==================== design 1
===== config.mk =====
export PLATFORM = sky130hd
export DESIGN_NAME = elevator_plant_sim
export DESIGN_NICKNAME = d
export VERILOG_FILES = /design/src/rtl/elevator_plant_sim.sv
export SDC_FILE = /design/constraint.sdc
export NUM_CORES = 1
export LEC_CHECK = 0
export CORE_MARGIN = 4
export CORE_UTILIZATION = 49
export CTS_CLUSTER_DIAMETER = 60
export DETAILED_ROUTE_END_ITERATION = 8
export MAX_ROUTING_LAYER = met4
export PLACE_DENSITY_LB_ADDON = 0.3
export SETUP_SLACK_MARGIN = 0.02
export SYNTH_ARGS = -nofsm -noshare
export SYNTH_HDL_FRONTEND = slang
export SYNTH_SLANG_ARGS = --single-unit

===== constraint.sdc =====
create_clock -name clock -period 4.5 [get_ports clock]
set_input_delay 0.45 -clock clock [delete_from_list [all_inputs] [get_ports clock]]
set_output_delay 0.45 -clock clock [all_outputs]
set_load 0.005 [all_outputs]

===== src/rtl/elevator_plant_sim.sv =====
`default_nettype none
// ============================================================================
// Module   : elevator_plant_sim
// Purpose  : Closed-loop 4-floor elevator car model driving floor sensors,
//            a 7-seg floor display and fault flags from motor/door commands.
//            Optional macro PLANT_FAULT_LATCH_EN makes fault bits sticky.
// Revision : 1.0 - initial release
// ============================================================================
module elevator_plant_sim #(
    parameter int TICKS_PER_STEP  = 4,
    parameter int STEPS_PER_FLOOR = 3
) (
    input  logic       clock,
    input  logic       reset,
    input  logic       motor1,
    input  logic       motor2,
    input  logic       porta,
    output logic       sen1,
    output logic       sen2,
    output logic       sen3,
    output logic       sen4,
    output logic [6:0] hex,
    output logic       moving,
    output logic [2:0] fault
);

    localparam int PMAX = 3 * STEPS_PER_FLOOR;
    localparam int PW   = $clog2(PMAX + 1);
    localparam int CW   = (TICKS_PER_STEP > 1) ? $clog2(TICKS_PER_STEP) : 1;

    localparam logic [PW-1:0] POS_MAX  = PW'(PMAX);
    localparam logic [PW-1:0] POS_F2   = PW'(STEPS_PER_FLOOR);
    localparam logic [PW-1:0] POS_F3   = PW'(2 * STEPS_PER_FLOOR);
    localparam logic [CW-1:0] PRE_LAST = CW'(TICKS_PER_STEP - 1);

    typedef enum logic [1:0] {
        DIR_NONE = 2'd0,
        DIR_UP   = 2'd1,
        DIR_DOWN = 2'd2
    } dir_t;

    logic [PW-1:0] pos;
    logic [CW-1:0] prescaler;
    dir_t          last_dir;

    dir_t          dir;
    logic          at_top;
    logic          at_bottom;
    logic          cmd_ok;
    logic [CW-1:0] pre_base;
    logic [2:0]    fault_now;

    always_comb begin
        at_top    = (pos == POS_MAX);
        at_bottom = (pos == '0);
        dir       = DIR_NONE;
        if (motor1 && !motor2) dir = DIR_UP;
        if (motor2 && !motor1) dir = DIR_DOWN;
        cmd_ok = (dir != DIR_NONE) && !porta
                 && !(motor1 && at_top) && !(motor2 && at_bottom);
        // A reversal restarts the step timer rather than reusing partial credit.
        pre_base     = (dir == last_dir) ? prescaler : '0;
        fault_now[0] = motor1 & motor2;
        fault_now[1] = (motor1 | motor2) & porta;
        fault_now[2] = (motor1 & at_top) | (motor2 & at_bottom);
    end

    always_ff @(posedge clock) begin
        if (!reset) begin
            pos       <= '0;
            prescaler <= '0;
            last_dir  <= DIR_NONE;
            moving    <= 1'b0;
            fault     <= 3'b000;
        end else begin
            moving   <= cmd_ok;
            last_dir <= cmd_ok ? dir : DIR_NONE;
            if (cmd_ok) begin
                if (pre_base == PRE_LAST) begin
                    prescaler <= '0;
                    pos       <= (dir == DIR_UP) ? pos + 1'b1 : pos - 1'b1;
                end else begin
                    prescaler <= pre_base + 1'b1;
                end
            end else begin
                prescaler <= '0;
            end
`ifdef PLANT_FAULT_LATCH_EN
            fault <= fault | fault_now;
`else
            fault <= fault_now;
`endif
        end
    end

    always_comb begin
        sen1 = (pos == '0);
        sen2 = (pos == POS_F2);
        sen3 = (pos == POS_F3);
        sen4 = (pos == POS_MAX);
        hex  = 7'b0111111;
        if (sen1) hex = 7'b1111001;
        if (sen2) hex = 7'b0100100;
        if (sen3) hex = 7'b0110000;
        if (sen4) hex = 7'b0011001;
    end

endmodule
`default_nettype wire

==================== design 2
### src/rtl/fir_slice_mac.sv
// Programmable FIR with slice-serial input and one time-shared MAC.
// Define FIR_SAT_EN to saturate the output instead of wrapping.
module fir_slice_mac #(
  parameter int DW   = 8,
  parameter int NW   = 4,
  parameter int CW   = 16,
  parameter int FRAC = 12,
  parameter int TAPS = 16,
  parameter int OW   = 8,
  localparam int TW  = $clog2(TAPS)
) (
  input  logic          clk,
  input  logic          reset,
  input  logic          x_valid,
  input  logic [NW-1:0] x_slice,
  output logic          x_ready,
  input  logic          coef_we,
  input  logic [TW-1:0] coef_addr,
  input  logic [CW-1:0] coef_data,
  output logic          z_valid,
  output logic [OW-1:0] z,
  output logic          busy
);

  localparam int NS = DW / NW;
  localparam int KW = (NS > 1) ? $clog2(NS) : 1;
  localparam int AW = DW + CW + TW;

  localparam logic signed [AW:0] ZMAX =
    {{(AW + 2 - OW){1'b0}}, {(OW - 1){1'b1}}};
  localparam logic signed [AW:0] ZMIN = ~ZMAX;
  localparam logic signed [AW:0] HALF =
    (AW + 1)'(1) << (FRAC - 1);

  typedef enum logic [1:0] {GATHER, MAC, OUT} state_t;

  state_t state;

  logic        [KW-1:0]   k;
  logic        [TW-1:0]   t;
  logic        [DW-1:0]   sample_q;
  logic        [DW-1:0]   sample_full;
  logic signed [DW-1:0]   d [TAPS];
  logic signed [CW-1:0]   c [TAPS];
  logic signed [AW-1:0]   acc;
  logic signed [AW-1:0]   acc_nxt;
  logic signed [DW+CW-1:0] prod;
  logic signed [AW:0]     rsum;
  logic signed [AW:0]     r;
  logic        [OW-1:0]   z_nxt;
  logic                   k_last;
  logic                   t_last;
  logic                   unused_r;

  assign x_ready = (state == GATHER);
  assign busy    = (state != GATHER);
  assign k_last  = (k == KW'(NS - 1));
  assign t_last  = (t == TW'(TAPS - 1));

  always_comb begin
    sample_full = sample_q;
    sample_full[k*NW +: NW] = x_slice;
  end

  assign prod    = d[t] * c[t];
  assign acc_nxt = acc + prod;
  // Round half up on the final sum, including the last tap product.
  assign rsum    = {acc_nxt[AW-1], acc_nxt} + HALF;
  assign r       = rsum >>> FRAC;
  assign unused_r = ^r;

  always_comb begin
`ifdef FIR_SAT_EN
    if (r > ZMAX)
      z_nxt = ZMAX[OW-1:0];
    else if (r < ZMIN)
      z_nxt = ZMIN[OW-1:0];
    else
      z_nxt = r[OW-1:0];
`else
    z_nxt = r[OW-1:0];
`endif
  end

  always_ff @(posedge clk) begin
    if (reset) begin
      state    <= GATHER;
      k        <= '0;
      t        <= '0;
      acc      <= '0;
      sample_q <= '0;
      z        <= '0;
      z_valid  <= 1'b0;
      for (int i = 0; i < TAPS; i++) begin
        d[i] <= '0;
        c[i] <= '0;
      end
    end else begin
      z_valid <= 1'b0;
      if (coef_we && state == GATHER &&
          int'(coef_addr) < TAPS)
        c[coef_addr] <= coef_data;
      unique case (state)
        GATHER: begin
          if (x_valid) begin
            sample_q <= sample_full;
            if (k_last) begin
              k <= '0;
              for (int i = TAPS - 1; i > 0; i--)
                d[i] <= d[i-1];
              d[0]  <= sample_full;
              acc   <= '0;
              t     <= '0;
              state <= MAC;
            end else begin
              k <= k + KW'(1);
            end
          end
        end
        MAC: begin
          acc <= acc_nxt;
          t   <= t + TW'(1);
          if (t_last) begin
            z     <= z_nxt;
            state <= OUT;
          end
        end
        OUT: begin
          z_valid <= 1'b1;
          state   <= GATHER;
        end
        default: state <= GATHER;
      endcase
    end
  end

endmodule

### config.mk
export PLATFORM = sky130hd
export DESIGN_NAME = fir_slice_mac
export DESIGN_NICKNAME = d
export VERILOG_FILES = /design/src/rtl/fir_slice_mac.sv
export SDC_FILE = /design/constraint.sdc
export NUM_CORES = 1
export LEC_CHECK = 0
export ABC_AREA = 1
export CORE_ASPECT_RATIO = 1.5
export CORE_MARGIN = 4
export CORE_UTILIZATION = 50
export DETAILED_ROUTE_END_ITERATION = 6
export GPL_ROUTABILITY_DRIVEN = 1
export PLACE_DENSITY = 0.69
export SYNTH_ARGS = -nofsm -noshare
export SYNTH_HDL_FRONTEND = slang
export SYNTH_SLANG_ARGS = --single-unit
### constraint.sdc
create_clock -name clk -period 6.1 [get_ports clk]
set_input_delay 1.22 -clock clk [delete_from_list [all_inputs] [get_ports clk]]
set_output_delay 1.22 -clock clk [all_outputs]
set_load 0.005 [all_outputs]
==================== design 3
[src/rtl/countdown_timer.sv]
// countdown_timer: BCD mm:ss down-counter with a digit-by-digit preset,
// 1 Hz decrement, expiry flag/strobe and restart from the preset.
// Optional feature macro: COUNTDOWN_AUTORELOAD_EN (reload from the preset on
// expiry and keep running instead of entering DONE).
module countdown_timer (
    input  logic       clk,
    input  logic       rst,
    input  logic       tick,
    input  logic       start,
    input  logic       paused,
    input  logic       adj,
    input  logic [1:0] adj_sel,
    input  logic [3:0] adj_val,
    output logic [3:0] min_l,
    output logic [3:0] min_r,
    output logic [3:0] sec_l,
    output logic [3:0] sec_r,
    output logic       running,
    output logic       expired,
    output logic       expire_pulse
);

    localparam int unsigned DIGIT_W  = 4;
    localparam int unsigned SEL_W    = 2;
    localparam logic [DIGIT_W-1:0] DIGIT_MAX   = DIGIT_W'(9);
    localparam logic [DIGIT_W-1:0] SEC_L_MAX   = DIGIT_W'(5);
    localparam logic [SEL_W-1:0]   SEL_MIN_L   = SEL_W'(0);
    localparam logic [SEL_W-1:0]   SEL_MIN_R   = SEL_W'(1);
    localparam logic [SEL_W-1:0]   SEL_SEC_L   = SEL_W'(2);

    // Digit layout shared by the live count and the preset.
    typedef struct packed {
        logic [DIGIT_W-1:0] min_l;
        logic [DIGIT_W-1:0] min_r;
        logic [DIGIT_W-1:0] sec_l;
        logic [DIGIT_W-1:0] sec_r;
    } bcd_time_t;

    typedef enum logic [1:0] {
        ST_IDLE = 2'd0,
        ST_RUN  = 2'd1,
        ST_DONE = 2'd2
    } state_t;

    state_t    state, state_nxt;
    bcd_time_t cur_q, cur_nxt;
    bcd_time_t preset_q, preset_nxt;
    bcd_time_t cur_dec;

    logic               running_nxt;
    logic               expired_nxt;
    logic               pulse_nxt;
    logic               cur_zero;
    logic               preset_zero;
    logic               dec_zero;
    logic               adj_en;
    logic               step_en;
    logic [DIGIT_W-1:0] adj_clamped;

    // Clamp the adjust value: sec_l tops out at 5, every other digit at 9.
    always_comb begin
        adj_clamped = adj_val;
        if (adj_sel == SEL_SEC_L) begin
            if (adj_val > SEC_L_MAX) adj_clamped = SEC_L_MAX;
        end else begin
            if (adj_val > DIGIT_MAX) adj_clamped = DIGIT_MAX;
        end
    end

    // One-second BCD decrement with borrow; only used when the count is nonzero.
    always_comb begin
        cur_dec = cur_q;
        if (cur_q.sec_r != '0) begin
            cur_dec.sec_r = cur_q.sec_r - DIGIT_W'(1);
        end else begin
            cur_dec.sec_r = DIGIT_MAX;
            if (cur_q.sec_l != '0) begin
                cur_dec.sec_l = cur_q.sec_l - DIGIT_W'(1);
            end else begin
                cur_dec.sec_l = SEC_L_MAX;
                if (cur_q.min_r != '0) begin
                    cur_dec.min_r = cur_q.min_r - DIGIT_W'(1);
                end else begin
                    cur_dec.min_r = DIGIT_MAX;
                    cur_dec.min_l = cur_q.min_l - DIGIT_W'(1);
                end
            end
        end
    end

    // Shared qualifiers: adjust is only honoured outside RUN; a step needs an
    // unpaused tick in RUN with no competing start.
    always_comb begin
        cur_zero    = (cur_q == '0);
        preset_zero = (preset_q == '0);
        dec_zero    = (cur_dec == '0);
        adj_en      = adj && (state != ST_RUN);
        step_en     = (state == ST_RUN) && !start && tick && !paused;
    end

    // State register.
    always_ff @(posedge clk) begin
        if (rst) state <= ST_IDLE;
        else     state <= state_nxt;
    end

    // Next-state logic, priority adj > start > tick.
    always_comb begin
        state_nxt = state;
        case (state)
            ST_IDLE: begin
                if (!adj_en && start && !cur_zero) state_nxt = ST_RUN;
            end
            ST_RUN: begin
                if (start) begin
                    state_nxt = ST_IDLE;
                end else if (step_en && dec_zero) begin
`ifdef COUNTDOWN_AUTORELOAD_EN
                    // A zero preset (possible after a stop and re-adjust) must
                    // not keep running at 00:00, so park in IDLE instead.
                    state_nxt = preset_zero ? ST_IDLE : ST_RUN;
`else
                    state_nxt = ST_DONE;
`endif
                end
            end
            ST_DONE: begin
                if (adj_en)                       state_nxt = ST_IDLE;
                else if (start && !preset_zero)   state_nxt = ST_RUN;
            end
            default: state_nxt = ST_IDLE;
        endcase
    end

    // Datapath and flag next values.
    always_comb begin
        cur_nxt    = cur_q;
        preset_nxt = preset_q;
        pulse_nxt  = 1'b0;
        if (adj_en) begin
            case (adj_sel)
                SEL_MIN_L: begin cur_nxt.min_l = adj_clamped; preset_nxt.min_l = adj_clamped; end
                SEL_MIN_R: begin cur_nxt.min_r = adj_clamped; preset_nxt.min_r = adj_clamped; end
                SEL_SEC_L: begin cur_nxt.sec_l = adj_clamped; preset_nxt.sec_l = adj_clamped; end
                default:   begin cur_nxt.sec_r = adj_clamped; preset_nxt.sec_r = adj_clamped; end
            endcase
        end else if (step_en) begin
            cur_nxt = cur_dec;
            if (dec_zero) begin
                pulse_nxt = 1'b1;
`ifdef COUNTDOWN_AUTORELOAD_EN
                cur_nxt = preset_q;
`endif
            end
        end else if ((state == ST_DONE) && start && !preset_zero) begin
            cur_nxt = preset_q;
        end
        running_nxt = (state_nxt == ST_RUN) && !paused;
        expired_nxt = (state_nxt == ST_DONE);
    end

    // Registered digits, preset and status outputs.
    always_ff @(posedge clk) begin
        if (rst) begin
            cur_q        <= '0;
            preset_q     <= '0;
            running      <= 1'b0;
            expired      <= 1'b0;
            expire_pulse <= 1'b0;
        end else begin
            cur_q        <= cur_nxt;
            preset_q     <= preset_nxt;
            running      <= running_nxt;
            expired      <= expired_nxt;
            expire_pulse <= pulse_nxt;
        end
    end

    assign min_l = cur_q.min_l;
    assign min_r = cur_q.min_r;
    assign sec_l = cur_q.sec_l;
    assign sec_r = cur_q.sec_r;

endmodule

[config.mk]
export PLATFORM = sky130hd
export DESIGN_NAME = countdown_timer
export DESIGN_NICKNAME = d
export VERILOG_FILES = /design/src/rtl/countdown_timer.sv
export SDC_FILE = /design/constraint.sdc
export NUM_CORES = 1
export LEC_CHECK = 0
export ABC_AREA = 1
export CAP_MARGIN = 10
export CORE_MARGIN = 3
export CORE_UTILIZATION = 42
export CTS_BUF_LIST = sky130_fd_sc_hd__clkbuf_4 sky130_fd_sc_hd__clkbuf_8
export DETAILED_ROUTE_END_ITERATION = 10
export PLACE_DENSITY = 0.62
export SLEW_MARGIN = 20
export SYNTH_ARGS = -nofsm -noshare
export SYNTH_HDL_FRONTEND = slang
export SYNTH_SLANG_ARGS = --single-unit
[constraint.sdc]
create_clock -name clk -period 2.7 [get_ports clk]
set_input_delay 0.675 -clock clk [delete_from_list [all_inputs] [get_ports clk]]
set_output_delay 0.675 -clock clk [all_outputs]
set_load 0.03 [all_outputs]
==================== design 4
--- src/rtl/fft_frame_sched.sv ---
// Frame scheduler between the ADC sample strobe and the streaming FFT core.
// Optional watchdog on the drain side is built in when FFT_SCHED_WATCHDOG_EN is defined.
module fft_frame_sched #(
  parameter int FFT_LEN = 1024,
  parameter int IDX_W   = 10,
  parameter int GAP_W   = 8,
  parameter int MAX_OUT = 2
) (
  input  logic             sys_clk,
  input  logic             sys_rst_n,
  input  logic             start,
  input  logic             stop,
  input  logic             mode_cont,
  input  logic [GAP_W-1:0] gap_cycles,
  input  logic             sample_valid,
  input  logic             sink_ready,
  output logic             sink_valid,
  output logic             sink_sop,
  output logic             sink_eop,
  input  logic             source_valid,
  input  logic             source_sop,
  input  logic             source_eop,
  output logic             busy,
  output logic             frame_done,
  output logic [15:0]      frame_cnt,
  output logic             err_overrun,
  output logic             err_timeout
);

  localparam int OUT_W = 3;
  localparam logic [IDX_W-1:0] LAST_IDX  = IDX_W'(FFT_LEN - 1);
  localparam logic [OUT_W-1:0] MAX_OUT_C = OUT_W'(MAX_OUT);

  typedef enum logic [2:0] {
    ST_IDLE,
    ST_LOAD,
    ST_GAP,
    ST_WAIT_OUT,
    ST_DRAIN
  } state_t;

  state_t             state_q, state_d;
  logic [IDX_W-1:0]   idx_q, idx_d;
  logic [OUT_W-1:0]   out_q, out_d;
  logic [GAP_W-1:0]   gap_cnt_q, gap_cnt_d;
  logic [GAP_W-1:0]   gap_q, gap_d;
  logic               mode_q, mode_d;
  logic               stop_pend_q, stop_pend_d;
  logic               sink_valid_q, sink_valid_d;
  logic               sink_sop_q, sink_sop_d;
  logic               sink_eop_q, sink_eop_d;
  logic               busy_q, busy_d;
  logic               frame_done_q, frame_done_d;
  logic [15:0]        frame_cnt_q, frame_cnt_d;
  logic               err_overrun_q, err_overrun_d;
  logic               err_timeout_q, err_timeout_d;

  logic accept;
  logic issue;
  logic drain;
  logic stop_seen;

`ifdef FFT_SCHED_WATCHDOG_EN
  logic [15:0] wd_cnt_q, wd_cnt_d;
`else
  logic unused_source_sop;
  assign unused_source_sop = source_sop;
`endif

  assign accept    = (state_q == ST_LOAD) && sample_valid && sink_ready;
  assign issue     = accept && (idx_q == LAST_IDX);
  assign drain     = source_valid && source_eop;
  assign stop_seen = stop_pend_q || stop;

  always_comb begin
    state_d       = state_q;
    idx_d         = idx_q;
    out_d         = out_q;
    gap_cnt_d     = gap_cnt_q;
    gap_d         = gap_q;
    mode_d        = mode_q;
    stop_pend_d   = stop_pend_q;
    sink_valid_d  = 1'b0;
    sink_sop_d    = 1'b0;
    sink_eop_d    = 1'b0;
    frame_done_d  = 1'b0;
    frame_cnt_d   = frame_cnt_q;
    err_overrun_d = err_overrun_q;
    err_timeout_d = err_timeout_q;

    // Issue and drain in the same clock cancel; a stray drain never underflows.
    if (issue && !drain) begin
      out_d = out_q + 1'b1;
    end else if (drain && !issue && (out_q != '0)) begin
      out_d = out_q - 1'b1;
    end

    if (drain) begin
      frame_done_d = 1'b1;
      frame_cnt_d  = frame_cnt_q + 16'd1;
    end

    if ((state_q != ST_IDLE) && stop) begin
      stop_pend_d = 1'b1;
    end

    unique case (state_q)
      ST_IDLE: begin
        idx_d       = '0;
        stop_pend_d = 1'b0;
        if (start) begin
          mode_d        = mode_cont;
          gap_d         = gap_cycles;
          err_overrun_d = 1'b0;
          err_timeout_d = 1'b0;
          frame_cnt_d   = '0;
          state_d       = (out_q < MAX_OUT_C) ? ST_LOAD : ST_WAIT_OUT;
        end
      end

      ST_LOAD: begin
        if (sample_valid && !sink_ready) begin
          err_overrun_d = 1'b1;
        end else if (accept) begin
          sink_valid_d = 1'b1;
          sink_sop_d   = (idx_q == '0);
          sink_eop_d   = (idx_q == LAST_IDX);
          if (idx_q == LAST_IDX) begin
            idx_d = '0;
            if (!mode_q || stop_seen) begin
              state_d = ST_DRAIN;
            end else if (gap_q != '0) begin
              state_d   = ST_GAP;
              gap_cnt_d = gap_q;
            end else if ((out_q + 1'b1) < MAX_OUT_C) begin
              state_d = ST_LOAD;
            end else begin
              state_d = ST_WAIT_OUT;
            end
          end else begin
            idx_d = idx_q + 1'b1;
          end
        end
      end

      ST_GAP: begin
        if (stop_seen) begin
          state_d = ST_DRAIN;
        end else if (gap_cnt_q <= GAP_W'(1)) begin
          gap_cnt_d = '0;
          state_d   = (out_q < MAX_OUT_C) ? ST_LOAD : ST_WAIT_OUT;
        end else begin
          gap_cnt_d = gap_cnt_q - 1'b1;
        end
      end

      ST_WAIT_OUT: begin
        if (stop_seen) begin
          state_d = ST_DRAIN;
        end else if (out_q < MAX_OUT_C) begin
          state_d = ST_LOAD;
        end
      end

      ST_DRAIN: begin
        if (out_q == '0) begin
          state_d = ST_IDLE;
        end
      end

      default: state_d = ST_IDLE;
    endcase

`ifdef FFT_SCHED_WATCHDOG_EN
    // A silent source side with frames in flight gives up and returns to IDLE.
    wd_cnt_d = wd_cnt_q;
    if ((out_q == '0) || (source_valid && (source_sop || source_eop))) begin
      wd_cnt_d = '0;
    end else if (wd_cnt_q != 16'hFFFF) begin
      wd_cnt_d = wd_cnt_q + 16'd1;
    end
    if ((out_q != '0) && (wd_cnt_q == 16'hFFFF)) begin
      err_timeout_d = 1'b1;
      out_d         = '0;
      stop_pend_d   = 1'b0;
      idx_d         = '0;
      wd_cnt_d      = '0;
      state_d       = ST_IDLE;
    end
`else
    err_timeout_d = 1'b0;
`endif

    busy_d = (state_d != ST_IDLE);
  end

  always_ff @(posedge sys_clk) begin
    if (!sys_rst_n) begin
      state_q       <= ST_IDLE;
      idx_q         <= '0;
      out_q         <= '0;
      gap_cnt_q     <= '0;
      gap_q         <= '0;
      mode_q        <= 1'b0;
      stop_pend_q   <= 1'b0;
      sink_valid_q  <= 1'b0;
      sink_sop_q    <= 1'b0;
      sink_eop_q    <= 1'b0;
      busy_q        <= 1'b0;
      frame_done_q  <= 1'b0;
      frame_cnt_q   <= '0;
      err_overrun_q <= 1'b0;
      err_timeout_q <= 1'b0;
`ifdef FFT_SCHED_WATCHDOG_EN
      wd_cnt_q      <= '0;
`endif
    end else begin
      state_q       <= state_d;
      idx_q         <= idx_d;
      out_q         <= out_d;
      gap_cnt_q     <= gap_cnt_d;
      gap_q         <= gap_d;
      mode_q        <= mode_d;
      stop_pend_q   <= stop_pend_d;
      sink_valid_q  <= sink_valid_d;
      sink_sop_q    <= sink_sop_d;
      sink_eop_q    <= sink_eop_d;
      busy_q        <= busy_d;
      frame_done_q  <= frame_done_d;
      frame_cnt_q   <= frame_cnt_d;
      err_overrun_q <= err_overrun_d;
      err_timeout_q <= err_timeout_d;
`ifdef FFT_SCHED_WATCHDOG_EN
      wd_cnt_q      <= wd_cnt_d;
`endif
    end
  end

  assign sink_valid  = sink_valid_q;
  assign sink_sop    = sink_sop_q;
  assign sink_eop    = sink_eop_q;
  assign busy        = busy_q;
  assign frame_done  = frame_done_q;
  assign frame_cnt   = frame_cnt_q;
  assign err_overrun = err_overrun_q;
  assign err_timeout = err_timeout_q;

endmodule

--- config.mk ---
export PLATFORM = sky130hd
export DESIGN_NAME = fft_frame_sched
export DESIGN_NICKNAME = d
export VERILOG_FILES = /design/src/rtl/fft_frame_sched.sv
export SDC_FILE = /design/constraint.sdc
export NUM_CORES = 1
export LEC_CHECK = 0
export CORE_ASPECT_RATIO = 0.9
export CORE_MARGIN = 4
export CORE_UTILIZATION = 54
export DETAILED_ROUTE_END_ITERATION = 10
export PLACE_DENSITY_LB_ADDON = 0.3
export SETUP_SLACK_MARGIN = 0.3
export SKIP_LAST_GASP = 1
export SLEW_MARGIN = 20
export SYNTH_ARGS = -nofsm -noshare
export SYNTH_HDL_FRONTEND = slang
export SYNTH_SLANG_ARGS = --single-unit
--- constraint.sdc ---
create_clock -name sys_clk -period 2.05 [get_ports sys_clk]
set_clock_uncertainty 0.1 [all_clocks]
set_input_delay 0.205 -clock sys_clk [delete_from_list [all_inputs] [get_ports sys_clk]]
set_output_delay 0.205 -clock sys_clk [all_outputs]
set_load 0.02 [all_outputs]
Design 1, signal wires by layer:
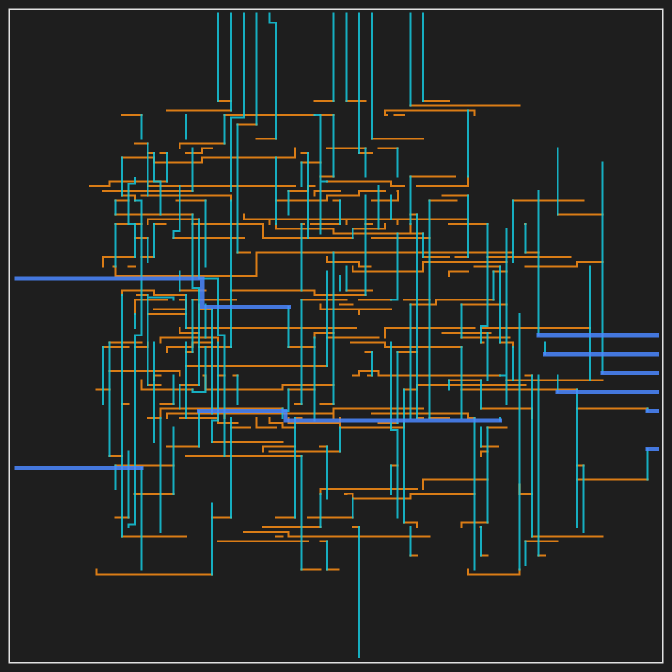
blue -> M3  # wire length 81.8 µm
cyan -> M2  # wire length 732 µm
orange -> M1  # wire length 698 µm

==> reports/qor.json, design 1 <==
{
  "status": {
    "outcome": "finished clean"
  },
  "final_layout": {
    "antenna_cells_inserted": 0,
    "combGateArea_um2": 440,
    "clockBufferCount": 3,
    "comb-cell-share_pct": 46.9,
    "register_area_um2": 240
  },
  "synthesis": {
    "yosysChipArea_um2": 738,
    "synth-async-reset-ratio_pct": 0
  },
  "place": {
    "postPlaceCellArea_um2": 916
  },
  "detailed_routing": {
    "first_iter_violations": 8,
    "top_layer_used": "met3",
    "first_pass_iters": 4
  },
  "grt": {
    "busiest_layer": "met2",
    "global_route.usage.met3_pct": 8.43,
    "globalRouteOverflowTotal": 0
  },
  "power_and_ir_drop": {
    "pwr.group.sequential_w": 0.000109
  },
  "clocking": {
    "cts-buffers-inserted": 3
  },
  "sta": {
    "period_minus_slack_ns": 2.50
  }
}
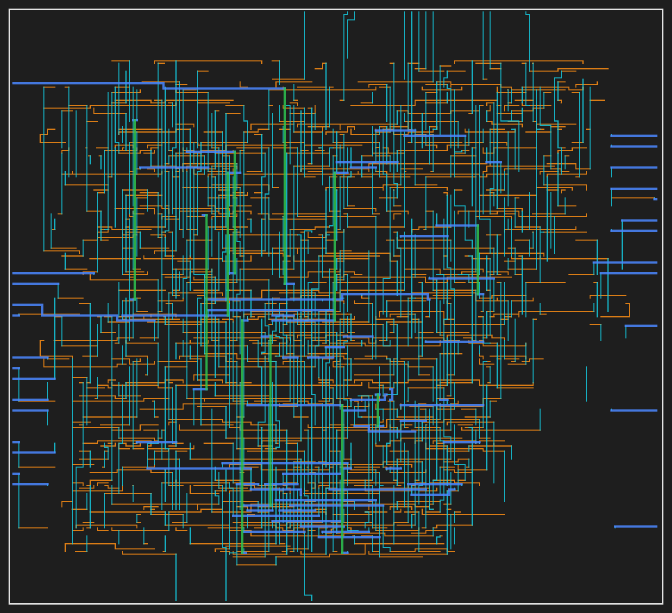
Design 4: signal wires by layer
cyan -> M2  # wire length 3,690 µm
blue -> M3  # wire length 544 µm
orange -> M1  # wire length 3,220 µm
green -> M4  # wire length 207 µm

==> reports/qor.json, design 4 <==
{
  "status": {
    "outcome": "finished clean"
  },
  "worst_hold_path": {
    "hold_class": "in2reg"
  },
  "die": {
    "tap-cell-count": 65
  },
  "synthesis": {
    "netlist.top_cell.by_instances": "sky130_fd_sc_hd__dfxtp_1",
    "synthesis.area_per_instance_um2": 8.23,
    "post_synth_and_or_nand_nor_area_fraction_pct": 28.3,
    "flip_flop_and_latch_count_after_synthesis": 56,
    "syn_nets": 367
  },
  "place": {
    "numPlacedInstances": 447,
    "pre_cts_slack_ns": -0.184
  },
  "final_layout": {
    "non_clock_buffer_count": 70,
    "combGateArea_mm2": 0.00182,
    "drive_gt1_share_pct": 22.4,
    "clock_tree_area_fraction_pct": 2.80,
    "layout.filler_cells": 327,
    "comb-cell-share_pct": 47.4,
    "area.growth.synth_to_final_pct": 36.6
  },
  "sta": {
    "minimum_setup_slack_in_the_final_design_ns": 0.0973,
    "period_minus_slack_ns": 1.95,
    "drv_slew": 0,
    "holdWs_ns": 0.335,
    "finalCritPeriodShare_pct": 95.3
  },
  "detailed_routing": {
    "routed_wire_length_per_instance_um": 16.2,
    "route.detailed.vias_per_inst": 6.06,
    "met1_length_mm": 3.22
  },
  "setup_path": {
    "worstPathArrival_ns": 2.05,
    "crit_path_start": "state_q[2]",
    "cp.depth": 6,
    "cpMostUsedCell": "sky130_fd_sc_hd__buf_4",
    "setup.worst_path.start_class": "register",
    "critical_path_buf_inv_count": 2
  },
  "clocking": {
    "htree_num_levels": 2,
    "tritoncts": "built",
    "clock_tree.buffer_depth": 2,
    "clock_sinks": 56,
    "postCtsSetupBuffers": 10
  },
  "power_and_ir_drop": {
    "reported_combinational_group_power_w": 0.000653,
    "leakage_nw": 1.35,
    "power_top_consumer": "sequential cells",
    "pwr.group.sequential_w": 0.00123,
    "vdd_drop_max_uv": 601
  },
  "grt": {
    "global_route.usage.met3_pct": 4.32
  },
  "run": {
    "warning_count": 34
  }
}
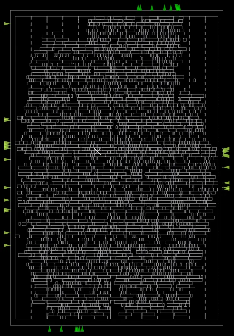
Design 2: placed standard cells
count of placed standard cells in the final layout, fillers left out: 3,342
number of tap cells added at floorplan: 594

==> reports/qor.json, design 2 <==
{
  "status": {
    "outcome": "finished with violations",
    "failing_checks": "design-rule violations, negative setup slack"
  },
  "grt": {
    "grt_pass1_vias": 19093
  },
  "clocking": {
    "clock_sinks": 432,
    "htree_num_levels": 2
  },
  "setup_path": {
    "cpMostUsedCell": "sky130_fd_sc_hd__nand2_1"
  },
  "run": {
    "max_cap_violations": 0
  },
  "detailed_routing": {
    "drcViolationCount": 6
  },
  "synthesis": {
    "top_area_cell": "sky130_fd_sc_hd__edfxtp_1",
    "flip_flop_and_latch_count_after_synthesis": 432,
    "xor_area_share_pct": 0.407,
    "top_cell_area_share_pct": 48.7
  },
  "worst_hold_path": {
    "hold_class": "reg2reg",
    "hold-path-endpoint": "acc[4]",
    "min_from": "acc[4]"
  },
  "sta": {
    "period_minus_slack_ns": 6.33,
    "finalCritPeriodShare_pct": 104,
    "maximum_clock_rate_mhz": 158,
    "minimum_setup_slack_in_the_final_design_ns": -0.228,
    "final-setup-viol-count": 9
  },
  "final_layout": {
    "nets": 2893,
    "comb-cell-share_pct": 34.4
  },
  "power_and_ir_drop": {
    "power_top_consumer": "combinational cells",
    "swShare_pct": 37.9,
    "vdd_drop_max_uv": 541,
    "power.sequential.fraction_pct": 25.9
  },
  "die": {
    "core.rowCount": 97
  }
}
Design 3, placed standard cells:
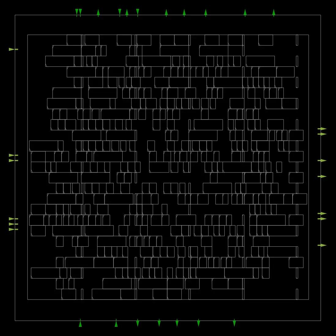
area of the core: 0.00491 mm²
count of placed standard cells in the final layout, fillers left out: 452
Final Util: 55.8%
number of cell rows: 25
fraction of standard cell area that is sequential: 27.0%

Design 3, cells by drive strength:
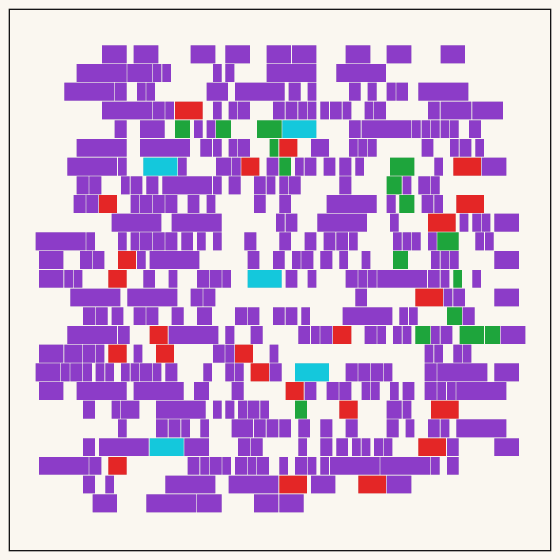
green -> x2  # cells 16, share 4.2%, most used nor2_2
red -> x3 and x4  # cells 23, share 6.0%, most used buf_4
purple -> x1 and smaller  # cells 341, share 89%, most used nand2_1
cyan -> x6 and larger  # cells 5, share 1.3%, most used clkbuf_8

==> reports/qor.json, design 3 <==
{
  "status": {
    "outcome": "finished clean"
  },
  "final_layout": {
    "buf_share_pct": 14.5,
    "regMostFlops": "preset_q"
  },
  "detailed_routing": {
    "top_layer_used": "met4",
    "met3WireLength_um": 282,
    "routed_wire_length_per_instance_um": 13.3
  },
  "die": {
    "floorplan.io_pins": 31
  },
  "sta": {
    "final-setup-viol-count": 0
  },
  "setup_path": {
    "critical_path.top_delay_family": "simple AND/OR/NAND/NOR gates",
    "r2r-end": "running",
    "cpMostUsedCell": "sky130_fd_sc_hd__nand2_1"
  },
  "worst_hold_path": {
    "hold-path-endpoint": "preset_q[2]"
  },
  "grt": {
    "busiest_layer": "met2"
  },
  "synthesis": {
    "top_cells_by_count": "sky130_fd_sc_hd__nand2_1 (68), sky130_fd_sc_hd__inv_1 (44), sky130_fd_sc_hd__o21ai_0 (44)"
  },
  "power_and_ir_drop": {
    "clockNetworkPower_w": 0.000394
  }
}

==> screenshots <==
Placement by cell class.
Fill, decap, tap and diode cells in grey.
(a)
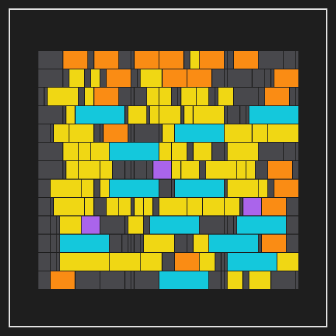
(b)
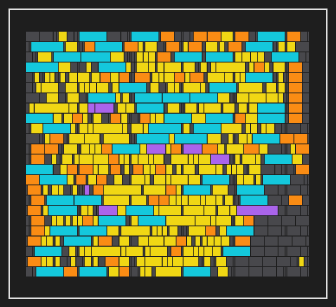
(c)
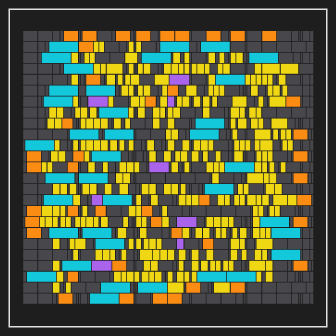
(d)
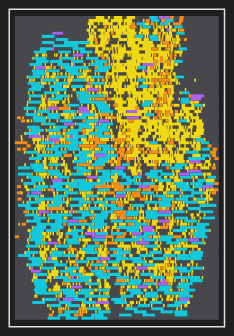
- fewest sequential cells: (a)
- most sequential cells: (d)
(c) comes from design 3.
(b) comes from design 4.
(a) comes from design 1.
(d) comes from design 2.


==================== design 5
Design 5, placement by cell class:
Fill, decap, tap and diode cells in grey.
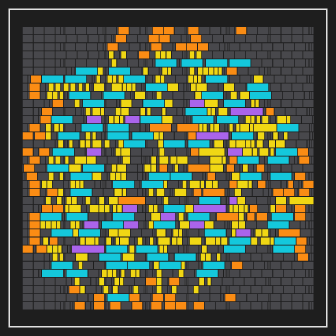

File: src/rtl/seg_scan_mux_if.sv
// Segment-scan bus bundle: frame inputs from the digit encoders, multiplexed drive to the display.
// SEG_DIM_EN adds the 2-bit bright input.
interface seg_scan_mux_if #(
  parameter int N_DIGITS = 6
);
  logic [8*N_DIGITS-1:0] seg_in;
  logic [N_DIGITS-1:0]   digit_en;
`ifdef SEG_DIM_EN
  logic [1:0]            bright;
`endif
  logic [7:0]            seg_com;
  logic [N_DIGITS-1:0]   seg_dig;
  logic [2:0]            scan_idx;
  logic                  frame_tick;

`ifdef SEG_DIM_EN
  modport master (output seg_in, digit_en, bright,
                  input  seg_com, seg_dig, scan_idx, frame_tick);
  modport slave  (input  seg_in, digit_en, bright,
                  output seg_com, seg_dig, scan_idx, frame_tick);
`else
  modport master (output seg_in, digit_en,
                  input  seg_com, seg_dig, scan_idx, frame_tick);
  modport slave  (input  seg_in, digit_en,
                  output seg_com, seg_dig, scan_idx, frame_tick);
`endif
endinterface

File: src/rtl/seg_scan_mux.sv
// Time-multiplexed 7-segment driver with blanking gap and frame-latched codes; SEG_DIM_EN adds PWM dimming.
// All outputs registered from pre-edge counters (1-cycle latency); free-running, no backpressure.
module seg_scan_mux #(
  parameter int N_DIGITS    = 6,
  parameter int SCAN_DIV    = 1000,
  parameter int BLANK_CYC   = 16,
  parameter bit DIG_ACT_LOW = 1'b1
) (
  input  logic          clk_in,
  input  logic          rst,
  seg_scan_mux_if.slave bus
);
  localparam int CW = $clog2(SCAN_DIV);
  localparam int IW = (N_DIGITS > 1) ? $clog2(N_DIGITS) : 1;
  localparam logic [CW-1:0] LAST_CNT = CW'(SCAN_DIV - 1);
  localparam logic [CW-1:0] BLANK_V  = CW'(BLANK_CYC);
  localparam logic [IW-1:0] LAST_IDX = IW'(N_DIGITS - 1);
  // XOR mask that turns the active-high select into the pin polarity; also the idle pattern.
  localparam logic [N_DIGITS-1:0] DIG_IDLE = DIG_ACT_LOW ? '1 : '0;

  logic [CW-1:0]         pre_cnt;
  logic [IW-1:0]         idx;
  logic [8*N_DIGITS-1:0] shadow;

  logic                  slot_end;
  logic                  frame_start;
  logic                  frame_end;
  logic                  drive;
  logic [8*N_DIGITS-1:0] frame_data;
  logic [7:0]            seg_nxt;
  logic [N_DIGITS-1:0]   dig_on;
`ifdef SEG_DIM_EN
  logic [31:0]           k;
  logic [31:0]           win;
`endif

  always_comb begin
    slot_end    = (pre_cnt == LAST_CNT);
    frame_start = (pre_cnt == '0) && (idx == '0);
    frame_end   = slot_end && (idx == LAST_IDX);
    // On the load edge use the incoming codes so a zero-blank slot 0 is never a frame stale.
    frame_data  = frame_start ? bus.seg_in : shadow;
    drive       = (pre_cnt >= BLANK_V) && bus.digit_en[idx];
`ifdef SEG_DIM_EN
    k     = 32'(pre_cnt) - 32'(BLANK_CYC);
    win   = ((32'(bus.bright) + 32'd1) * 32'(SCAN_DIV - BLANK_CYC)) >> 2;
    drive = drive && (k < win);
`endif
    seg_nxt = 8'h00;
    dig_on  = '0;
    if (drive) begin
      seg_nxt     = frame_data[{idx, 3'b000} +: 8];
      dig_on[idx] = 1'b1;
    end
  end

  always_ff @(posedge clk_in) begin
    if (rst) begin
      pre_cnt        <= '0;
      idx            <= '0;
      shadow         <= '0;
      bus.seg_com    <= 8'h00;
      bus.seg_dig    <= DIG_IDLE;
      bus.scan_idx   <= 3'd0;
      bus.frame_tick <= 1'b0;
    end else begin
      pre_cnt <= slot_end ? '0 : pre_cnt + CW'(1);
      if (slot_end) idx <= (idx == LAST_IDX) ? '0 : idx + IW'(1);
      if (frame_start) shadow <= bus.seg_in;
      bus.seg_com    <= seg_nxt;
      bus.seg_dig    <= dig_on ^ DIG_IDLE;
      bus.scan_idx   <= 3'(idx);
      bus.frame_tick <= frame_end;
    end
  end
endmodule

File: src/flat_wrapper.sv
// flat-port wrapper written by rule: the top's interface ports become plain ports
module seg_scan_mux_flat 
#(
  parameter int N_DIGITS    = 6,
  parameter int SCAN_DIV    = 1000,
  parameter int BLANK_CYC   = 16,
  parameter bit DIG_ACT_LOW = 1'b1
)
  (clk_in, rst, bus_seg_in, bus_digit_en, bus_seg_com, bus_seg_dig, bus_scan_idx, bus_frame_tick);
  seg_scan_mux_if #(.N_DIGITS(N_DIGITS)) bus_i ();
  input  logic clk_in;
  input  logic rst;
  input wire logic [$bits(bus_i.seg_in)-1:0] bus_seg_in;
  input wire logic [$bits(bus_i.digit_en)-1:0] bus_digit_en;
  output wire logic [$bits(bus_i.seg_com)-1:0] bus_seg_com;
  output wire logic [$bits(bus_i.seg_dig)-1:0] bus_seg_dig;
  output wire logic [$bits(bus_i.scan_idx)-1:0] bus_scan_idx;
  output wire logic [$bits(bus_i.frame_tick)-1:0] bus_frame_tick;
  assign bus_i.seg_in = bus_seg_in;
  assign bus_i.digit_en = bus_digit_en;
  assign bus_seg_com = bus_i.seg_com;
  assign bus_seg_dig = bus_i.seg_dig;
  assign bus_scan_idx = bus_i.scan_idx;
  assign bus_frame_tick = bus_i.frame_tick;
  seg_scan_mux #(.N_DIGITS(N_DIGITS), .SCAN_DIV(SCAN_DIV), .BLANK_CYC(BLANK_CYC), .DIG_ACT_LOW(DIG_ACT_LOW)) u_core (.clk_in(clk_in), .rst(rst), .bus(bus_i));
endmodule
File: config.mk
export PLATFORM = sky130hd
export DESIGN_NAME = seg_scan_mux_flat
export DESIGN_NICKNAME = d
export VERILOG_FILES = /design/src/rtl/seg_scan_mux_if.sv /design/src/rtl/seg_scan_mux.sv /design/src/flat_wrapper.sv
export SDC_FILE = /design/constraint.sdc
export NUM_CORES = 1
export LEC_CHECK = 0
export CAP_MARGIN = 10
export CORE_MARGIN = 4
export CORE_UTILIZATION = 35
export DETAILED_ROUTE_END_ITERATION = 8
export GPL_ROUTABILITY_DRIVEN = 0
export SKIP_LAST_GASP = 1
export SYNTH_ARGS = -nofsm -noshare
export SYNTH_HDL_FRONTEND = slang
export SYNTH_SLANG_ARGS = --single-unit
File: constraint.sdc
create_clock -name clk_in -period 2 [get_ports clk_in]
set_clock_uncertainty 0.15 [all_clocks]
set_input_delay 0.4 -clock clk_in [delete_from_list [all_inputs] [get_ports clk_in]]
set_output_delay 0.4 -clock clk_in [all_outputs]
set_load 0.03 [all_outputs]
==================== design 6
<file path="config.mk">
export PLATFORM = sky130hd
export DESIGN_NAME = vga_capture
export DESIGN_NICKNAME = d
export VERILOG_FILES = /design/src/rtl/vga_capture.sv
export SDC_FILE = /design/constraint.sdc
export NUM_CORES = 1
export LEC_CHECK = 0
export ABC_AREA = 1
export CORE_MARGIN = 2
export CORE_UTILIZATION = 55
export DETAILED_ROUTE_END_ITERATION = 12
export GPL_TIMING_DRIVEN = 0
export PLACE_DENSITY = 0.74
export SLEW_MARGIN = 20
export SYNTH_ARGS = -nofsm -noshare
export SYNTH_HDL_FRONTEND = slang
export SYNTH_SLANG_ARGS = --single-unit
</file>
<file path="constraint.sdc">
create_clock -name clk_50mhz -period 2.23 [get_ports clk_50mhz]
set_clock_uncertainty 0.05 [all_clocks]
set_input_delay 0.5575 -clock clk_50mhz [delete_from_list [all_inputs] [get_ports clk_50mhz]]
set_output_delay 0.5575 -clock clk_50mhz [all_outputs]
set_load 0.02 [all_outputs]
</file>
<file path="src/rtl/vga_capture.sv">
// Captures a 1-bit-per-colour VGA stream into a frame-buffer write port,
// one write per visible pixel, and flags line-timing errors.
module vga_capture #(
  parameter int H_ACTIVE    = 640,
  parameter int V_ACTIVE    = 480,
  parameter int H_START     = 144,
  parameter int V_START     = 35,
  parameter int H_TOTAL     = 800,
  parameter int CLK_PER_PIX = 2
) (
  input  logic        clk_50mhz,
  input  logic        rst_n,
  input  logic        vga_red,
  input  logic        vga_green,
  input  logic        vga_blue,
  input  logic        vga_hsync,
  input  logic        vga_vsync,
  input  logic        cap_en,
  output logic        cap_we,
  output logic [18:0] cap_addr,
  output logic [2:0]  cap_data,
  output logic        busy,
  output logic        frame_done,
  output logic        sync_err
);

  // state   | meaning
  // IDLE    | capture disabled, waiting for cap_en
  // WAIT_VS | armed, waiting for a vsync falling edge
  // V_PORCH | counting hsync edges through vertical sync and back porch
  // LINE    | sampling the visible pixels of line y
  // DONE    | single end-of-frame cycle, frame_done asserted
  typedef enum logic [2:0] {IDLE, WAIT_VS, V_PORCH, LINE, DONE} state_t;

  localparam int LINE_CLKS = H_TOTAL * CLK_PER_PIX;
  localparam int LW = $clog2(LINE_CLKS + 1) + 1;
  localparam int PW = $clog2(H_START * CLK_PER_PIX + 1) + 1;
  localparam int XW = $clog2(H_ACTIVE + 1);
  localparam int YW = $clog2(V_ACTIVE + 1);
  localparam int VW = $clog2(V_START + 1) + 1;
  localparam logic [PW-1:0] PIX_FIRST = PW'(H_START * CLK_PER_PIX - 1);
  localparam logic [PW-1:0] PIX_NEXT  = PW'(CLK_PER_PIX - 1);
  localparam logic [18:0]   H_ACT_A   = 19'(H_ACTIVE);
  // {hsync, vsync, red, green, blue}: syncs idle high, colours idle low
  localparam logic [4:0]    SYNC_RST  = 5'b11000;

  logic [4:0]    sync_q1, sync_q2;
  logic          hs_d, vs_d;
  logic          hs_fe, vs_fe;
  logic [2:0]    rgb_s;
  logic [LW-1:0] lclk;
  logic          line_ok;

  state_t        state;
  logic [PW-1:0] pix_tmr;
  logic [XW-1:0] x_cnt;
  logic [YW-1:0] y_cnt;
  logic [VW-1:0] vcnt;
  logic [18:0]   line_base;
  logic [18:0]   addr_cnt;
  logic          px_active;
  logic          h_valid;

  always_ff @(posedge clk_50mhz or negedge rst_n) begin
    if (!rst_n) begin
      sync_q1 <= SYNC_RST;
      sync_q2 <= SYNC_RST;
      hs_d    <= 1'b1;
      vs_d    <= 1'b1;
    end else begin
      sync_q1 <= {vga_hsync, vga_vsync, vga_red, vga_green, vga_blue};
      sync_q2 <= sync_q1;
      hs_d    <= sync_q2[4];
      vs_d    <= sync_q2[3];
    end
  end

  assign hs_fe   = !sync_q2[4] && hs_d;
  assign vs_fe   = !sync_q2[3] && vs_d;
  assign rgb_s   = sync_q2[2:0];
  assign line_ok = (lclk == LW'(LINE_CLKS));

  // Clocks since the last hsync falling edge; saturates on a lost hsync.
  always_ff @(posedge clk_50mhz or negedge rst_n) begin
    if (!rst_n)
      lclk <= '0;
    else if (hs_fe)
      lclk <= LW'(1);
    else if (lclk != '1)
      lclk <= lclk + LW'(1);
  end

  always_ff @(posedge clk_50mhz or negedge rst_n) begin
    if (!rst_n) begin
      state      <= IDLE;
      cap_we     <= 1'b0;
      cap_addr   <= '0;
      cap_data   <= '0;
      busy       <= 1'b0;
      frame_done <= 1'b0;
      sync_err   <= 1'b0;
      pix_tmr    <= '0;
      x_cnt      <= '0;
      y_cnt      <= '0;
      vcnt       <= '0;
      line_base  <= '0;
      addr_cnt   <= '0;
      px_active  <= 1'b0;
      h_valid    <= 1'b0;
    end else begin
      cap_we     <= 1'b0;
      frame_done <= 1'b0;
      if (pix_tmr != '0)
        pix_tmr <= pix_tmr - PW'(1);

      case (state)
        IDLE: begin
          busy <= 1'b0;
          if (cap_en) begin
            state    <= WAIT_VS;
            sync_err <= 1'b0;
          end
        end

        WAIT_VS: begin
          busy <= 1'b0;
          if (!cap_en) begin
            state <= IDLE;
          end else if (vs_fe) begin
            // a coincident hsync edge is line 0 and starts interval timing
            state   <= V_PORCH;
            busy    <= 1'b1;
            vcnt    <= '0;
            h_valid <= hs_fe;
          end
        end

        V_PORCH: begin
          if (vs_fe) begin
            sync_err <= 1'b1;
            vcnt     <= '0;
            h_valid  <= hs_fe;
          end else if (hs_fe) begin
            if (h_valid && !line_ok)
              sync_err <= 1'b1;
            h_valid <= 1'b1;
            if (vcnt == VW'(V_START - 1)) begin
              state     <= LINE;
              y_cnt     <= '0;
              x_cnt     <= '0;
              line_base <= '0;
              addr_cnt  <= '0;
              px_active <= 1'b1;
              pix_tmr   <= PIX_FIRST;
            end else begin
              vcnt <= vcnt + VW'(1);
            end
          end
        end

        LINE: begin
          if (vs_fe) begin
            state     <= V_PORCH;
            sync_err  <= 1'b1;
            vcnt      <= '0;
            h_valid   <= hs_fe;
            px_active <= 1'b0;
          end else if (hs_fe) begin
            // an edge while pixels remain means a short line: skip the rest
            if (!line_ok || px_active)
              sync_err <= 1'b1;
            if (y_cnt == YW'(V_ACTIVE - 1)) begin
              state      <= DONE;
              frame_done <= 1'b1;
              px_active  <= 1'b0;
            end else begin
              y_cnt     <= y_cnt + YW'(1);
              line_base <= line_base + H_ACT_A;
              addr_cnt  <= line_base + H_ACT_A;
              x_cnt     <= '0;
              px_active <= 1'b1;
              pix_tmr   <= PIX_FIRST;
            end
          end else if (px_active) begin
            if (pix_tmr == '0) begin
              cap_we   <= 1'b1;
              cap_data <= rgb_s;
              cap_addr <= addr_cnt;
              addr_cnt <= addr_cnt + 19'd1;
              pix_tmr  <= PIX_NEXT;
              if (x_cnt == XW'(H_ACTIVE - 1))
                px_active <= 1'b0;
              else
                x_cnt <= x_cnt + XW'(1);
            end
          end else if (y_cnt == YW'(V_ACTIVE - 1)) begin
            // leave one cycle after the last sample so its write stays in LINE
            state      <= DONE;
            frame_done <= 1'b1;
          end
        end

        DONE: begin
          busy  <= 1'b0;
          state <= cap_en ? WAIT_VS : IDLE;
        end

        default: state <= IDLE;
      endcase
    end
  end

endmodule

</file>
==================== design 7
### config.mk
export PLATFORM = sky130hd
export DESIGN_NAME = gray_seq_ctrl
export DESIGN_NICKNAME = d
export VERILOG_FILES = /design/src/rtl/gray_seq_pkg.sv /design/src/rtl/bin2gray_w.sv /design/src/rtl/gray_seq_ctrl.sv
export SDC_FILE = /design/constraint.sdc
export NUM_CORES = 1
export LEC_CHECK = 0
export CORE_MARGIN = 2
export CORE_UTILIZATION = 44
export DETAILED_ROUTE_END_ITERATION = 16
export GPL_ROUTABILITY_DRIVEN = 0
export PLACE_DENSITY = 0.74
export SYNTH_ARGS = -nofsm -noshare
export SYNTH_HDL_FRONTEND = slang
export SYNTH_SLANG_ARGS = --single-unit
export TNS_END_PERCENT = 50
### constraint.sdc
create_clock -name clk -period 1.8 [get_ports clk]
set_input_delay 0.36 -clock clk [delete_from_list [all_inputs] [get_ports clk]]
set_output_delay 0.36 -clock clk [all_outputs]
set_load 0.02 [all_outputs]
### src/rtl/gray_seq_pkg.sv
`default_nettype none
// ============================================================================
//  Module      : gray_seq_pkg
//  Description : Shared types and helpers for the Gray-code sequencer:
//                FSM state encoding, default counter width and a
//                single-bit-difference test used by the optional checker.
//  Revision    : 1.0 - initial release
// ============================================================================
package gray_seq_pkg;

    localparam int DEFAULT_WIDTH = 4;

    typedef enum logic [1:0] {
        IDLE = 2'd0,
        RUN  = 2'd1,
        DONE = 2'd2
    } state_t;

    // True when the two codes differ in exactly one bit position.
    function automatic logic hamming_is_one(input logic [31:0] a, input logic [31:0] b);
        return ($countones(a ^ b) == 1);
    endfunction

endpackage
`default_nettype wire

### src/rtl/bin2gray_w.sv
`default_nettype none
// ============================================================================
//  Module      : bin2gray_w
//  Description : Combinational binary-to-reflected-Gray conversion,
//                gray = bin ^ (bin >> 1).
//  Revision    : 1.0 - initial release
// ============================================================================
module bin2gray_w #(
    parameter int WIDTH = 4
) (
    input  logic [WIDTH-1:0] bin,
    output logic [WIDTH-1:0] gray
);

    // Each Gray bit is the XOR of the binary bit and its upper neighbour.
    assign gray = bin ^ (bin >> 1);

endmodule
`default_nettype wire

### src/rtl/gray_seq_ctrl.sv
`default_nettype none
// ============================================================================
//  Module      : gray_seq_ctrl
//  Description : Sweeps a binary counter from a latched first value to a
//                latched last value (up or down, wrapping modulo 2^WIDTH,
//                optionally looping) and presents each step as a registered
//                binary/Gray pair on a valid/ready stream.
//                Optional macro GRAY_SEQ_CHECK_EN builds a sticky checker that
//                flags delivered codes that are not single-bit steps or whose
//                Gray value does not match the binary count.
//  Revision    : 1.0 - initial release
// ============================================================================
module gray_seq_ctrl
    import gray_seq_pkg::*;
#(
    parameter int WIDTH = DEFAULT_WIDTH
) (
    input  logic             clk,
    input  logic             rst_n,
    input  logic             start,
    input  logic             stop,
    input  logic [WIDTH-1:0] first_val,
    input  logic [WIDTH-1:0] last_val,
    input  logic             dir,
    input  logic             loop,
    output logic             out_valid,
    input  logic             out_ready,
    output logic [WIDTH-1:0] out_gray,
    output logic [WIDTH-1:0] out_bin,
    output logic             busy,
    output logic             done,
    output logic             err
);

    localparam logic [WIDTH-1:0] C_ONE = WIDTH'(1);

    state_t           state_q, state_d;
    logic [WIDTH-1:0] cnt_q,   cnt_d;
    logic [WIDTH-1:0] gray_q,  gray_d;
    logic [WIDTH-1:0] first_q, first_d;
    logic [WIDTH-1:0] last_q,  last_d;
    logic             dir_q,   dir_d;
    logic             loop_q,  loop_d;
    logic             beat;

    assign out_valid = (state_q == RUN);
    assign busy      = (state_q != IDLE);
    assign done      = (state_q == DONE);
    assign out_bin   = cnt_q;
    assign out_gray  = gray_q;
    assign beat      = out_valid & out_ready;

    // Gray code is derived from the next count so both registers update together.
    bin2gray_w #(.WIDTH(WIDTH)) u_bin2gray (
        .bin  (cnt_d),
        .gray (gray_d)
    );

    // Next-state, counter and sweep-configuration logic.
    always_comb begin
        state_d = state_q;
        cnt_d   = cnt_q;
        first_d = first_q;
        last_d  = last_q;
        dir_d   = dir_q;
        loop_d  = loop_q;
        case (state_q)
            IDLE: begin
                if (start) begin
                    first_d = first_val;
                    last_d  = last_val;
                    dir_d   = dir;
                    loop_d  = loop;
                    cnt_d   = first_val;
                    state_d = RUN;
                end
            end
            RUN: begin
                if (beat) begin
                    if (cnt_q != last_q) begin
                        cnt_d = dir_q ? (cnt_q - C_ONE) : (cnt_q + C_ONE);
                    end else if (loop_q) begin
                        cnt_d = first_q;
                    end else begin
                        state_d = DONE;
                    end
                end
                // Abort wins over the final-beat transition; a beat in this cycle still counts.
                if (stop) begin
                    state_d = IDLE;
                end
            end
            DONE: begin
                state_d = IDLE;
            end
            default: begin
                state_d = IDLE;
            end
        endcase
    end

    // State and datapath registers.
    always_ff @(posedge clk or negedge rst_n) begin
        if (!rst_n) begin
            state_q <= IDLE;
            cnt_q   <= '0;
            gray_q  <= '0;
            first_q <= '0;
            last_q  <= '0;
            dir_q   <= 1'b0;
            loop_q  <= 1'b0;
        end else begin
            state_q <= state_d;
            cnt_q   <= cnt_d;
            gray_q  <= gray_d;
            first_q <= first_d;
            last_q  <= last_d;
            dir_q   <= dir_d;
            loop_q  <= loop_d;
        end
    end

`ifdef GRAY_SEQ_CHECK_EN
    logic [WIDTH-1:0] prev_gray_q, prev_gray_d;
    logic             have_prev_q, have_prev_d;
    logic             err_q,       err_d;

    // Checker: compare each delivered code to the previous one within the sweep.
    always_comb begin
        prev_gray_d = prev_gray_q;
        have_prev_d = have_prev_q;
        err_d       = err_q;
        if ((state_q == IDLE) && start) begin
            have_prev_d = 1'b0;
        end
        if (beat) begin
            if (have_prev_q && !hamming_is_one(32'(prev_gray_q), 32'(gray_q))) begin
                err_d = 1'b1;
            end
            prev_gray_d = gray_q;
            // The step after a loop reload (last -> first) is not a Gray step.
            have_prev_d = !((cnt_q == last_q) && loop_q);
        end
        if (out_valid && (gray_q != (cnt_q ^ (cnt_q >> 1)))) begin
            err_d = 1'b1;
        end
    end

    // Checker registers; err is sticky until reset.
    always_ff @(posedge clk or negedge rst_n) begin
        if (!rst_n) begin
            prev_gray_q <= '0;
            have_prev_q <= 1'b0;
            err_q       <= 1'b0;
        end else begin
            prev_gray_q <= prev_gray_d;
            have_prev_q <= have_prev_d;
            err_q       <= err_d;
        end
    end

    assign err = err_q;
`else
    assign err = 1'b0;
`endif

endmodule
`default_nettype wire
Design 5, I/O nets highlighted:
Scale bar: 20 µm.
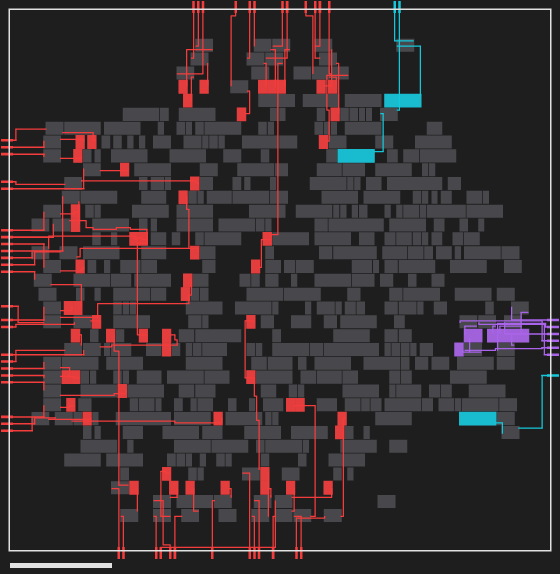
cyan -> `bus_scan_idx`  # bits 3, direction output, edge 2 north, 1 east, end cells 3, buffers 3, wire 72.8 µm
purple -> `bus_digit_en`  # bits 6, direction input, edge east, end cells 3, buffers 6, wire 121 µm
red -> `bus_seg_in`  # bits 48, direction input, edge 23 west, 13 south, 12 north, end cells 56, buffers 48, wire 1,110 µm

## Picture notes: 'placement by cell class' of design 5
yellow -> remaining logic cells  # cells 276
cyan -> sequential cells  # cells 79
orange -> remaining buffers and delay cells  # cells 94
purple -> clock drivers and dummy loads  # cells 16

==> reports/qor.json, design 5 <==
{
  "final_layout": {
    "largest_register_ffs": 48,
    "register_area_mm2": 0.00158,
    "cell_class_with_the_largest_area_share": "multi-input combinational cells",
    "layout.filler_cells": 890,
    "instances_no_fill": 594,
    "ff_count": 79,
    "regMostFlops": "u_core.shadow",
    "drive_gt1_share_pct": 11.2,
    "clock_tree_area_fraction_pct": 6.04
  },
  "status": {
    "outcome": "finished clean"
  },
  "power_and_ir_drop": {
    "power_density_mw_per_mm2": 832,
    "clockNetworkPower_w": 0.00160,
    "post-layout-total-power_w": 0.00385,
    "swShare_pct": 22.9,
    "power_top_consumer": "sequential cells"
  },
  "synthesis": {
    "synth-edff-count": 0,
    "yosys-mux-area-fraction_pct": 6.60,
    "yosysSeqAreaShare_pct": 46.8,
    "compound_area_share_pct": 13.2,
    "most_used_flip_flop_cell": "sky130_fd_sc_hd__dfxtp_1",
    "synthesis.area_per_instance_um2": 8.61,
    "xor_area_share_pct": 2.34,
    "synth-warning-count": 0
  },
  "die": {
    "core.rowCount": 35
  },
  "sta": {
    "maximum_clock_rate_mhz": 516,
    "maxSlewHeadroom_pct": 59.6,
    "tightest_slew_ns": 0.606
  },
  "setup_path": {
    "crit_path_end_kind": "output port",
    "crit_path_start": "u_core.bus.seg_com[2]"
  },
  "detailed_routing": {
    "top_layer_used": "met4",
    "ant_nets": 0
  },
  "clocking": {
    "number_of_resized_instances_in_the_post_cts_repair_step": 0,
    "cts-buffers-inserted": 9
  },
  "grt": {
    "grt_pass1_vias": 2930,
    "global_route_wire_length_before_repair_mm": 14.6,
    "global_route.usage.met3_pct": 4.31
  },
  "worst_hold_path": {
    "hold_path_depth": 3
  }
}
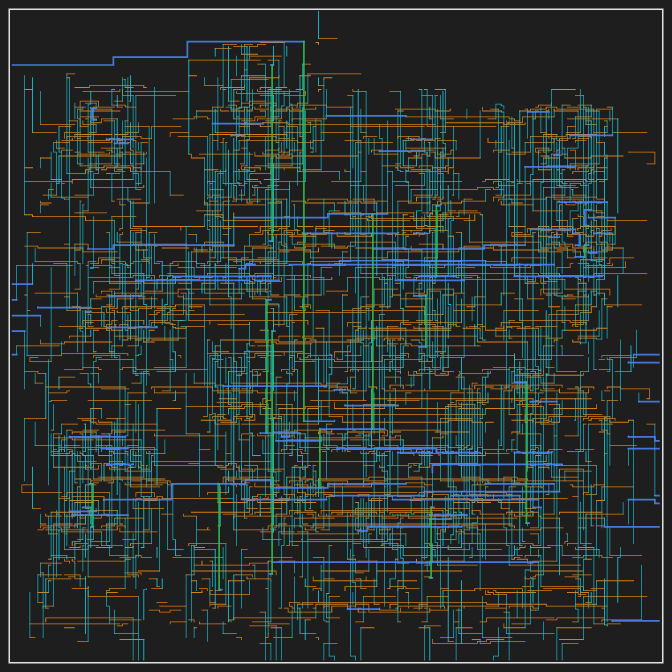
Design 6: signal wires by layer
orange -> M1  # wire length 6,680 µm
green -> M4  # wire length 295 µm
blue -> M3  # wire length 909 µm
cyan -> M2  # wire length 7,520 µm

==> reports/qor.json, design 6 <==
{
  "status": {
    "outcome": "finished with violations",
    "failing_checks": "design-rule violations"
  },
  "clocking": {
    "worst_setup_hold_path_clk_slew_ns": 0.05,
    "clock_tree.buffer_depth": 2
  },
  "sta": {
    "hold_viol_final": 0,
    "timing.setup.tns_ns": 0
  },
  "final_layout": {
    "register_area_mm2": 0.00306,
    "buf_share_pct": 7.57,
    "finalCoreUtilization_pct": 67.7,
    "drive_gt1_share_pct": 12.6
  },
  "detailed_routing": {
    "ant_nets": 0,
    "first_pass_iters": 10,
    "routed_wire_length_per_instance_um": 14.8,
    "drcViolationCount": 2
  },
  "power_and_ir_drop": {
    "pwr.group.sequential_w": 0.00274,
    "leakage_nw": 3.52
  },
  "synthesis": {
    "synth-edff-count": 0,
    "yosys-mux-area-fraction_pct": 0.343,
    "top_area_cell": "sky130_fd_sc_hd__dfrtp_1",
    "synthesis.area_per_instance_um2": 7.93,
    "most_used_flip_flop_cell": "sky130_fd_sc_hd__dfrtp_1",
    "synth-warning-count": 0,
    "flip_flop_and_latch_count_after_synthesis": 122,
    "yosysChipArea_mm2": 0.00657,
    "postSynthCellCount": 828,
    "yosys_cells": 828
  },
  "die": {
    "die_w_um": 113
  },
  "place": {
    "postPlaceCellArea_mm2": 0.00710
  },
  "worst_hold_path": {
    "hold_class": "in2async"
  },
  "grt": {
    "grt_pass1_vias": 5680,
    "initial_antenna_violation_count": 0
  },
  "setup_path": {
    "rrSetupSlack_ns": 0.13
  }
}
Design 7, signal wires by layer:
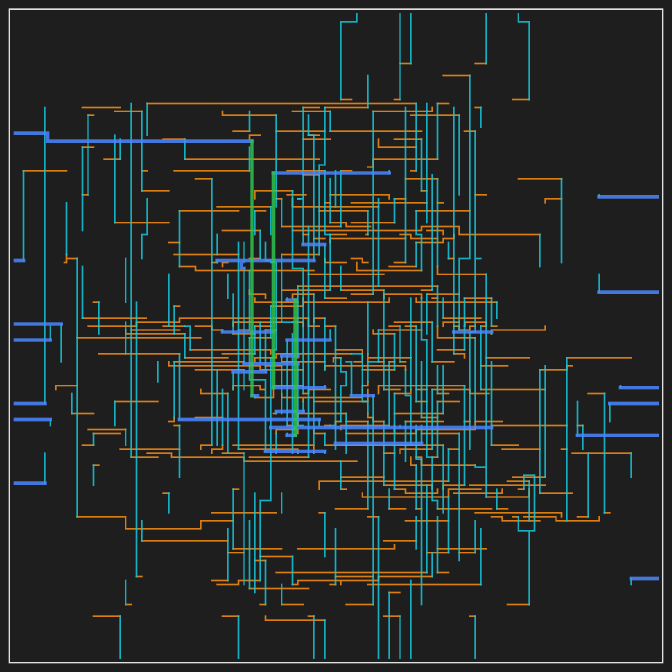
orange -> M1  # wire length 989 µm
green -> M4  # wire length 51.7 µm
blue -> M3  # wire length 157 µm
cyan -> M2  # wire length 1,250 µm

Design 7, I/O nets highlighted:
Scale bar: 20 µm.
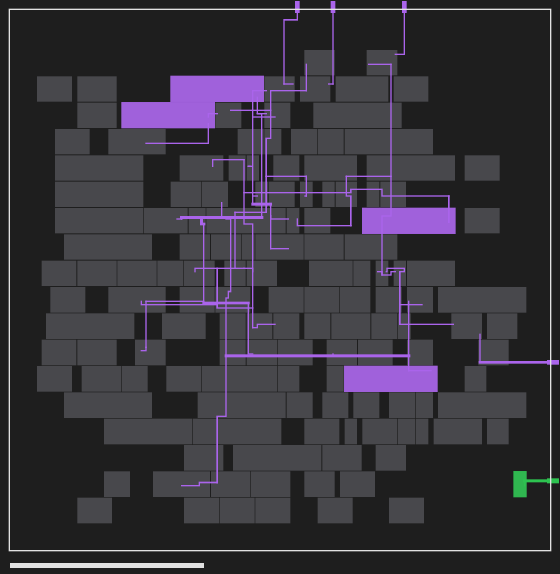
green -> `err`  # bits 1, direction output, edge east, end cells 1, buffers 0, wire 2.70 µm
purple -> `out_bin`  # bits 4, direction output, edge 3 north, 1 east, end cells 4, buffers 8, wire 357 µm

==> reports/qor.json, design 7 <==
{
  "final_layout": {
    "buf_share_pct": 22.0,
    "combGateArea_um2": 687,
    "register_area_um2": 480,
    "area.growth.synth_to_final_pct": 35.8,
    "non_clock_buffer_count": 40,
    "inverters_excl_clock": 4,
    "ff_count": 19
  },
  "status": {
    "failing_checks": "negative setup slack",
    "outcome": "finished with violations"
  },
  "sta": {
    "minimum_setup_slack_in_the_final_design_ns": -0.0957,
    "timing.setup.tns_ns": -0.217,
    "final-setup-viol-count": 3,
    "hold_viol_final": 0,
    "maximum_clock_rate_mhz": 528,
    "drv_slew": 0,
    "holdWs_ns": 0.376
  },
  "power_and_ir_drop": {
    "power.sequential.fraction_pct": 30.4,
    "combinationalPowerShare_pct": 61.2,
    "reported_combinational_group_power_w": 0.00155,
    "vdd_drop_max_uv": 870,
    "swShare_pct": 40.9
  },
  "synthesis": {
    "yosys-mux-area-fraction_pct": 13.8,
    "topCombFamilyByArea": "AND-OR/OR-AND gates",
    "syn_nets": 122,
    "yosys_cells": 104,
    "xor_area_share_pct": 6.48,
    "synth-warning-count": 0,
    "most_used_flip_flop_cell": "sky130_fd_sc_hd__dfrtp_1"
  },
  "setup_path": {
    "cp.depth": 5,
    "crit_fanout": 6,
    "setup.worst_path.start_class": "register",
    "rrSetupSlack_ns": -0.1,
    "critical-path-max-stage-delay_ns": 0.49,
    "critical_path_buf_inv_count": 0,
    "critical_path.top_delay_family": "AND-OR/OR-AND gates"
  },
  "clocking": {
    "clock_sinks": 19,
    "tritoncts": "built",
    "root_buffer": "sky130_fd_sc_hd__clkbuf_4",
    "cts-buffers-inserted": 3
  },
  "die": {
    "tap-cell-count": 30,
    "die_w_um": 55.8,
    "fp-utilization_pct": 47.1,
    "chip_area_mm2": 0.00311,
    "fp.coreArea_mm2": 0.00250,
    "floorplan.io_pins": 27,
    "die_height_um": 55.8
  },
  "detailed_routing": {
    "routed_wirelength_mm": 2.45,
    "routed_wire_length_per_instance_um": 14.4,
    "met2_length_mm": 1.25,
    "num_vias": 961,
    "met1_length_um": 988
  },
  "grt": {
    "global_route.usage.met3_pct": 3.49,
    "grt_pass1_vias": 927
  },
  "place": {
    "postPlaceCellArea_mm2": 0.00152
  }
}

==> gallery <==
Cells by drive strength.
panel A
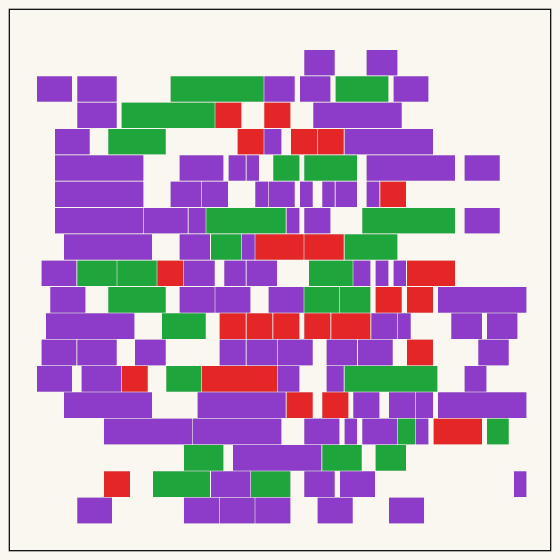
panel B
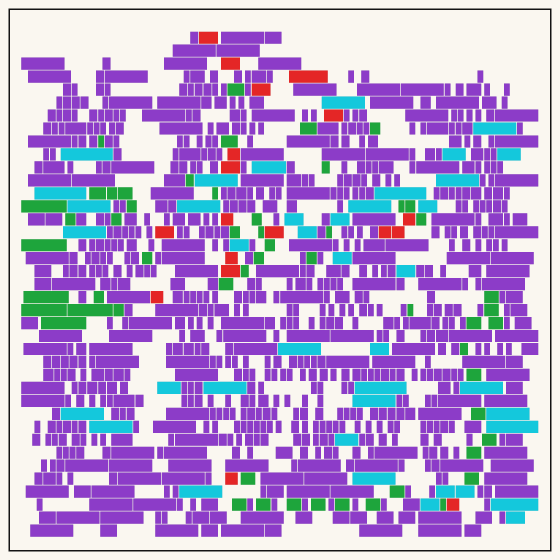
panel C
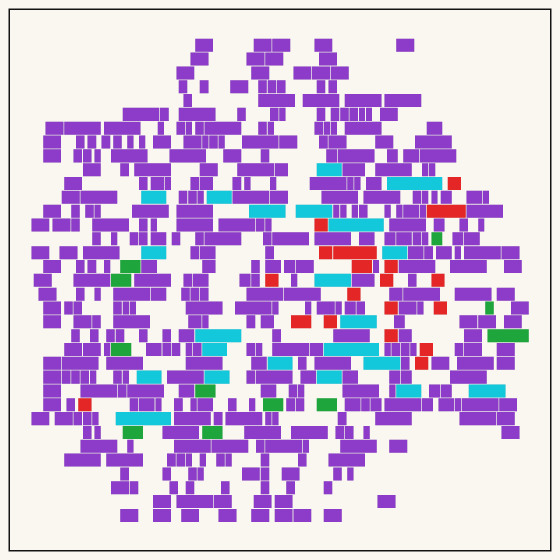
Design 5 is panel C.
Design 7 is panel A.
Design 6 is panel B.
The one with the most cells is panel B.
The one with the fewest cells is panel A.


==================== design 8
**src/rtl/ifu_fetch.sv**
```systemverilog
// rtl/ifu_fetch.sv - RV32I instruction fetch unit with SRAM request pipeline and fetch queue
module ifu_fetch #(
  parameter logic [15:0] RESET_PC = 16'h0000,
  parameter int          FQ_DEPTH = 2
) (
  input  logic        clk,
  input  logic        rstn,
  output logic [15:0] ins_a,
  output logic        ins_e,
  input  logic [31:0] ins,
  input  logic        stall,
  input  logic        branch,
  input  logic [15:0] branch_pc,
  output logic        ifu_vld,
  output logic [15:0] ifu_pc,
  output logic [31:0] ifu_ins
);

  localparam int PW = (FQ_DEPTH > 1) ? $clog2(FQ_DEPTH) : 1;
  localparam int CW = $clog2(FQ_DEPTH + 1);
  localparam logic [CW:0] DEPTH_C = (CW + 1)'(FQ_DEPTH);

  typedef enum logic {
    IDLE = 1'b0,
    RUN  = 1'b1
  } state_t;

  state_t        state;
  state_t        state_nxt;
  logic [15:0]   pc;
  logic          req_vld;
  logic [15:0]   req_pc;
  logic [15:0]   fq_pc  [FQ_DEPTH];
  logic [31:0]   fq_ins [FQ_DEPTH];
  logic [PW-1:0] wptr;
  logic [PW-1:0] rptr;
  logic [CW-1:0] cnt;
  logic [15:0]   last_pc;
  logic [31:0]   last_ins;
  logic          pop;
  logic          push;
  logic          issue;
  logic [CW:0]   occ_next;
  logic          unused_bpc;

  // Low address bits of the redirect target are dropped; instructions are word aligned.
  assign unused_bpc = ^branch_pc[1:0];

  assign ifu_vld = (cnt != '0);
  assign pop     = ifu_vld & ~stall;
  // A returning word is only kept if no redirect kills it in the same cycle.
  assign push    = req_vld & ~branch;

  // Occupancy after this cycle's pop plus the word already in flight; issuing only
  // when it stays below depth leaves room for the word this request returns.
  assign occ_next = {1'b0, cnt} - {{CW{1'b0}}, pop} + {{CW{1'b0}}, req_vld};

  assign ins_e   = issue;
  assign ins_a   = pc;
  assign ifu_pc  = ifu_vld ? fq_pc[rptr]  : last_pc;
  assign ifu_ins = ifu_vld ? fq_ins[rptr] : last_ins;

  // Next-state and issue decision.
  always_comb begin
    state_nxt = state;
    issue     = 1'b0;
    case (state)
      IDLE: begin
        state_nxt = RUN;
      end
      RUN: begin
        issue = ~branch & (occ_next < DEPTH_C);
      end
      default: begin
        state_nxt = IDLE;
      end
    endcase
  end

  // State register; only reset brings the unit back to IDLE.
  always_ff @(posedge clk or posedge rstn) begin
    if (rstn) begin
      state <= IDLE;
    end else begin
      state <= state_nxt;
    end
  end

  // Fetch pc and in-flight request tracking; a redirect overrides sequential issue.
  always_ff @(posedge clk or posedge rstn) begin
    if (rstn) begin
      pc      <= RESET_PC;
      req_vld <= 1'b0;
      req_pc  <= '0;
    end else begin
      req_vld <= issue;
      if (issue) begin
        req_pc <= pc;
      end
      if (branch) begin
        pc <= {branch_pc[15:2], 2'b00};
      end else if (issue) begin
        pc <= pc + 16'd4;
      end
    end
  end

  // Queue pointers and occupancy; a redirect empties the queue.
  always_ff @(posedge clk or posedge rstn) begin
    if (rstn) begin
      wptr <= '0;
      rptr <= '0;
      cnt  <= '0;
    end else if (branch) begin
      wptr <= '0;
      rptr <= '0;
      cnt  <= '0;
    end else begin
      if (push) begin
        wptr <= wptr + 1'b1;
      end
      if (pop) begin
        rptr <= rptr + 1'b1;
      end
      cnt <= cnt + CW'(push) - CW'(pop);
    end
  end

  // Queue storage: returning SRAM word tagged with the pc that requested it.
  always_ff @(posedge clk) begin
    if (push) begin
      fq_pc[wptr]  <= req_pc;
      fq_ins[wptr] <= ins;
    end
  end

  // Remember the last consumed entry so the outputs hold while the queue is empty.
  always_ff @(posedge clk or posedge rstn) begin
    if (rstn) begin
      last_pc  <= '0;
      last_ins <= '0;
    end else if (pop) begin
      last_pc  <= fq_pc[rptr];
      last_ins <= fq_ins[rptr];
    end
  end

endmodule

```
**config.mk**
```make
export PLATFORM = sky130hd
export DESIGN_NAME = ifu_fetch
export DESIGN_NICKNAME = d
export VERILOG_FILES = /design/src/rtl/ifu_fetch.sv
export SDC_FILE = /design/constraint.sdc
export NUM_CORES = 1
export LEC_CHECK = 0
export ABC_AREA = 0
export CAP_MARGIN = 20
export CORE_ASPECT_RATIO = 1.75
export CORE_MARGIN = 1
export CORE_UTILIZATION = 53
export DETAILED_ROUTE_END_ITERATION = 12
export PLACE_DENSITY_LB_ADDON = 0.15
export SLEW_MARGIN = 20
export SYNTH_ARGS = -nofsm -noshare
export SYNTH_HDL_FRONTEND = slang
export SYNTH_SLANG_ARGS = --single-unit
```
**constraint.sdc**
```tcl
create_clock -name clk -period 6.6 [get_ports clk]
set_clock_uncertainty 0.05 [all_clocks]
set_input_delay 1.98 -clock clk [delete_from_list [all_inputs] [get_ports clk]]
set_output_delay 1.98 -clock clk [all_outputs]
set_load 0.02 [all_outputs]
```
==================== design 9
$ cat src/rtl/bcd_serial_subtractor.sv
// Digit-serial BCD subtractor: A - B as sign-magnitude, one digit per clock, LSD first.
// Adds the nines' complement of B with carry-in 1, then re-complements a negative result.

module bcd_nines_comp (
    input  logic [3:0] digit_i,
    output logic [3:0] comp_o
);
    assign comp_o = 4'd9 - digit_i;
endmodule

module bcd_serial_subtractor #(
    parameter int DIGITS = 4
) (
    input  logic                  clk,
    input  logic                  rst,
    input  logic                  start,
    input  logic [4*DIGITS-1:0]   a,
    input  logic [4*DIGITS-1:0]   b,
    output logic                  busy,
    output logic                  done,
    output logic [4*DIGITS-1:0]   diff,
    output logic                  neg,
    output logic                  err
);
    localparam int W  = 4 * DIGITS;
    localparam int IW = (DIGITS > 1) ? $clog2(DIGITS) : 1;

    typedef enum logic [1:0] {IDLE, ADD, FIX, DONE} state_t;

    state_t          state_q;
    logic [W-1:0]    a_q, b_q, diff_q;
    logic [IW-1:0]   idx_q;
    logic            carry_q, busy_q, done_q, neg_q, err_q;

    logic [3:0]      aDigit, bDigit, diffDigit, bComp, diffComp, digit_d;
    logic [4:0]      sum;
    logic            carry_d, inBad, lastDigit;

    assign aDigit    = a_q[{idx_q, 2'b00} +: 4];
    assign bDigit    = b_q[{idx_q, 2'b00} +: 4];
    assign diffDigit = diff_q[{idx_q, 2'b00} +: 4];
    assign lastDigit = (idx_q == IW'(DIGITS - 1));

    bcd_nines_comp uCompB    (.digit_i(bDigit),    .comp_o(bComp));
    bcd_nines_comp uCompDiff (.digit_i(diffDigit), .comp_o(diffComp));

    // FIX re-complements the stored digit; ADD sums A with complemented B.
    always_comb begin
        sum     = 5'd0;
        digit_d = 4'd0;
        carry_d = 1'b0;
        if (state_q == FIX)
            sum = {1'b0, diffComp} + {4'b0, carry_q};
        else
            sum = {1'b0, aDigit} + {1'b0, bComp} + {4'b0, carry_q};
        if (sum > 5'd9) begin
            digit_d = sum[3:0] + 4'd6;
            carry_d = 1'b1;
        end else begin
            digit_d = sum[3:0];
            carry_d = 1'b0;
        end
    end

    always_comb begin
        inBad = 1'b0;
        for (int k = 0; k < DIGITS; k++) begin
            if ((a[4*k +: 4] > 4'd9) || (b[4*k +: 4] > 4'd9))
                inBad = 1'b1;
        end
    end

    always_ff @(posedge clk or posedge rst) begin
        if (rst) begin
            state_q <= IDLE;
            a_q     <= '0;
            b_q     <= '0;
            diff_q  <= '0;
            idx_q   <= '0;
            carry_q <= 1'b0;
            busy_q  <= 1'b0;
            done_q  <= 1'b0;
            neg_q   <= 1'b0;
            err_q   <= 1'b0;
        end else begin
            case (state_q)
                IDLE: begin
                    done_q <= 1'b0;
                    if (start) begin
                        a_q    <= a;
                        b_q    <= b;
                        neg_q  <= 1'b0;
                        busy_q <= 1'b1;
                        idx_q  <= '0;
                        if (inBad) begin
                            err_q   <= 1'b1;
                            diff_q  <= '0;
                            done_q  <= 1'b1;
                            state_q <= DONE;
                        end else begin
                            err_q   <= 1'b0;
                            carry_q <= 1'b1;
                            state_q <= ADD;
                        end
                    end
                end
                ADD: begin
                    diff_q[{idx_q, 2'b00} +: 4] <= digit_d;
                    idx_q   <= idx_q + 1'b1;
                    carry_q <= carry_d;
                    if (lastDigit) begin
                        if (carry_d) begin
                            neg_q   <= 1'b0;
                            done_q  <= 1'b1;
                            state_q <= DONE;
                        end else begin
                            // No carry out means A < B: diff holds the tens' complement.
                            neg_q   <= 1'b1;
                            carry_q <= 1'b1;
                            idx_q   <= '0;
                            state_q <= FIX;
                        end
                    end
                end
                FIX: begin
                    diff_q[{idx_q, 2'b00} +: 4] <= digit_d;
                    idx_q   <= idx_q + 1'b1;
                    carry_q <= carry_d;
                    if (lastDigit) begin
                        done_q  <= 1'b1;
                        state_q <= DONE;
                    end
                end
                DONE: begin
                    done_q  <= 1'b0;
                    busy_q  <= 1'b0;
                    state_q <= IDLE;
                end
                default: state_q <= IDLE;
            endcase
        end
    end

    assign busy = busy_q;
    assign done = done_q;
    assign diff = diff_q;
    assign neg  = neg_q;
    assign err  = err_q;

endmodule
$ cat config.mk
export PLATFORM = sky130hd
export DESIGN_NAME = bcd_serial_subtractor
export DESIGN_NICKNAME = d
export VERILOG_FILES = /design/src/rtl/bcd_serial_subtractor.sv
export SDC_FILE = /design/constraint.sdc
export NUM_CORES = 1
export LEC_CHECK = 0
export ABC_CLOCK_PERIOD_IN_PS = 3450
export CAP_MARGIN = 20
export CORE_UTILIZATION = 55
export DETAILED_ROUTE_END_ITERATION = 10
export DONT_BUFFER_PORTS = 1
export GPL_TIMING_DRIVEN = 0
export PLACE_DENSITY_LB_ADDON = 0.05
export SYNTH_ARGS = -nofsm -noshare
export SYNTH_HDL_FRONTEND = slang
export SYNTH_HIERARCHICAL = 1
export SYNTH_SLANG_ARGS = --single-unit
export TNS_END_PERCENT = 30
$ cat constraint.sdc
create_clock -name clk -period 3.45 [get_ports clk]
set_input_delay 0.345 -clock clk [delete_from_list [all_inputs] [get_ports clk]]
set_output_delay 0.345 -clock clk [all_outputs]
set_load 0.03 [all_outputs]
Design 8, placement by cell class:
Fill, decap, tap and diode cells in grey.
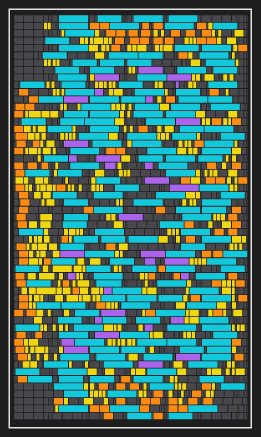
cyan -> sequential cells  # cells 172
purple -> clock drivers and dummy loads  # cells 32
orange -> remaining buffers and delay cells  # cells 122
yellow -> remaining logic cells  # cells 368

Design 8, placed standard cells:
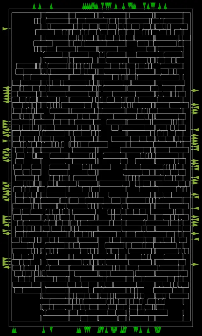
fraction of standard cell area that is sequential: 53.9%
Final Util: 68.4%
number of cell rows: 55
count of placed standard cells in the final layout, fillers left out: 865
number of tap cells added at floorplan: 171

==> reports/qor.json, design 8 <==
{
  "status": {
    "outcome": "finished clean"
  },
  "sta": {
    "holdWs_ns": 0.422,
    "maximum_clock_rate_mhz": 161,
    "tightest_slew_ns": 0.970,
    "minimum_setup_slack_in_the_final_design_ns": 0.403,
    "timing.setup.tns_ns": 0
  },
  "die": {
    "chip_area_mm2": 0.0137,
    "fp-utilization_pct": 54.2,
    "die_height_um": 154
  },
  "synthesis": {
    "top_cells_by_area": "sky130_fd_sc_hd__edfxtp_1 (39%), sky130_fd_sc_hd__dfrtp_1 (29%), sky130_fd_sc_hd__mux2i_1 (6.7%)",
    "post_synth_and_or_nand_nor_area_fraction_pct": 10.3,
    "synth-async-reset-ratio_pct": 46.5,
    "synthAdderAreaFrac_pct": 0.821,
    "yosys-mux-area-fraction_pct": 6.71,
    "top_area_cell": "sky130_fd_sc_hd__edfxtp_1",
    "flip_flop_and_latch_count_after_synthesis": 172,
    "topCombFamilyByArea": "simple AND/OR/NAND/NOR gates"
  },
  "grt": {
    "grt_max_degree": 94,
    "initial_antenna_violation_count": 0,
    "globalRouteOverflowTotal": 0
  },
  "final_layout": {
    "buf_share_pct": 13.5,
    "ff_count": 172,
    "non_clock_buffer_count": 122,
    "nets": 737,
    "clock_tree_area_fraction_pct": 6.62,
    "register_area_mm2": 0.00477
  },
  "detailed_routing": {
    "top_layer_used": "met4",
    "met3WireLength_um": 690,
    "route.detailed.vias_per_inst": 5.42,
    "first_pass_iters": 4
  },
  "setup_path": {
    "timing.setup.critical_path_class": "in2out",
    "rrSetupSlack_ns": 3.63,
    "critical_path_required_ns": 4.57
  },
  "worst_hold_path": {
    "hold_class": "reg2reg",
    "min_from": "req_pc[13]"
  },
  "clocking": {
    "tritoncts": "built"
  }
}
Design 9, I/O nets highlighted:
Scale bar: 20 µm.
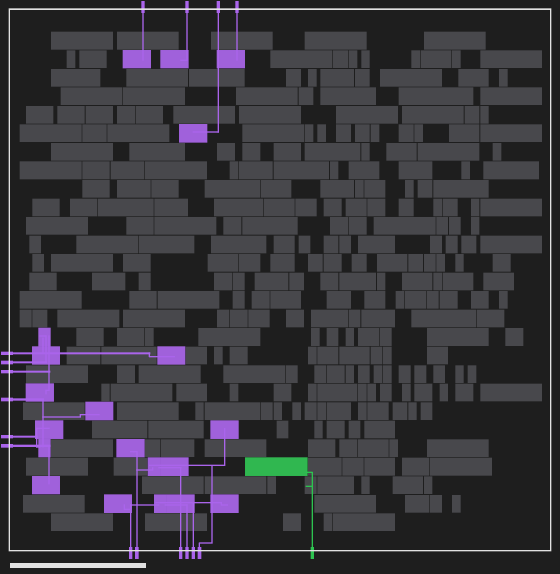
green -> `err`  # bits 1, direction output, edge south, end cells 1, buffers 0, wire 12.9 µm
purple -> `b`  # bits 16, direction input, edge 6 west, 6 south, 4 north, end cells 20, buffers 0, wire 236 µm

==> reports/qor.json, design 9 <==
{
  "status": {
    "outcome": "finished clean"
  },
  "final_layout": {
    "layout.filler_cells": 412,
    "inverters_excl_clock": 37,
    "buf_share_pct": 6.19,
    "design_area_mm2": 0.00382,
    "non_clock_buffer_count": 29,
    "comb-cell-share_pct": 44.5,
    "drive_gt1_share_pct": 33.8,
    "cell_class_with_the_largest_area_share": "multi-input combinational cells",
    "fraction_of_standard_cell_area_that_is_sequential_pct": 37.4,
    "most_common_cell_after_layout_fill_and_taps_aside": "sky130_fd_sc_hd__dfrtp_1"
  },
  "clocking": {
    "tritoncts": "built",
    "insertion_delay_ns": 0.35
  },
  "synthesis": {
    "top_cells_by_area": "sky130_fd_sc_hd__dfrtp_1 (43%), sky130_fd_sc_hd__mux2_2 (11%), sky130_fd_sc_hd__mux4_2 (8.2%)",
    "top_area_cell": "sky130_fd_sc_hd__dfrtp_1",
    "flip_flop_and_latch_count_after_synthesis": 57,
    "yosys-mux-area-fraction_pct": 22.6,
    "synth_cell_type_count": 48,
    "synth-async-reset-ratio_pct": 100
  },
  "grt": {
    "global_route.usage.met3_pct": 10.0,
    "initial_antenna_violation_count": 0,
    "grt_max_degree": 33,
    "busiest_layer": "met2",
    "global_route_wire_length_before_repair_mm": 12.3
  },
  "detailed_routing": {
    "routed_wirelength_mm": 7.56
  },
  "setup_path": {
    "rrSetupSlack_ns": 0.06,
    "critical_path_buf_inv_count": 2,
    "crit_fanout": 4,
    "critical_path.top_delay_family": "adder cells",
    "r2r-end": "done",
    "cp_cell_sequence": "buf_6 -> buf_12 -> mux4_2 -> fa_2 -> fa_2 -> mux2i_4 -> ha_2 -> and2_4 -> a21o_1 -> o21a_4 -> a21oi_4 -> mux2_4"
  },
  "die": {
    "die_height_um": 79.3
  },
  "sta": {
    "drv_slew": 0,
    "period_minus_slack_ns": 3.39
  }
}

==================== design 10
==> config.mk <==
export PLATFORM = sky130hd
export DESIGN_NAME = sim_uart_monitor
export DESIGN_NICKNAME = d
export VERILOG_FILES = /design/src/rtl/sim_uart_monitor.sv
export SDC_FILE = /design/constraint.sdc
export NUM_CORES = 1
export LEC_CHECK = 0
export ABC_AREA = 1
export CORE_MARGIN = 4
export CORE_UTILIZATION = 25
export CTS_BUF_LIST = sky130_fd_sc_hd__clkbuf_8
export CTS_CLUSTER_DIAMETER = 80
export DETAILED_ROUTE_END_ITERATION = 10
export MAX_ROUTING_LAYER = met4
export SETUP_SLACK_MARGIN = 0.5
export SYNTH_ARGS = -nofsm -noshare
export SYNTH_HDL_FRONTEND = slang
export SYNTH_SLANG_ARGS = --single-unit
==> constraint.sdc <==
create_clock -name clock -period 3.53 [get_ports clock]
set_input_delay 0.706 -clock clock [delete_from_list [all_inputs] [get_ports clock]]
set_output_delay 0.706 -clock clock [all_outputs]
set_load 0.01 [all_outputs]
==> src/rtl/sim_uart_monitor.sv <==
// sim_uart_monitor: 8N1 UART receiver feeding a first-word-fall-through byte FIFO.
// It also keeps error and overflow flags, a received-byte count and a sticky end-of-transmission flag.
module sim_uart_monitor #(
  parameter int          CLK_FREQ   = 100000000,
  parameter int          BAUD       = 115200,
  parameter int          FIFO_DEPTH = 16,
  parameter logic [7:0]  EOT_BYTE   = 8'h04
) (
  input  logic        clock,
  input  logic        reset,
  input  logic        in_uart_rx,
  output logic [7:0]  out_data,
  output logic        out_valid,
  input  logic        in_ready,
  output logic        out_framing_err,
  output logic        out_overflow,
  output logic [15:0] out_rx_count,
  output logic        out_eot,
  output logic        out_busy
);
  localparam int CPB  = CLK_FREQ / BAUD;
  localparam int HALF = CPB / 2;
  localparam int CW   = $clog2(CPB + 1);
  localparam int AW   = $clog2(FIFO_DEPTH);
  typedef enum logic [2:0] {IDLE, START, DATA, STOP, WAIT_HIGH} state_t;
  state_t        r_state;
  logic          r_s1, r_s2;
  logic [CW-1:0] r_cnt;
  logic [2:0]    r_bit;
  logic [7:0]    r_shift;
  logic          r_fe;
  logic          r_ovf;
  logic          r_eot;
  logic [15:0]   r_count;
  logic [7:0]    r_mem [FIFO_DEPTH];
  logic [AW:0]   r_wp, r_rp;
  logic          w_empty, w_full, w_pop, w_good, w_push;
  assign w_empty = r_wp == r_rp;
  assign w_full  = (r_wp[AW-1:0] == r_rp[AW-1:0]) && (r_wp[AW] != r_rp[AW]);
  assign w_pop   = !w_empty && in_ready;
  assign w_good  = r_state == STOP && r_cnt == CW'(CPB - 1) && r_s2;
  assign w_push  = w_good && (!w_full || w_pop);
  assign out_valid       = !w_empty;
  assign out_data        = w_empty ? 8'h00 : r_mem[r_rp[AW-1:0]];
  assign out_framing_err = r_fe;
  assign out_overflow    = r_ovf;
  assign out_rx_count    = r_count;
  assign out_eot         = r_eot;
  assign out_busy        = r_state != IDLE;
  always_ff @(posedge clock) begin
    if (reset) begin
      r_s1 <= 1'b1;
      r_s2 <= 1'b1;
    end else begin
      r_s1 <= in_uart_rx;
      r_s2 <= r_s1;
    end
  end
  always_ff @(posedge clock) begin
    if (reset) begin
      r_state <= IDLE;
      r_cnt   <= '0;
      r_bit   <= '0;
      r_shift <= '0;
      r_fe    <= 1'b0;
    end else begin
      r_fe <= 1'b0;
      case (r_state)
        IDLE: if (!r_s2) begin
          r_state <= START;
          r_cnt   <= '0;
        end
        START: if (r_cnt == CW'(HALF - 1)) begin
          r_cnt   <= '0;
          r_bit   <= '0;
          r_state <= r_s2 ? IDLE : DATA;
        end else r_cnt <= r_cnt + 1'b1;
        DATA: if (r_cnt == CW'(CPB - 1)) begin
          r_cnt          <= '0;
          r_shift[r_bit] <= r_s2;
          r_bit          <= r_bit + 3'd1;
          if (r_bit == 3'd7) r_state <= STOP;
        end else r_cnt <= r_cnt + 1'b1;
        STOP: if (r_cnt == CW'(CPB - 1)) begin
          r_cnt   <= '0;
          r_fe    <= !r_s2;
          r_state <= r_s2 ? IDLE : WAIT_HIGH;
        end else r_cnt <= r_cnt + 1'b1;
        WAIT_HIGH: if (r_s2) r_state <= IDLE;
        default: r_state <= IDLE;
      endcase
    end
  end
  // a good byte is pushed on the same edge that samples its stop bit
  always_ff @(posedge clock) begin
    if (w_push) r_mem[r_wp[AW-1:0]] <= r_shift;
  end
  always_ff @(posedge clock) begin
    if (reset) begin
      r_wp    <= '0;
      r_rp    <= '0;
      r_ovf   <= 1'b0;
      r_eot   <= 1'b0;
      r_count <= '0;
    end else begin
      if (w_push) r_wp <= r_wp + 1'b1;
      if (w_pop) r_rp <= r_rp + 1'b1;
      if (w_good && w_full && !w_pop) r_ovf <= 1'b1;
      if (w_good && r_count != 16'hFFFF) r_count <= r_count + 16'd1;
      if (w_good && r_shift == EOT_BYTE) r_eot <= 1'b1;
    end
  end
endmodule

==================== design 11
File: src/rtl/reg_op_sequencer.sv
// Command-driven micro-sequencer for a 64 x 16 register file: FETCH -> EXEC -> WRITE.
// Optional status flags (Zero/Carry/Negative) enabled by defining SEQ_FLAGS_EN.
module reg_op_sequencer #(
  parameter int DATA_WIDTH = 16,
  parameter int ADDR_WIDTH = 6
) (
  input  logic                  Clock,
  input  logic                  Reset,
  input  logic                  CmdValid,
  output logic                  CmdReady,
  input  logic [2:0]            CmdOp,
  input  logic [ADDR_WIDTH-1:0] CmdDest,
  input  logic [ADDR_WIDTH-1:0] CmdSrcB,
  input  logic [DATA_WIDTH-1:0] CmdImm,
  output logic [ADDR_WIDTH-1:0] RegAddressA,
  output logic [ADDR_WIDTH-1:0] RegAddressB,
  output logic [DATA_WIDTH-1:0] RegWriteData,
  output logic                  RegWriteEnable,
  input  logic [DATA_WIDTH-1:0] RegReadDataA,
  input  logic [DATA_WIDTH-1:0] RegReadDataB,
  output logic [DATA_WIDTH-1:0] Result,
  output logic                  Done,
  output logic                  Busy
`ifdef SEQ_FLAGS_EN
  ,
  output logic                  Zero,
  output logic                  Carry,
  output logic                  Negative
`endif
);

  typedef enum logic [1:0] {
    S_IDLE,
    S_FETCH,
    S_EXEC,
    S_WRITE
  } state_e;

  typedef enum logic [2:0] {
    OP_ADD   = 3'd0,
    OP_SUB   = 3'd1,
    OP_AND   = 3'd2,
    OP_OR    = 3'd3,
    OP_XOR   = 3'd4,
    OP_MOVB  = 3'd5,
    OP_LOADI = 3'd6,
    OP_CMP   = 3'd7
  } op_e;

  state_e                state, state_next;
  op_e                   op_q;
  logic [ADDR_WIDTH-1:0] dest_q;
  logic [ADDR_WIDTH-1:0] srcb_q;
  logic [DATA_WIDTH-1:0] imm_q;
  logic [DATA_WIDTH-1:0] op_a;
  logic [DATA_WIDTH-1:0] op_b;
  logic [DATA_WIDTH-1:0] result_q;
  logic [DATA_WIDTH-1:0] alu_result;

  // State register
  always_ff @(posedge Clock) begin
    if (Reset) begin
      state <= S_IDLE;
    end else begin
      state <= state_next;
    end
  end

  // Next-state logic
  always_comb begin
    state_next = state;
    case (state)
      S_IDLE:  if (CmdValid) state_next = S_FETCH;
      S_FETCH: state_next = S_EXEC;
      S_EXEC:  state_next = S_WRITE;
      S_WRITE: state_next = S_IDLE;
      default: state_next = S_IDLE;
    endcase
  end

  // Output logic
  always_comb begin
    CmdReady       = 1'b0;
    Busy           = 1'b1;
    Done           = 1'b0;
    RegAddressA    = '0;
    RegAddressB    = '0;
    RegWriteData   = '0;
    RegWriteEnable = 1'b0;
    case (state)
      S_IDLE: begin
        CmdReady = 1'b1;
        Busy     = 1'b0;
      end
      S_FETCH: begin
        RegAddressA = dest_q;
        RegAddressB = srcb_q;
      end
      S_WRITE: begin
        RegAddressA    = dest_q;
        RegWriteData   = result_q;
        RegWriteEnable = (op_q != OP_CMP);
        Done           = 1'b1;
      end
      default: ;
    endcase
  end

  always_comb begin
    alu_result = '0;
    case (op_q)
      OP_ADD:   alu_result = op_a + op_b;
      OP_SUB:   alu_result = op_a - op_b;
      OP_AND:   alu_result = op_a & op_b;
      OP_OR:    alu_result = op_a | op_b;
      OP_XOR:   alu_result = op_a ^ op_b;
      OP_MOVB:  alu_result = op_b;
      OP_LOADI: alu_result = imm_q;
      OP_CMP:   alu_result = op_a - op_b;
      default:  alu_result = '0;
    endcase
  end

  // Command latch, operand capture and result register
  always_ff @(posedge Clock) begin
    if (Reset) begin
      op_q     <= OP_ADD;
      dest_q   <= '0;
      srcb_q   <= '0;
      imm_q    <= '0;
      op_a     <= '0;
      op_b     <= '0;
      result_q <= '0;
    end else begin
      case (state)
        S_IDLE: begin
          if (CmdValid) begin
            op_q   <= op_e'(CmdOp);
            dest_q <= CmdDest;
            srcb_q <= CmdSrcB;
            imm_q  <= CmdImm;
          end
        end
        S_FETCH: begin
          op_a <= RegReadDataA;
          op_b <= RegReadDataB;
        end
        S_EXEC:  result_q <= alu_result;
        default: ;
      endcase
    end
  end

  assign Result = result_q;

`ifdef SEQ_FLAGS_EN
  logic [DATA_WIDTH:0] sum_ext;
  logic                alu_carry;
  logic                zero_q, carry_q, negative_q;

  // Carry is the ADD carry-out; for SUB/CMP it reports an unsigned borrow.
  always_comb begin
    sum_ext   = {1'b0, op_a} + {1'b0, op_b};
    alu_carry = 1'b0;
    case (op_q)
      OP_ADD:         alu_carry = sum_ext[DATA_WIDTH];
      OP_SUB, OP_CMP: alu_carry = (op_a < op_b);
      default:        alu_carry = 1'b0;
    endcase
  end

  always_ff @(posedge Clock) begin
    if (Reset) begin
      zero_q     <= 1'b0;
      carry_q    <= 1'b0;
      negative_q <= 1'b0;
    end else if (state == S_EXEC) begin
      zero_q     <= (alu_result == '0);
      carry_q    <= alu_carry;
      negative_q <= alu_result[DATA_WIDTH-1];
    end
  end

  assign Zero     = zero_q;
  assign Carry    = carry_q;
  assign Negative = negative_q;
`endif

endmodule

File: config.mk
export PLATFORM = sky130hd
export DESIGN_NAME = reg_op_sequencer
export DESIGN_NICKNAME = d
export VERILOG_FILES = /design/src/rtl/reg_op_sequencer.sv
export SDC_FILE = /design/constraint.sdc
export NUM_CORES = 1
export LEC_CHECK = 0
export CAP_MARGIN = 20
export CORE_MARGIN = 2
export CORE_UTILIZATION = 30
export DETAILED_ROUTE_END_ITERATION = 6
export GPL_TIMING_DRIVEN = 0
export PLACE_DENSITY_LB_ADDON = 0.08
export SETUP_SLACK_MARGIN = 0.4
export SLEW_MARGIN = 5
export SYNTH_ARGS = -nofsm -noshare
export SYNTH_HDL_FRONTEND = slang
export SYNTH_SLANG_ARGS = --single-unit
File: constraint.sdc
create_clock -name Clock -period 3.5 [get_ports Clock]
set_input_delay 0.525 -clock Clock [delete_from_list [all_inputs] [get_ports Clock]]
set_output_delay 0.525 -clock Clock [all_outputs]
set_load 0.02 [all_outputs]
==================== design 12
<file path="config.mk">
export PLATFORM = sky130hd
export DESIGN_NAME = sccb_read_master
export DESIGN_NICKNAME = d
export VERILOG_FILES = /design/src/rtl/sccb_pkg.sv /design/src/rtl/sccb_tick_gen.sv /design/src/rtl/sccb_read_master.sv
export SDC_FILE = /design/constraint.sdc
export NUM_CORES = 1
export LEC_CHECK = 0
export CORE_ASPECT_RATIO = 1.75
export CORE_MARGIN = 8
export CORE_UTILIZATION = 40
export DETAILED_ROUTE_END_ITERATION = 6
export SYNTH_ARGS = -nofsm -noshare
export SYNTH_HDL_FRONTEND = slang
export SYNTH_HIERARCHICAL = 1
export SYNTH_SLANG_ARGS = --single-unit
</file>
<file path="constraint.sdc">
create_clock -name clk -period 3.9 [get_ports clk]
set_clock_uncertainty 0.1 [all_clocks]
set_input_delay 0.585 -clock clk [delete_from_list [all_inputs] [get_ports clk]]
set_output_delay 0.585 -clock clk [all_outputs]
set_load 0.01 [all_outputs]
</file>
<file path="src/rtl/sccb_pkg.sv">
// Shared SCCB definitions: controller states, bus constants, quarter-bit
// encodings and the per-quarter pin drive table. Also used by the
// write-configuration master on the same camera control bus.
package sccb_pkg;

  typedef enum logic [3:0] {
    ST_IDLE,
    ST_START1,
    ST_W_ID,
    ST_W_X1,
    ST_W_ADDR,
    ST_W_X2,
    ST_STOP1,
    ST_GAP,
    ST_START2,
    ST_R_ID,
    ST_R_X3,
    ST_R_DATA,
    ST_R_NA,
    ST_STOP2
  } sccb_state_e;

  localparam logic [7:0] SCCB_WRITE_ID       = 8'h42;
  localparam int         SCCB_BITS_PER_PHASE = 9;   // 8 data bits + don't-care/ACK slot
  localparam int         SCCB_READ_PERIODS   = 41;  // bit periods in one full read

  localparam logic [1:0] Q_0 = 2'd0;
  localparam logic [1:0] Q_1 = 2'd1;
  localparam logic [1:0] Q_2 = 2'd2;
  localparam logic [1:0] Q_3 = 2'd3;

  // Pin levels {sio_c, sio_d_out, sio_d_oe} for a given state and quarter.
  // Released slots keep sio_d_out at 1 so the pad never glitches low when
  // the output enable comes back.
  function automatic logic [2:0] sccb_drive(input sccb_state_e st,
                                            input logic [1:0]  q,
                                            input logic        tx_bit);
    logic       c_hi;
    logic [2:0] pins;
    c_hi = (q == Q_2) || (q == Q_3);
    case (st)
      ST_IDLE, ST_GAP:             pins = 3'b111;
      ST_START1, ST_START2:        pins = {1'b1, (q == Q_0) || (q == Q_1), 1'b1};
      ST_STOP1, ST_STOP2:          pins = {c_hi, q == Q_3, 1'b1};
      ST_W_ID, ST_W_ADDR, ST_R_ID: pins = {c_hi, tx_bit, 1'b1};
      ST_R_NA:                     pins = {c_hi, 1'b1, 1'b1};
      default:                     pins = {c_hi, 1'b1, 1'b0};
    endcase
    return pins;
  endfunction

endpackage

</file>
<file path="src/rtl/sccb_tick_gen.sv">
// Quarter-bit timebase: divides clk by CLK_DIV into ticks and counts four
// quarters per SCCB bit. Cleared so a new transaction starts on a clean q0.
module sccb_tick_gen #(
  parameter int CLK_DIV = 4
) (
  input  logic       clk,
  input  logic       rst,
  input  logic       clr,
  output logic       tick,
  output logic [1:0] quarter
);

  localparam int             CW = (CLK_DIV > 1) ? $clog2(CLK_DIV) : 1;
  localparam logic [CW-1:0] TC = CW'(CLK_DIV - 1);

  logic [CW-1:0] div_q;
  logic [1:0]    qtr_q;

  assign tick    = (div_q == TC);
  assign quarter = qtr_q;

  // Divider wraps at CLK_DIV-1; each wrap advances the quarter counter.
  always_ff @(posedge clk) begin
    if (rst || clr) begin
      div_q <= '0;
      qtr_q <= 2'd0;
    end else if (tick) begin
      div_q <= '0;
      qtr_q <= qtr_q + 2'd1;
    end else begin
      div_q <= div_q + CW'(1);
    end
  end

endmodule

</file>
<file path="src/rtl/sccb_read_master.sv">
// SCCB read initiator: write phase (ID + sub-address), stop, then read
// phase (read ID + one data byte, NACKed), returning the byte on rd_data.
//
// state     | meaning
// ----------+------------------------------------------------------
// IDLE      | bus idle, SIO_C/SIO_D high, waiting for start
// START1    | start condition before the write phase
// W_ID      | sending write ID, MSB first (8 bits)
// W_X1      | don't-care slot after ID, SIO_D released
// W_ADDR    | sending captured sub-address (8 bits)
// W_X2      | don't-care slot after sub-address, SIO_D released
// STOP1     | stop condition ending the write phase
// GAP       | bus idle for one bit between the phases
// START2    | start condition before the read phase
// R_ID      | sending read ID (8 bits)
// R_X3      | don't-care slot after read ID, SIO_D released
// R_DATA    | SIO_D released, slave data sampled mid SIO_C-high (8 bits)
// R_NA      | master drives 1 (NACK)
// STOP2     | final stop; rd_data/done updated on exit
module sccb_read_master
  import sccb_pkg::*;
#(
  parameter logic [7:0] SLAVE_ID = SCCB_WRITE_ID,
  parameter int         CLK_DIV  = 4
) (
  input  logic       clk,
  input  logic       rst,
  input  logic       start,
  input  logic [7:0] reg_address,
  output logic       busy,
  output logic       done,
  output logic [7:0] rd_data,
  output logic       sio_c,
  output logic       sio_d_out,
  output logic       sio_d_oe,
  input  logic       sio_d_in
);

  localparam logic [7:0] READ_ID  = SLAVE_ID | 8'h01;
  localparam logic [2:0] LAST_BIT = 3'(SCCB_BITS_PER_PHASE - 2);

  sccb_state_e state_q, state_d;
  logic [2:0]  bit_cnt_q, bit_cnt_d;
  logic [7:0]  tx_sr_q, tx_sr_d;
  logic [7:0]  rx_sr_q;
  logic [7:0]  addr_q;
  logic [1:0]  quarter, quarter_d;
  logic        tick, bit_end, accept;

  logic        busy_q, done_q, sio_c_q, sio_d_out_q, sio_d_oe_q;
  logic [7:0]  rd_data_q;

  sccb_tick_gen #(.CLK_DIV(CLK_DIV)) u_tick (
    .clk     (clk),
    .rst     (rst),
    .clr     (accept),
    .tick    (tick),
    .quarter (quarter)
  );

  assign bit_end = tick && (quarter == Q_3);

  // Next bus position: state, bit index, TX byte and quarter after this clock.
  always_comb begin
    state_d   = state_q;
    bit_cnt_d = bit_cnt_q;
    tx_sr_d   = tx_sr_q;
    accept    = 1'b0;
    quarter_d = tick ? quarter + 2'd1 : quarter;
    if (state_q == ST_IDLE) begin
      quarter_d = Q_0;
      if (start) begin
        accept  = 1'b1;
        state_d = ST_START1;
      end
    end else if (bit_end) begin
      case (state_q)
        ST_START1: begin
          state_d   = ST_W_ID;
          bit_cnt_d = 3'd0;
          tx_sr_d   = SLAVE_ID;
        end
        ST_W_ID, ST_W_ADDR, ST_R_ID: begin
          if (bit_cnt_q == LAST_BIT) begin
            state_d = (state_q == ST_W_ID)   ? ST_W_X1 :
                      (state_q == ST_W_ADDR) ? ST_W_X2 : ST_R_X3;
          end else begin
            bit_cnt_d = bit_cnt_q + 3'd1;
            tx_sr_d   = {tx_sr_q[6:0], 1'b0};
          end
        end
        ST_W_X1: begin
          state_d   = ST_W_ADDR;
          bit_cnt_d = 3'd0;
          tx_sr_d   = addr_q;
        end
        ST_W_X2:   state_d = ST_STOP1;
        ST_STOP1:  state_d = ST_GAP;
        ST_GAP:    state_d = ST_START2;
        ST_START2: begin
          state_d   = ST_R_ID;
          bit_cnt_d = 3'd0;
          tx_sr_d   = READ_ID;
        end
        ST_R_X3: begin
          state_d   = ST_R_DATA;
          bit_cnt_d = 3'd0;
        end
        ST_R_DATA: begin
          if (bit_cnt_q == LAST_BIT) state_d = ST_R_NA;
          else                       bit_cnt_d = bit_cnt_q + 3'd1;
        end
        ST_R_NA:   state_d = ST_STOP2;
        ST_STOP2:  state_d = ST_IDLE;
        default:   state_d = ST_IDLE;
      endcase
    end
  end

  // Controller registers; pins are registered from the next position so they
  // change exactly at quarter entry.
  always_ff @(posedge clk) begin
    if (rst) begin
      state_q     <= ST_IDLE;
      bit_cnt_q   <= 3'd0;
      tx_sr_q     <= 8'h00;
      rx_sr_q     <= 8'h00;
      addr_q      <= 8'h00;
      busy_q      <= 1'b0;
      done_q      <= 1'b0;
      rd_data_q   <= 8'h00;
      sio_c_q     <= 1'b1;
      sio_d_out_q <= 1'b1;
      sio_d_oe_q  <= 1'b1;
    end else begin
      state_q   <= state_d;
      bit_cnt_q <= bit_cnt_d;
      tx_sr_q   <= tx_sr_d;
      if (accept) addr_q <= reg_address;
      if ((state_q == ST_R_DATA) && tick && (quarter == Q_2))
        rx_sr_q <= {rx_sr_q[6:0], sio_d_in};
      {sio_c_q, sio_d_out_q, sio_d_oe_q} <= sccb_drive(state_d, quarter_d, tx_sr_d[7]);
      busy_q <= (state_d != ST_IDLE);
      done_q <= (state_q == ST_STOP2) && bit_end;
      if ((state_q == ST_STOP2) && bit_end) rd_data_q <= rx_sr_q;
    end
  end

  assign busy      = busy_q;
  assign done      = done_q;
  assign rd_data   = rd_data_q;
  assign sio_c     = sio_c_q;
  assign sio_d_out = sio_d_out_q;
  assign sio_d_oe  = sio_d_oe_q;

endmodule

</file>
Design 12, I/O nets highlighted:
Scale bar: 20 µm.
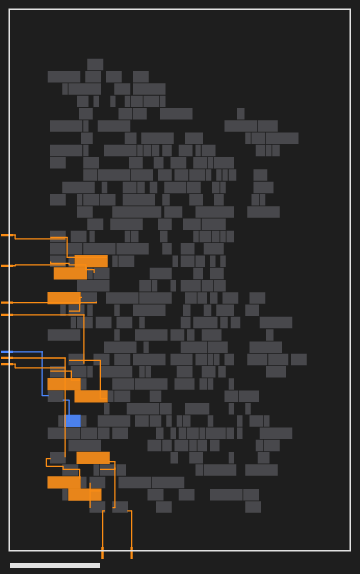
blue -> `sio_d_in`  # bits 1, direction input, edge west, end cells 1, buffers 1, wire 23.9 µm
orange -> `rd_data`  # bits 8, direction output, edge 6 west, 2 south, end cells 8, buffers 8, wire 230 µm

Design 12, signal wires by layer:
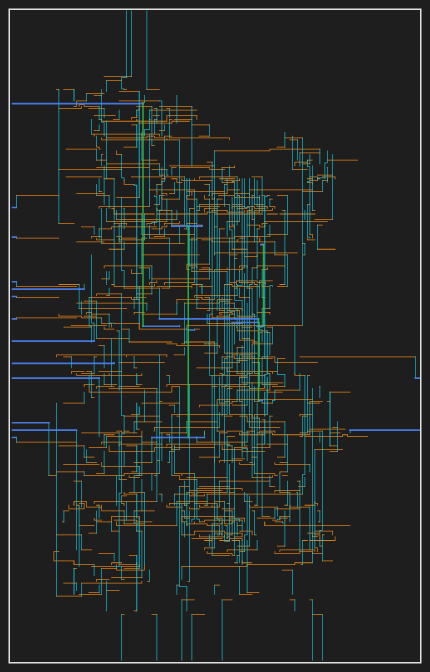
blue -> M3  # wire length 170 µm
green -> M4  # wire length 110 µm
cyan -> M2  # wire length 2,520 µm
orange -> M1  # wire length 2,330 µm

==> reports/qor.json, design 12 <==
{
  "clocking": {
    "root_buffer": "sky130_fd_sc_hd__clkbuf_8",
    "cts-buffers-inserted": 5,
    "clock_sinks": 48
  },
  "status": {
    "outcome": "finished clean"
  },
  "final_layout": {
    "layout.filler_cells": 595,
    "finalCoreUtilization_pct": 48.1,
    "comb-cell-share_pct": 48.1,
    "ff_count": 48,
    "cell_class_with_the_largest_area_share": "multi-input combinational cells",
    "buf_share_pct": 9.02
  },
  "synthesis": {
    "synthesis.area_per_instance_um2": 9.31,
    "netlist.top_cell.by_instances": "sky130_fd_sc_hd__dfxtp_1",
    "top_cell_area_share_pct": 39.2
  },
  "sta": {
    "maxSlewHeadroom_pct": 29.0
  },
  "setup_path": {
    "crit_path_end_kind": "register"
  },
  "power_and_ir_drop": {
    "clockNetworkPower_w": 0.000382,
    "power_density_mw_per_mm2": 338
  },
  "grt": {
    "globalRouteOverflowTotal": 0
  },
  "detailed_routing": {
    "routed_wire_length_per_instance_um": 14.3
  }
}
Design 10, placement by cell class:
Fill, decap, tap and diode cells in grey.
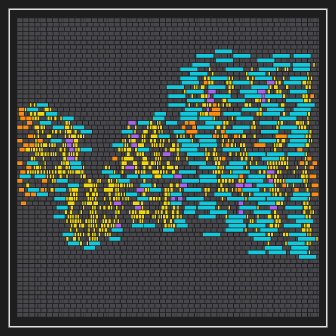
cyan -> sequential cells  # cells 187
purple -> clock drivers and dummy loads  # cells 32
yellow -> remaining logic cells  # cells 701
orange -> remaining buffers and delay cells  # cells 55

==> reports/qor.json, design 10 <==
{
  "clocking": {
    "holdBufCountCts": 0,
    "clock_sinks": 187,
    "number_of_resized_instances_in_the_post_cts_repair_step": 7,
    "insertion_delay_ns": 0.48
  },
  "status": {
    "outcome": "finished clean"
  },
  "synthesis": {
    "synth-edff-count": 128,
    "top_area_cell": "sky130_fd_sc_hd__edfxtp_1",
    "synth-warning-count": 0,
    "syn_nets": 938,
    "yosysSeqAreaShare_pct": 59.0,
    "synthAdderAreaFrac_pct": 1.47,
    "yosys_cells": 924
  },
  "final_layout": {
    "antenna_cells_inserted": 1,
    "clock_tree_area_fraction_pct": 3.69,
    "most-common-layout-cells": "sky130_fd_sc_hd__nand2_1 (179), sky130_fd_sc_hd__edfxtp_1 (128), sky130_fd_sc_hd__inv_1 (117)",
    "drive_gt1_share_pct": 9.54,
    "inverters_excl_clock": 125,
    "nMultiInputCombCells": 576
  },
  "place": {
    "postPlaceCellArea_mm2": 0.00937
  },
  "power_and_ir_drop": {
    "power_top_consumer": "sequential cells",
    "clockNetworkPower_w": 0.00136,
    "power_density_mw_per_mm2": 413
  },
  "sta": {
    "timing.setup.tns_ns": 0,
    "holdWs_ns": 0.433,
    "maximum_clock_rate_mhz": 346,
    "period_minus_slack_ns": 2.89,
    "minimum_setup_slack_in_the_final_design_ns": 0.640,
    "fin_skew_ns": 0.0186,
    "drv_slew": 0
  },
  "grt": {
    "use_met2_pct": 17.0
  },
  "die": {
    "die_height_um": 193,
    "chip_area_mm2": 0.0371,
    "fp-utilization_pct": 25.4
  },
  "setup_path": {
    "critical_path_buf_inv_count": 3,
    "crit-reg2reg-launch": "r_cnt[0]",
    "worst_path_max_delay_cell": "sky130_fd_sc_hd__dfxtp_4",
    "setup.worst_path.start_class": "register",
    "r2r-end": "r_mem[6][3]",
    "timing.setup.critical_path_class": "reg2out"
  },
  "run": {
    "warning_count": 32
  },
  "detailed_routing": {
    "first_iter_violations": 541,
    "first_pass_iters": 5,
    "met1_length_mm": 9.85,
    "top_layer_used": "met4",
    "met3WireLength_um": 945,
    "num_vias": 6295
  }
}
Design 11, placement by cell class:
Fill, decap, tap and diode cells in grey.
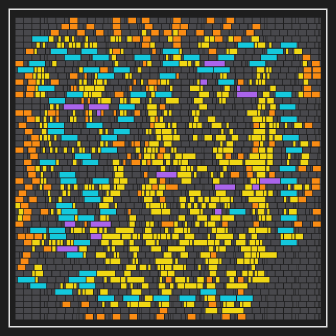
purple -> clock drivers and dummy loads  # cells 16
yellow -> remaining logic cells  # cells 554
cyan -> sequential cells  # cells 81
orange -> remaining buffers and delay cells  # cells 179

==> reports/qor.json, design 11 <==
{
  "final_layout": {
    "antenna_cells_inserted": 0,
    "nets": 944,
    "clockBufferCount": 11,
    "drive_gt1_share_pct": 13.9,
    "instances_no_fill": 1059,
    "buf_share_pct": 20.2
  },
  "detailed_routing": {
    "routed_wire_length_per_instance_um": 18.6,
    "first_iter_violations": 218,
    "met1_length_mm": 9.20,
    "ant_nets": 0
  },
  "synthesis": {
    "synth-edff-count": 0,
    "synth-async-reset-ratio_pct": 0,
    "xor_area_share_pct": 4.31,
    "synth_cell_type_count": 67,
    "synth-warning-count": 0,
    "yosys-mux-area-fraction_pct": 10.1,
    "syn_nets": 794,
    "netlist.top_cell.by_instances": "sky130_fd_sc_hd__nand2_1",
    "yosys_cells": 675,
    "postSynthCellCount": 675
  },
  "setup_path": {
    "worst_path_max_delay_cell": "sky130_fd_sc_hd__dfxtp_2",
    "rrSetupSlack_ns": 0.51,
    "setup.worst_path.start_class": "register"
  },
  "power_and_ir_drop": {
    "power.sequential.fraction_pct": 19.4,
    "pwr-share-clk_pct": 12.6,
    "reported_combinational_group_power_w": 0.00505,
    "pwr.group.sequential_w": 0.00144,
    "combinationalPowerShare_pct": 68.0,
    "power_density_mw_per_mm2": 961
  },
  "clocking": {
    "number_of_resized_instances_in_the_post_cts_repair_step": 38,
    "postCtsSetupBuffers": 7
  },
  "grt": {
    "use_met2_pct": 32.7,
    "global_route_wire_length_before_repair_mm": 30.2,
    "busiest_layer": "met2"
  },
  "status": {
    "outcome": "finished clean"
  },
  "die": {
    "core.rowCount": 49
  },
  "place": {
    "place.port_buffers": 113
  },
  "sta": {
    "finalCritPeriodShare_pct": 85.6
  }
}

==> layout pictures side by side <==
Cells by drive strength.
image #1
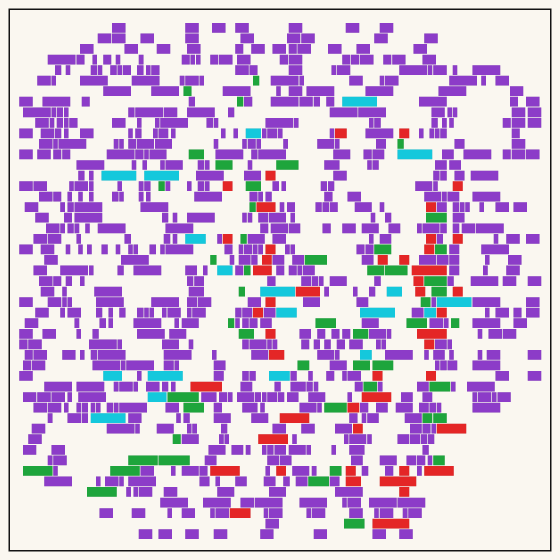
image #2
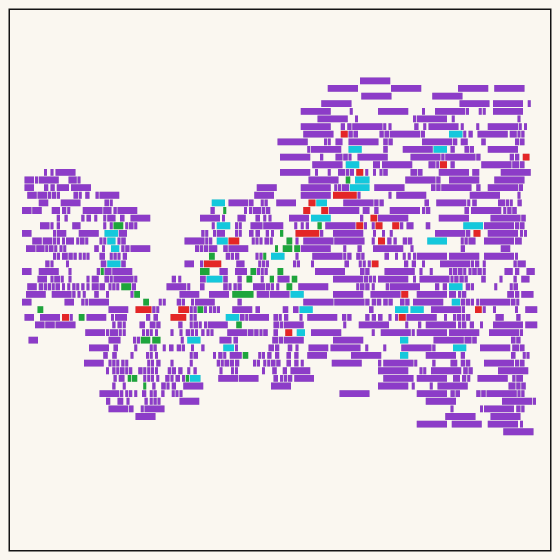
image #3
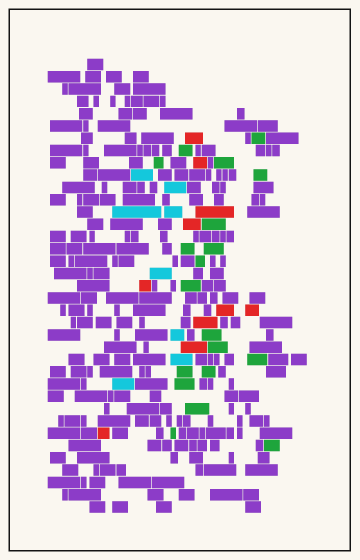
| picture | from |
|---|---|
| image #1 | design 11 |
| image #2 | design 10 |
| image #3 | design 12 |
The one with the fewest cells is image #3.
The one with the most cells is image #2.

Key to image #1:
green -> x2  # cells 49, share 5.9%, most used buf_2
purple -> x1 and smaller  # cells 715, share 86%, most used clkdlybuf4s50_1
red -> x3 and x4  # cells 47, share 5.7%, most used buf_4
cyan -> x6 and larger  # cells 19, share 2.3%, most used clkbuf_16


==================== design 13
Design 13, cells by drive strength:
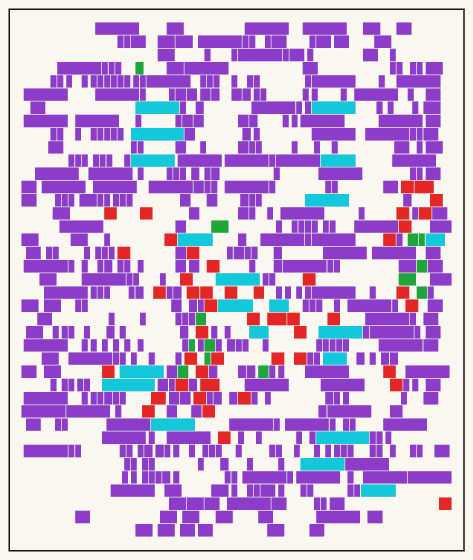

<file path="src/rtl/ama_riscv_imm_gen_pipe_pkg.sv">
// Shared decode defines for the AMA-RISCV immediate generator:
// immediate-select encodings and legal-parameter helpers.
package ama_riscv_imm_gen_pipe_pkg;

    // Immediate type select carried from the decoder
    typedef enum logic [2:0] {
        IgDisabled = 3'b000,
        IgIType    = 3'b001,
        IgSType    = 3'b010,
        IgBType    = 3'b011,
        IgJType    = 3'b100,
        IgUType    = 3'b101,
        IgZType    = 3'b110,
        IgRsvd     = 3'b111
    } ig_sel_e;

    // Width of the instruction slice ins[31:7] fed to the generator
    localparam int unsigned IgInW = 25;

    function automatic bit xlen_legal(input int unsigned xlen);
        return (xlen == 32) || (xlen == 64);
    endfunction

    function automatic bit stages_legal(input int unsigned stages);
        return (stages >= 1) && (stages <= 3);
    endfunction

endpackage

</file>
<file path="src/rtl/ama_riscv_imm_expand.sv">
// Combinational immediate expansion: decodes ig_sel, sign/zero-extends the
// selected immediate to XLEN, and reports whether the hold value must update.
module ama_riscv_imm_expand
    import ama_riscv_imm_gen_pipe_pkg::*;
#(
    parameter int unsigned XLEN = 32
) (
    input  logic [2:0]       ig_sel_i,
    input  logic [IgInW-1:0] ig_in_i,
    input  logic [XLEN-1:0]  hold_i,
    output logic [XLEN-1:0]  imm_o,
    output logic             err_o,
    output logic             upd_hold_o
);

    // ig_in_i[n] holds instruction bit n+7
    logic signed [11:0] imm_i;
    logic signed [11:0] imm_s;
    logic signed [12:0] imm_b;
    logic signed [20:0] imm_j;
    logic signed [31:0] imm_u;
    logic        [4:0]  imm_z;

    assign imm_i = ig_in_i[24:13];
    assign imm_s = {ig_in_i[24:18], ig_in_i[4:0]};
    assign imm_b = {ig_in_i[24], ig_in_i[0], ig_in_i[23:18], ig_in_i[4:1], 1'b0};
    assign imm_j = {ig_in_i[24], ig_in_i[12:5], ig_in_i[13], ig_in_i[23:14], 1'b0};
    assign imm_u = {ig_in_i[24:5], 12'b0};
    assign imm_z = ig_in_i[12:8];

    // Select and extend; signed casts sign-extend from ins[31]
    always_comb begin
        imm_o      = '0;
        err_o      = 1'b0;
        upd_hold_o = 1'b0;
        unique case (ig_sel_e'(ig_sel_i))
            IgDisabled: imm_o = hold_i;
            IgIType: begin
                imm_o      = XLEN'(imm_i);
                upd_hold_o = 1'b1;
            end
            IgSType: begin
                imm_o      = XLEN'(imm_s);
                upd_hold_o = 1'b1;
            end
            IgBType: begin
                imm_o      = XLEN'(imm_b);
                upd_hold_o = 1'b1;
            end
            IgJType: begin
                imm_o      = XLEN'(imm_j);
                upd_hold_o = 1'b1;
            end
            IgUType: begin
                imm_o      = XLEN'(imm_u);
                upd_hold_o = 1'b1;
            end
            IgZType: begin
                imm_o      = XLEN'(imm_z);
                upd_hold_o = 1'b1;
            end
            IgRsvd: begin
                imm_o = '0;
                err_o = 1'b1;
            end
            default: begin
                imm_o = '0;
                err_o = 1'b1;
            end
        endcase
    end

endmodule

</file>
<file path="src/rtl/ama_riscv_imm_gen_pipe.sv">
// Pipelined immediate generator: expands at acceptance into stage 0, then moves
// entries through STAGES elastic valid/ready registers with flush. A hold
// register supplies the value returned for DISABLED entries.
module ama_riscv_imm_gen_pipe
    import ama_riscv_imm_gen_pipe_pkg::*;
#(
    parameter int unsigned XLEN   = 32,
    parameter int unsigned STAGES = 1,
    parameter int unsigned TAG_W  = 5
) (
    input  logic             clk_i,
    input  logic             rst_ni,
    input  logic             flush_i,
    input  logic             in_valid_i,
    output logic             in_ready_o,
    input  logic [2:0]       ig_sel_i,
    input  logic [IgInW-1:0] ig_in_i,
    input  logic [TAG_W-1:0] in_tag_i,
    output logic             out_valid_o,
    input  logic             out_ready_i,
    output logic [XLEN-1:0]  ig_out_o,
    output logic [TAG_W-1:0] out_tag_o,
    output logic             out_err_o
);

    if (!xlen_legal(XLEN) || !stages_legal(STAGES)) begin : g_param_check
        $error("ama_riscv_imm_gen_pipe: illegal XLEN or STAGES");
    end

    logic              en_q;
    logic [XLEN-1:0]   hold_q;
    logic [STAGES-1:0] valid_q;
    logic [STAGES-1:0] valid_d;
    logic [STAGES-1:0] stage_rdy;
    logic [STAGES-1:0] vmask;
    logic [XLEN-1:0]   exp_imm;
    logic              exp_err;
    logic              exp_upd;
    logic              accept;

    ama_riscv_imm_expand #(
        .XLEN (XLEN)
    ) u_expand (
        .ig_sel_i   (ig_sel_i),
        .ig_in_i    (ig_in_i),
        .hold_i     (hold_q),
        .imm_o      (exp_imm),
        .err_o      (exp_err),
        .upd_hold_o (exp_upd)
    );

    // Stage k can take a new entry if it or any later stage is empty, or the
    // consumer drains the last stage; closed form avoids a combinational chain.
    always_comb begin
        stage_rdy = '0;
        vmask     = '0;
        for (int k = 0; k < int'(STAGES); k++) begin
            vmask        = valid_q | STAGES'((32'd1 << k) - 32'd1);
            stage_rdy[k] = out_ready_i || !(&vmask);
        end
    end

    // en_q keeps in_ready low until the first edge after reset release
    assign in_ready_o = en_q && !flush_i && stage_rdy[0];
    assign accept     = in_valid_i && in_ready_o;

    // Valid bits: shift where a stage is ready, clear everything on flush
    always_comb begin
        valid_d = valid_q;
        if (flush_i) begin
            valid_d = '0;
        end else begin
            if (stage_rdy[0]) valid_d[0] = accept;
            for (int k = 1; k < int'(STAGES); k++) begin
                if (stage_rdy[k]) valid_d[k] = valid_q[k-1];
            end
        end
    end

    // Valid bits and the post-reset enable
    always_ff @(posedge clk_i or negedge rst_ni) begin
        if (!rst_ni) begin
            valid_q <= '0;
            en_q    <= 1'b0;
        end else begin
            valid_q <= valid_d;
            en_q    <= 1'b1;
        end
    end

    // Hold register tracks the latest accepted non-DISABLED, non-reserved entry
    always_ff @(posedge clk_i or negedge rst_ni) begin
        if (!rst_ni) begin
            hold_q <= '0;
        end else if (accept && exp_upd) begin
            hold_q <= exp_imm;
        end
    end

    for (genvar k = 0; k < STAGES; k++) begin : g_stage
        logic             ld;
        logic [XLEN-1:0]  imm_d;
        logic [XLEN-1:0]  imm_q;
        logic [TAG_W-1:0] tag_d;
        logic [TAG_W-1:0] tag_q;
        logic             err_d;
        logic             err_q;

        if (k == 0) begin : g_head
            assign ld    = accept;
            assign imm_d = exp_imm;
            assign tag_d = in_tag_i;
            assign err_d = exp_err;
        end else begin : g_body
            assign ld    = !flush_i && stage_rdy[k] && valid_q[k-1];
            assign imm_d = g_stage[k-1].imm_q;
            assign tag_d = g_stage[k-1].tag_q;
            assign err_d = g_stage[k-1].err_q;
        end

        // Stage payload loads only when a valid entry moves in
        always_ff @(posedge clk_i or negedge rst_ni) begin
            if (!rst_ni) begin
                imm_q <= '0;
                tag_q <= '0;
                err_q <= 1'b0;
            end else if (ld) begin
                imm_q <= imm_d;
                tag_q <= tag_d;
                err_q <= err_d;
            end
        end
    end

    assign out_valid_o = valid_q[STAGES-1];
    assign ig_out_o    = g_stage[STAGES-1].imm_q;
    assign out_tag_o   = g_stage[STAGES-1].tag_q;
    assign out_err_o   = g_stage[STAGES-1].err_q;

endmodule

</file>
<file path="config.mk">
export PLATFORM = sky130hd
export DESIGN_NAME = ama_riscv_imm_gen_pipe
export DESIGN_NICKNAME = d
export VERILOG_FILES = /design/src/rtl/ama_riscv_imm_gen_pipe_pkg.sv /design/src/rtl/ama_riscv_imm_expand.sv /design/src/rtl/ama_riscv_imm_gen_pipe.sv
export SDC_FILE = /design/constraint.sdc
export NUM_CORES = 1
export LEC_CHECK = 0
export ABC_AREA = 1
export CAP_MARGIN = 5
export CELL_PAD_IN_SITES_DETAIL_PLACEMENT = 0
export CELL_PAD_IN_SITES_GLOBAL_PLACEMENT = 1
export CORE_ASPECT_RATIO = 1.2
export CORE_MARGIN = 2
export CORE_UTILIZATION = 36
export CTS_CLUSTER_DIAMETER = 40
export DETAILED_ROUTE_END_ITERATION = 12
export PLACE_DENSITY_LB_ADDON = 0.1
export SYNTH_ARGS = -nofsm -noshare
export SYNTH_HDL_FRONTEND = slang
export SYNTH_SLANG_ARGS = --single-unit
</file>
<file path="constraint.sdc">
create_clock -name clk_i -period 1.6 [get_ports clk_i]
set_input_delay 0.48 -clock clk_i [delete_from_list [all_inputs] [get_ports clk_i]]
set_output_delay 0.48 -clock clk_i [all_outputs]
set_load 0.02 [all_outputs]
</file>
==================== design 14
===== config.mk =====
export PLATFORM = sky130hd
export DESIGN_NAME = sequence_player_flat
export DESIGN_NICKNAME = d
export VERILOG_FILES = /design/src/rtl/simon_pkg.sv /design/src/rtl/sequence_player_if.sv /design/src/rtl/chan_decoder.sv /design/src/rtl/sequence_player.sv /design/src/flat_wrapper.sv
export SDC_FILE = /design/constraint.sdc
export NUM_CORES = 1
export LEC_CHECK = 0
export ABC_CLOCK_PERIOD_IN_PS = 3800
export CAP_MARGIN = 20
export CORE_MARGIN = 5
export CORE_UTILIZATION = 45
export DETAILED_ROUTE_END_ITERATION = 10
export DONT_BUFFER_PORTS = 1
export SKIP_LAST_GASP = 1
export SYNTH_ARGS = -nofsm -noshare
export SYNTH_HDL_FRONTEND = slang
export SYNTH_SLANG_ARGS = --single-unit
export TNS_END_PERCENT = 1

===== constraint.sdc =====
create_clock -name clk -period 3.8 [get_ports clk]
set_input_delay 0.76 -clock clk [delete_from_list [all_inputs] [get_ports clk]]
set_output_delay 0.76 -clock clk [all_outputs]
set_load 0.01 [all_outputs]

===== src/rtl/simon_pkg.sv =====
`default_nettype none
// ============================================================================
// Package : simon_pkg
// Brief   : Shared types and width helpers for the Simon sequence player.
// Rev     : 1.0
// ============================================================================
package simon_pkg;

  typedef enum logic [1:0] {
    IDLE = 2'd0,
    LEAD = 2'd1,
    ON   = 2'd2,
    OFF  = 2'd3
  } player_state_t;

  typedef logic [1:0] tempo_t;

  // Index width for a range of v values; a single-entry range still needs one bit.
  function automatic int clog2w(input int v);
    return (v < 2) ? 1 : $clog2(v);
  endfunction

endpackage
`default_nettype wire


===== src/rtl/sequence_player_if.sv =====
`default_nettype none
// ============================================================================
// Interface : sequence_player_if
// Brief     : Game-FSM handshake, sequence-memory read port and lamp drive.
// Rev       : 1.0
// ============================================================================
interface sequence_player_if #(
  parameter int ADDR_W = 4,
  parameter int CH_W   = 2,
  parameter int LED_W  = 10
);
  import simon_pkg::*;

  logic              start_i;
  logic              abort_i;
  logic [ADDR_W:0]   len_i;
  tempo_t            tempo_i;
  logic [CH_W-1:0]   rd_data_i;
  logic [ADDR_W-1:0] rd_addr_o;
  logic [LED_W-1:0]  led_out_o;
  logic              busy_o;
  logic              done_o;
  logic [ADDR_W:0]   step_o;

  modport master (
    output start_i, abort_i, len_i, tempo_i, rd_data_i,
    input  rd_addr_o, led_out_o, busy_o, done_o, step_o
  );

  modport slave (
    input  start_i, abort_i, len_i, tempo_i, rd_data_i,
    output rd_addr_o, led_out_o, busy_o, done_o, step_o
  );

endinterface
`default_nettype wire


===== src/rtl/chan_decoder.sv =====
`default_nettype none
// ============================================================================
// Module : chan_decoder
// Brief  : Channel index to one-hot lamp vector; out-of-range index gives zero.
// Rev    : 1.0
// ============================================================================
module chan_decoder
  import simon_pkg::*;
#(
  parameter int N_CH  = 4,
  parameter int LED_W = 10,
  parameter int CH_W  = clog2w(N_CH)
) (
  input  logic [CH_W-1:0]  idx_i,
  output logic [LED_W-1:0] onehot_o
);

  for (genvar g = 0; g < LED_W; g++) begin : g_bit
    if (g < N_CH) begin : g_lamp
      assign onehot_o[g] = (idx_i == CH_W'(g));
    end else begin : g_dark
      assign onehot_o[g] = 1'b0;
    end
  end

endmodule
`default_nettype wire


===== src/rtl/sequence_player.sv =====
`default_nettype none
// ============================================================================
// Module : sequence_player
// Brief  : Plays a stored Simon sequence across N_CH lamps with lead-in gap,
//          tempo scaling, abort and start/done handshake.
// Rev    : 1.0
// ============================================================================
module sequence_player
  import simon_pkg::*;
#(
  parameter int N_CH    = 4,
  parameter int MAX_LEN = 16,
  parameter int LED_W   = 10,
  parameter int ON_CYC  = 5_000_000,
  parameter int OFF_CYC = 5_000_000
) (
  input  logic               clk,
  input  logic               reset,
  sequence_player_if.slave   bus_io
);

  localparam int c_addr_w  = clog2w(MAX_LEN);
  localparam int c_ch_w    = clog2w(N_CH);
  localparam int c_max_cyc = (ON_CYC > OFF_CYC) ? ON_CYC : OFF_CYC;
  localparam int c_cnt_w   = $clog2(c_max_cyc) + 1;

  localparam logic [c_cnt_w-1:0]  c_on_base  = c_cnt_w'(ON_CYC);
  localparam logic [c_cnt_w-1:0]  c_off_base = c_cnt_w'(OFF_CYC);
  localparam logic [c_cnt_w-1:0]  c_cnt_one  = c_cnt_w'(1);
  localparam logic [c_addr_w-1:0] c_idx_one  = c_addr_w'(1);
  localparam logic [c_addr_w:0]   c_step_one = (c_addr_w + 1)'(1);
  localparam logic [c_addr_w:0]   c_max_len  = (c_addr_w + 1)'(MAX_LEN);

  player_state_t       state_q, state_d;
  logic [c_cnt_w-1:0]  cnt_q, cnt_d;
  logic [c_cnt_w-1:0]  on_t_q, on_t_d;
  logic [c_cnt_w-1:0]  off_t_q, off_t_d;
  logic [c_addr_w-1:0] idx_q, idx_d;
  logic [c_addr_w:0]   step_q, step_d;
  logic [c_addr_w:0]   len_q, len_d;
  logic [c_ch_w-1:0]   chan_q, chan_d;
  logic                done_q, done_d;

  logic [c_cnt_w-1:0]  w_on_sh, w_off_sh, w_on_t, w_off_t;
  logic [c_addr_w:0]   w_len_eff, w_step_inc;
  logic [LED_W-1:0]    w_onehot;

  // Fast tempos can shift the base period to zero; a step never lasts less than one cycle.
  assign w_on_sh    = c_on_base >> bus_io.tempo_i;
  assign w_off_sh   = c_off_base >> bus_io.tempo_i;
  assign w_on_t     = (w_on_sh == '0) ? c_cnt_one : w_on_sh;
  assign w_off_t    = (w_off_sh == '0) ? c_cnt_one : w_off_sh;
  assign w_len_eff  = (bus_io.len_i > c_max_len) ? c_max_len : bus_io.len_i;
  assign w_step_inc = step_q + c_step_one;

  chan_decoder #(
    .N_CH  (N_CH),
    .LED_W (LED_W),
    .CH_W  (c_ch_w)
  ) u_dec (
    .idx_i    (chan_q),
    .onehot_o (w_onehot)
  );

  always_ff @(posedge clk or posedge reset) begin
    if (reset) begin
      state_q <= IDLE;
      cnt_q   <= '0;
      on_t_q  <= '0;
      off_t_q <= '0;
      idx_q   <= '0;
      step_q  <= '0;
      len_q   <= '0;
      chan_q  <= '0;
      done_q  <= 1'b0;
    end else begin
      state_q <= state_d;
      cnt_q   <= cnt_d;
      on_t_q  <= on_t_d;
      off_t_q <= off_t_d;
      idx_q   <= idx_d;
      step_q  <= step_d;
      len_q   <= len_d;
      chan_q  <= chan_d;
      done_q  <= done_d;
    end
  end

  always_comb begin
    state_d = state_q;
    cnt_d   = cnt_q;
    on_t_d  = on_t_q;
    off_t_d = off_t_q;
    idx_d   = idx_q;
    step_d  = step_q;
    len_d   = len_q;
    chan_d  = chan_q;
    done_d  = 1'b0;

    case (state_q)
      IDLE: begin
        if (bus_io.start_i && !bus_io.abort_i) begin
          step_d  = '0;
          idx_d   = '0;
          on_t_d  = w_on_t;
          off_t_d = w_off_t;
          len_d   = w_len_eff;
          if (w_len_eff == '0) begin
            done_d = 1'b1;
          end else begin
            state_d = LEAD;
            cnt_d   = w_off_t - c_cnt_one;
          end
        end
      end
      LEAD: begin
        if (cnt_q == '0) begin
          state_d = ON;
          cnt_d   = on_t_q - c_cnt_one;
          chan_d  = bus_io.rd_data_i;
        end else begin
          cnt_d = cnt_q - c_cnt_one;
        end
      end
      ON: begin
        if (cnt_q == '0) begin
          state_d = OFF;
          cnt_d   = off_t_q - c_cnt_one;
          step_d  = w_step_inc;
          // The index stops at the last step so the address never walks off the sequence.
          if (w_step_inc < len_q) begin
            idx_d = idx_q + c_idx_one;
          end
        end else begin
          cnt_d = cnt_q - c_cnt_one;
        end
      end
      OFF: begin
        if (cnt_q == '0) begin
          if (step_q < len_q) begin
            state_d = ON;
            cnt_d   = on_t_q - c_cnt_one;
            chan_d  = bus_io.rd_data_i;
          end else begin
            state_d = IDLE;
            done_d  = 1'b1;
          end
        end else begin
          cnt_d = cnt_q - c_cnt_one;
        end
      end
      default: state_d = IDLE;
    endcase

    if (bus_io.abort_i && (state_q != IDLE)) begin
      state_d = IDLE;
      cnt_d   = '0;
      done_d  = 1'b0;
    end
  end

  assign bus_io.rd_addr_o = idx_q;
  assign bus_io.busy_o    = (state_q != IDLE);
  assign bus_io.done_o    = done_q;
  assign bus_io.step_o    = step_q;
  assign bus_io.led_out_o = (state_q == ON) ? w_onehot : '0;

endmodule
`default_nettype wire


===== src/flat_wrapper.sv =====
// flat-port wrapper written by rule: the top's interface ports become plain ports
module sequence_player_flat import simon_pkg::*;
#(
  parameter int N_CH    = 4,
  parameter int MAX_LEN = 16,
  parameter int LED_W   = 10,
  parameter int ON_CYC  = 5_000_000,
  parameter int OFF_CYC = 5_000_000
)
  (clk, reset, bus_io_start_i, bus_io_abort_i, bus_io_len_i, bus_io_tempo_i, bus_io_rd_data_i, bus_io_rd_addr_o, bus_io_led_out_o, bus_io_busy_o, bus_io_done_o, bus_io_step_o);
  sequence_player_if #(.ADDR_W(4), .CH_W(2), .LED_W(LED_W)) bus_io_i ();
  input  logic clk;
  input  logic reset;
  input wire logic [$bits(bus_io_i.start_i)-1:0] bus_io_start_i;
  input wire logic [$bits(bus_io_i.abort_i)-1:0] bus_io_abort_i;
  input wire logic [$bits(bus_io_i.len_i)-1:0] bus_io_len_i;
  input wire logic [$bits(bus_io_i.tempo_i)-1:0] bus_io_tempo_i;
  input wire logic [$bits(bus_io_i.rd_data_i)-1:0] bus_io_rd_data_i;
  output wire logic [$bits(bus_io_i.rd_addr_o)-1:0] bus_io_rd_addr_o;
  output wire logic [$bits(bus_io_i.led_out_o)-1:0] bus_io_led_out_o;
  output wire logic [$bits(bus_io_i.busy_o)-1:0] bus_io_busy_o;
  output wire logic [$bits(bus_io_i.done_o)-1:0] bus_io_done_o;
  output wire logic [$bits(bus_io_i.step_o)-1:0] bus_io_step_o;
  assign bus_io_i.start_i = bus_io_start_i;
  assign bus_io_i.abort_i = bus_io_abort_i;
  assign bus_io_i.len_i = bus_io_len_i;
  assign bus_io_i.tempo_i = bus_io_tempo_i;
  assign bus_io_i.rd_data_i = bus_io_rd_data_i;
  assign bus_io_rd_addr_o = bus_io_i.rd_addr_o;
  assign bus_io_led_out_o = bus_io_i.led_out_o;
  assign bus_io_busy_o = bus_io_i.busy_o;
  assign bus_io_done_o = bus_io_i.done_o;
  assign bus_io_step_o = bus_io_i.step_o;
  sequence_player #(.N_CH(N_CH), .MAX_LEN(MAX_LEN), .LED_W(LED_W), .ON_CYC(ON_CYC), .OFF_CYC(OFF_CYC)) u_core (.clk(clk), .reset(reset), .bus_io(bus_io_i));
endmodule

Design 14, I/O nets highlighted:
Scale bar: 20 µm.
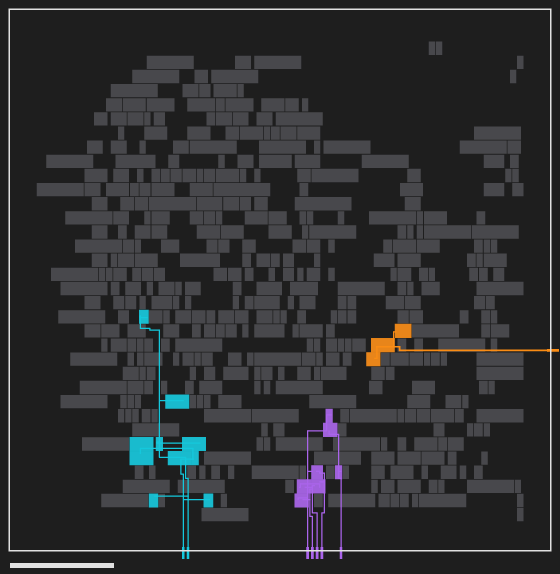
purple -> `bus_io_len_i`  # bits 5, direction input, edge south, end cells 7, buffers 0, wire 111 µm
orange -> `bus_io_start_i`  # bits 1, direction input, edge east, end cells 3, buffers 0, wire 39.6 µm
cyan -> `bus_io_tempo_i`  # bits 2, direction input, edge south, end cells 10, buffers 0, wire 114 µm

==> reports/qor.json, design 14 <==
{
  "synthesis": {
    "topCombFamilyByArea": "simple AND/OR/NAND/NOR gates",
    "synth-edff-count": 0,
    "top_cell_area_share_pct": 35.3,
    "yosys_cells": 438,
    "top_area_cell": "sky130_fd_sc_hd__dfrtp_1",
    "compound_area_share_pct": 19.7,
    "post_synth_and_or_nand_nor_area_fraction_pct": 25.2
  },
  "setup_path": {
    "cp.depth": 8,
    "critical_path_buf_inv_count": 1,
    "rrSetupSlack_ns": 0.48,
    "r2r-end": "u_core.cnt_q[19]",
    "timing.setup.critical_path_class": "reg2reg",
    "timing.reg2reg.worst_path_depth": 8
  },
  "final_layout": {
    "most-common-layout-cells": "sky130_fd_sc_hd__nand2_1 (71), sky130_fd_sc_hd__dfrtp_1 (56), sky130_fd_sc_hd__o21ai_0 (33)",
    "buf_share_pct": 2.10,
    "inverters_excl_clock": 14,
    "area.growth.synth_to_final_pct": 4.92,
    "largest_register_ffs": 24,
    "design_area_mm2": 0.00417
  },
  "detailed_routing": {
    "num_vias": 3248,
    "drcViolationCount": 0,
    "first_iter_violations": 266,
    "route.detailed.vias_per_inst": 5.99
  },
  "sta": {
    "period_minus_slack_ns": 3.32
  },
  "place": {
    "numPlacedInstances": 534
  },
  "power_and_ir_drop": {
    "combinationalPowerShare_pct": 55.9,
    "post-layout-total-power_w": 0.00341,
    "power.sequential.fraction_pct": 30.7
  },
  "run": {
    "max_cap_violations": 0
  },
  "status": {
    "outcome": "finished clean"
  },
  "grt": {
    "initial_antenna_violation_count": 0
  }
}
Design 13, placed standard cells:
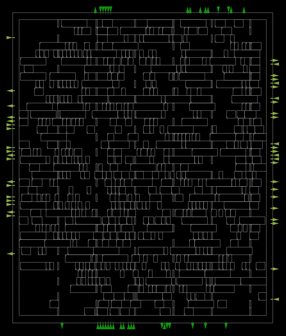
fraction of standard cell area that is sequential: 36.2%
count of placed standard cells in the final layout, fillers left out: 703
number of cell rows: 39
Final Util: 52.9%

## Picture notes: 'cells by drive strength' of design 13
red -> x3 and x4  # cells 46, share 7.9%, most used buf_4
green -> x2  # cells 13, share 2.2%, most used nand2_2
purple -> x1 and smaller  # cells 501, share 86%, most used nand2_1
cyan -> x6 and larger  # cells 20, share 3.4%, most used clkbuf_16

==> reports/qor.json, design 13 <==
{
  "setup_path": {
    "critical-path-max-stage-delay_ns": 0.32
  },
  "final_layout": {
    "drive_gt1_share_pct": 13.6,
    "cell_class_with_the_largest_area_share": "flip-flops and latches",
    "non_clock_buffer_count": 123,
    "buf_share_pct": 22.6
  },
  "power_and_ir_drop": {
    "total_switching_power_w": 0.00164,
    "vdd_drop_max_uv": 521,
    "power_density_mw_per_mm2": 1180
  },
  "synthesis": {
    "synthesis.area_per_instance_um2": 7.44,
    "netlist.top_cell.by_instances": "sky130_fd_sc_hd__nand2_1",
    "postSynthCellCount": 464,
    "synth-warning-count": 0
  },
  "grt": {
    "use_met2_pct": 30.5,
    "globalRouteMet1Util_pct": 27.1
  },
  "clocking": {
    "postCtsSetupBuffers": 0,
    "holdBufCountCts": 0,
    "number_of_resized_instances_in_the_post_cts_repair_step": 54
  },
  "status": {
    "outcome": "finished clean"
  }
}

==================== design 15
Design 15, cells by drive strength:
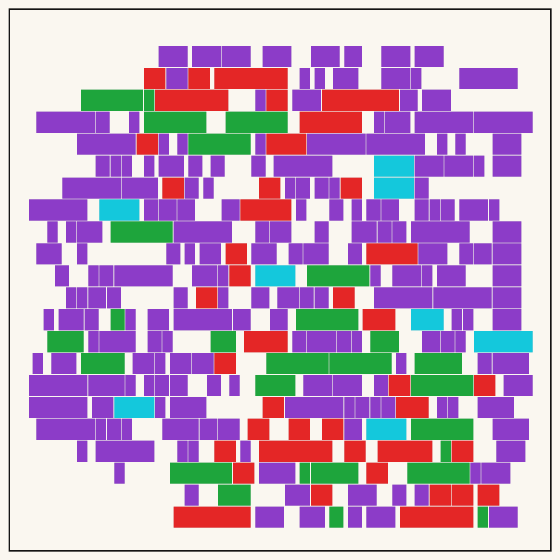

[config.mk]
export PLATFORM = sky130hd
export DESIGN_NAME = tcs_bist
export DESIGN_NICKNAME = d
export VERILOG_FILES = /design/src/rtl/tcs_bist.sv
export SDC_FILE = /design/constraint.sdc
export NUM_CORES = 1
export LEC_CHECK = 0
export ABC_CLOCK_PERIOD_IN_PS = 1800
export CAP_MARGIN = 0
export CORE_MARGIN = 2
export CORE_UTILIZATION = 49
export DETAILED_ROUTE_END_ITERATION = 10
export PLACE_DENSITY = 0.77
export SLEW_MARGIN = 20
export SYNTH_ARGS = -nofsm -noshare
export SYNTH_HDL_FRONTEND = slang
export SYNTH_SLANG_ARGS = --single-unit
[constraint.sdc]
create_clock -name clk -period 1.8 [get_ports clk]
set_input_delay 0.45 -clock clk [delete_from_list [all_inputs] [get_ports clk]]
set_output_delay 0.45 -clock clk [all_outputs]
set_load 0.01 [all_outputs]
[src/rtl/tcs_bist.sv]
// rtl/tcs_bist.sv - built-in self test sequencer for a 2-bit cascadable comparator slice
module tcs_bist #(
    parameter int SETTLE = 9
) (
    input  logic       clk,
    input  logic       rst,
    input  logic       start,
    output logic [1:0] a_o,
    output logic [1:0] b_o,
    output logic       eq_o,
    output logic       gt_o,
    input  logic       EQ_i,
    input  logic       GT_i,
    output logic       busy,
    output logic       done,
    output logic       pass,
    output logic [5:0] err_count,
    output logic [5:0] fail_first
);

    localparam logic [1:0] S_IDLE   = 2'd0;
    localparam logic [1:0] S_SETTLE = 2'd1;
    localparam logic [1:0] S_CHECK  = 2'd2;
    localparam logic [1:0] S_DONE   = 2'd3;

    localparam logic [7:0] CNT_LAST  = 8'(SETTLE - 1);
    localparam logic [5:0] V_LAST    = 6'd47;
    localparam logic [5:0] NO_FAIL   = 6'h3F;
    localparam logic [5:0] ERR_MAX   = 6'd48;

    logic [1:0] state;
    logic [5:0] v;
    logic [7:0] cnt;
    logic       exp_eq;
    logic       exp_gt;
    logic       mismatch;

    // Stimulus packing {a, b, eq, gt}; mode 1 drives gt-in, mode 2 drives eq-in.
    function automatic logic [5:0] stim(input logic [5:0] idx);
        logic [1:0] casc;
        casc = 2'b00;
        if (idx[5:4] == 2'd1) casc = 2'b01;
        if (idx[5:4] == 2'd2) casc = 2'b10;
        return {idx[3:2], idx[1:0], casc};
    endfunction

    // Stimulus registers hold vector v throughout SETTLE and CHECK.
    assign exp_eq   = eq_o & (a_o == b_o);
    assign exp_gt   = gt_o | (eq_o & (a_o > b_o));
    assign mismatch = ({EQ_i, GT_i} != {exp_eq, exp_gt});

    always_ff @(posedge clk) begin
        if (rst) begin
            state      <= S_IDLE;
            v          <= '0;
            cnt        <= '0;
            err_count  <= '0;
            fail_first <= NO_FAIL;
            {a_o, b_o, eq_o, gt_o} <= '0;
        end else begin
            case (state)
                S_IDLE, S_DONE: begin
                    if (start) begin
                        state      <= S_SETTLE;
                        v          <= '0;
                        cnt        <= '0;
                        err_count  <= '0;
                        fail_first <= NO_FAIL;
                        {a_o, b_o, eq_o, gt_o} <= stim(6'd0);
                    end
                end
                S_SETTLE: begin
                    if (cnt == CNT_LAST) begin
                        state <= S_CHECK;
                    end else begin
                        cnt <= cnt + 8'd1;
                    end
                end
                S_CHECK: begin
                    if (mismatch) begin
                        if (err_count != ERR_MAX) err_count <= err_count + 6'd1;
                        if (fail_first == NO_FAIL) fail_first <= v;
                    end
                    if (v == V_LAST) begin
                        state <= S_DONE;
                        {a_o, b_o, eq_o, gt_o} <= '0;
                    end else begin
                        state <= S_SETTLE;
                        v     <= v + 6'd1;
                        cnt   <= '0;
                        {a_o, b_o, eq_o, gt_o} <= stim(v + 6'd1);
                    end
                end
                default: state <= S_IDLE;
            endcase
        end
    end

    assign busy = (state == S_SETTLE) || (state == S_CHECK);
    assign done = (state == S_DONE);
    assign pass = done && (err_count == 6'd0);

endmodule

==================== design 16
## config.mk

```make
export PLATFORM = sky130hd
export DESIGN_NAME = fixed_point_add_arbiter
export DESIGN_NICKNAME = d
export VERILOG_FILES = /design/src/rtl/fixed_point_add_arbiter.sv
export SDC_FILE = /design/constraint.sdc
export NUM_CORES = 1
export LEC_CHECK = 0
export CAP_MARGIN = 15
export CORE_ASPECT_RATIO = 2
export CORE_MARGIN = 1.5
export CORE_UTILIZATION = 33
export CTS_CLUSTER_DIAMETER = 30
export DETAILED_ROUTE_END_ITERATION = 8
export DONT_BUFFER_PORTS = 1
export HOLD_SLACK_MARGIN = 0.15
export SLEW_MARGIN = 20
export SYNTH_ARGS = -nofsm -noshare
export SYNTH_HDL_FRONTEND = slang
export SYNTH_SLANG_ARGS = --single-unit
```

## constraint.sdc

```tcl
create_clock -name CLK -period 3.3 [get_ports CLK]
set_input_delay 0.495 -clock CLK [delete_from_list [all_inputs] [get_ports CLK]]
set_output_delay 0.495 -clock CLK [all_outputs]
set_load 0.01 [all_outputs]
```

## src/rtl/fixed_point_add_arbiter.sv

```systemverilog
// fixed_point_add_arbiter: round-robin share of one registered fixed-point adder among NUM_REQ requesters.
// Sum is tagged with the winning index and held in a single result register with valid/ready backpressure.
module fixed_point_add_arbiter #(
   parameter int WIDTH     = 8,
   parameter int FRAC_BITS = 3,
   parameter int NUM_REQ   = 4,
   parameter int SATURATE  = 0
)(
   input  logic                       CLK,
   input  logic                       RSTN,
   input  logic [NUM_REQ-1:0]         REQ_VALID_IN,
   input  logic [NUM_REQ*WIDTH-1:0]   REQ_A_IN,
   input  logic [NUM_REQ*WIDTH-1:0]   REQ_B_IN,
   output logic [NUM_REQ-1:0]         REQ_READY_OUT,
   output logic [WIDTH-1:0]           RESULT_OUT,
   output logic [$clog2(NUM_REQ)-1:0] RESULT_ID_OUT,
   output logic                       RESULT_OVF_OUT,
   output logic                       RESULT_VALID_OUT,
   input  logic                       RESULT_READY_IN
);
   localparam int ID_W = $clog2(NUM_REQ);
   // Binary point is shared by inputs and output; illegal configurations never grant.
   localparam logic CFG_OK = (FRAC_BITS > 0) && (NUM_REQ >= 2);

   logic [ID_W-1:0]  r_ptr, r_id;
   logic [WIDTH-1:0] r_res;
   logic             r_ovf, r_valid;
   logic [ID_W-1:0]  w_cand, w_win, w_next;
   logic             w_found, w_can_issue, w_fire, w_ovf;
   logic [WIDTH-1:0] w_a, w_b, w_res;
   logic [WIDTH:0]   w_sum;

   always_comb begin
      w_found = 1'b0;
      w_win   = '0;
      w_cand  = '0;
      for (int k = 0; k < NUM_REQ; k++) begin
         w_cand = ID_W'((int'(r_ptr) + k) % NUM_REQ);
         if (!w_found && REQ_VALID_IN[w_cand]) begin
            w_found = 1'b1;
            w_win   = w_cand;
         end
      end
   end

   assign w_can_issue   = RSTN && CFG_OK && (!r_valid || RESULT_READY_IN);
   assign w_fire        = w_can_issue && w_found;
   assign REQ_READY_OUT = w_fire ? NUM_REQ'(1) << w_win : '0;
   assign w_next        = ID_W'((int'(w_win) + 1) % NUM_REQ);

   assign w_a   = REQ_A_IN[int'(w_win)*WIDTH +: WIDTH];
   assign w_b   = REQ_B_IN[int'(w_win)*WIDTH +: WIDTH];
   assign w_sum = {w_a[WIDTH-1], w_a} + {w_b[WIDTH-1], w_b};
   assign w_ovf = w_sum[WIDTH] ^ w_sum[WIDTH-1];
   // Overflow implies both operands share a sign, so A's sign picks the clamp rail.
   assign w_res = (SATURATE != 0 && w_ovf) ? {w_a[WIDTH-1], {(WIDTH-1){~w_a[WIDTH-1]}}} : w_sum[WIDTH-1:0];

   always_ff @(posedge CLK) begin
      if (!RSTN) begin
         r_valid <= 1'b0;
         r_res   <= '0;
         r_id    <= '0;
         r_ovf   <= 1'b0;
         r_ptr   <= '0;
      end else if (w_fire) begin
         r_valid <= 1'b1;
         r_res   <= w_res;
         r_id    <= w_win;
         r_ovf   <= w_ovf;
         r_ptr   <= w_next;
      end else if (RESULT_READY_IN) begin
         r_valid <= 1'b0;
      end
   end

   assign RESULT_OUT       = r_res;
   assign RESULT_ID_OUT    = r_id;
   assign RESULT_OVF_OUT   = r_ovf;
   assign RESULT_VALID_OUT = r_valid;
endmodule
```

==================== design 17
$ cat config.mk
export PLATFORM = sky130hd
export DESIGN_NAME = uart_tx_buf
export DESIGN_NICKNAME = d
export VERILOG_FILES = /design/src/rtl/uart_tx_buf.sv
export SDC_FILE = /design/constraint.sdc
export NUM_CORES = 1
export LEC_CHECK = 0
export CAP_MARGIN = 20
export CORE_MARGIN = 1.5
export CORE_UTILIZATION = 49
export DETAILED_ROUTE_END_ITERATION = 8
export GPL_TIMING_DRIVEN = 0
export PLACE_DENSITY = 0.67
export SLEW_MARGIN = 20
export SYNTH_ARGS = -nofsm -noshare
export SYNTH_HDL_FRONTEND = slang
export SYNTH_SLANG_ARGS = --single-unit
$ cat constraint.sdc
create_clock -name clk -period 7.9 [get_ports clk]
set_clock_uncertainty 0.15 [all_clocks]
set_input_delay 1.58 -clock clk [delete_from_list [all_inputs] [get_ports clk]]
set_output_delay 1.58 -clock clk [all_outputs]
set_load 0.1 [all_outputs]
$ cat src/rtl/uart_tx_buf.sv
// uart_tx_buf: byte-wide transmit FIFO feeding an 8N1 UART serialiser.
//
// Parameters
//   CLKS_PER_BIT : clk cycles per serial bit period (2..65535)
//   FIFO_DEPTH   : byte entries in the transmit FIFO (power of two, 2..16)
//
// Ports
//   clk      : sole clock, rising-edge
//   rst      : asynchronous active-high reset
//   din      : byte to enqueue, sampled when wr_en=1
//   wr_en    : enqueue request, one byte per cycle
//   tx       : registered serial line, idle high
//   full     : FIFO holds FIFO_DEPTH bytes
//   empty    : FIFO holds no bytes
//   busy     : a frame is in progress
//   overflow : sticky flag, a write was dropped because the FIFO was full
//   count    : current FIFO occupancy
module uart_tx_buf #(
   parameter int CLKS_PER_BIT = 16,
   parameter int FIFO_DEPTH   = 4
) (
   input  logic                          clk,
   input  logic                          rst,
   input  logic [7:0]                    din,
   input  logic                          wr_en,
   output logic                          tx,
   output logic                          full,
   output logic                          empty,
   output logic                          busy,
   output logic                          overflow,
   output logic [$clog2(FIFO_DEPTH):0]   count
);

   localparam int AW   = $clog2(FIFO_DEPTH);
   localparam int CNTW = AW + 1;
   localparam logic [15:0]     BIT_LAST = 16'(CLKS_PER_BIT - 1);
   localparam logic [CNTW-1:0] DEPTH_C  = CNTW'(FIFO_DEPTH);

   typedef enum logic [1:0] {IDLE, START, DATA, STOP} state_t;

   state_t            state_q, state_d;
   logic [15:0]       bit_cnt_q, bit_cnt_d;
   logic [2:0]        idx_q, idx_d;
   logic [7:0]        shift_q, shift_d;
   logic              tx_q, tx_d;
   logic [AW-1:0]     wr_ptr_q, wr_ptr_d;
   logic [AW-1:0]     rd_ptr_q, rd_ptr_d;
   logic [CNTW-1:0]   count_q, count_d;
   logic              full_q, full_d;
   logic              empty_q, empty_d;
   logic              ovf_q, ovf_d;
   logic [7:0]        mem_q [FIFO_DEPTH];

   logic push;
   logic pop;
   logic bit_end;
   logic have_data;

   // Writes are decided on the registered full flag so a pop in the same
   // cycle never makes room for a byte that arrived while full.
   assign push      = wr_en & ~full_q;
   assign have_data = (count_q != '0);
   assign bit_end   = (bit_cnt_q == BIT_LAST);

   // Serialiser FSM
   always_comb begin
      state_d   = state_q;
      bit_cnt_d = bit_cnt_q;
      idx_d     = idx_q;
      shift_d   = shift_q;
      tx_d      = tx_q;
      pop       = 1'b0;
      case (state_q)
         IDLE: begin
            tx_d = 1'b1;
            if (have_data) begin
               pop       = 1'b1;
               shift_d   = mem_q[rd_ptr_q];
               tx_d      = 1'b0;
               bit_cnt_d = '0;
               state_d   = START;
            end
         end
         START: begin
            if (bit_end) begin
               bit_cnt_d = '0;
               tx_d      = shift_q[0];
               idx_d     = 3'd0;
               state_d   = DATA;
            end else begin
               bit_cnt_d = bit_cnt_q + 16'd1;
            end
         end
         DATA: begin
            if (bit_end) begin
               bit_cnt_d = '0;
               if (idx_q == 3'd7) begin
                  tx_d    = 1'b1;
                  state_d = STOP;
               end else begin
                  // shift_q[0] is the bit on the line; the next one is [1]
                  idx_d   = idx_q + 3'd1;
                  shift_d = {1'b0, shift_q[7:1]};
                  tx_d    = shift_q[1];
               end
            end else begin
               bit_cnt_d = bit_cnt_q + 16'd1;
            end
         end
         STOP: begin
            if (bit_end) begin
               bit_cnt_d = '0;
               if (have_data) begin
                  // back-to-back frame: start bit follows stop bit directly
                  pop     = 1'b1;
                  shift_d = mem_q[rd_ptr_q];
                  tx_d    = 1'b0;
                  state_d = START;
               end else begin
                  state_d = IDLE;
               end
            end else begin
               bit_cnt_d = bit_cnt_q + 16'd1;
            end
         end
         default: begin
            state_d = IDLE;
            tx_d    = 1'b1;
         end
      endcase
   end

   // FIFO bookkeeping; pointers wrap naturally since depth is a power of two
   always_comb begin
      wr_ptr_d = push ? wr_ptr_q + AW'(1) : wr_ptr_q;
      rd_ptr_d = pop  ? rd_ptr_q + AW'(1) : rd_ptr_q;
      count_d  = count_q + CNTW'(push) - CNTW'(pop);
      full_d   = (count_d == DEPTH_C);
      empty_d  = (count_d == '0);
      ovf_d    = ovf_q | (wr_en & full_q);
   end

   always_ff @(posedge clk or posedge rst) begin
      if (rst) begin
         state_q   <= IDLE;
         bit_cnt_q <= '0;
         idx_q     <= '0;
         shift_q   <= '0;
         tx_q      <= 1'b1;
         wr_ptr_q  <= '0;
         rd_ptr_q  <= '0;
         count_q   <= '0;
         full_q    <= 1'b0;
         empty_q   <= 1'b1;
         ovf_q     <= 1'b0;
      end else begin
         state_q   <= state_d;
         bit_cnt_q <= bit_cnt_d;
         idx_q     <= idx_d;
         shift_q   <= shift_d;
         tx_q      <= tx_d;
         wr_ptr_q  <= wr_ptr_d;
         rd_ptr_q  <= rd_ptr_d;
         count_q   <= count_d;
         full_q    <= full_d;
         empty_q   <= empty_d;
         ovf_q     <= ovf_d;
      end
   end

   // Byte storage carries no reset; occupancy alone says what is valid.
   always_ff @(posedge clk) begin
      if (push) begin
         mem_q[wr_ptr_q] <= din;
      end
   end

   assign tx       = tx_q;
   assign full     = full_q;
   assign empty    = empty_q;
   assign busy     = (state_q != IDLE);
   assign overflow = ovf_q;
   assign count    = count_q;

endmodule

==================== design 18
==> config.mk <==
export PLATFORM = sky130hd
export DESIGN_NAME = biquad_coeff_bank_flat
export DESIGN_NICKNAME = d
export VERILOG_FILES = /design/src/rtl/biquad_coeff_bank_pkg.sv /design/src/rtl/biquad_coeff_bank_if.sv /design/src/rtl/biquad_coeff_bank_slew.sv /design/src/rtl/biquad_coeff_bank.sv /design/src/flat_wrapper.sv
export SDC_FILE = /design/constraint.sdc
export NUM_CORES = 1
export LEC_CHECK = 0
export ABC_AREA = 1
export CAP_MARGIN = 20
export CORE_MARGIN = 3
export CORE_UTILIZATION = 45
export DETAILED_ROUTE_END_ITERATION = 16
export DONT_BUFFER_PORTS = 1
export MAX_ROUTING_LAYER = met4
export PLACE_DENSITY_LB_ADDON = 0.05
export SLEW_MARGIN = 40
export SYNTH_ARGS = -nofsm -noshare
export SYNTH_HDL_FRONTEND = slang
export SYNTH_SLANG_ARGS = --single-unit
==> constraint.sdc <==
create_clock -name bclk -period 10 [get_ports bclk]
set_clock_uncertainty 0.1 [all_clocks]
set_input_delay 2 -clock bclk [delete_from_list [all_inputs] [get_ports bclk]]
set_output_delay 2 -clock bclk [all_outputs]
set_load 0.03 [all_outputs]
==> src/rtl/biquad_coeff_bank_pkg.sv <==
// Shared constants and types for the biquad coefficient bank: coefficient
// addresses, bank size, the unity coefficient and the commit state machine.
package biquad_coeff_bank_pkg;

    localparam int NUM_COEFFS = 5;

    localparam logic [2:0] ADDR_A0 = 3'd0;
    localparam logic [2:0] ADDR_A1 = 3'd1;
    localparam logic [2:0] ADDR_A2 = 3'd2;
    localparam logic [2:0] ADDR_B1 = 3'd3;
    localparam logic [2:0] ADDR_B2 = 3'd4;

    typedef enum logic [1:0] {
        ST_IDLE    = 2'd0,
        ST_PENDING = 2'd1,
        ST_RAMP    = 2'd2
    } bank_state_t;

    // Unity gain in signed Q2.(bitsize-2).
    function automatic int coeff_unity(input int bitsize);
        return 1 << (bitsize - 2);
    endfunction

endpackage

==> src/rtl/biquad_coeff_bank_if.sv <==
// Control-side register-write and commit port of the biquad coefficient bank.
// The master drives writes and commits; the slave (the bank) reports status.
interface biquad_coeff_bank_if #(
    parameter int BITSIZE = 16
) ();

    logic               wr_en;
    logic [2:0]         wr_addr;
    logic [BITSIZE-1:0] wr_data;
    logic               commit;
    logic               busy;
    logic               wr_err;
    logic               done;

    modport master (
        output wr_en, wr_addr, wr_data, commit,
        input  busy, wr_err, done
    );

    modport slave (
        input  wr_en, wr_addr, wr_data, commit,
        output busy, wr_err, done
    );

endinterface

==> src/rtl/biquad_coeff_bank_slew.sv <==
// biquad_coeff_slew: one active coefficient register. With BIQUAD_COEFF_RAMP_EN
// it keeps a target and slews toward it by at most RAMP_STEP per frame.
module biquad_coeff_slew #(
    parameter int BITSIZE = 16
`ifdef BIQUAD_COEFF_RAMP_EN
  , parameter int RAMP_STEP = 64
`endif
) (
    input  logic               bclk,
    input  logic               rst,
    input  logic [BITSIZE-1:0] reset_val,
    input  logic [BITSIZE-1:0] shadow,
    input  logic               load,
`ifdef BIQUAD_COEFF_RAMP_EN
    input  logic               advance,
    output logic               settles,
`endif
    output logic [BITSIZE-1:0] active
);

`ifdef BIQUAD_COEFF_RAMP_EN
    localparam logic [BITSIZE:0]   STEP_W = (BITSIZE + 1)'(RAMP_STEP);
    localparam logic [BITSIZE-1:0] STEP_N = BITSIZE'(RAMP_STEP);

    logic [BITSIZE-1:0]        target;
    logic [BITSIZE-1:0]        goal;
    logic signed [BITSIZE:0]   diff;
    logic [BITSIZE:0]          mag;
    logic [BITSIZE-1:0]        stepped;

    // The apply edge takes its first step straight from the shadow value.
    always_comb begin
        goal    = load ? shadow : target;
        diff    = $signed({goal[BITSIZE-1], goal}) - $signed({active[BITSIZE-1], active});
        mag     = diff[BITSIZE] ? $unsigned(-diff) : $unsigned(diff);
        settles = (mag <= STEP_W);
        stepped = goal;
        if (!settles) begin
            stepped = diff[BITSIZE] ? (active - STEP_N) : (active + STEP_N);
        end
    end

    always_ff @(posedge bclk or posedge rst) begin
        if (rst) begin
            target <= reset_val;
            active <= reset_val;
        end else begin
            if (load) begin
                target <= shadow;
            end
            if (load || advance) begin
                active <= stepped;
            end
        end
    end
`else
    always_ff @(posedge bclk or posedge rst) begin
        if (rst) begin
            active <= reset_val;
        end else if (load) begin
            active <= shadow;
        end
    end
`endif

endmodule

==> src/rtl/biquad_coeff_bank.sv <==
// Biquad coefficient bank: shadow registers written over the control port,
// applied atomically on an lrclk rising edge. BIQUAD_COEFF_RAMP_EN adds slewing.
module biquad_coeff_bank
    import biquad_coeff_bank_pkg::*;
#(
    parameter int BITSIZE   = 16,
    parameter int RAMP_STEP = 64
) (
    input  logic                bclk,
    input  logic                rst,
    input  logic                lrclk,
    biquad_coeff_bank_if.slave  bus,
    output logic [BITSIZE-1:0]  a0,
    output logic [BITSIZE-1:0]  a1,
    output logic [BITSIZE-1:0]  a2,
    output logic [BITSIZE-1:0]  b1,
    output logic [BITSIZE-1:0]  b2
);

    localparam logic [BITSIZE-1:0] UNITY = BITSIZE'(coeff_unity(BITSIZE));

    if (RAMP_STEP < 1 || RAMP_STEP >= (1 << (BITSIZE - 1))) begin : g_bad_ramp_step
        $error("biquad_coeff_bank: RAMP_STEP out of range");
    end

    function automatic logic [BITSIZE-1:0] coeff_reset(input int idx);
        return (idx == int'(ADDR_A0)) ? UNITY : '0;
    endfunction

    bank_state_t        state, state_nxt;
    logic               lrclk_q;
    logic               frame_edge;
    logic               wr_accept;
    logic               load;
    logic               done_q, done_nxt;
    logic               wr_err_q, wr_err_nxt;
    logic [BITSIZE-1:0] shadow [NUM_COEFFS];
    logic [BITSIZE-1:0] active [NUM_COEFFS];
`ifdef BIQUAD_COEFF_RAMP_EN
    logic                  advance;
    logic [NUM_COEFFS-1:0] settles;
`endif

    assign frame_edge = lrclk & ~lrclk_q;
    assign wr_accept  = bus.wr_en && (state == ST_IDLE) && (bus.wr_addr <= ADDR_B2);
    assign wr_err_nxt = bus.wr_en && !wr_accept;

    // NOTE: the shadow set is a register file that must come out of reset
    // holding the passthrough set, so every entry is reset explicitly.
    always_ff @(posedge bclk or posedge rst) begin
        if (rst) begin
            for (int i = 0; i < NUM_COEFFS; i++) begin
                shadow[i] <= coeff_reset(i);
            end
        end else begin
            for (int i = 0; i < NUM_COEFFS; i++) begin
                if (wr_accept && bus.wr_addr == 3'(i)) begin
                    shadow[i] <= bus.wr_data;
                end
            end
        end
    end

    // NOTE: all sequential state uses non-blocking assignments so every
    // register samples the pre-edge values of its neighbours.
    always_ff @(posedge bclk or posedge rst) begin
        if (rst) begin
            state    <= ST_IDLE;
            lrclk_q  <= 1'b1;
            done_q   <= 1'b0;
            wr_err_q <= 1'b0;
        end else begin
            state    <= state_nxt;
            lrclk_q  <= lrclk;
            done_q   <= done_nxt;
            wr_err_q <= wr_err_nxt;
        end
    end

    // NOTE: every output of this block gets a default first, so no path
    // through the case statement can infer a latch.
    always_comb begin
        state_nxt = state;
        load      = 1'b0;
        done_nxt  = 1'b0;
`ifdef BIQUAD_COEFF_RAMP_EN
        advance   = 1'b0;
`endif
        case (state)
            ST_IDLE: begin
                // A commit on a frame-edge cycle only registers; it applies next frame.
                if (bus.commit) begin
                    state_nxt = ST_PENDING;
                end
            end
            ST_PENDING: begin
                if (frame_edge) begin
                    load = 1'b1;
`ifdef BIQUAD_COEFF_RAMP_EN
                    if (&settles) begin
                        state_nxt = ST_IDLE;
                        done_nxt  = 1'b1;
                    end else begin
                        state_nxt = ST_RAMP;
                    end
`else
                    state_nxt = ST_IDLE;
                    done_nxt  = 1'b1;
`endif
                end
            end
`ifdef BIQUAD_COEFF_RAMP_EN
            ST_RAMP: begin
                if (frame_edge) begin
                    advance = 1'b1;
                    if (&settles) begin
                        state_nxt = ST_IDLE;
                        done_nxt  = 1'b1;
                    end
                end
            end
`endif
            default: state_nxt = ST_IDLE;
        endcase
    end

    for (genvar i = 0; i < NUM_COEFFS; i++) begin : g_coeff
        biquad_coeff_slew #(
            .BITSIZE   (BITSIZE)
`ifdef BIQUAD_COEFF_RAMP_EN
          , .RAMP_STEP (RAMP_STEP)
`endif
        ) u_slew (
            .bclk      (bclk),
            .rst       (rst),
            .reset_val (coeff_reset(i)),
            .shadow    (shadow[i]),
            .load      (load),
`ifdef BIQUAD_COEFF_RAMP_EN
            .advance   (advance),
            .settles   (settles[i]),
`endif
            .active    (active[i])
        );
    end

    assign a0 = active[ADDR_A0];
    assign a1 = active[ADDR_A1];
    assign a2 = active[ADDR_A2];
    assign b1 = active[ADDR_B1];
    assign b2 = active[ADDR_B2];

    assign bus.busy   = (state != ST_IDLE);
    assign bus.done   = done_q;
    assign bus.wr_err = wr_err_q;

endmodule

==> src/flat_wrapper.sv <==
// flat-port wrapper written by rule: the top's interface ports become plain ports
module biquad_coeff_bank_flat import biquad_coeff_bank_pkg::*;
#(
    parameter int BITSIZE   = 16,
    parameter int RAMP_STEP = 64
)
  (bclk, rst, lrclk, a0, a1, a2, b1, b2, bus_wr_en, bus_wr_addr, bus_wr_data, bus_commit, bus_busy, bus_wr_err, bus_done);
  biquad_coeff_bank_if #(.BITSIZE(BITSIZE)) bus_i ();
  input  logic bclk;
  input  logic rst;
  input  logic lrclk;
  output logic [BITSIZE-1:0] a0;
  output logic [BITSIZE-1:0] a1;
  output logic [BITSIZE-1:0] a2;
  output logic [BITSIZE-1:0] b1;
  output logic [BITSIZE-1:0] b2;
  input wire logic [$bits(bus_i.wr_en)-1:0] bus_wr_en;
  input wire logic [$bits(bus_i.wr_addr)-1:0] bus_wr_addr;
  input wire logic [$bits(bus_i.wr_data)-1:0] bus_wr_data;
  input wire logic [$bits(bus_i.commit)-1:0] bus_commit;
  output wire logic [$bits(bus_i.busy)-1:0] bus_busy;
  output wire logic [$bits(bus_i.wr_err)-1:0] bus_wr_err;
  output wire logic [$bits(bus_i.done)-1:0] bus_done;
  assign bus_i.wr_en = bus_wr_en;
  assign bus_i.wr_addr = bus_wr_addr;
  assign bus_i.wr_data = bus_wr_data;
  assign bus_i.commit = bus_commit;
  assign bus_busy = bus_i.busy;
  assign bus_wr_err = bus_i.wr_err;
  assign bus_done = bus_i.done;
  biquad_coeff_bank #(.BITSIZE(BITSIZE), .RAMP_STEP(RAMP_STEP)) u_core (.bclk(bclk), .rst(rst), .lrclk(lrclk), .bus(bus_i), .a0(a0), .a1(a1), .a2(a2), .b1(b1), .b2(b2));
endmodule
Design 17, cells by drive strength:
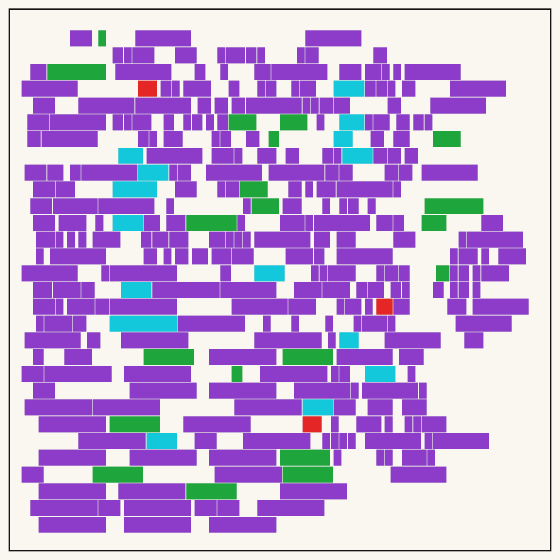
purple -> x1 and smaller  # cells 292, share 88%, most used nand2_1
red -> x3 and x4  # cells 3, share 0.91%, most used clkinv_4
green -> x2  # cells 20, share 6.1%, most used mux4_2
cyan -> x6 and larger  # cells 15, share 4.5%, most used clkbuf_8

==> reports/qor.json, design 17 <==
{
  "status": {
    "outcome": "finished clean"
  },
  "synthesis": {
    "syn_nets": 321,
    "synth-warning-count": 0,
    "yosys-mux-area-fraction_pct": 8.60,
    "yosysChipArea_mm2": 0.00350
  },
  "clocking": {
    "holdBufCountCts": 0,
    "clock_tree.buffer_depth": 2,
    "postCtsSetupBuffers": 0
  },
  "sta": {
    "holdWs_ns": 0.317,
    "drv_slew": 0,
    "timing.setup.tns_ns": 0,
    "hold_viol_final": 0,
    "grt_setup_unrepaired": "no"
  },
  "final_layout": {
    "instances_no_fill": 426,
    "most_common_cell_after_layout_fill_and_taps_aside": "sky130_fd_sc_hd__nand2_1",
    "inverters_excl_clock": 16,
    "comb-cell-share_pct": 35.2,
    "cell_class_with_the_largest_area_share": "flip-flops and latches",
    "area.growth.synth_to_final_pct": 15.2,
    "most-common-layout-cells": "sky130_fd_sc_hd__nand2_1 (42), sky130_fd_sc_hd__dfrtp_1 (38), sky130_fd_sc_hd__edfxtp_1 (32)",
    "finalCoreUtilization_pct": 58.8
  },
  "die": {
    "tap-cell-count": 96,
    "floorplan.io_pins": 19,
    "fp-utilization_pct": 51.0,
    "fp.coreArea_mm2": 0.00687,
    "die_w_um": 87.6
  },
  "place": {
    "numPlacedInstances": 410,
    "dp_hpwl_mm": 4.63,
    "pre_cts_slack_ns": 3.41
  },
  "setup_path": {
    "critical_path_buf_inv_count": 5,
    "worst_path_max_delay_cell": "sky130_fd_sc_hd__clkdlybuf4s50_1",
    "critPathCapture": "busy",
    "crit-reg2reg-launch": "count[0]",
    "cp_cell_sequence": "inv_1 -> ha_1 -> clkbuf_1 -> inv_1 -> clkbuf_1 -> clkdlybuf4s50_1",
    "setup.worst_path.start_class": "register"
  },
  "worst_hold_path": {
    "min_from": "overflow"
  },
  "detailed_routing": {
    "ant_nets": 0
  },
  "power_and_ir_drop": {
    "vdd_drop_max_uv": 355
  },
  "grt": {
    "global_route_wire_length_before_repair_mm": 11.3,
    "globalRouteOverflowTotal": 0,
    "grt_pass1_vias": 2303,
    "grt_max_degree": 26
  }
}
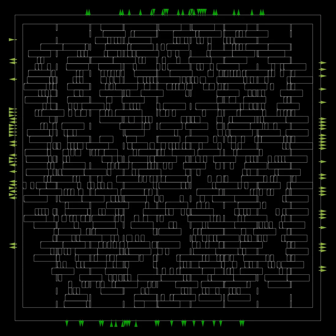
Design 18: placed standard cells
area of the core: 0.0140 mm²
count of placed standard cells in the final layout, fillers left out: 867
count of fill cells added during filler insertion: 1,340

Design 18, signal wires by layer:
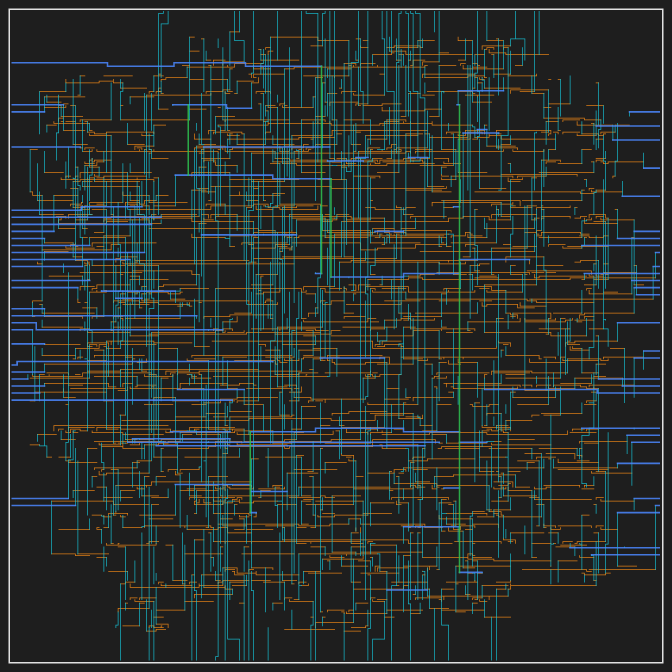
green -> M4  # wire length 179 µm
blue -> M3  # wire length 1,220 µm
cyan -> M2  # wire length 6,920 µm
orange -> M1  # wire length 6,730 µm

==> reports/qor.json, design 18 <==
{
  "sta": {
    "timing.setup.tns_ns": 0,
    "grt_setup_unrepaired": "no",
    "minimum_setup_slack_in_the_final_design_ns": 6.51
  },
  "setup_path": {
    "critical_path_required_ns": 10.21,
    "worst_path_max_delay_cell": "sky130_fd_sc_hd__buf_6",
    "cp_cell_sequence": "nand2_1 -> nor2_4 -> buf_6 -> inv_2 -> buf_4 -> nand2_1 -> nand2_1",
    "worstPathArrival_ns": 3.71,
    "setup.worst_path.start_class": "input pin",
    "cp.depth": 7
  },
  "synthesis": {
    "top_cell_area_share_pct": 62.0,
    "synth-edff-count": 0,
    "synthAdderAreaFrac_pct": 0,
    "compound_area_share_pct": 2.62
  },
  "final_layout": {
    "area.growth.synth_to_final_pct": 9.40,
    "cell_class_with_the_largest_area_share": "flip-flops and latches",
    "inverters_excl_clock": 22
  },
  "grt": {
    "globalRouteMet1Util_pct": 26.9,
    "grt_pass1_vias": 4562
  },
  "power_and_ir_drop": {
    "power.sequential.fraction_pct": 56.2
  },
  "die": {
    "die_w_um": 126,
    "core.rowCount": 43
  },
  "place": {
    "pre_cts_slack_ns": 5.78,
    "dp_hpwl_mm": 9.98
  },
  "detailed_routing": {
    "met3WireLength_mm": 1.22
  },
  "clocking": {
    "tritoncts": "built"
  },
  "status": {
    "outcome": "finished clean"
  }
}
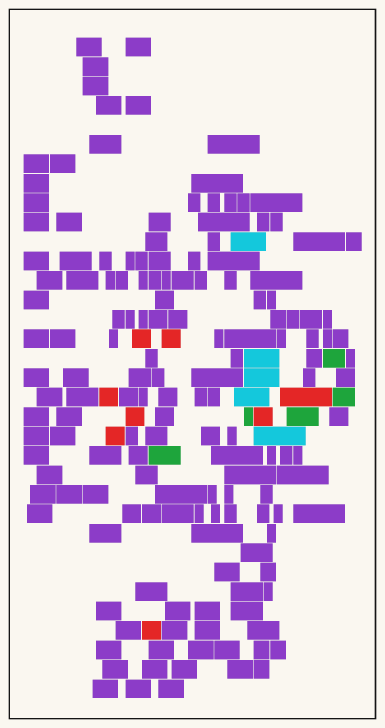
Design 16: cells by drive strength
red -> x3 and x4  # cells 8, share 4.6%, most used buf_4
cyan -> x6 and larger  # cells 5, share 2.9%, most used clkbuf_8
purple -> x1 and smaller  # cells 156, share 90%, most used mux2i_1
green -> x2  # cells 5, share 2.9%

==> reports/qor.json, design 16 <==
{
  "synthesis": {
    "top_area_cell": "sky130_fd_sc_hd__mux2i_1",
    "synth-warning-count": 0,
    "postSynthCellCount": 170,
    "yosys_cells": 170,
    "most_used_flip_flop_cell": "sky130_fd_sc_hd__dfxtp_1",
    "synthesis.area_per_instance_um2": 8.95,
    "top_cell_area_share_pct": 31.6,
    "total_standard_cell_area_after_synthesis_mm2": 0.00152,
    "top_cells_by_count": "sky130_fd_sc_hd__mux2i_1 (48), sky130_fd_sc_hd__dfxtp_1 (14), sky130_fd_sc_hd__nand2_1 (14)",
    "synth-async-reset-ratio_pct": 0,
    "yosysSeqAreaShare_pct": 18.4
  },
  "setup_path": {
    "crit-reg2reg-launch": "r_ptr[0]",
    "worst_path_max_delay_cell": "sky130_fd_sc_hd__a211oi_1",
    "cpMostUsedCell": "sky130_fd_sc_hd__mux2i_1",
    "crit_path_start": "r_ptr[0]",
    "worstPathArrival_ns": 3.11,
    "crit_path_end_kind": "register",
    "timing.reg2reg.worst_path_depth": 13,
    "critical_path.top_delay_family": "AND-OR/OR-AND gates"
  },
  "power_and_ir_drop": {
    "clockNetworkPower_w": 0.000164,
    "pwr-share-clk_pct": 13.9,
    "vdd_drop_max_uv": 344,
    "pwr.group.sequential_w": 0.000281,
    "leakage_nw": 0.734,
    "power_top_consumer": "combinational cells",
    "swShare_pct": 42.5,
    "power.sequential.fraction_pct": 23.7
  },
  "clocking": {
    "postCtsSetupBuffers": 0,
    "clock_tree.buffer_depth": 2,
    "cts-buffers-inserted": 3,
    "tritoncts": "built",
    "holdBufCountCts": 0
  },
  "sta": {
    "finalCritPeriodShare_pct": 91.0,
    "minimum_setup_slack_in_the_final_design_ns": 0.296,
    "maximum_clock_rate_mhz": 333,
    "fin_skew_ns": 0.00372,
    "grt_setup_unrepaired": "no",
    "drv_slew": 0,
    "hold_viol_final": 0,
    "final-setup-viol-count": 0
  },
  "final_layout": {
    "most_common_cell_after_layout_fill_and_taps_aside": "sky130_fd_sc_hd__mux2i_1",
    "finalCoreUtilization_pct": 37.4,
    "instances_no_fill": 228,
    "drive_gt1_share_pct": 10.3,
    "antenna_cells_inserted": 0,
    "buf_share_pct": 4.43,
    "clock_tree_area_fraction_pct": 3.36,
    "clockBufferCount": 4,
    "register_area_um2": 280,
    "nets": 259
  },
  "detailed_routing": {
    "met2_length_mm": 1.94,
    "routed_wirelength_mm": 3.41,
    "first_iter_violations": 12,
    "num_vias": 1227
  },
  "place": {
    "numPlacedInstances": 224,
    "dp_hpwl_mm": 2.88
  },
  "die": {
    "tap-cell-count": 54,
    "die_height_um": 99.0,
    "fp-utilization_pct": 34.7
  },
  "grt": {
    "use_met2_pct": 26.4,
    "grt.total_usage_pct": 13.7,
    "globalRouteMet1Util_pct": 13.3,
    "grt_max_degree": 19
  },
  "run": {
    "warning_count": 29
  },
  "status": {
    "outcome": "finished clean"
  }
}
Design 15, placement by cell class:
Fill, decap, tap and diode cells in grey.
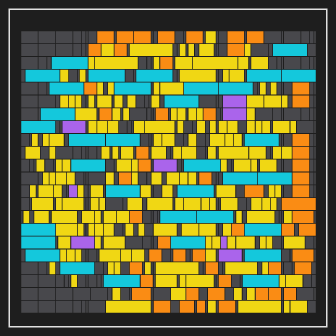
cyan -> sequential cells  # cells 34
orange -> remaining buffers and delay cells  # cells 54
purple -> clock drivers and dummy loads  # cells 8
yellow -> remaining logic cells  # cells 185

## Picture notes: 'cells by drive strength' of design 15
green -> x2  # cells 27, share 9.6%, most used dfxtp_2
purple -> x1 and smaller  # cells 205, share 73%, most used nand2_1
red -> x3 and x4  # cells 41, share 15%, most used buf_4
cyan -> x6 and larger  # cells 8, share 2.8%, most used clkbuf_8

==> reports/qor.json, design 15 <==
{
  "final_layout": {
    "cell_class_with_the_largest_area_share": "multi-input combinational cells",
    "finalCoreUtilization_pct": 70.9,
    "clockBufferCount": 7,
    "non_clock_buffer_count": 54,
    "nets": 296,
    "register_area_um2": 697,
    "combGateArea_mm2": 0.00127,
    "ff_count": 34,
    "layout.filler_cells": 305
  },
  "synthesis": {
    "yosys_cells": 229,
    "topCombFamilyByArea": "simple AND/OR/NAND/NOR gates",
    "synthAdderAreaFrac_pct": 7.08,
    "postSynthCellCount": 229,
    "synth-edff-count": 0,
    "top_cell_area_share_pct": 35.0,
    "yosysChipArea_mm2": 0.00194,
    "flip_flop_and_latch_count_after_synthesis": 34,
    "netlist.top_cell.by_instances": "sky130_fd_sc_hd__dfxtp_1",
    "synthesis.area_per_instance_um2": 8.49
  },
  "detailed_routing": {
    "route.detailed.vias_per_inst": 5.45,
    "met1_length_mm": 1.95,
    "first_iter_violations": 133,
    "drcViolationCount": 0,
    "routed_wirelength_mm": 4.45,
    "num_vias": 1793
  },
  "sta": {
    "maximum_clock_rate_mhz": 553,
    "grt_setup_unrepaired": "yes",
    "final-setup-viol-count": 2,
    "maxSlewHeadroom_pct": 75.8,
    "minimum_setup_slack_in_the_final_design_ns": -0.00854,
    "period_minus_slack_ns": 1.81
  },
  "status": {
    "outcome": "finished with violations",
    "failing_checks": "negative setup slack"
  },
  "grt": {
    "global_route_wire_length_before_repair_mm": 7.32,
    "grt.total_usage_pct": 21.6,
    "global_route.usage.met3_pct": 4.56,
    "initial_antenna_violation_count": 0,
    "grt_pass1_vias": 1690,
    "grt_max_degree": 35
  },
  "worst_hold_path": {
    "hold_class": "reg2reg"
  },
  "die": {
    "floorplan.io_pins": 26,
    "tap-cell-count": 48,
    "core.rowCount": 22,
    "die_height_um": 67.0,
    "chip_area_mm2": 0.00448,
    "die_w_um": 67.0
  },
  "clocking": {
    "clock_sinks": 34,
    "htree_num_levels": 2,
    "worst_setup_hold_path_clk_slew_ns": 0.07,
    "insertion_delay_ns": 0.29,
    "number_of_resized_instances_in_the_post_cts_repair_step": 14
  },
  "place": {
    "place.port_buffers": 25,
    "postPlaceCellArea_mm2": 0.00247,
    "pre_cts_slack_ns": -0.234,
    "dp_hpwl_mm": 3.18
  },
  "power_and_ir_drop": {
    "power_report.internal_total_w": 0.00117,
    "post-layout-total-power_w": 0.00156,
    "power_density_mw_per_mm2": 589,
    "vdd_drop_max_uv": 635
  },
  "setup_path": {
    "crit-reg2reg-launch": "b_o[1]",
    "setup.worst_path.start_class": "register",
    "cp_cell_sequence": "inv_2 -> ha_4 -> nor3b_4 -> nor4bb_2 -> buf_2",
    "timing.reg2reg.worst_path_depth": 8,
    "crit_fanout": 2,
    "critical_path_buf_inv_count": 2
  }
}

==> screenshots <==
I/O nets highlighted.
picture 1
Scale bar: 20 µm.
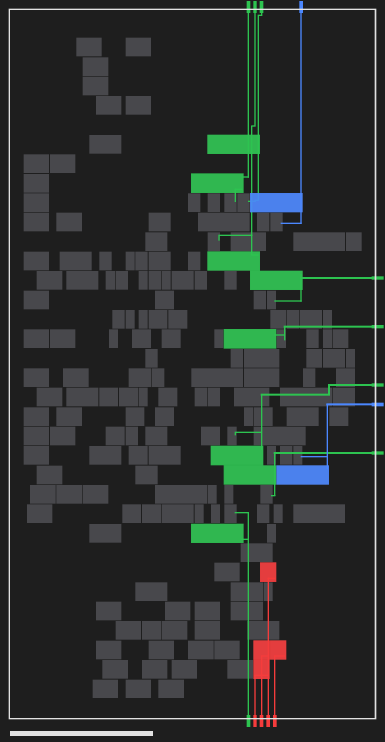
picture 2
Scale bar: 20 µm.
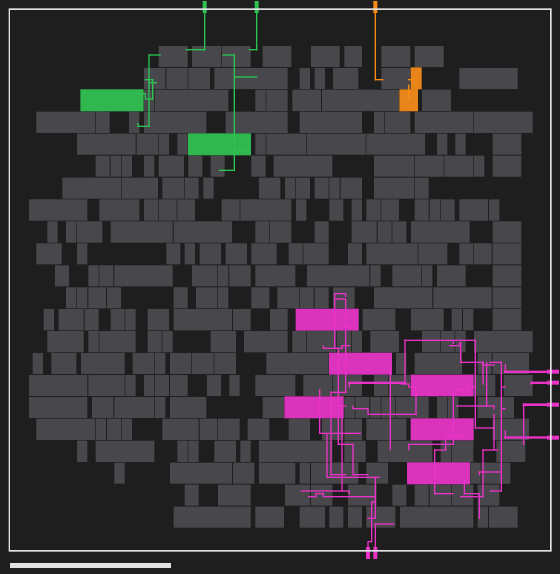
picture 3
Scale bar: 20 µm.
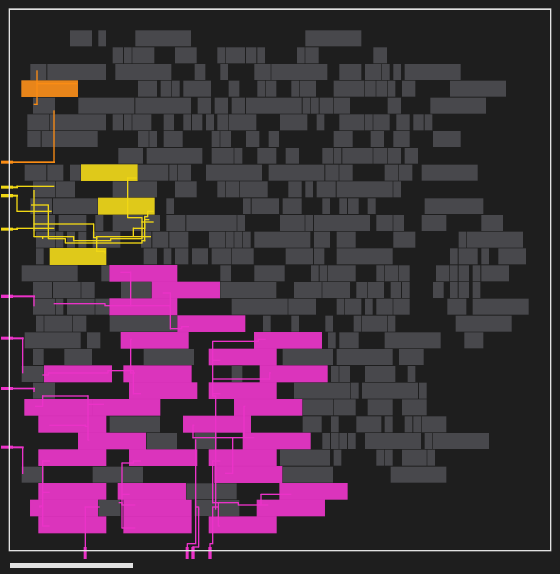
picture 4
Scale bar: 50 µm.
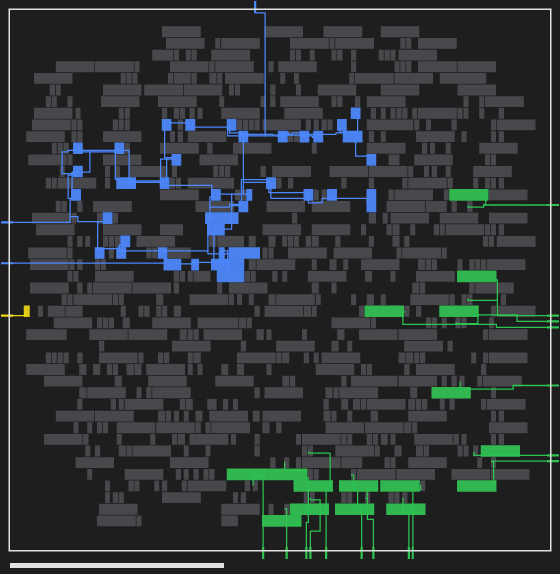
picture 1: design 16
picture 4: design 18
picture 2: design 15
picture 3: design 17



==> screenshots <==
I/O nets highlighted.
shot_01.png
Scale bar: 50 µm.
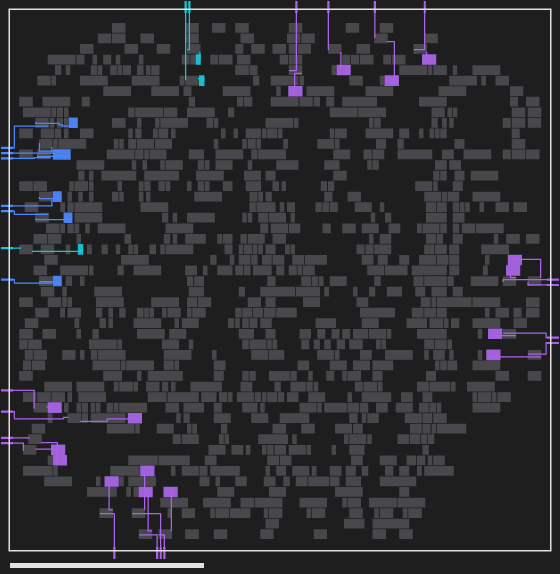
shot_02.png
Scale bar: 50 µm.
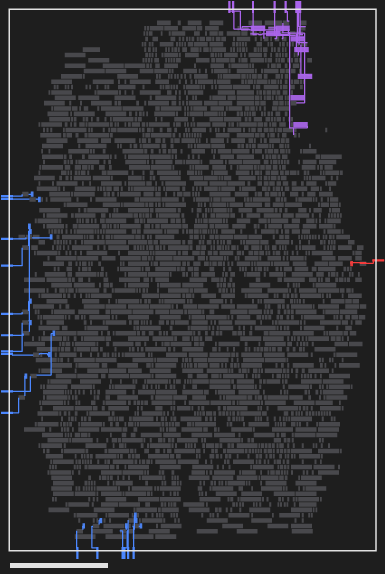
shot_03.png
Scale bar: 20 µm.
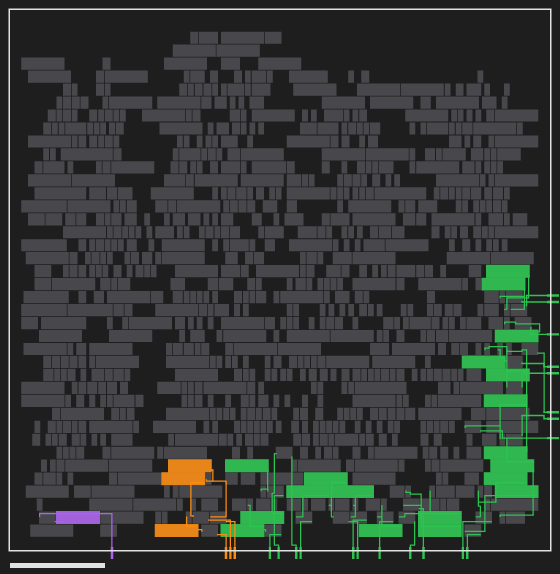
shot_04.png
Scale bar: 20 µm.
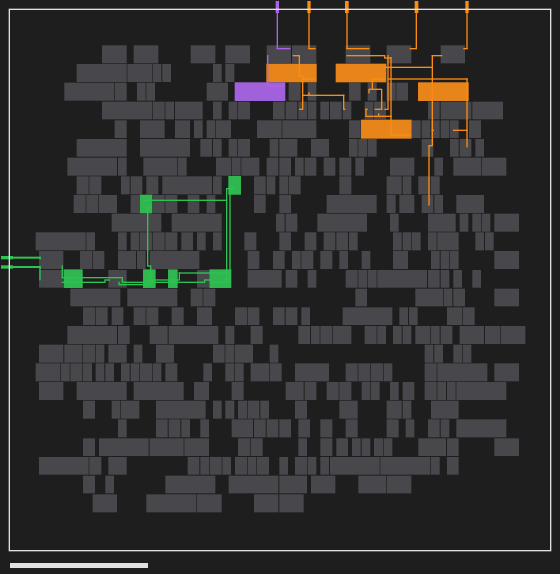
shot_05.png
Scale bar: 20 µm.
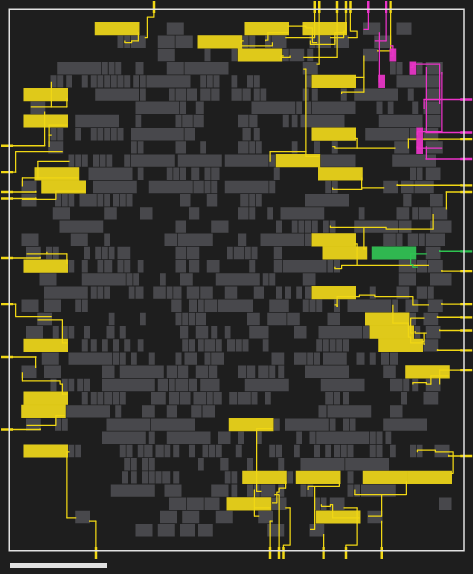
shot_06.png
Scale bar: 20 µm.
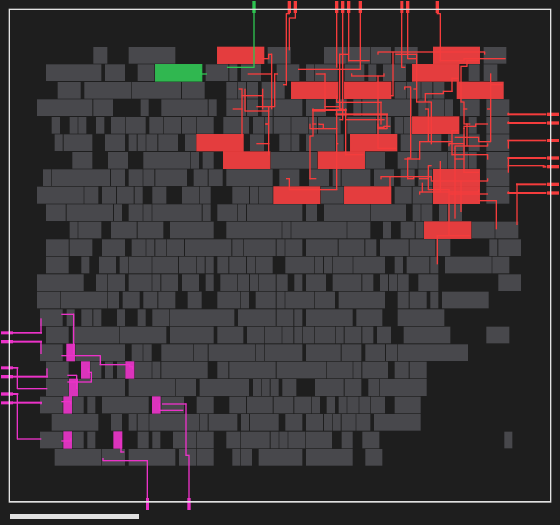
- largest die: shot_02.png
- most cells: shot_02.png
shot_03.png is design 6.
shot_01.png is design 11.
shot_05.png is design 13.
shot_04.png is design 3.
shot_02.png is design 2.
shot_06.png is design 4.

Key to shot_01.png:
cyan -> `CmdOp`  # bits 3, direction input, edge 2 north, 1 west, end cells 3, buffers 3, wire 47.6 µm
blue -> `RegAddressB`  # bits 6, direction output, edge west, end cells 6, buffers 6, wire 119 µm
purple -> `RegReadDataB`  # bits 16, direction input, edge 4 south, 4 north, 4 east, 4 west, end cells 16, buffers 16, wire 294 µm


## Gallery

Cells by drive strength.
Plate I
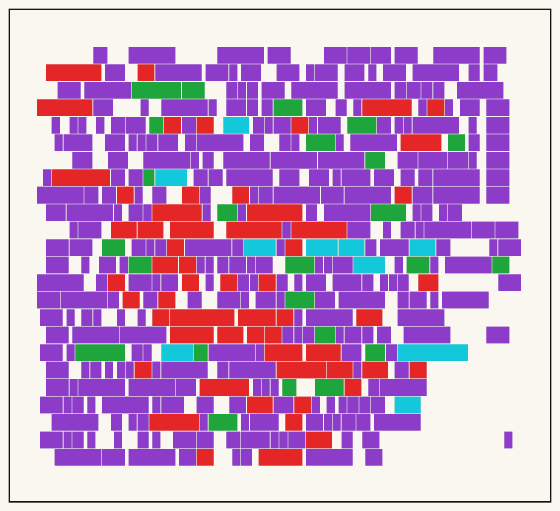
Plate II
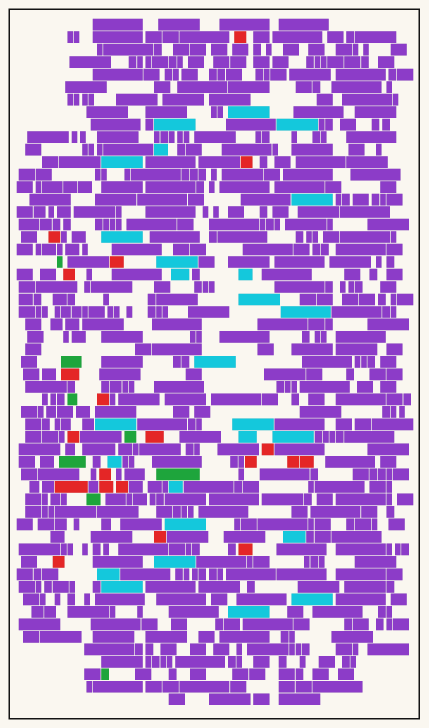
Plate III
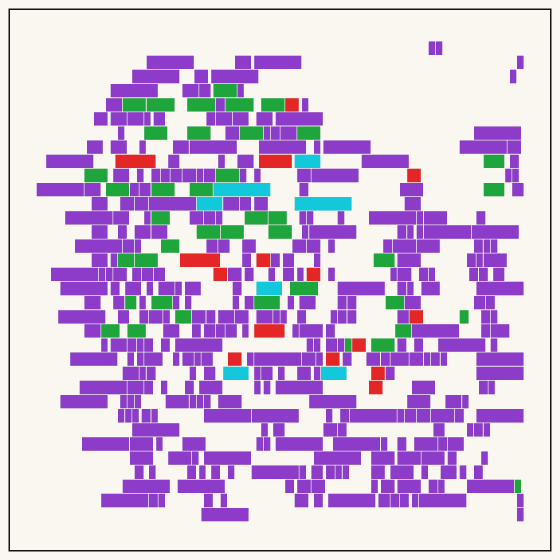
Plate IV
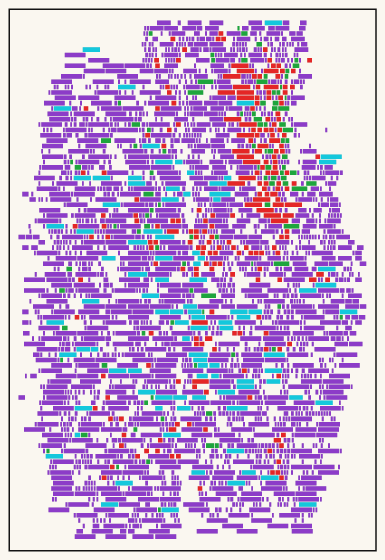
Plate V
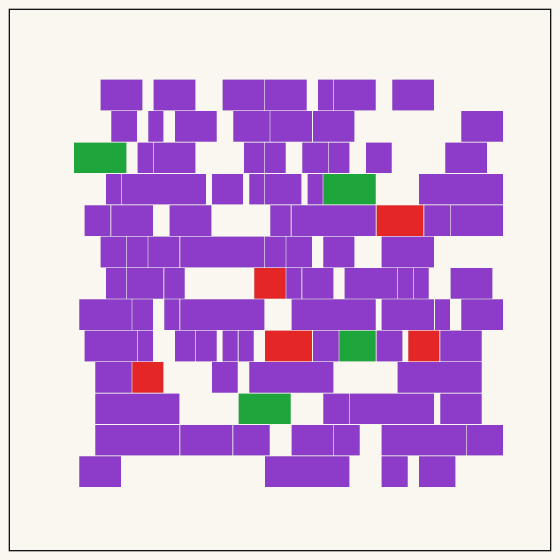
Plate VI
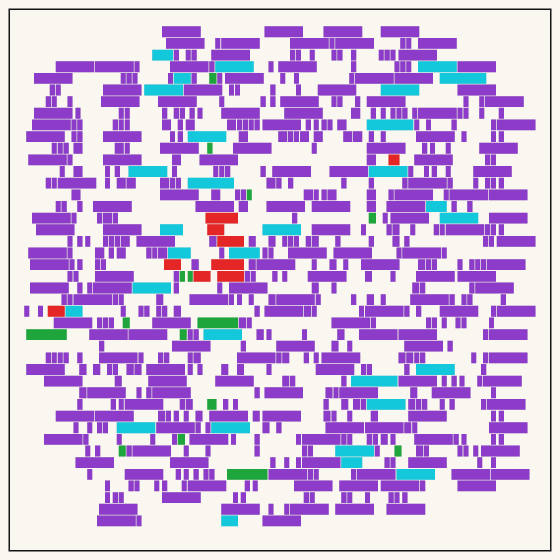
Plate VI is design 18.
Plate I is design 4.
Plate II is design 8.
Plate III is design 14.
Plate V is design 1.
Plate IV is design 2.
Of these, fewest cells: Plate V
Of these, most cells: Plate IV

Key to Plate III:
green -> x2  # cells 40, share 9.2%, most used o31ai_2
purple -> x1 and smaller  # cells 372, share 86%, most used nand2_1
cyan -> x6 and larger  # cells 7, share 1.6%, most used clkbuf_8
red -> x3 and x4  # cells 15, share 3.5%, most used buf_4

No activity file was given, so power comes from the tool's default toggle rates.
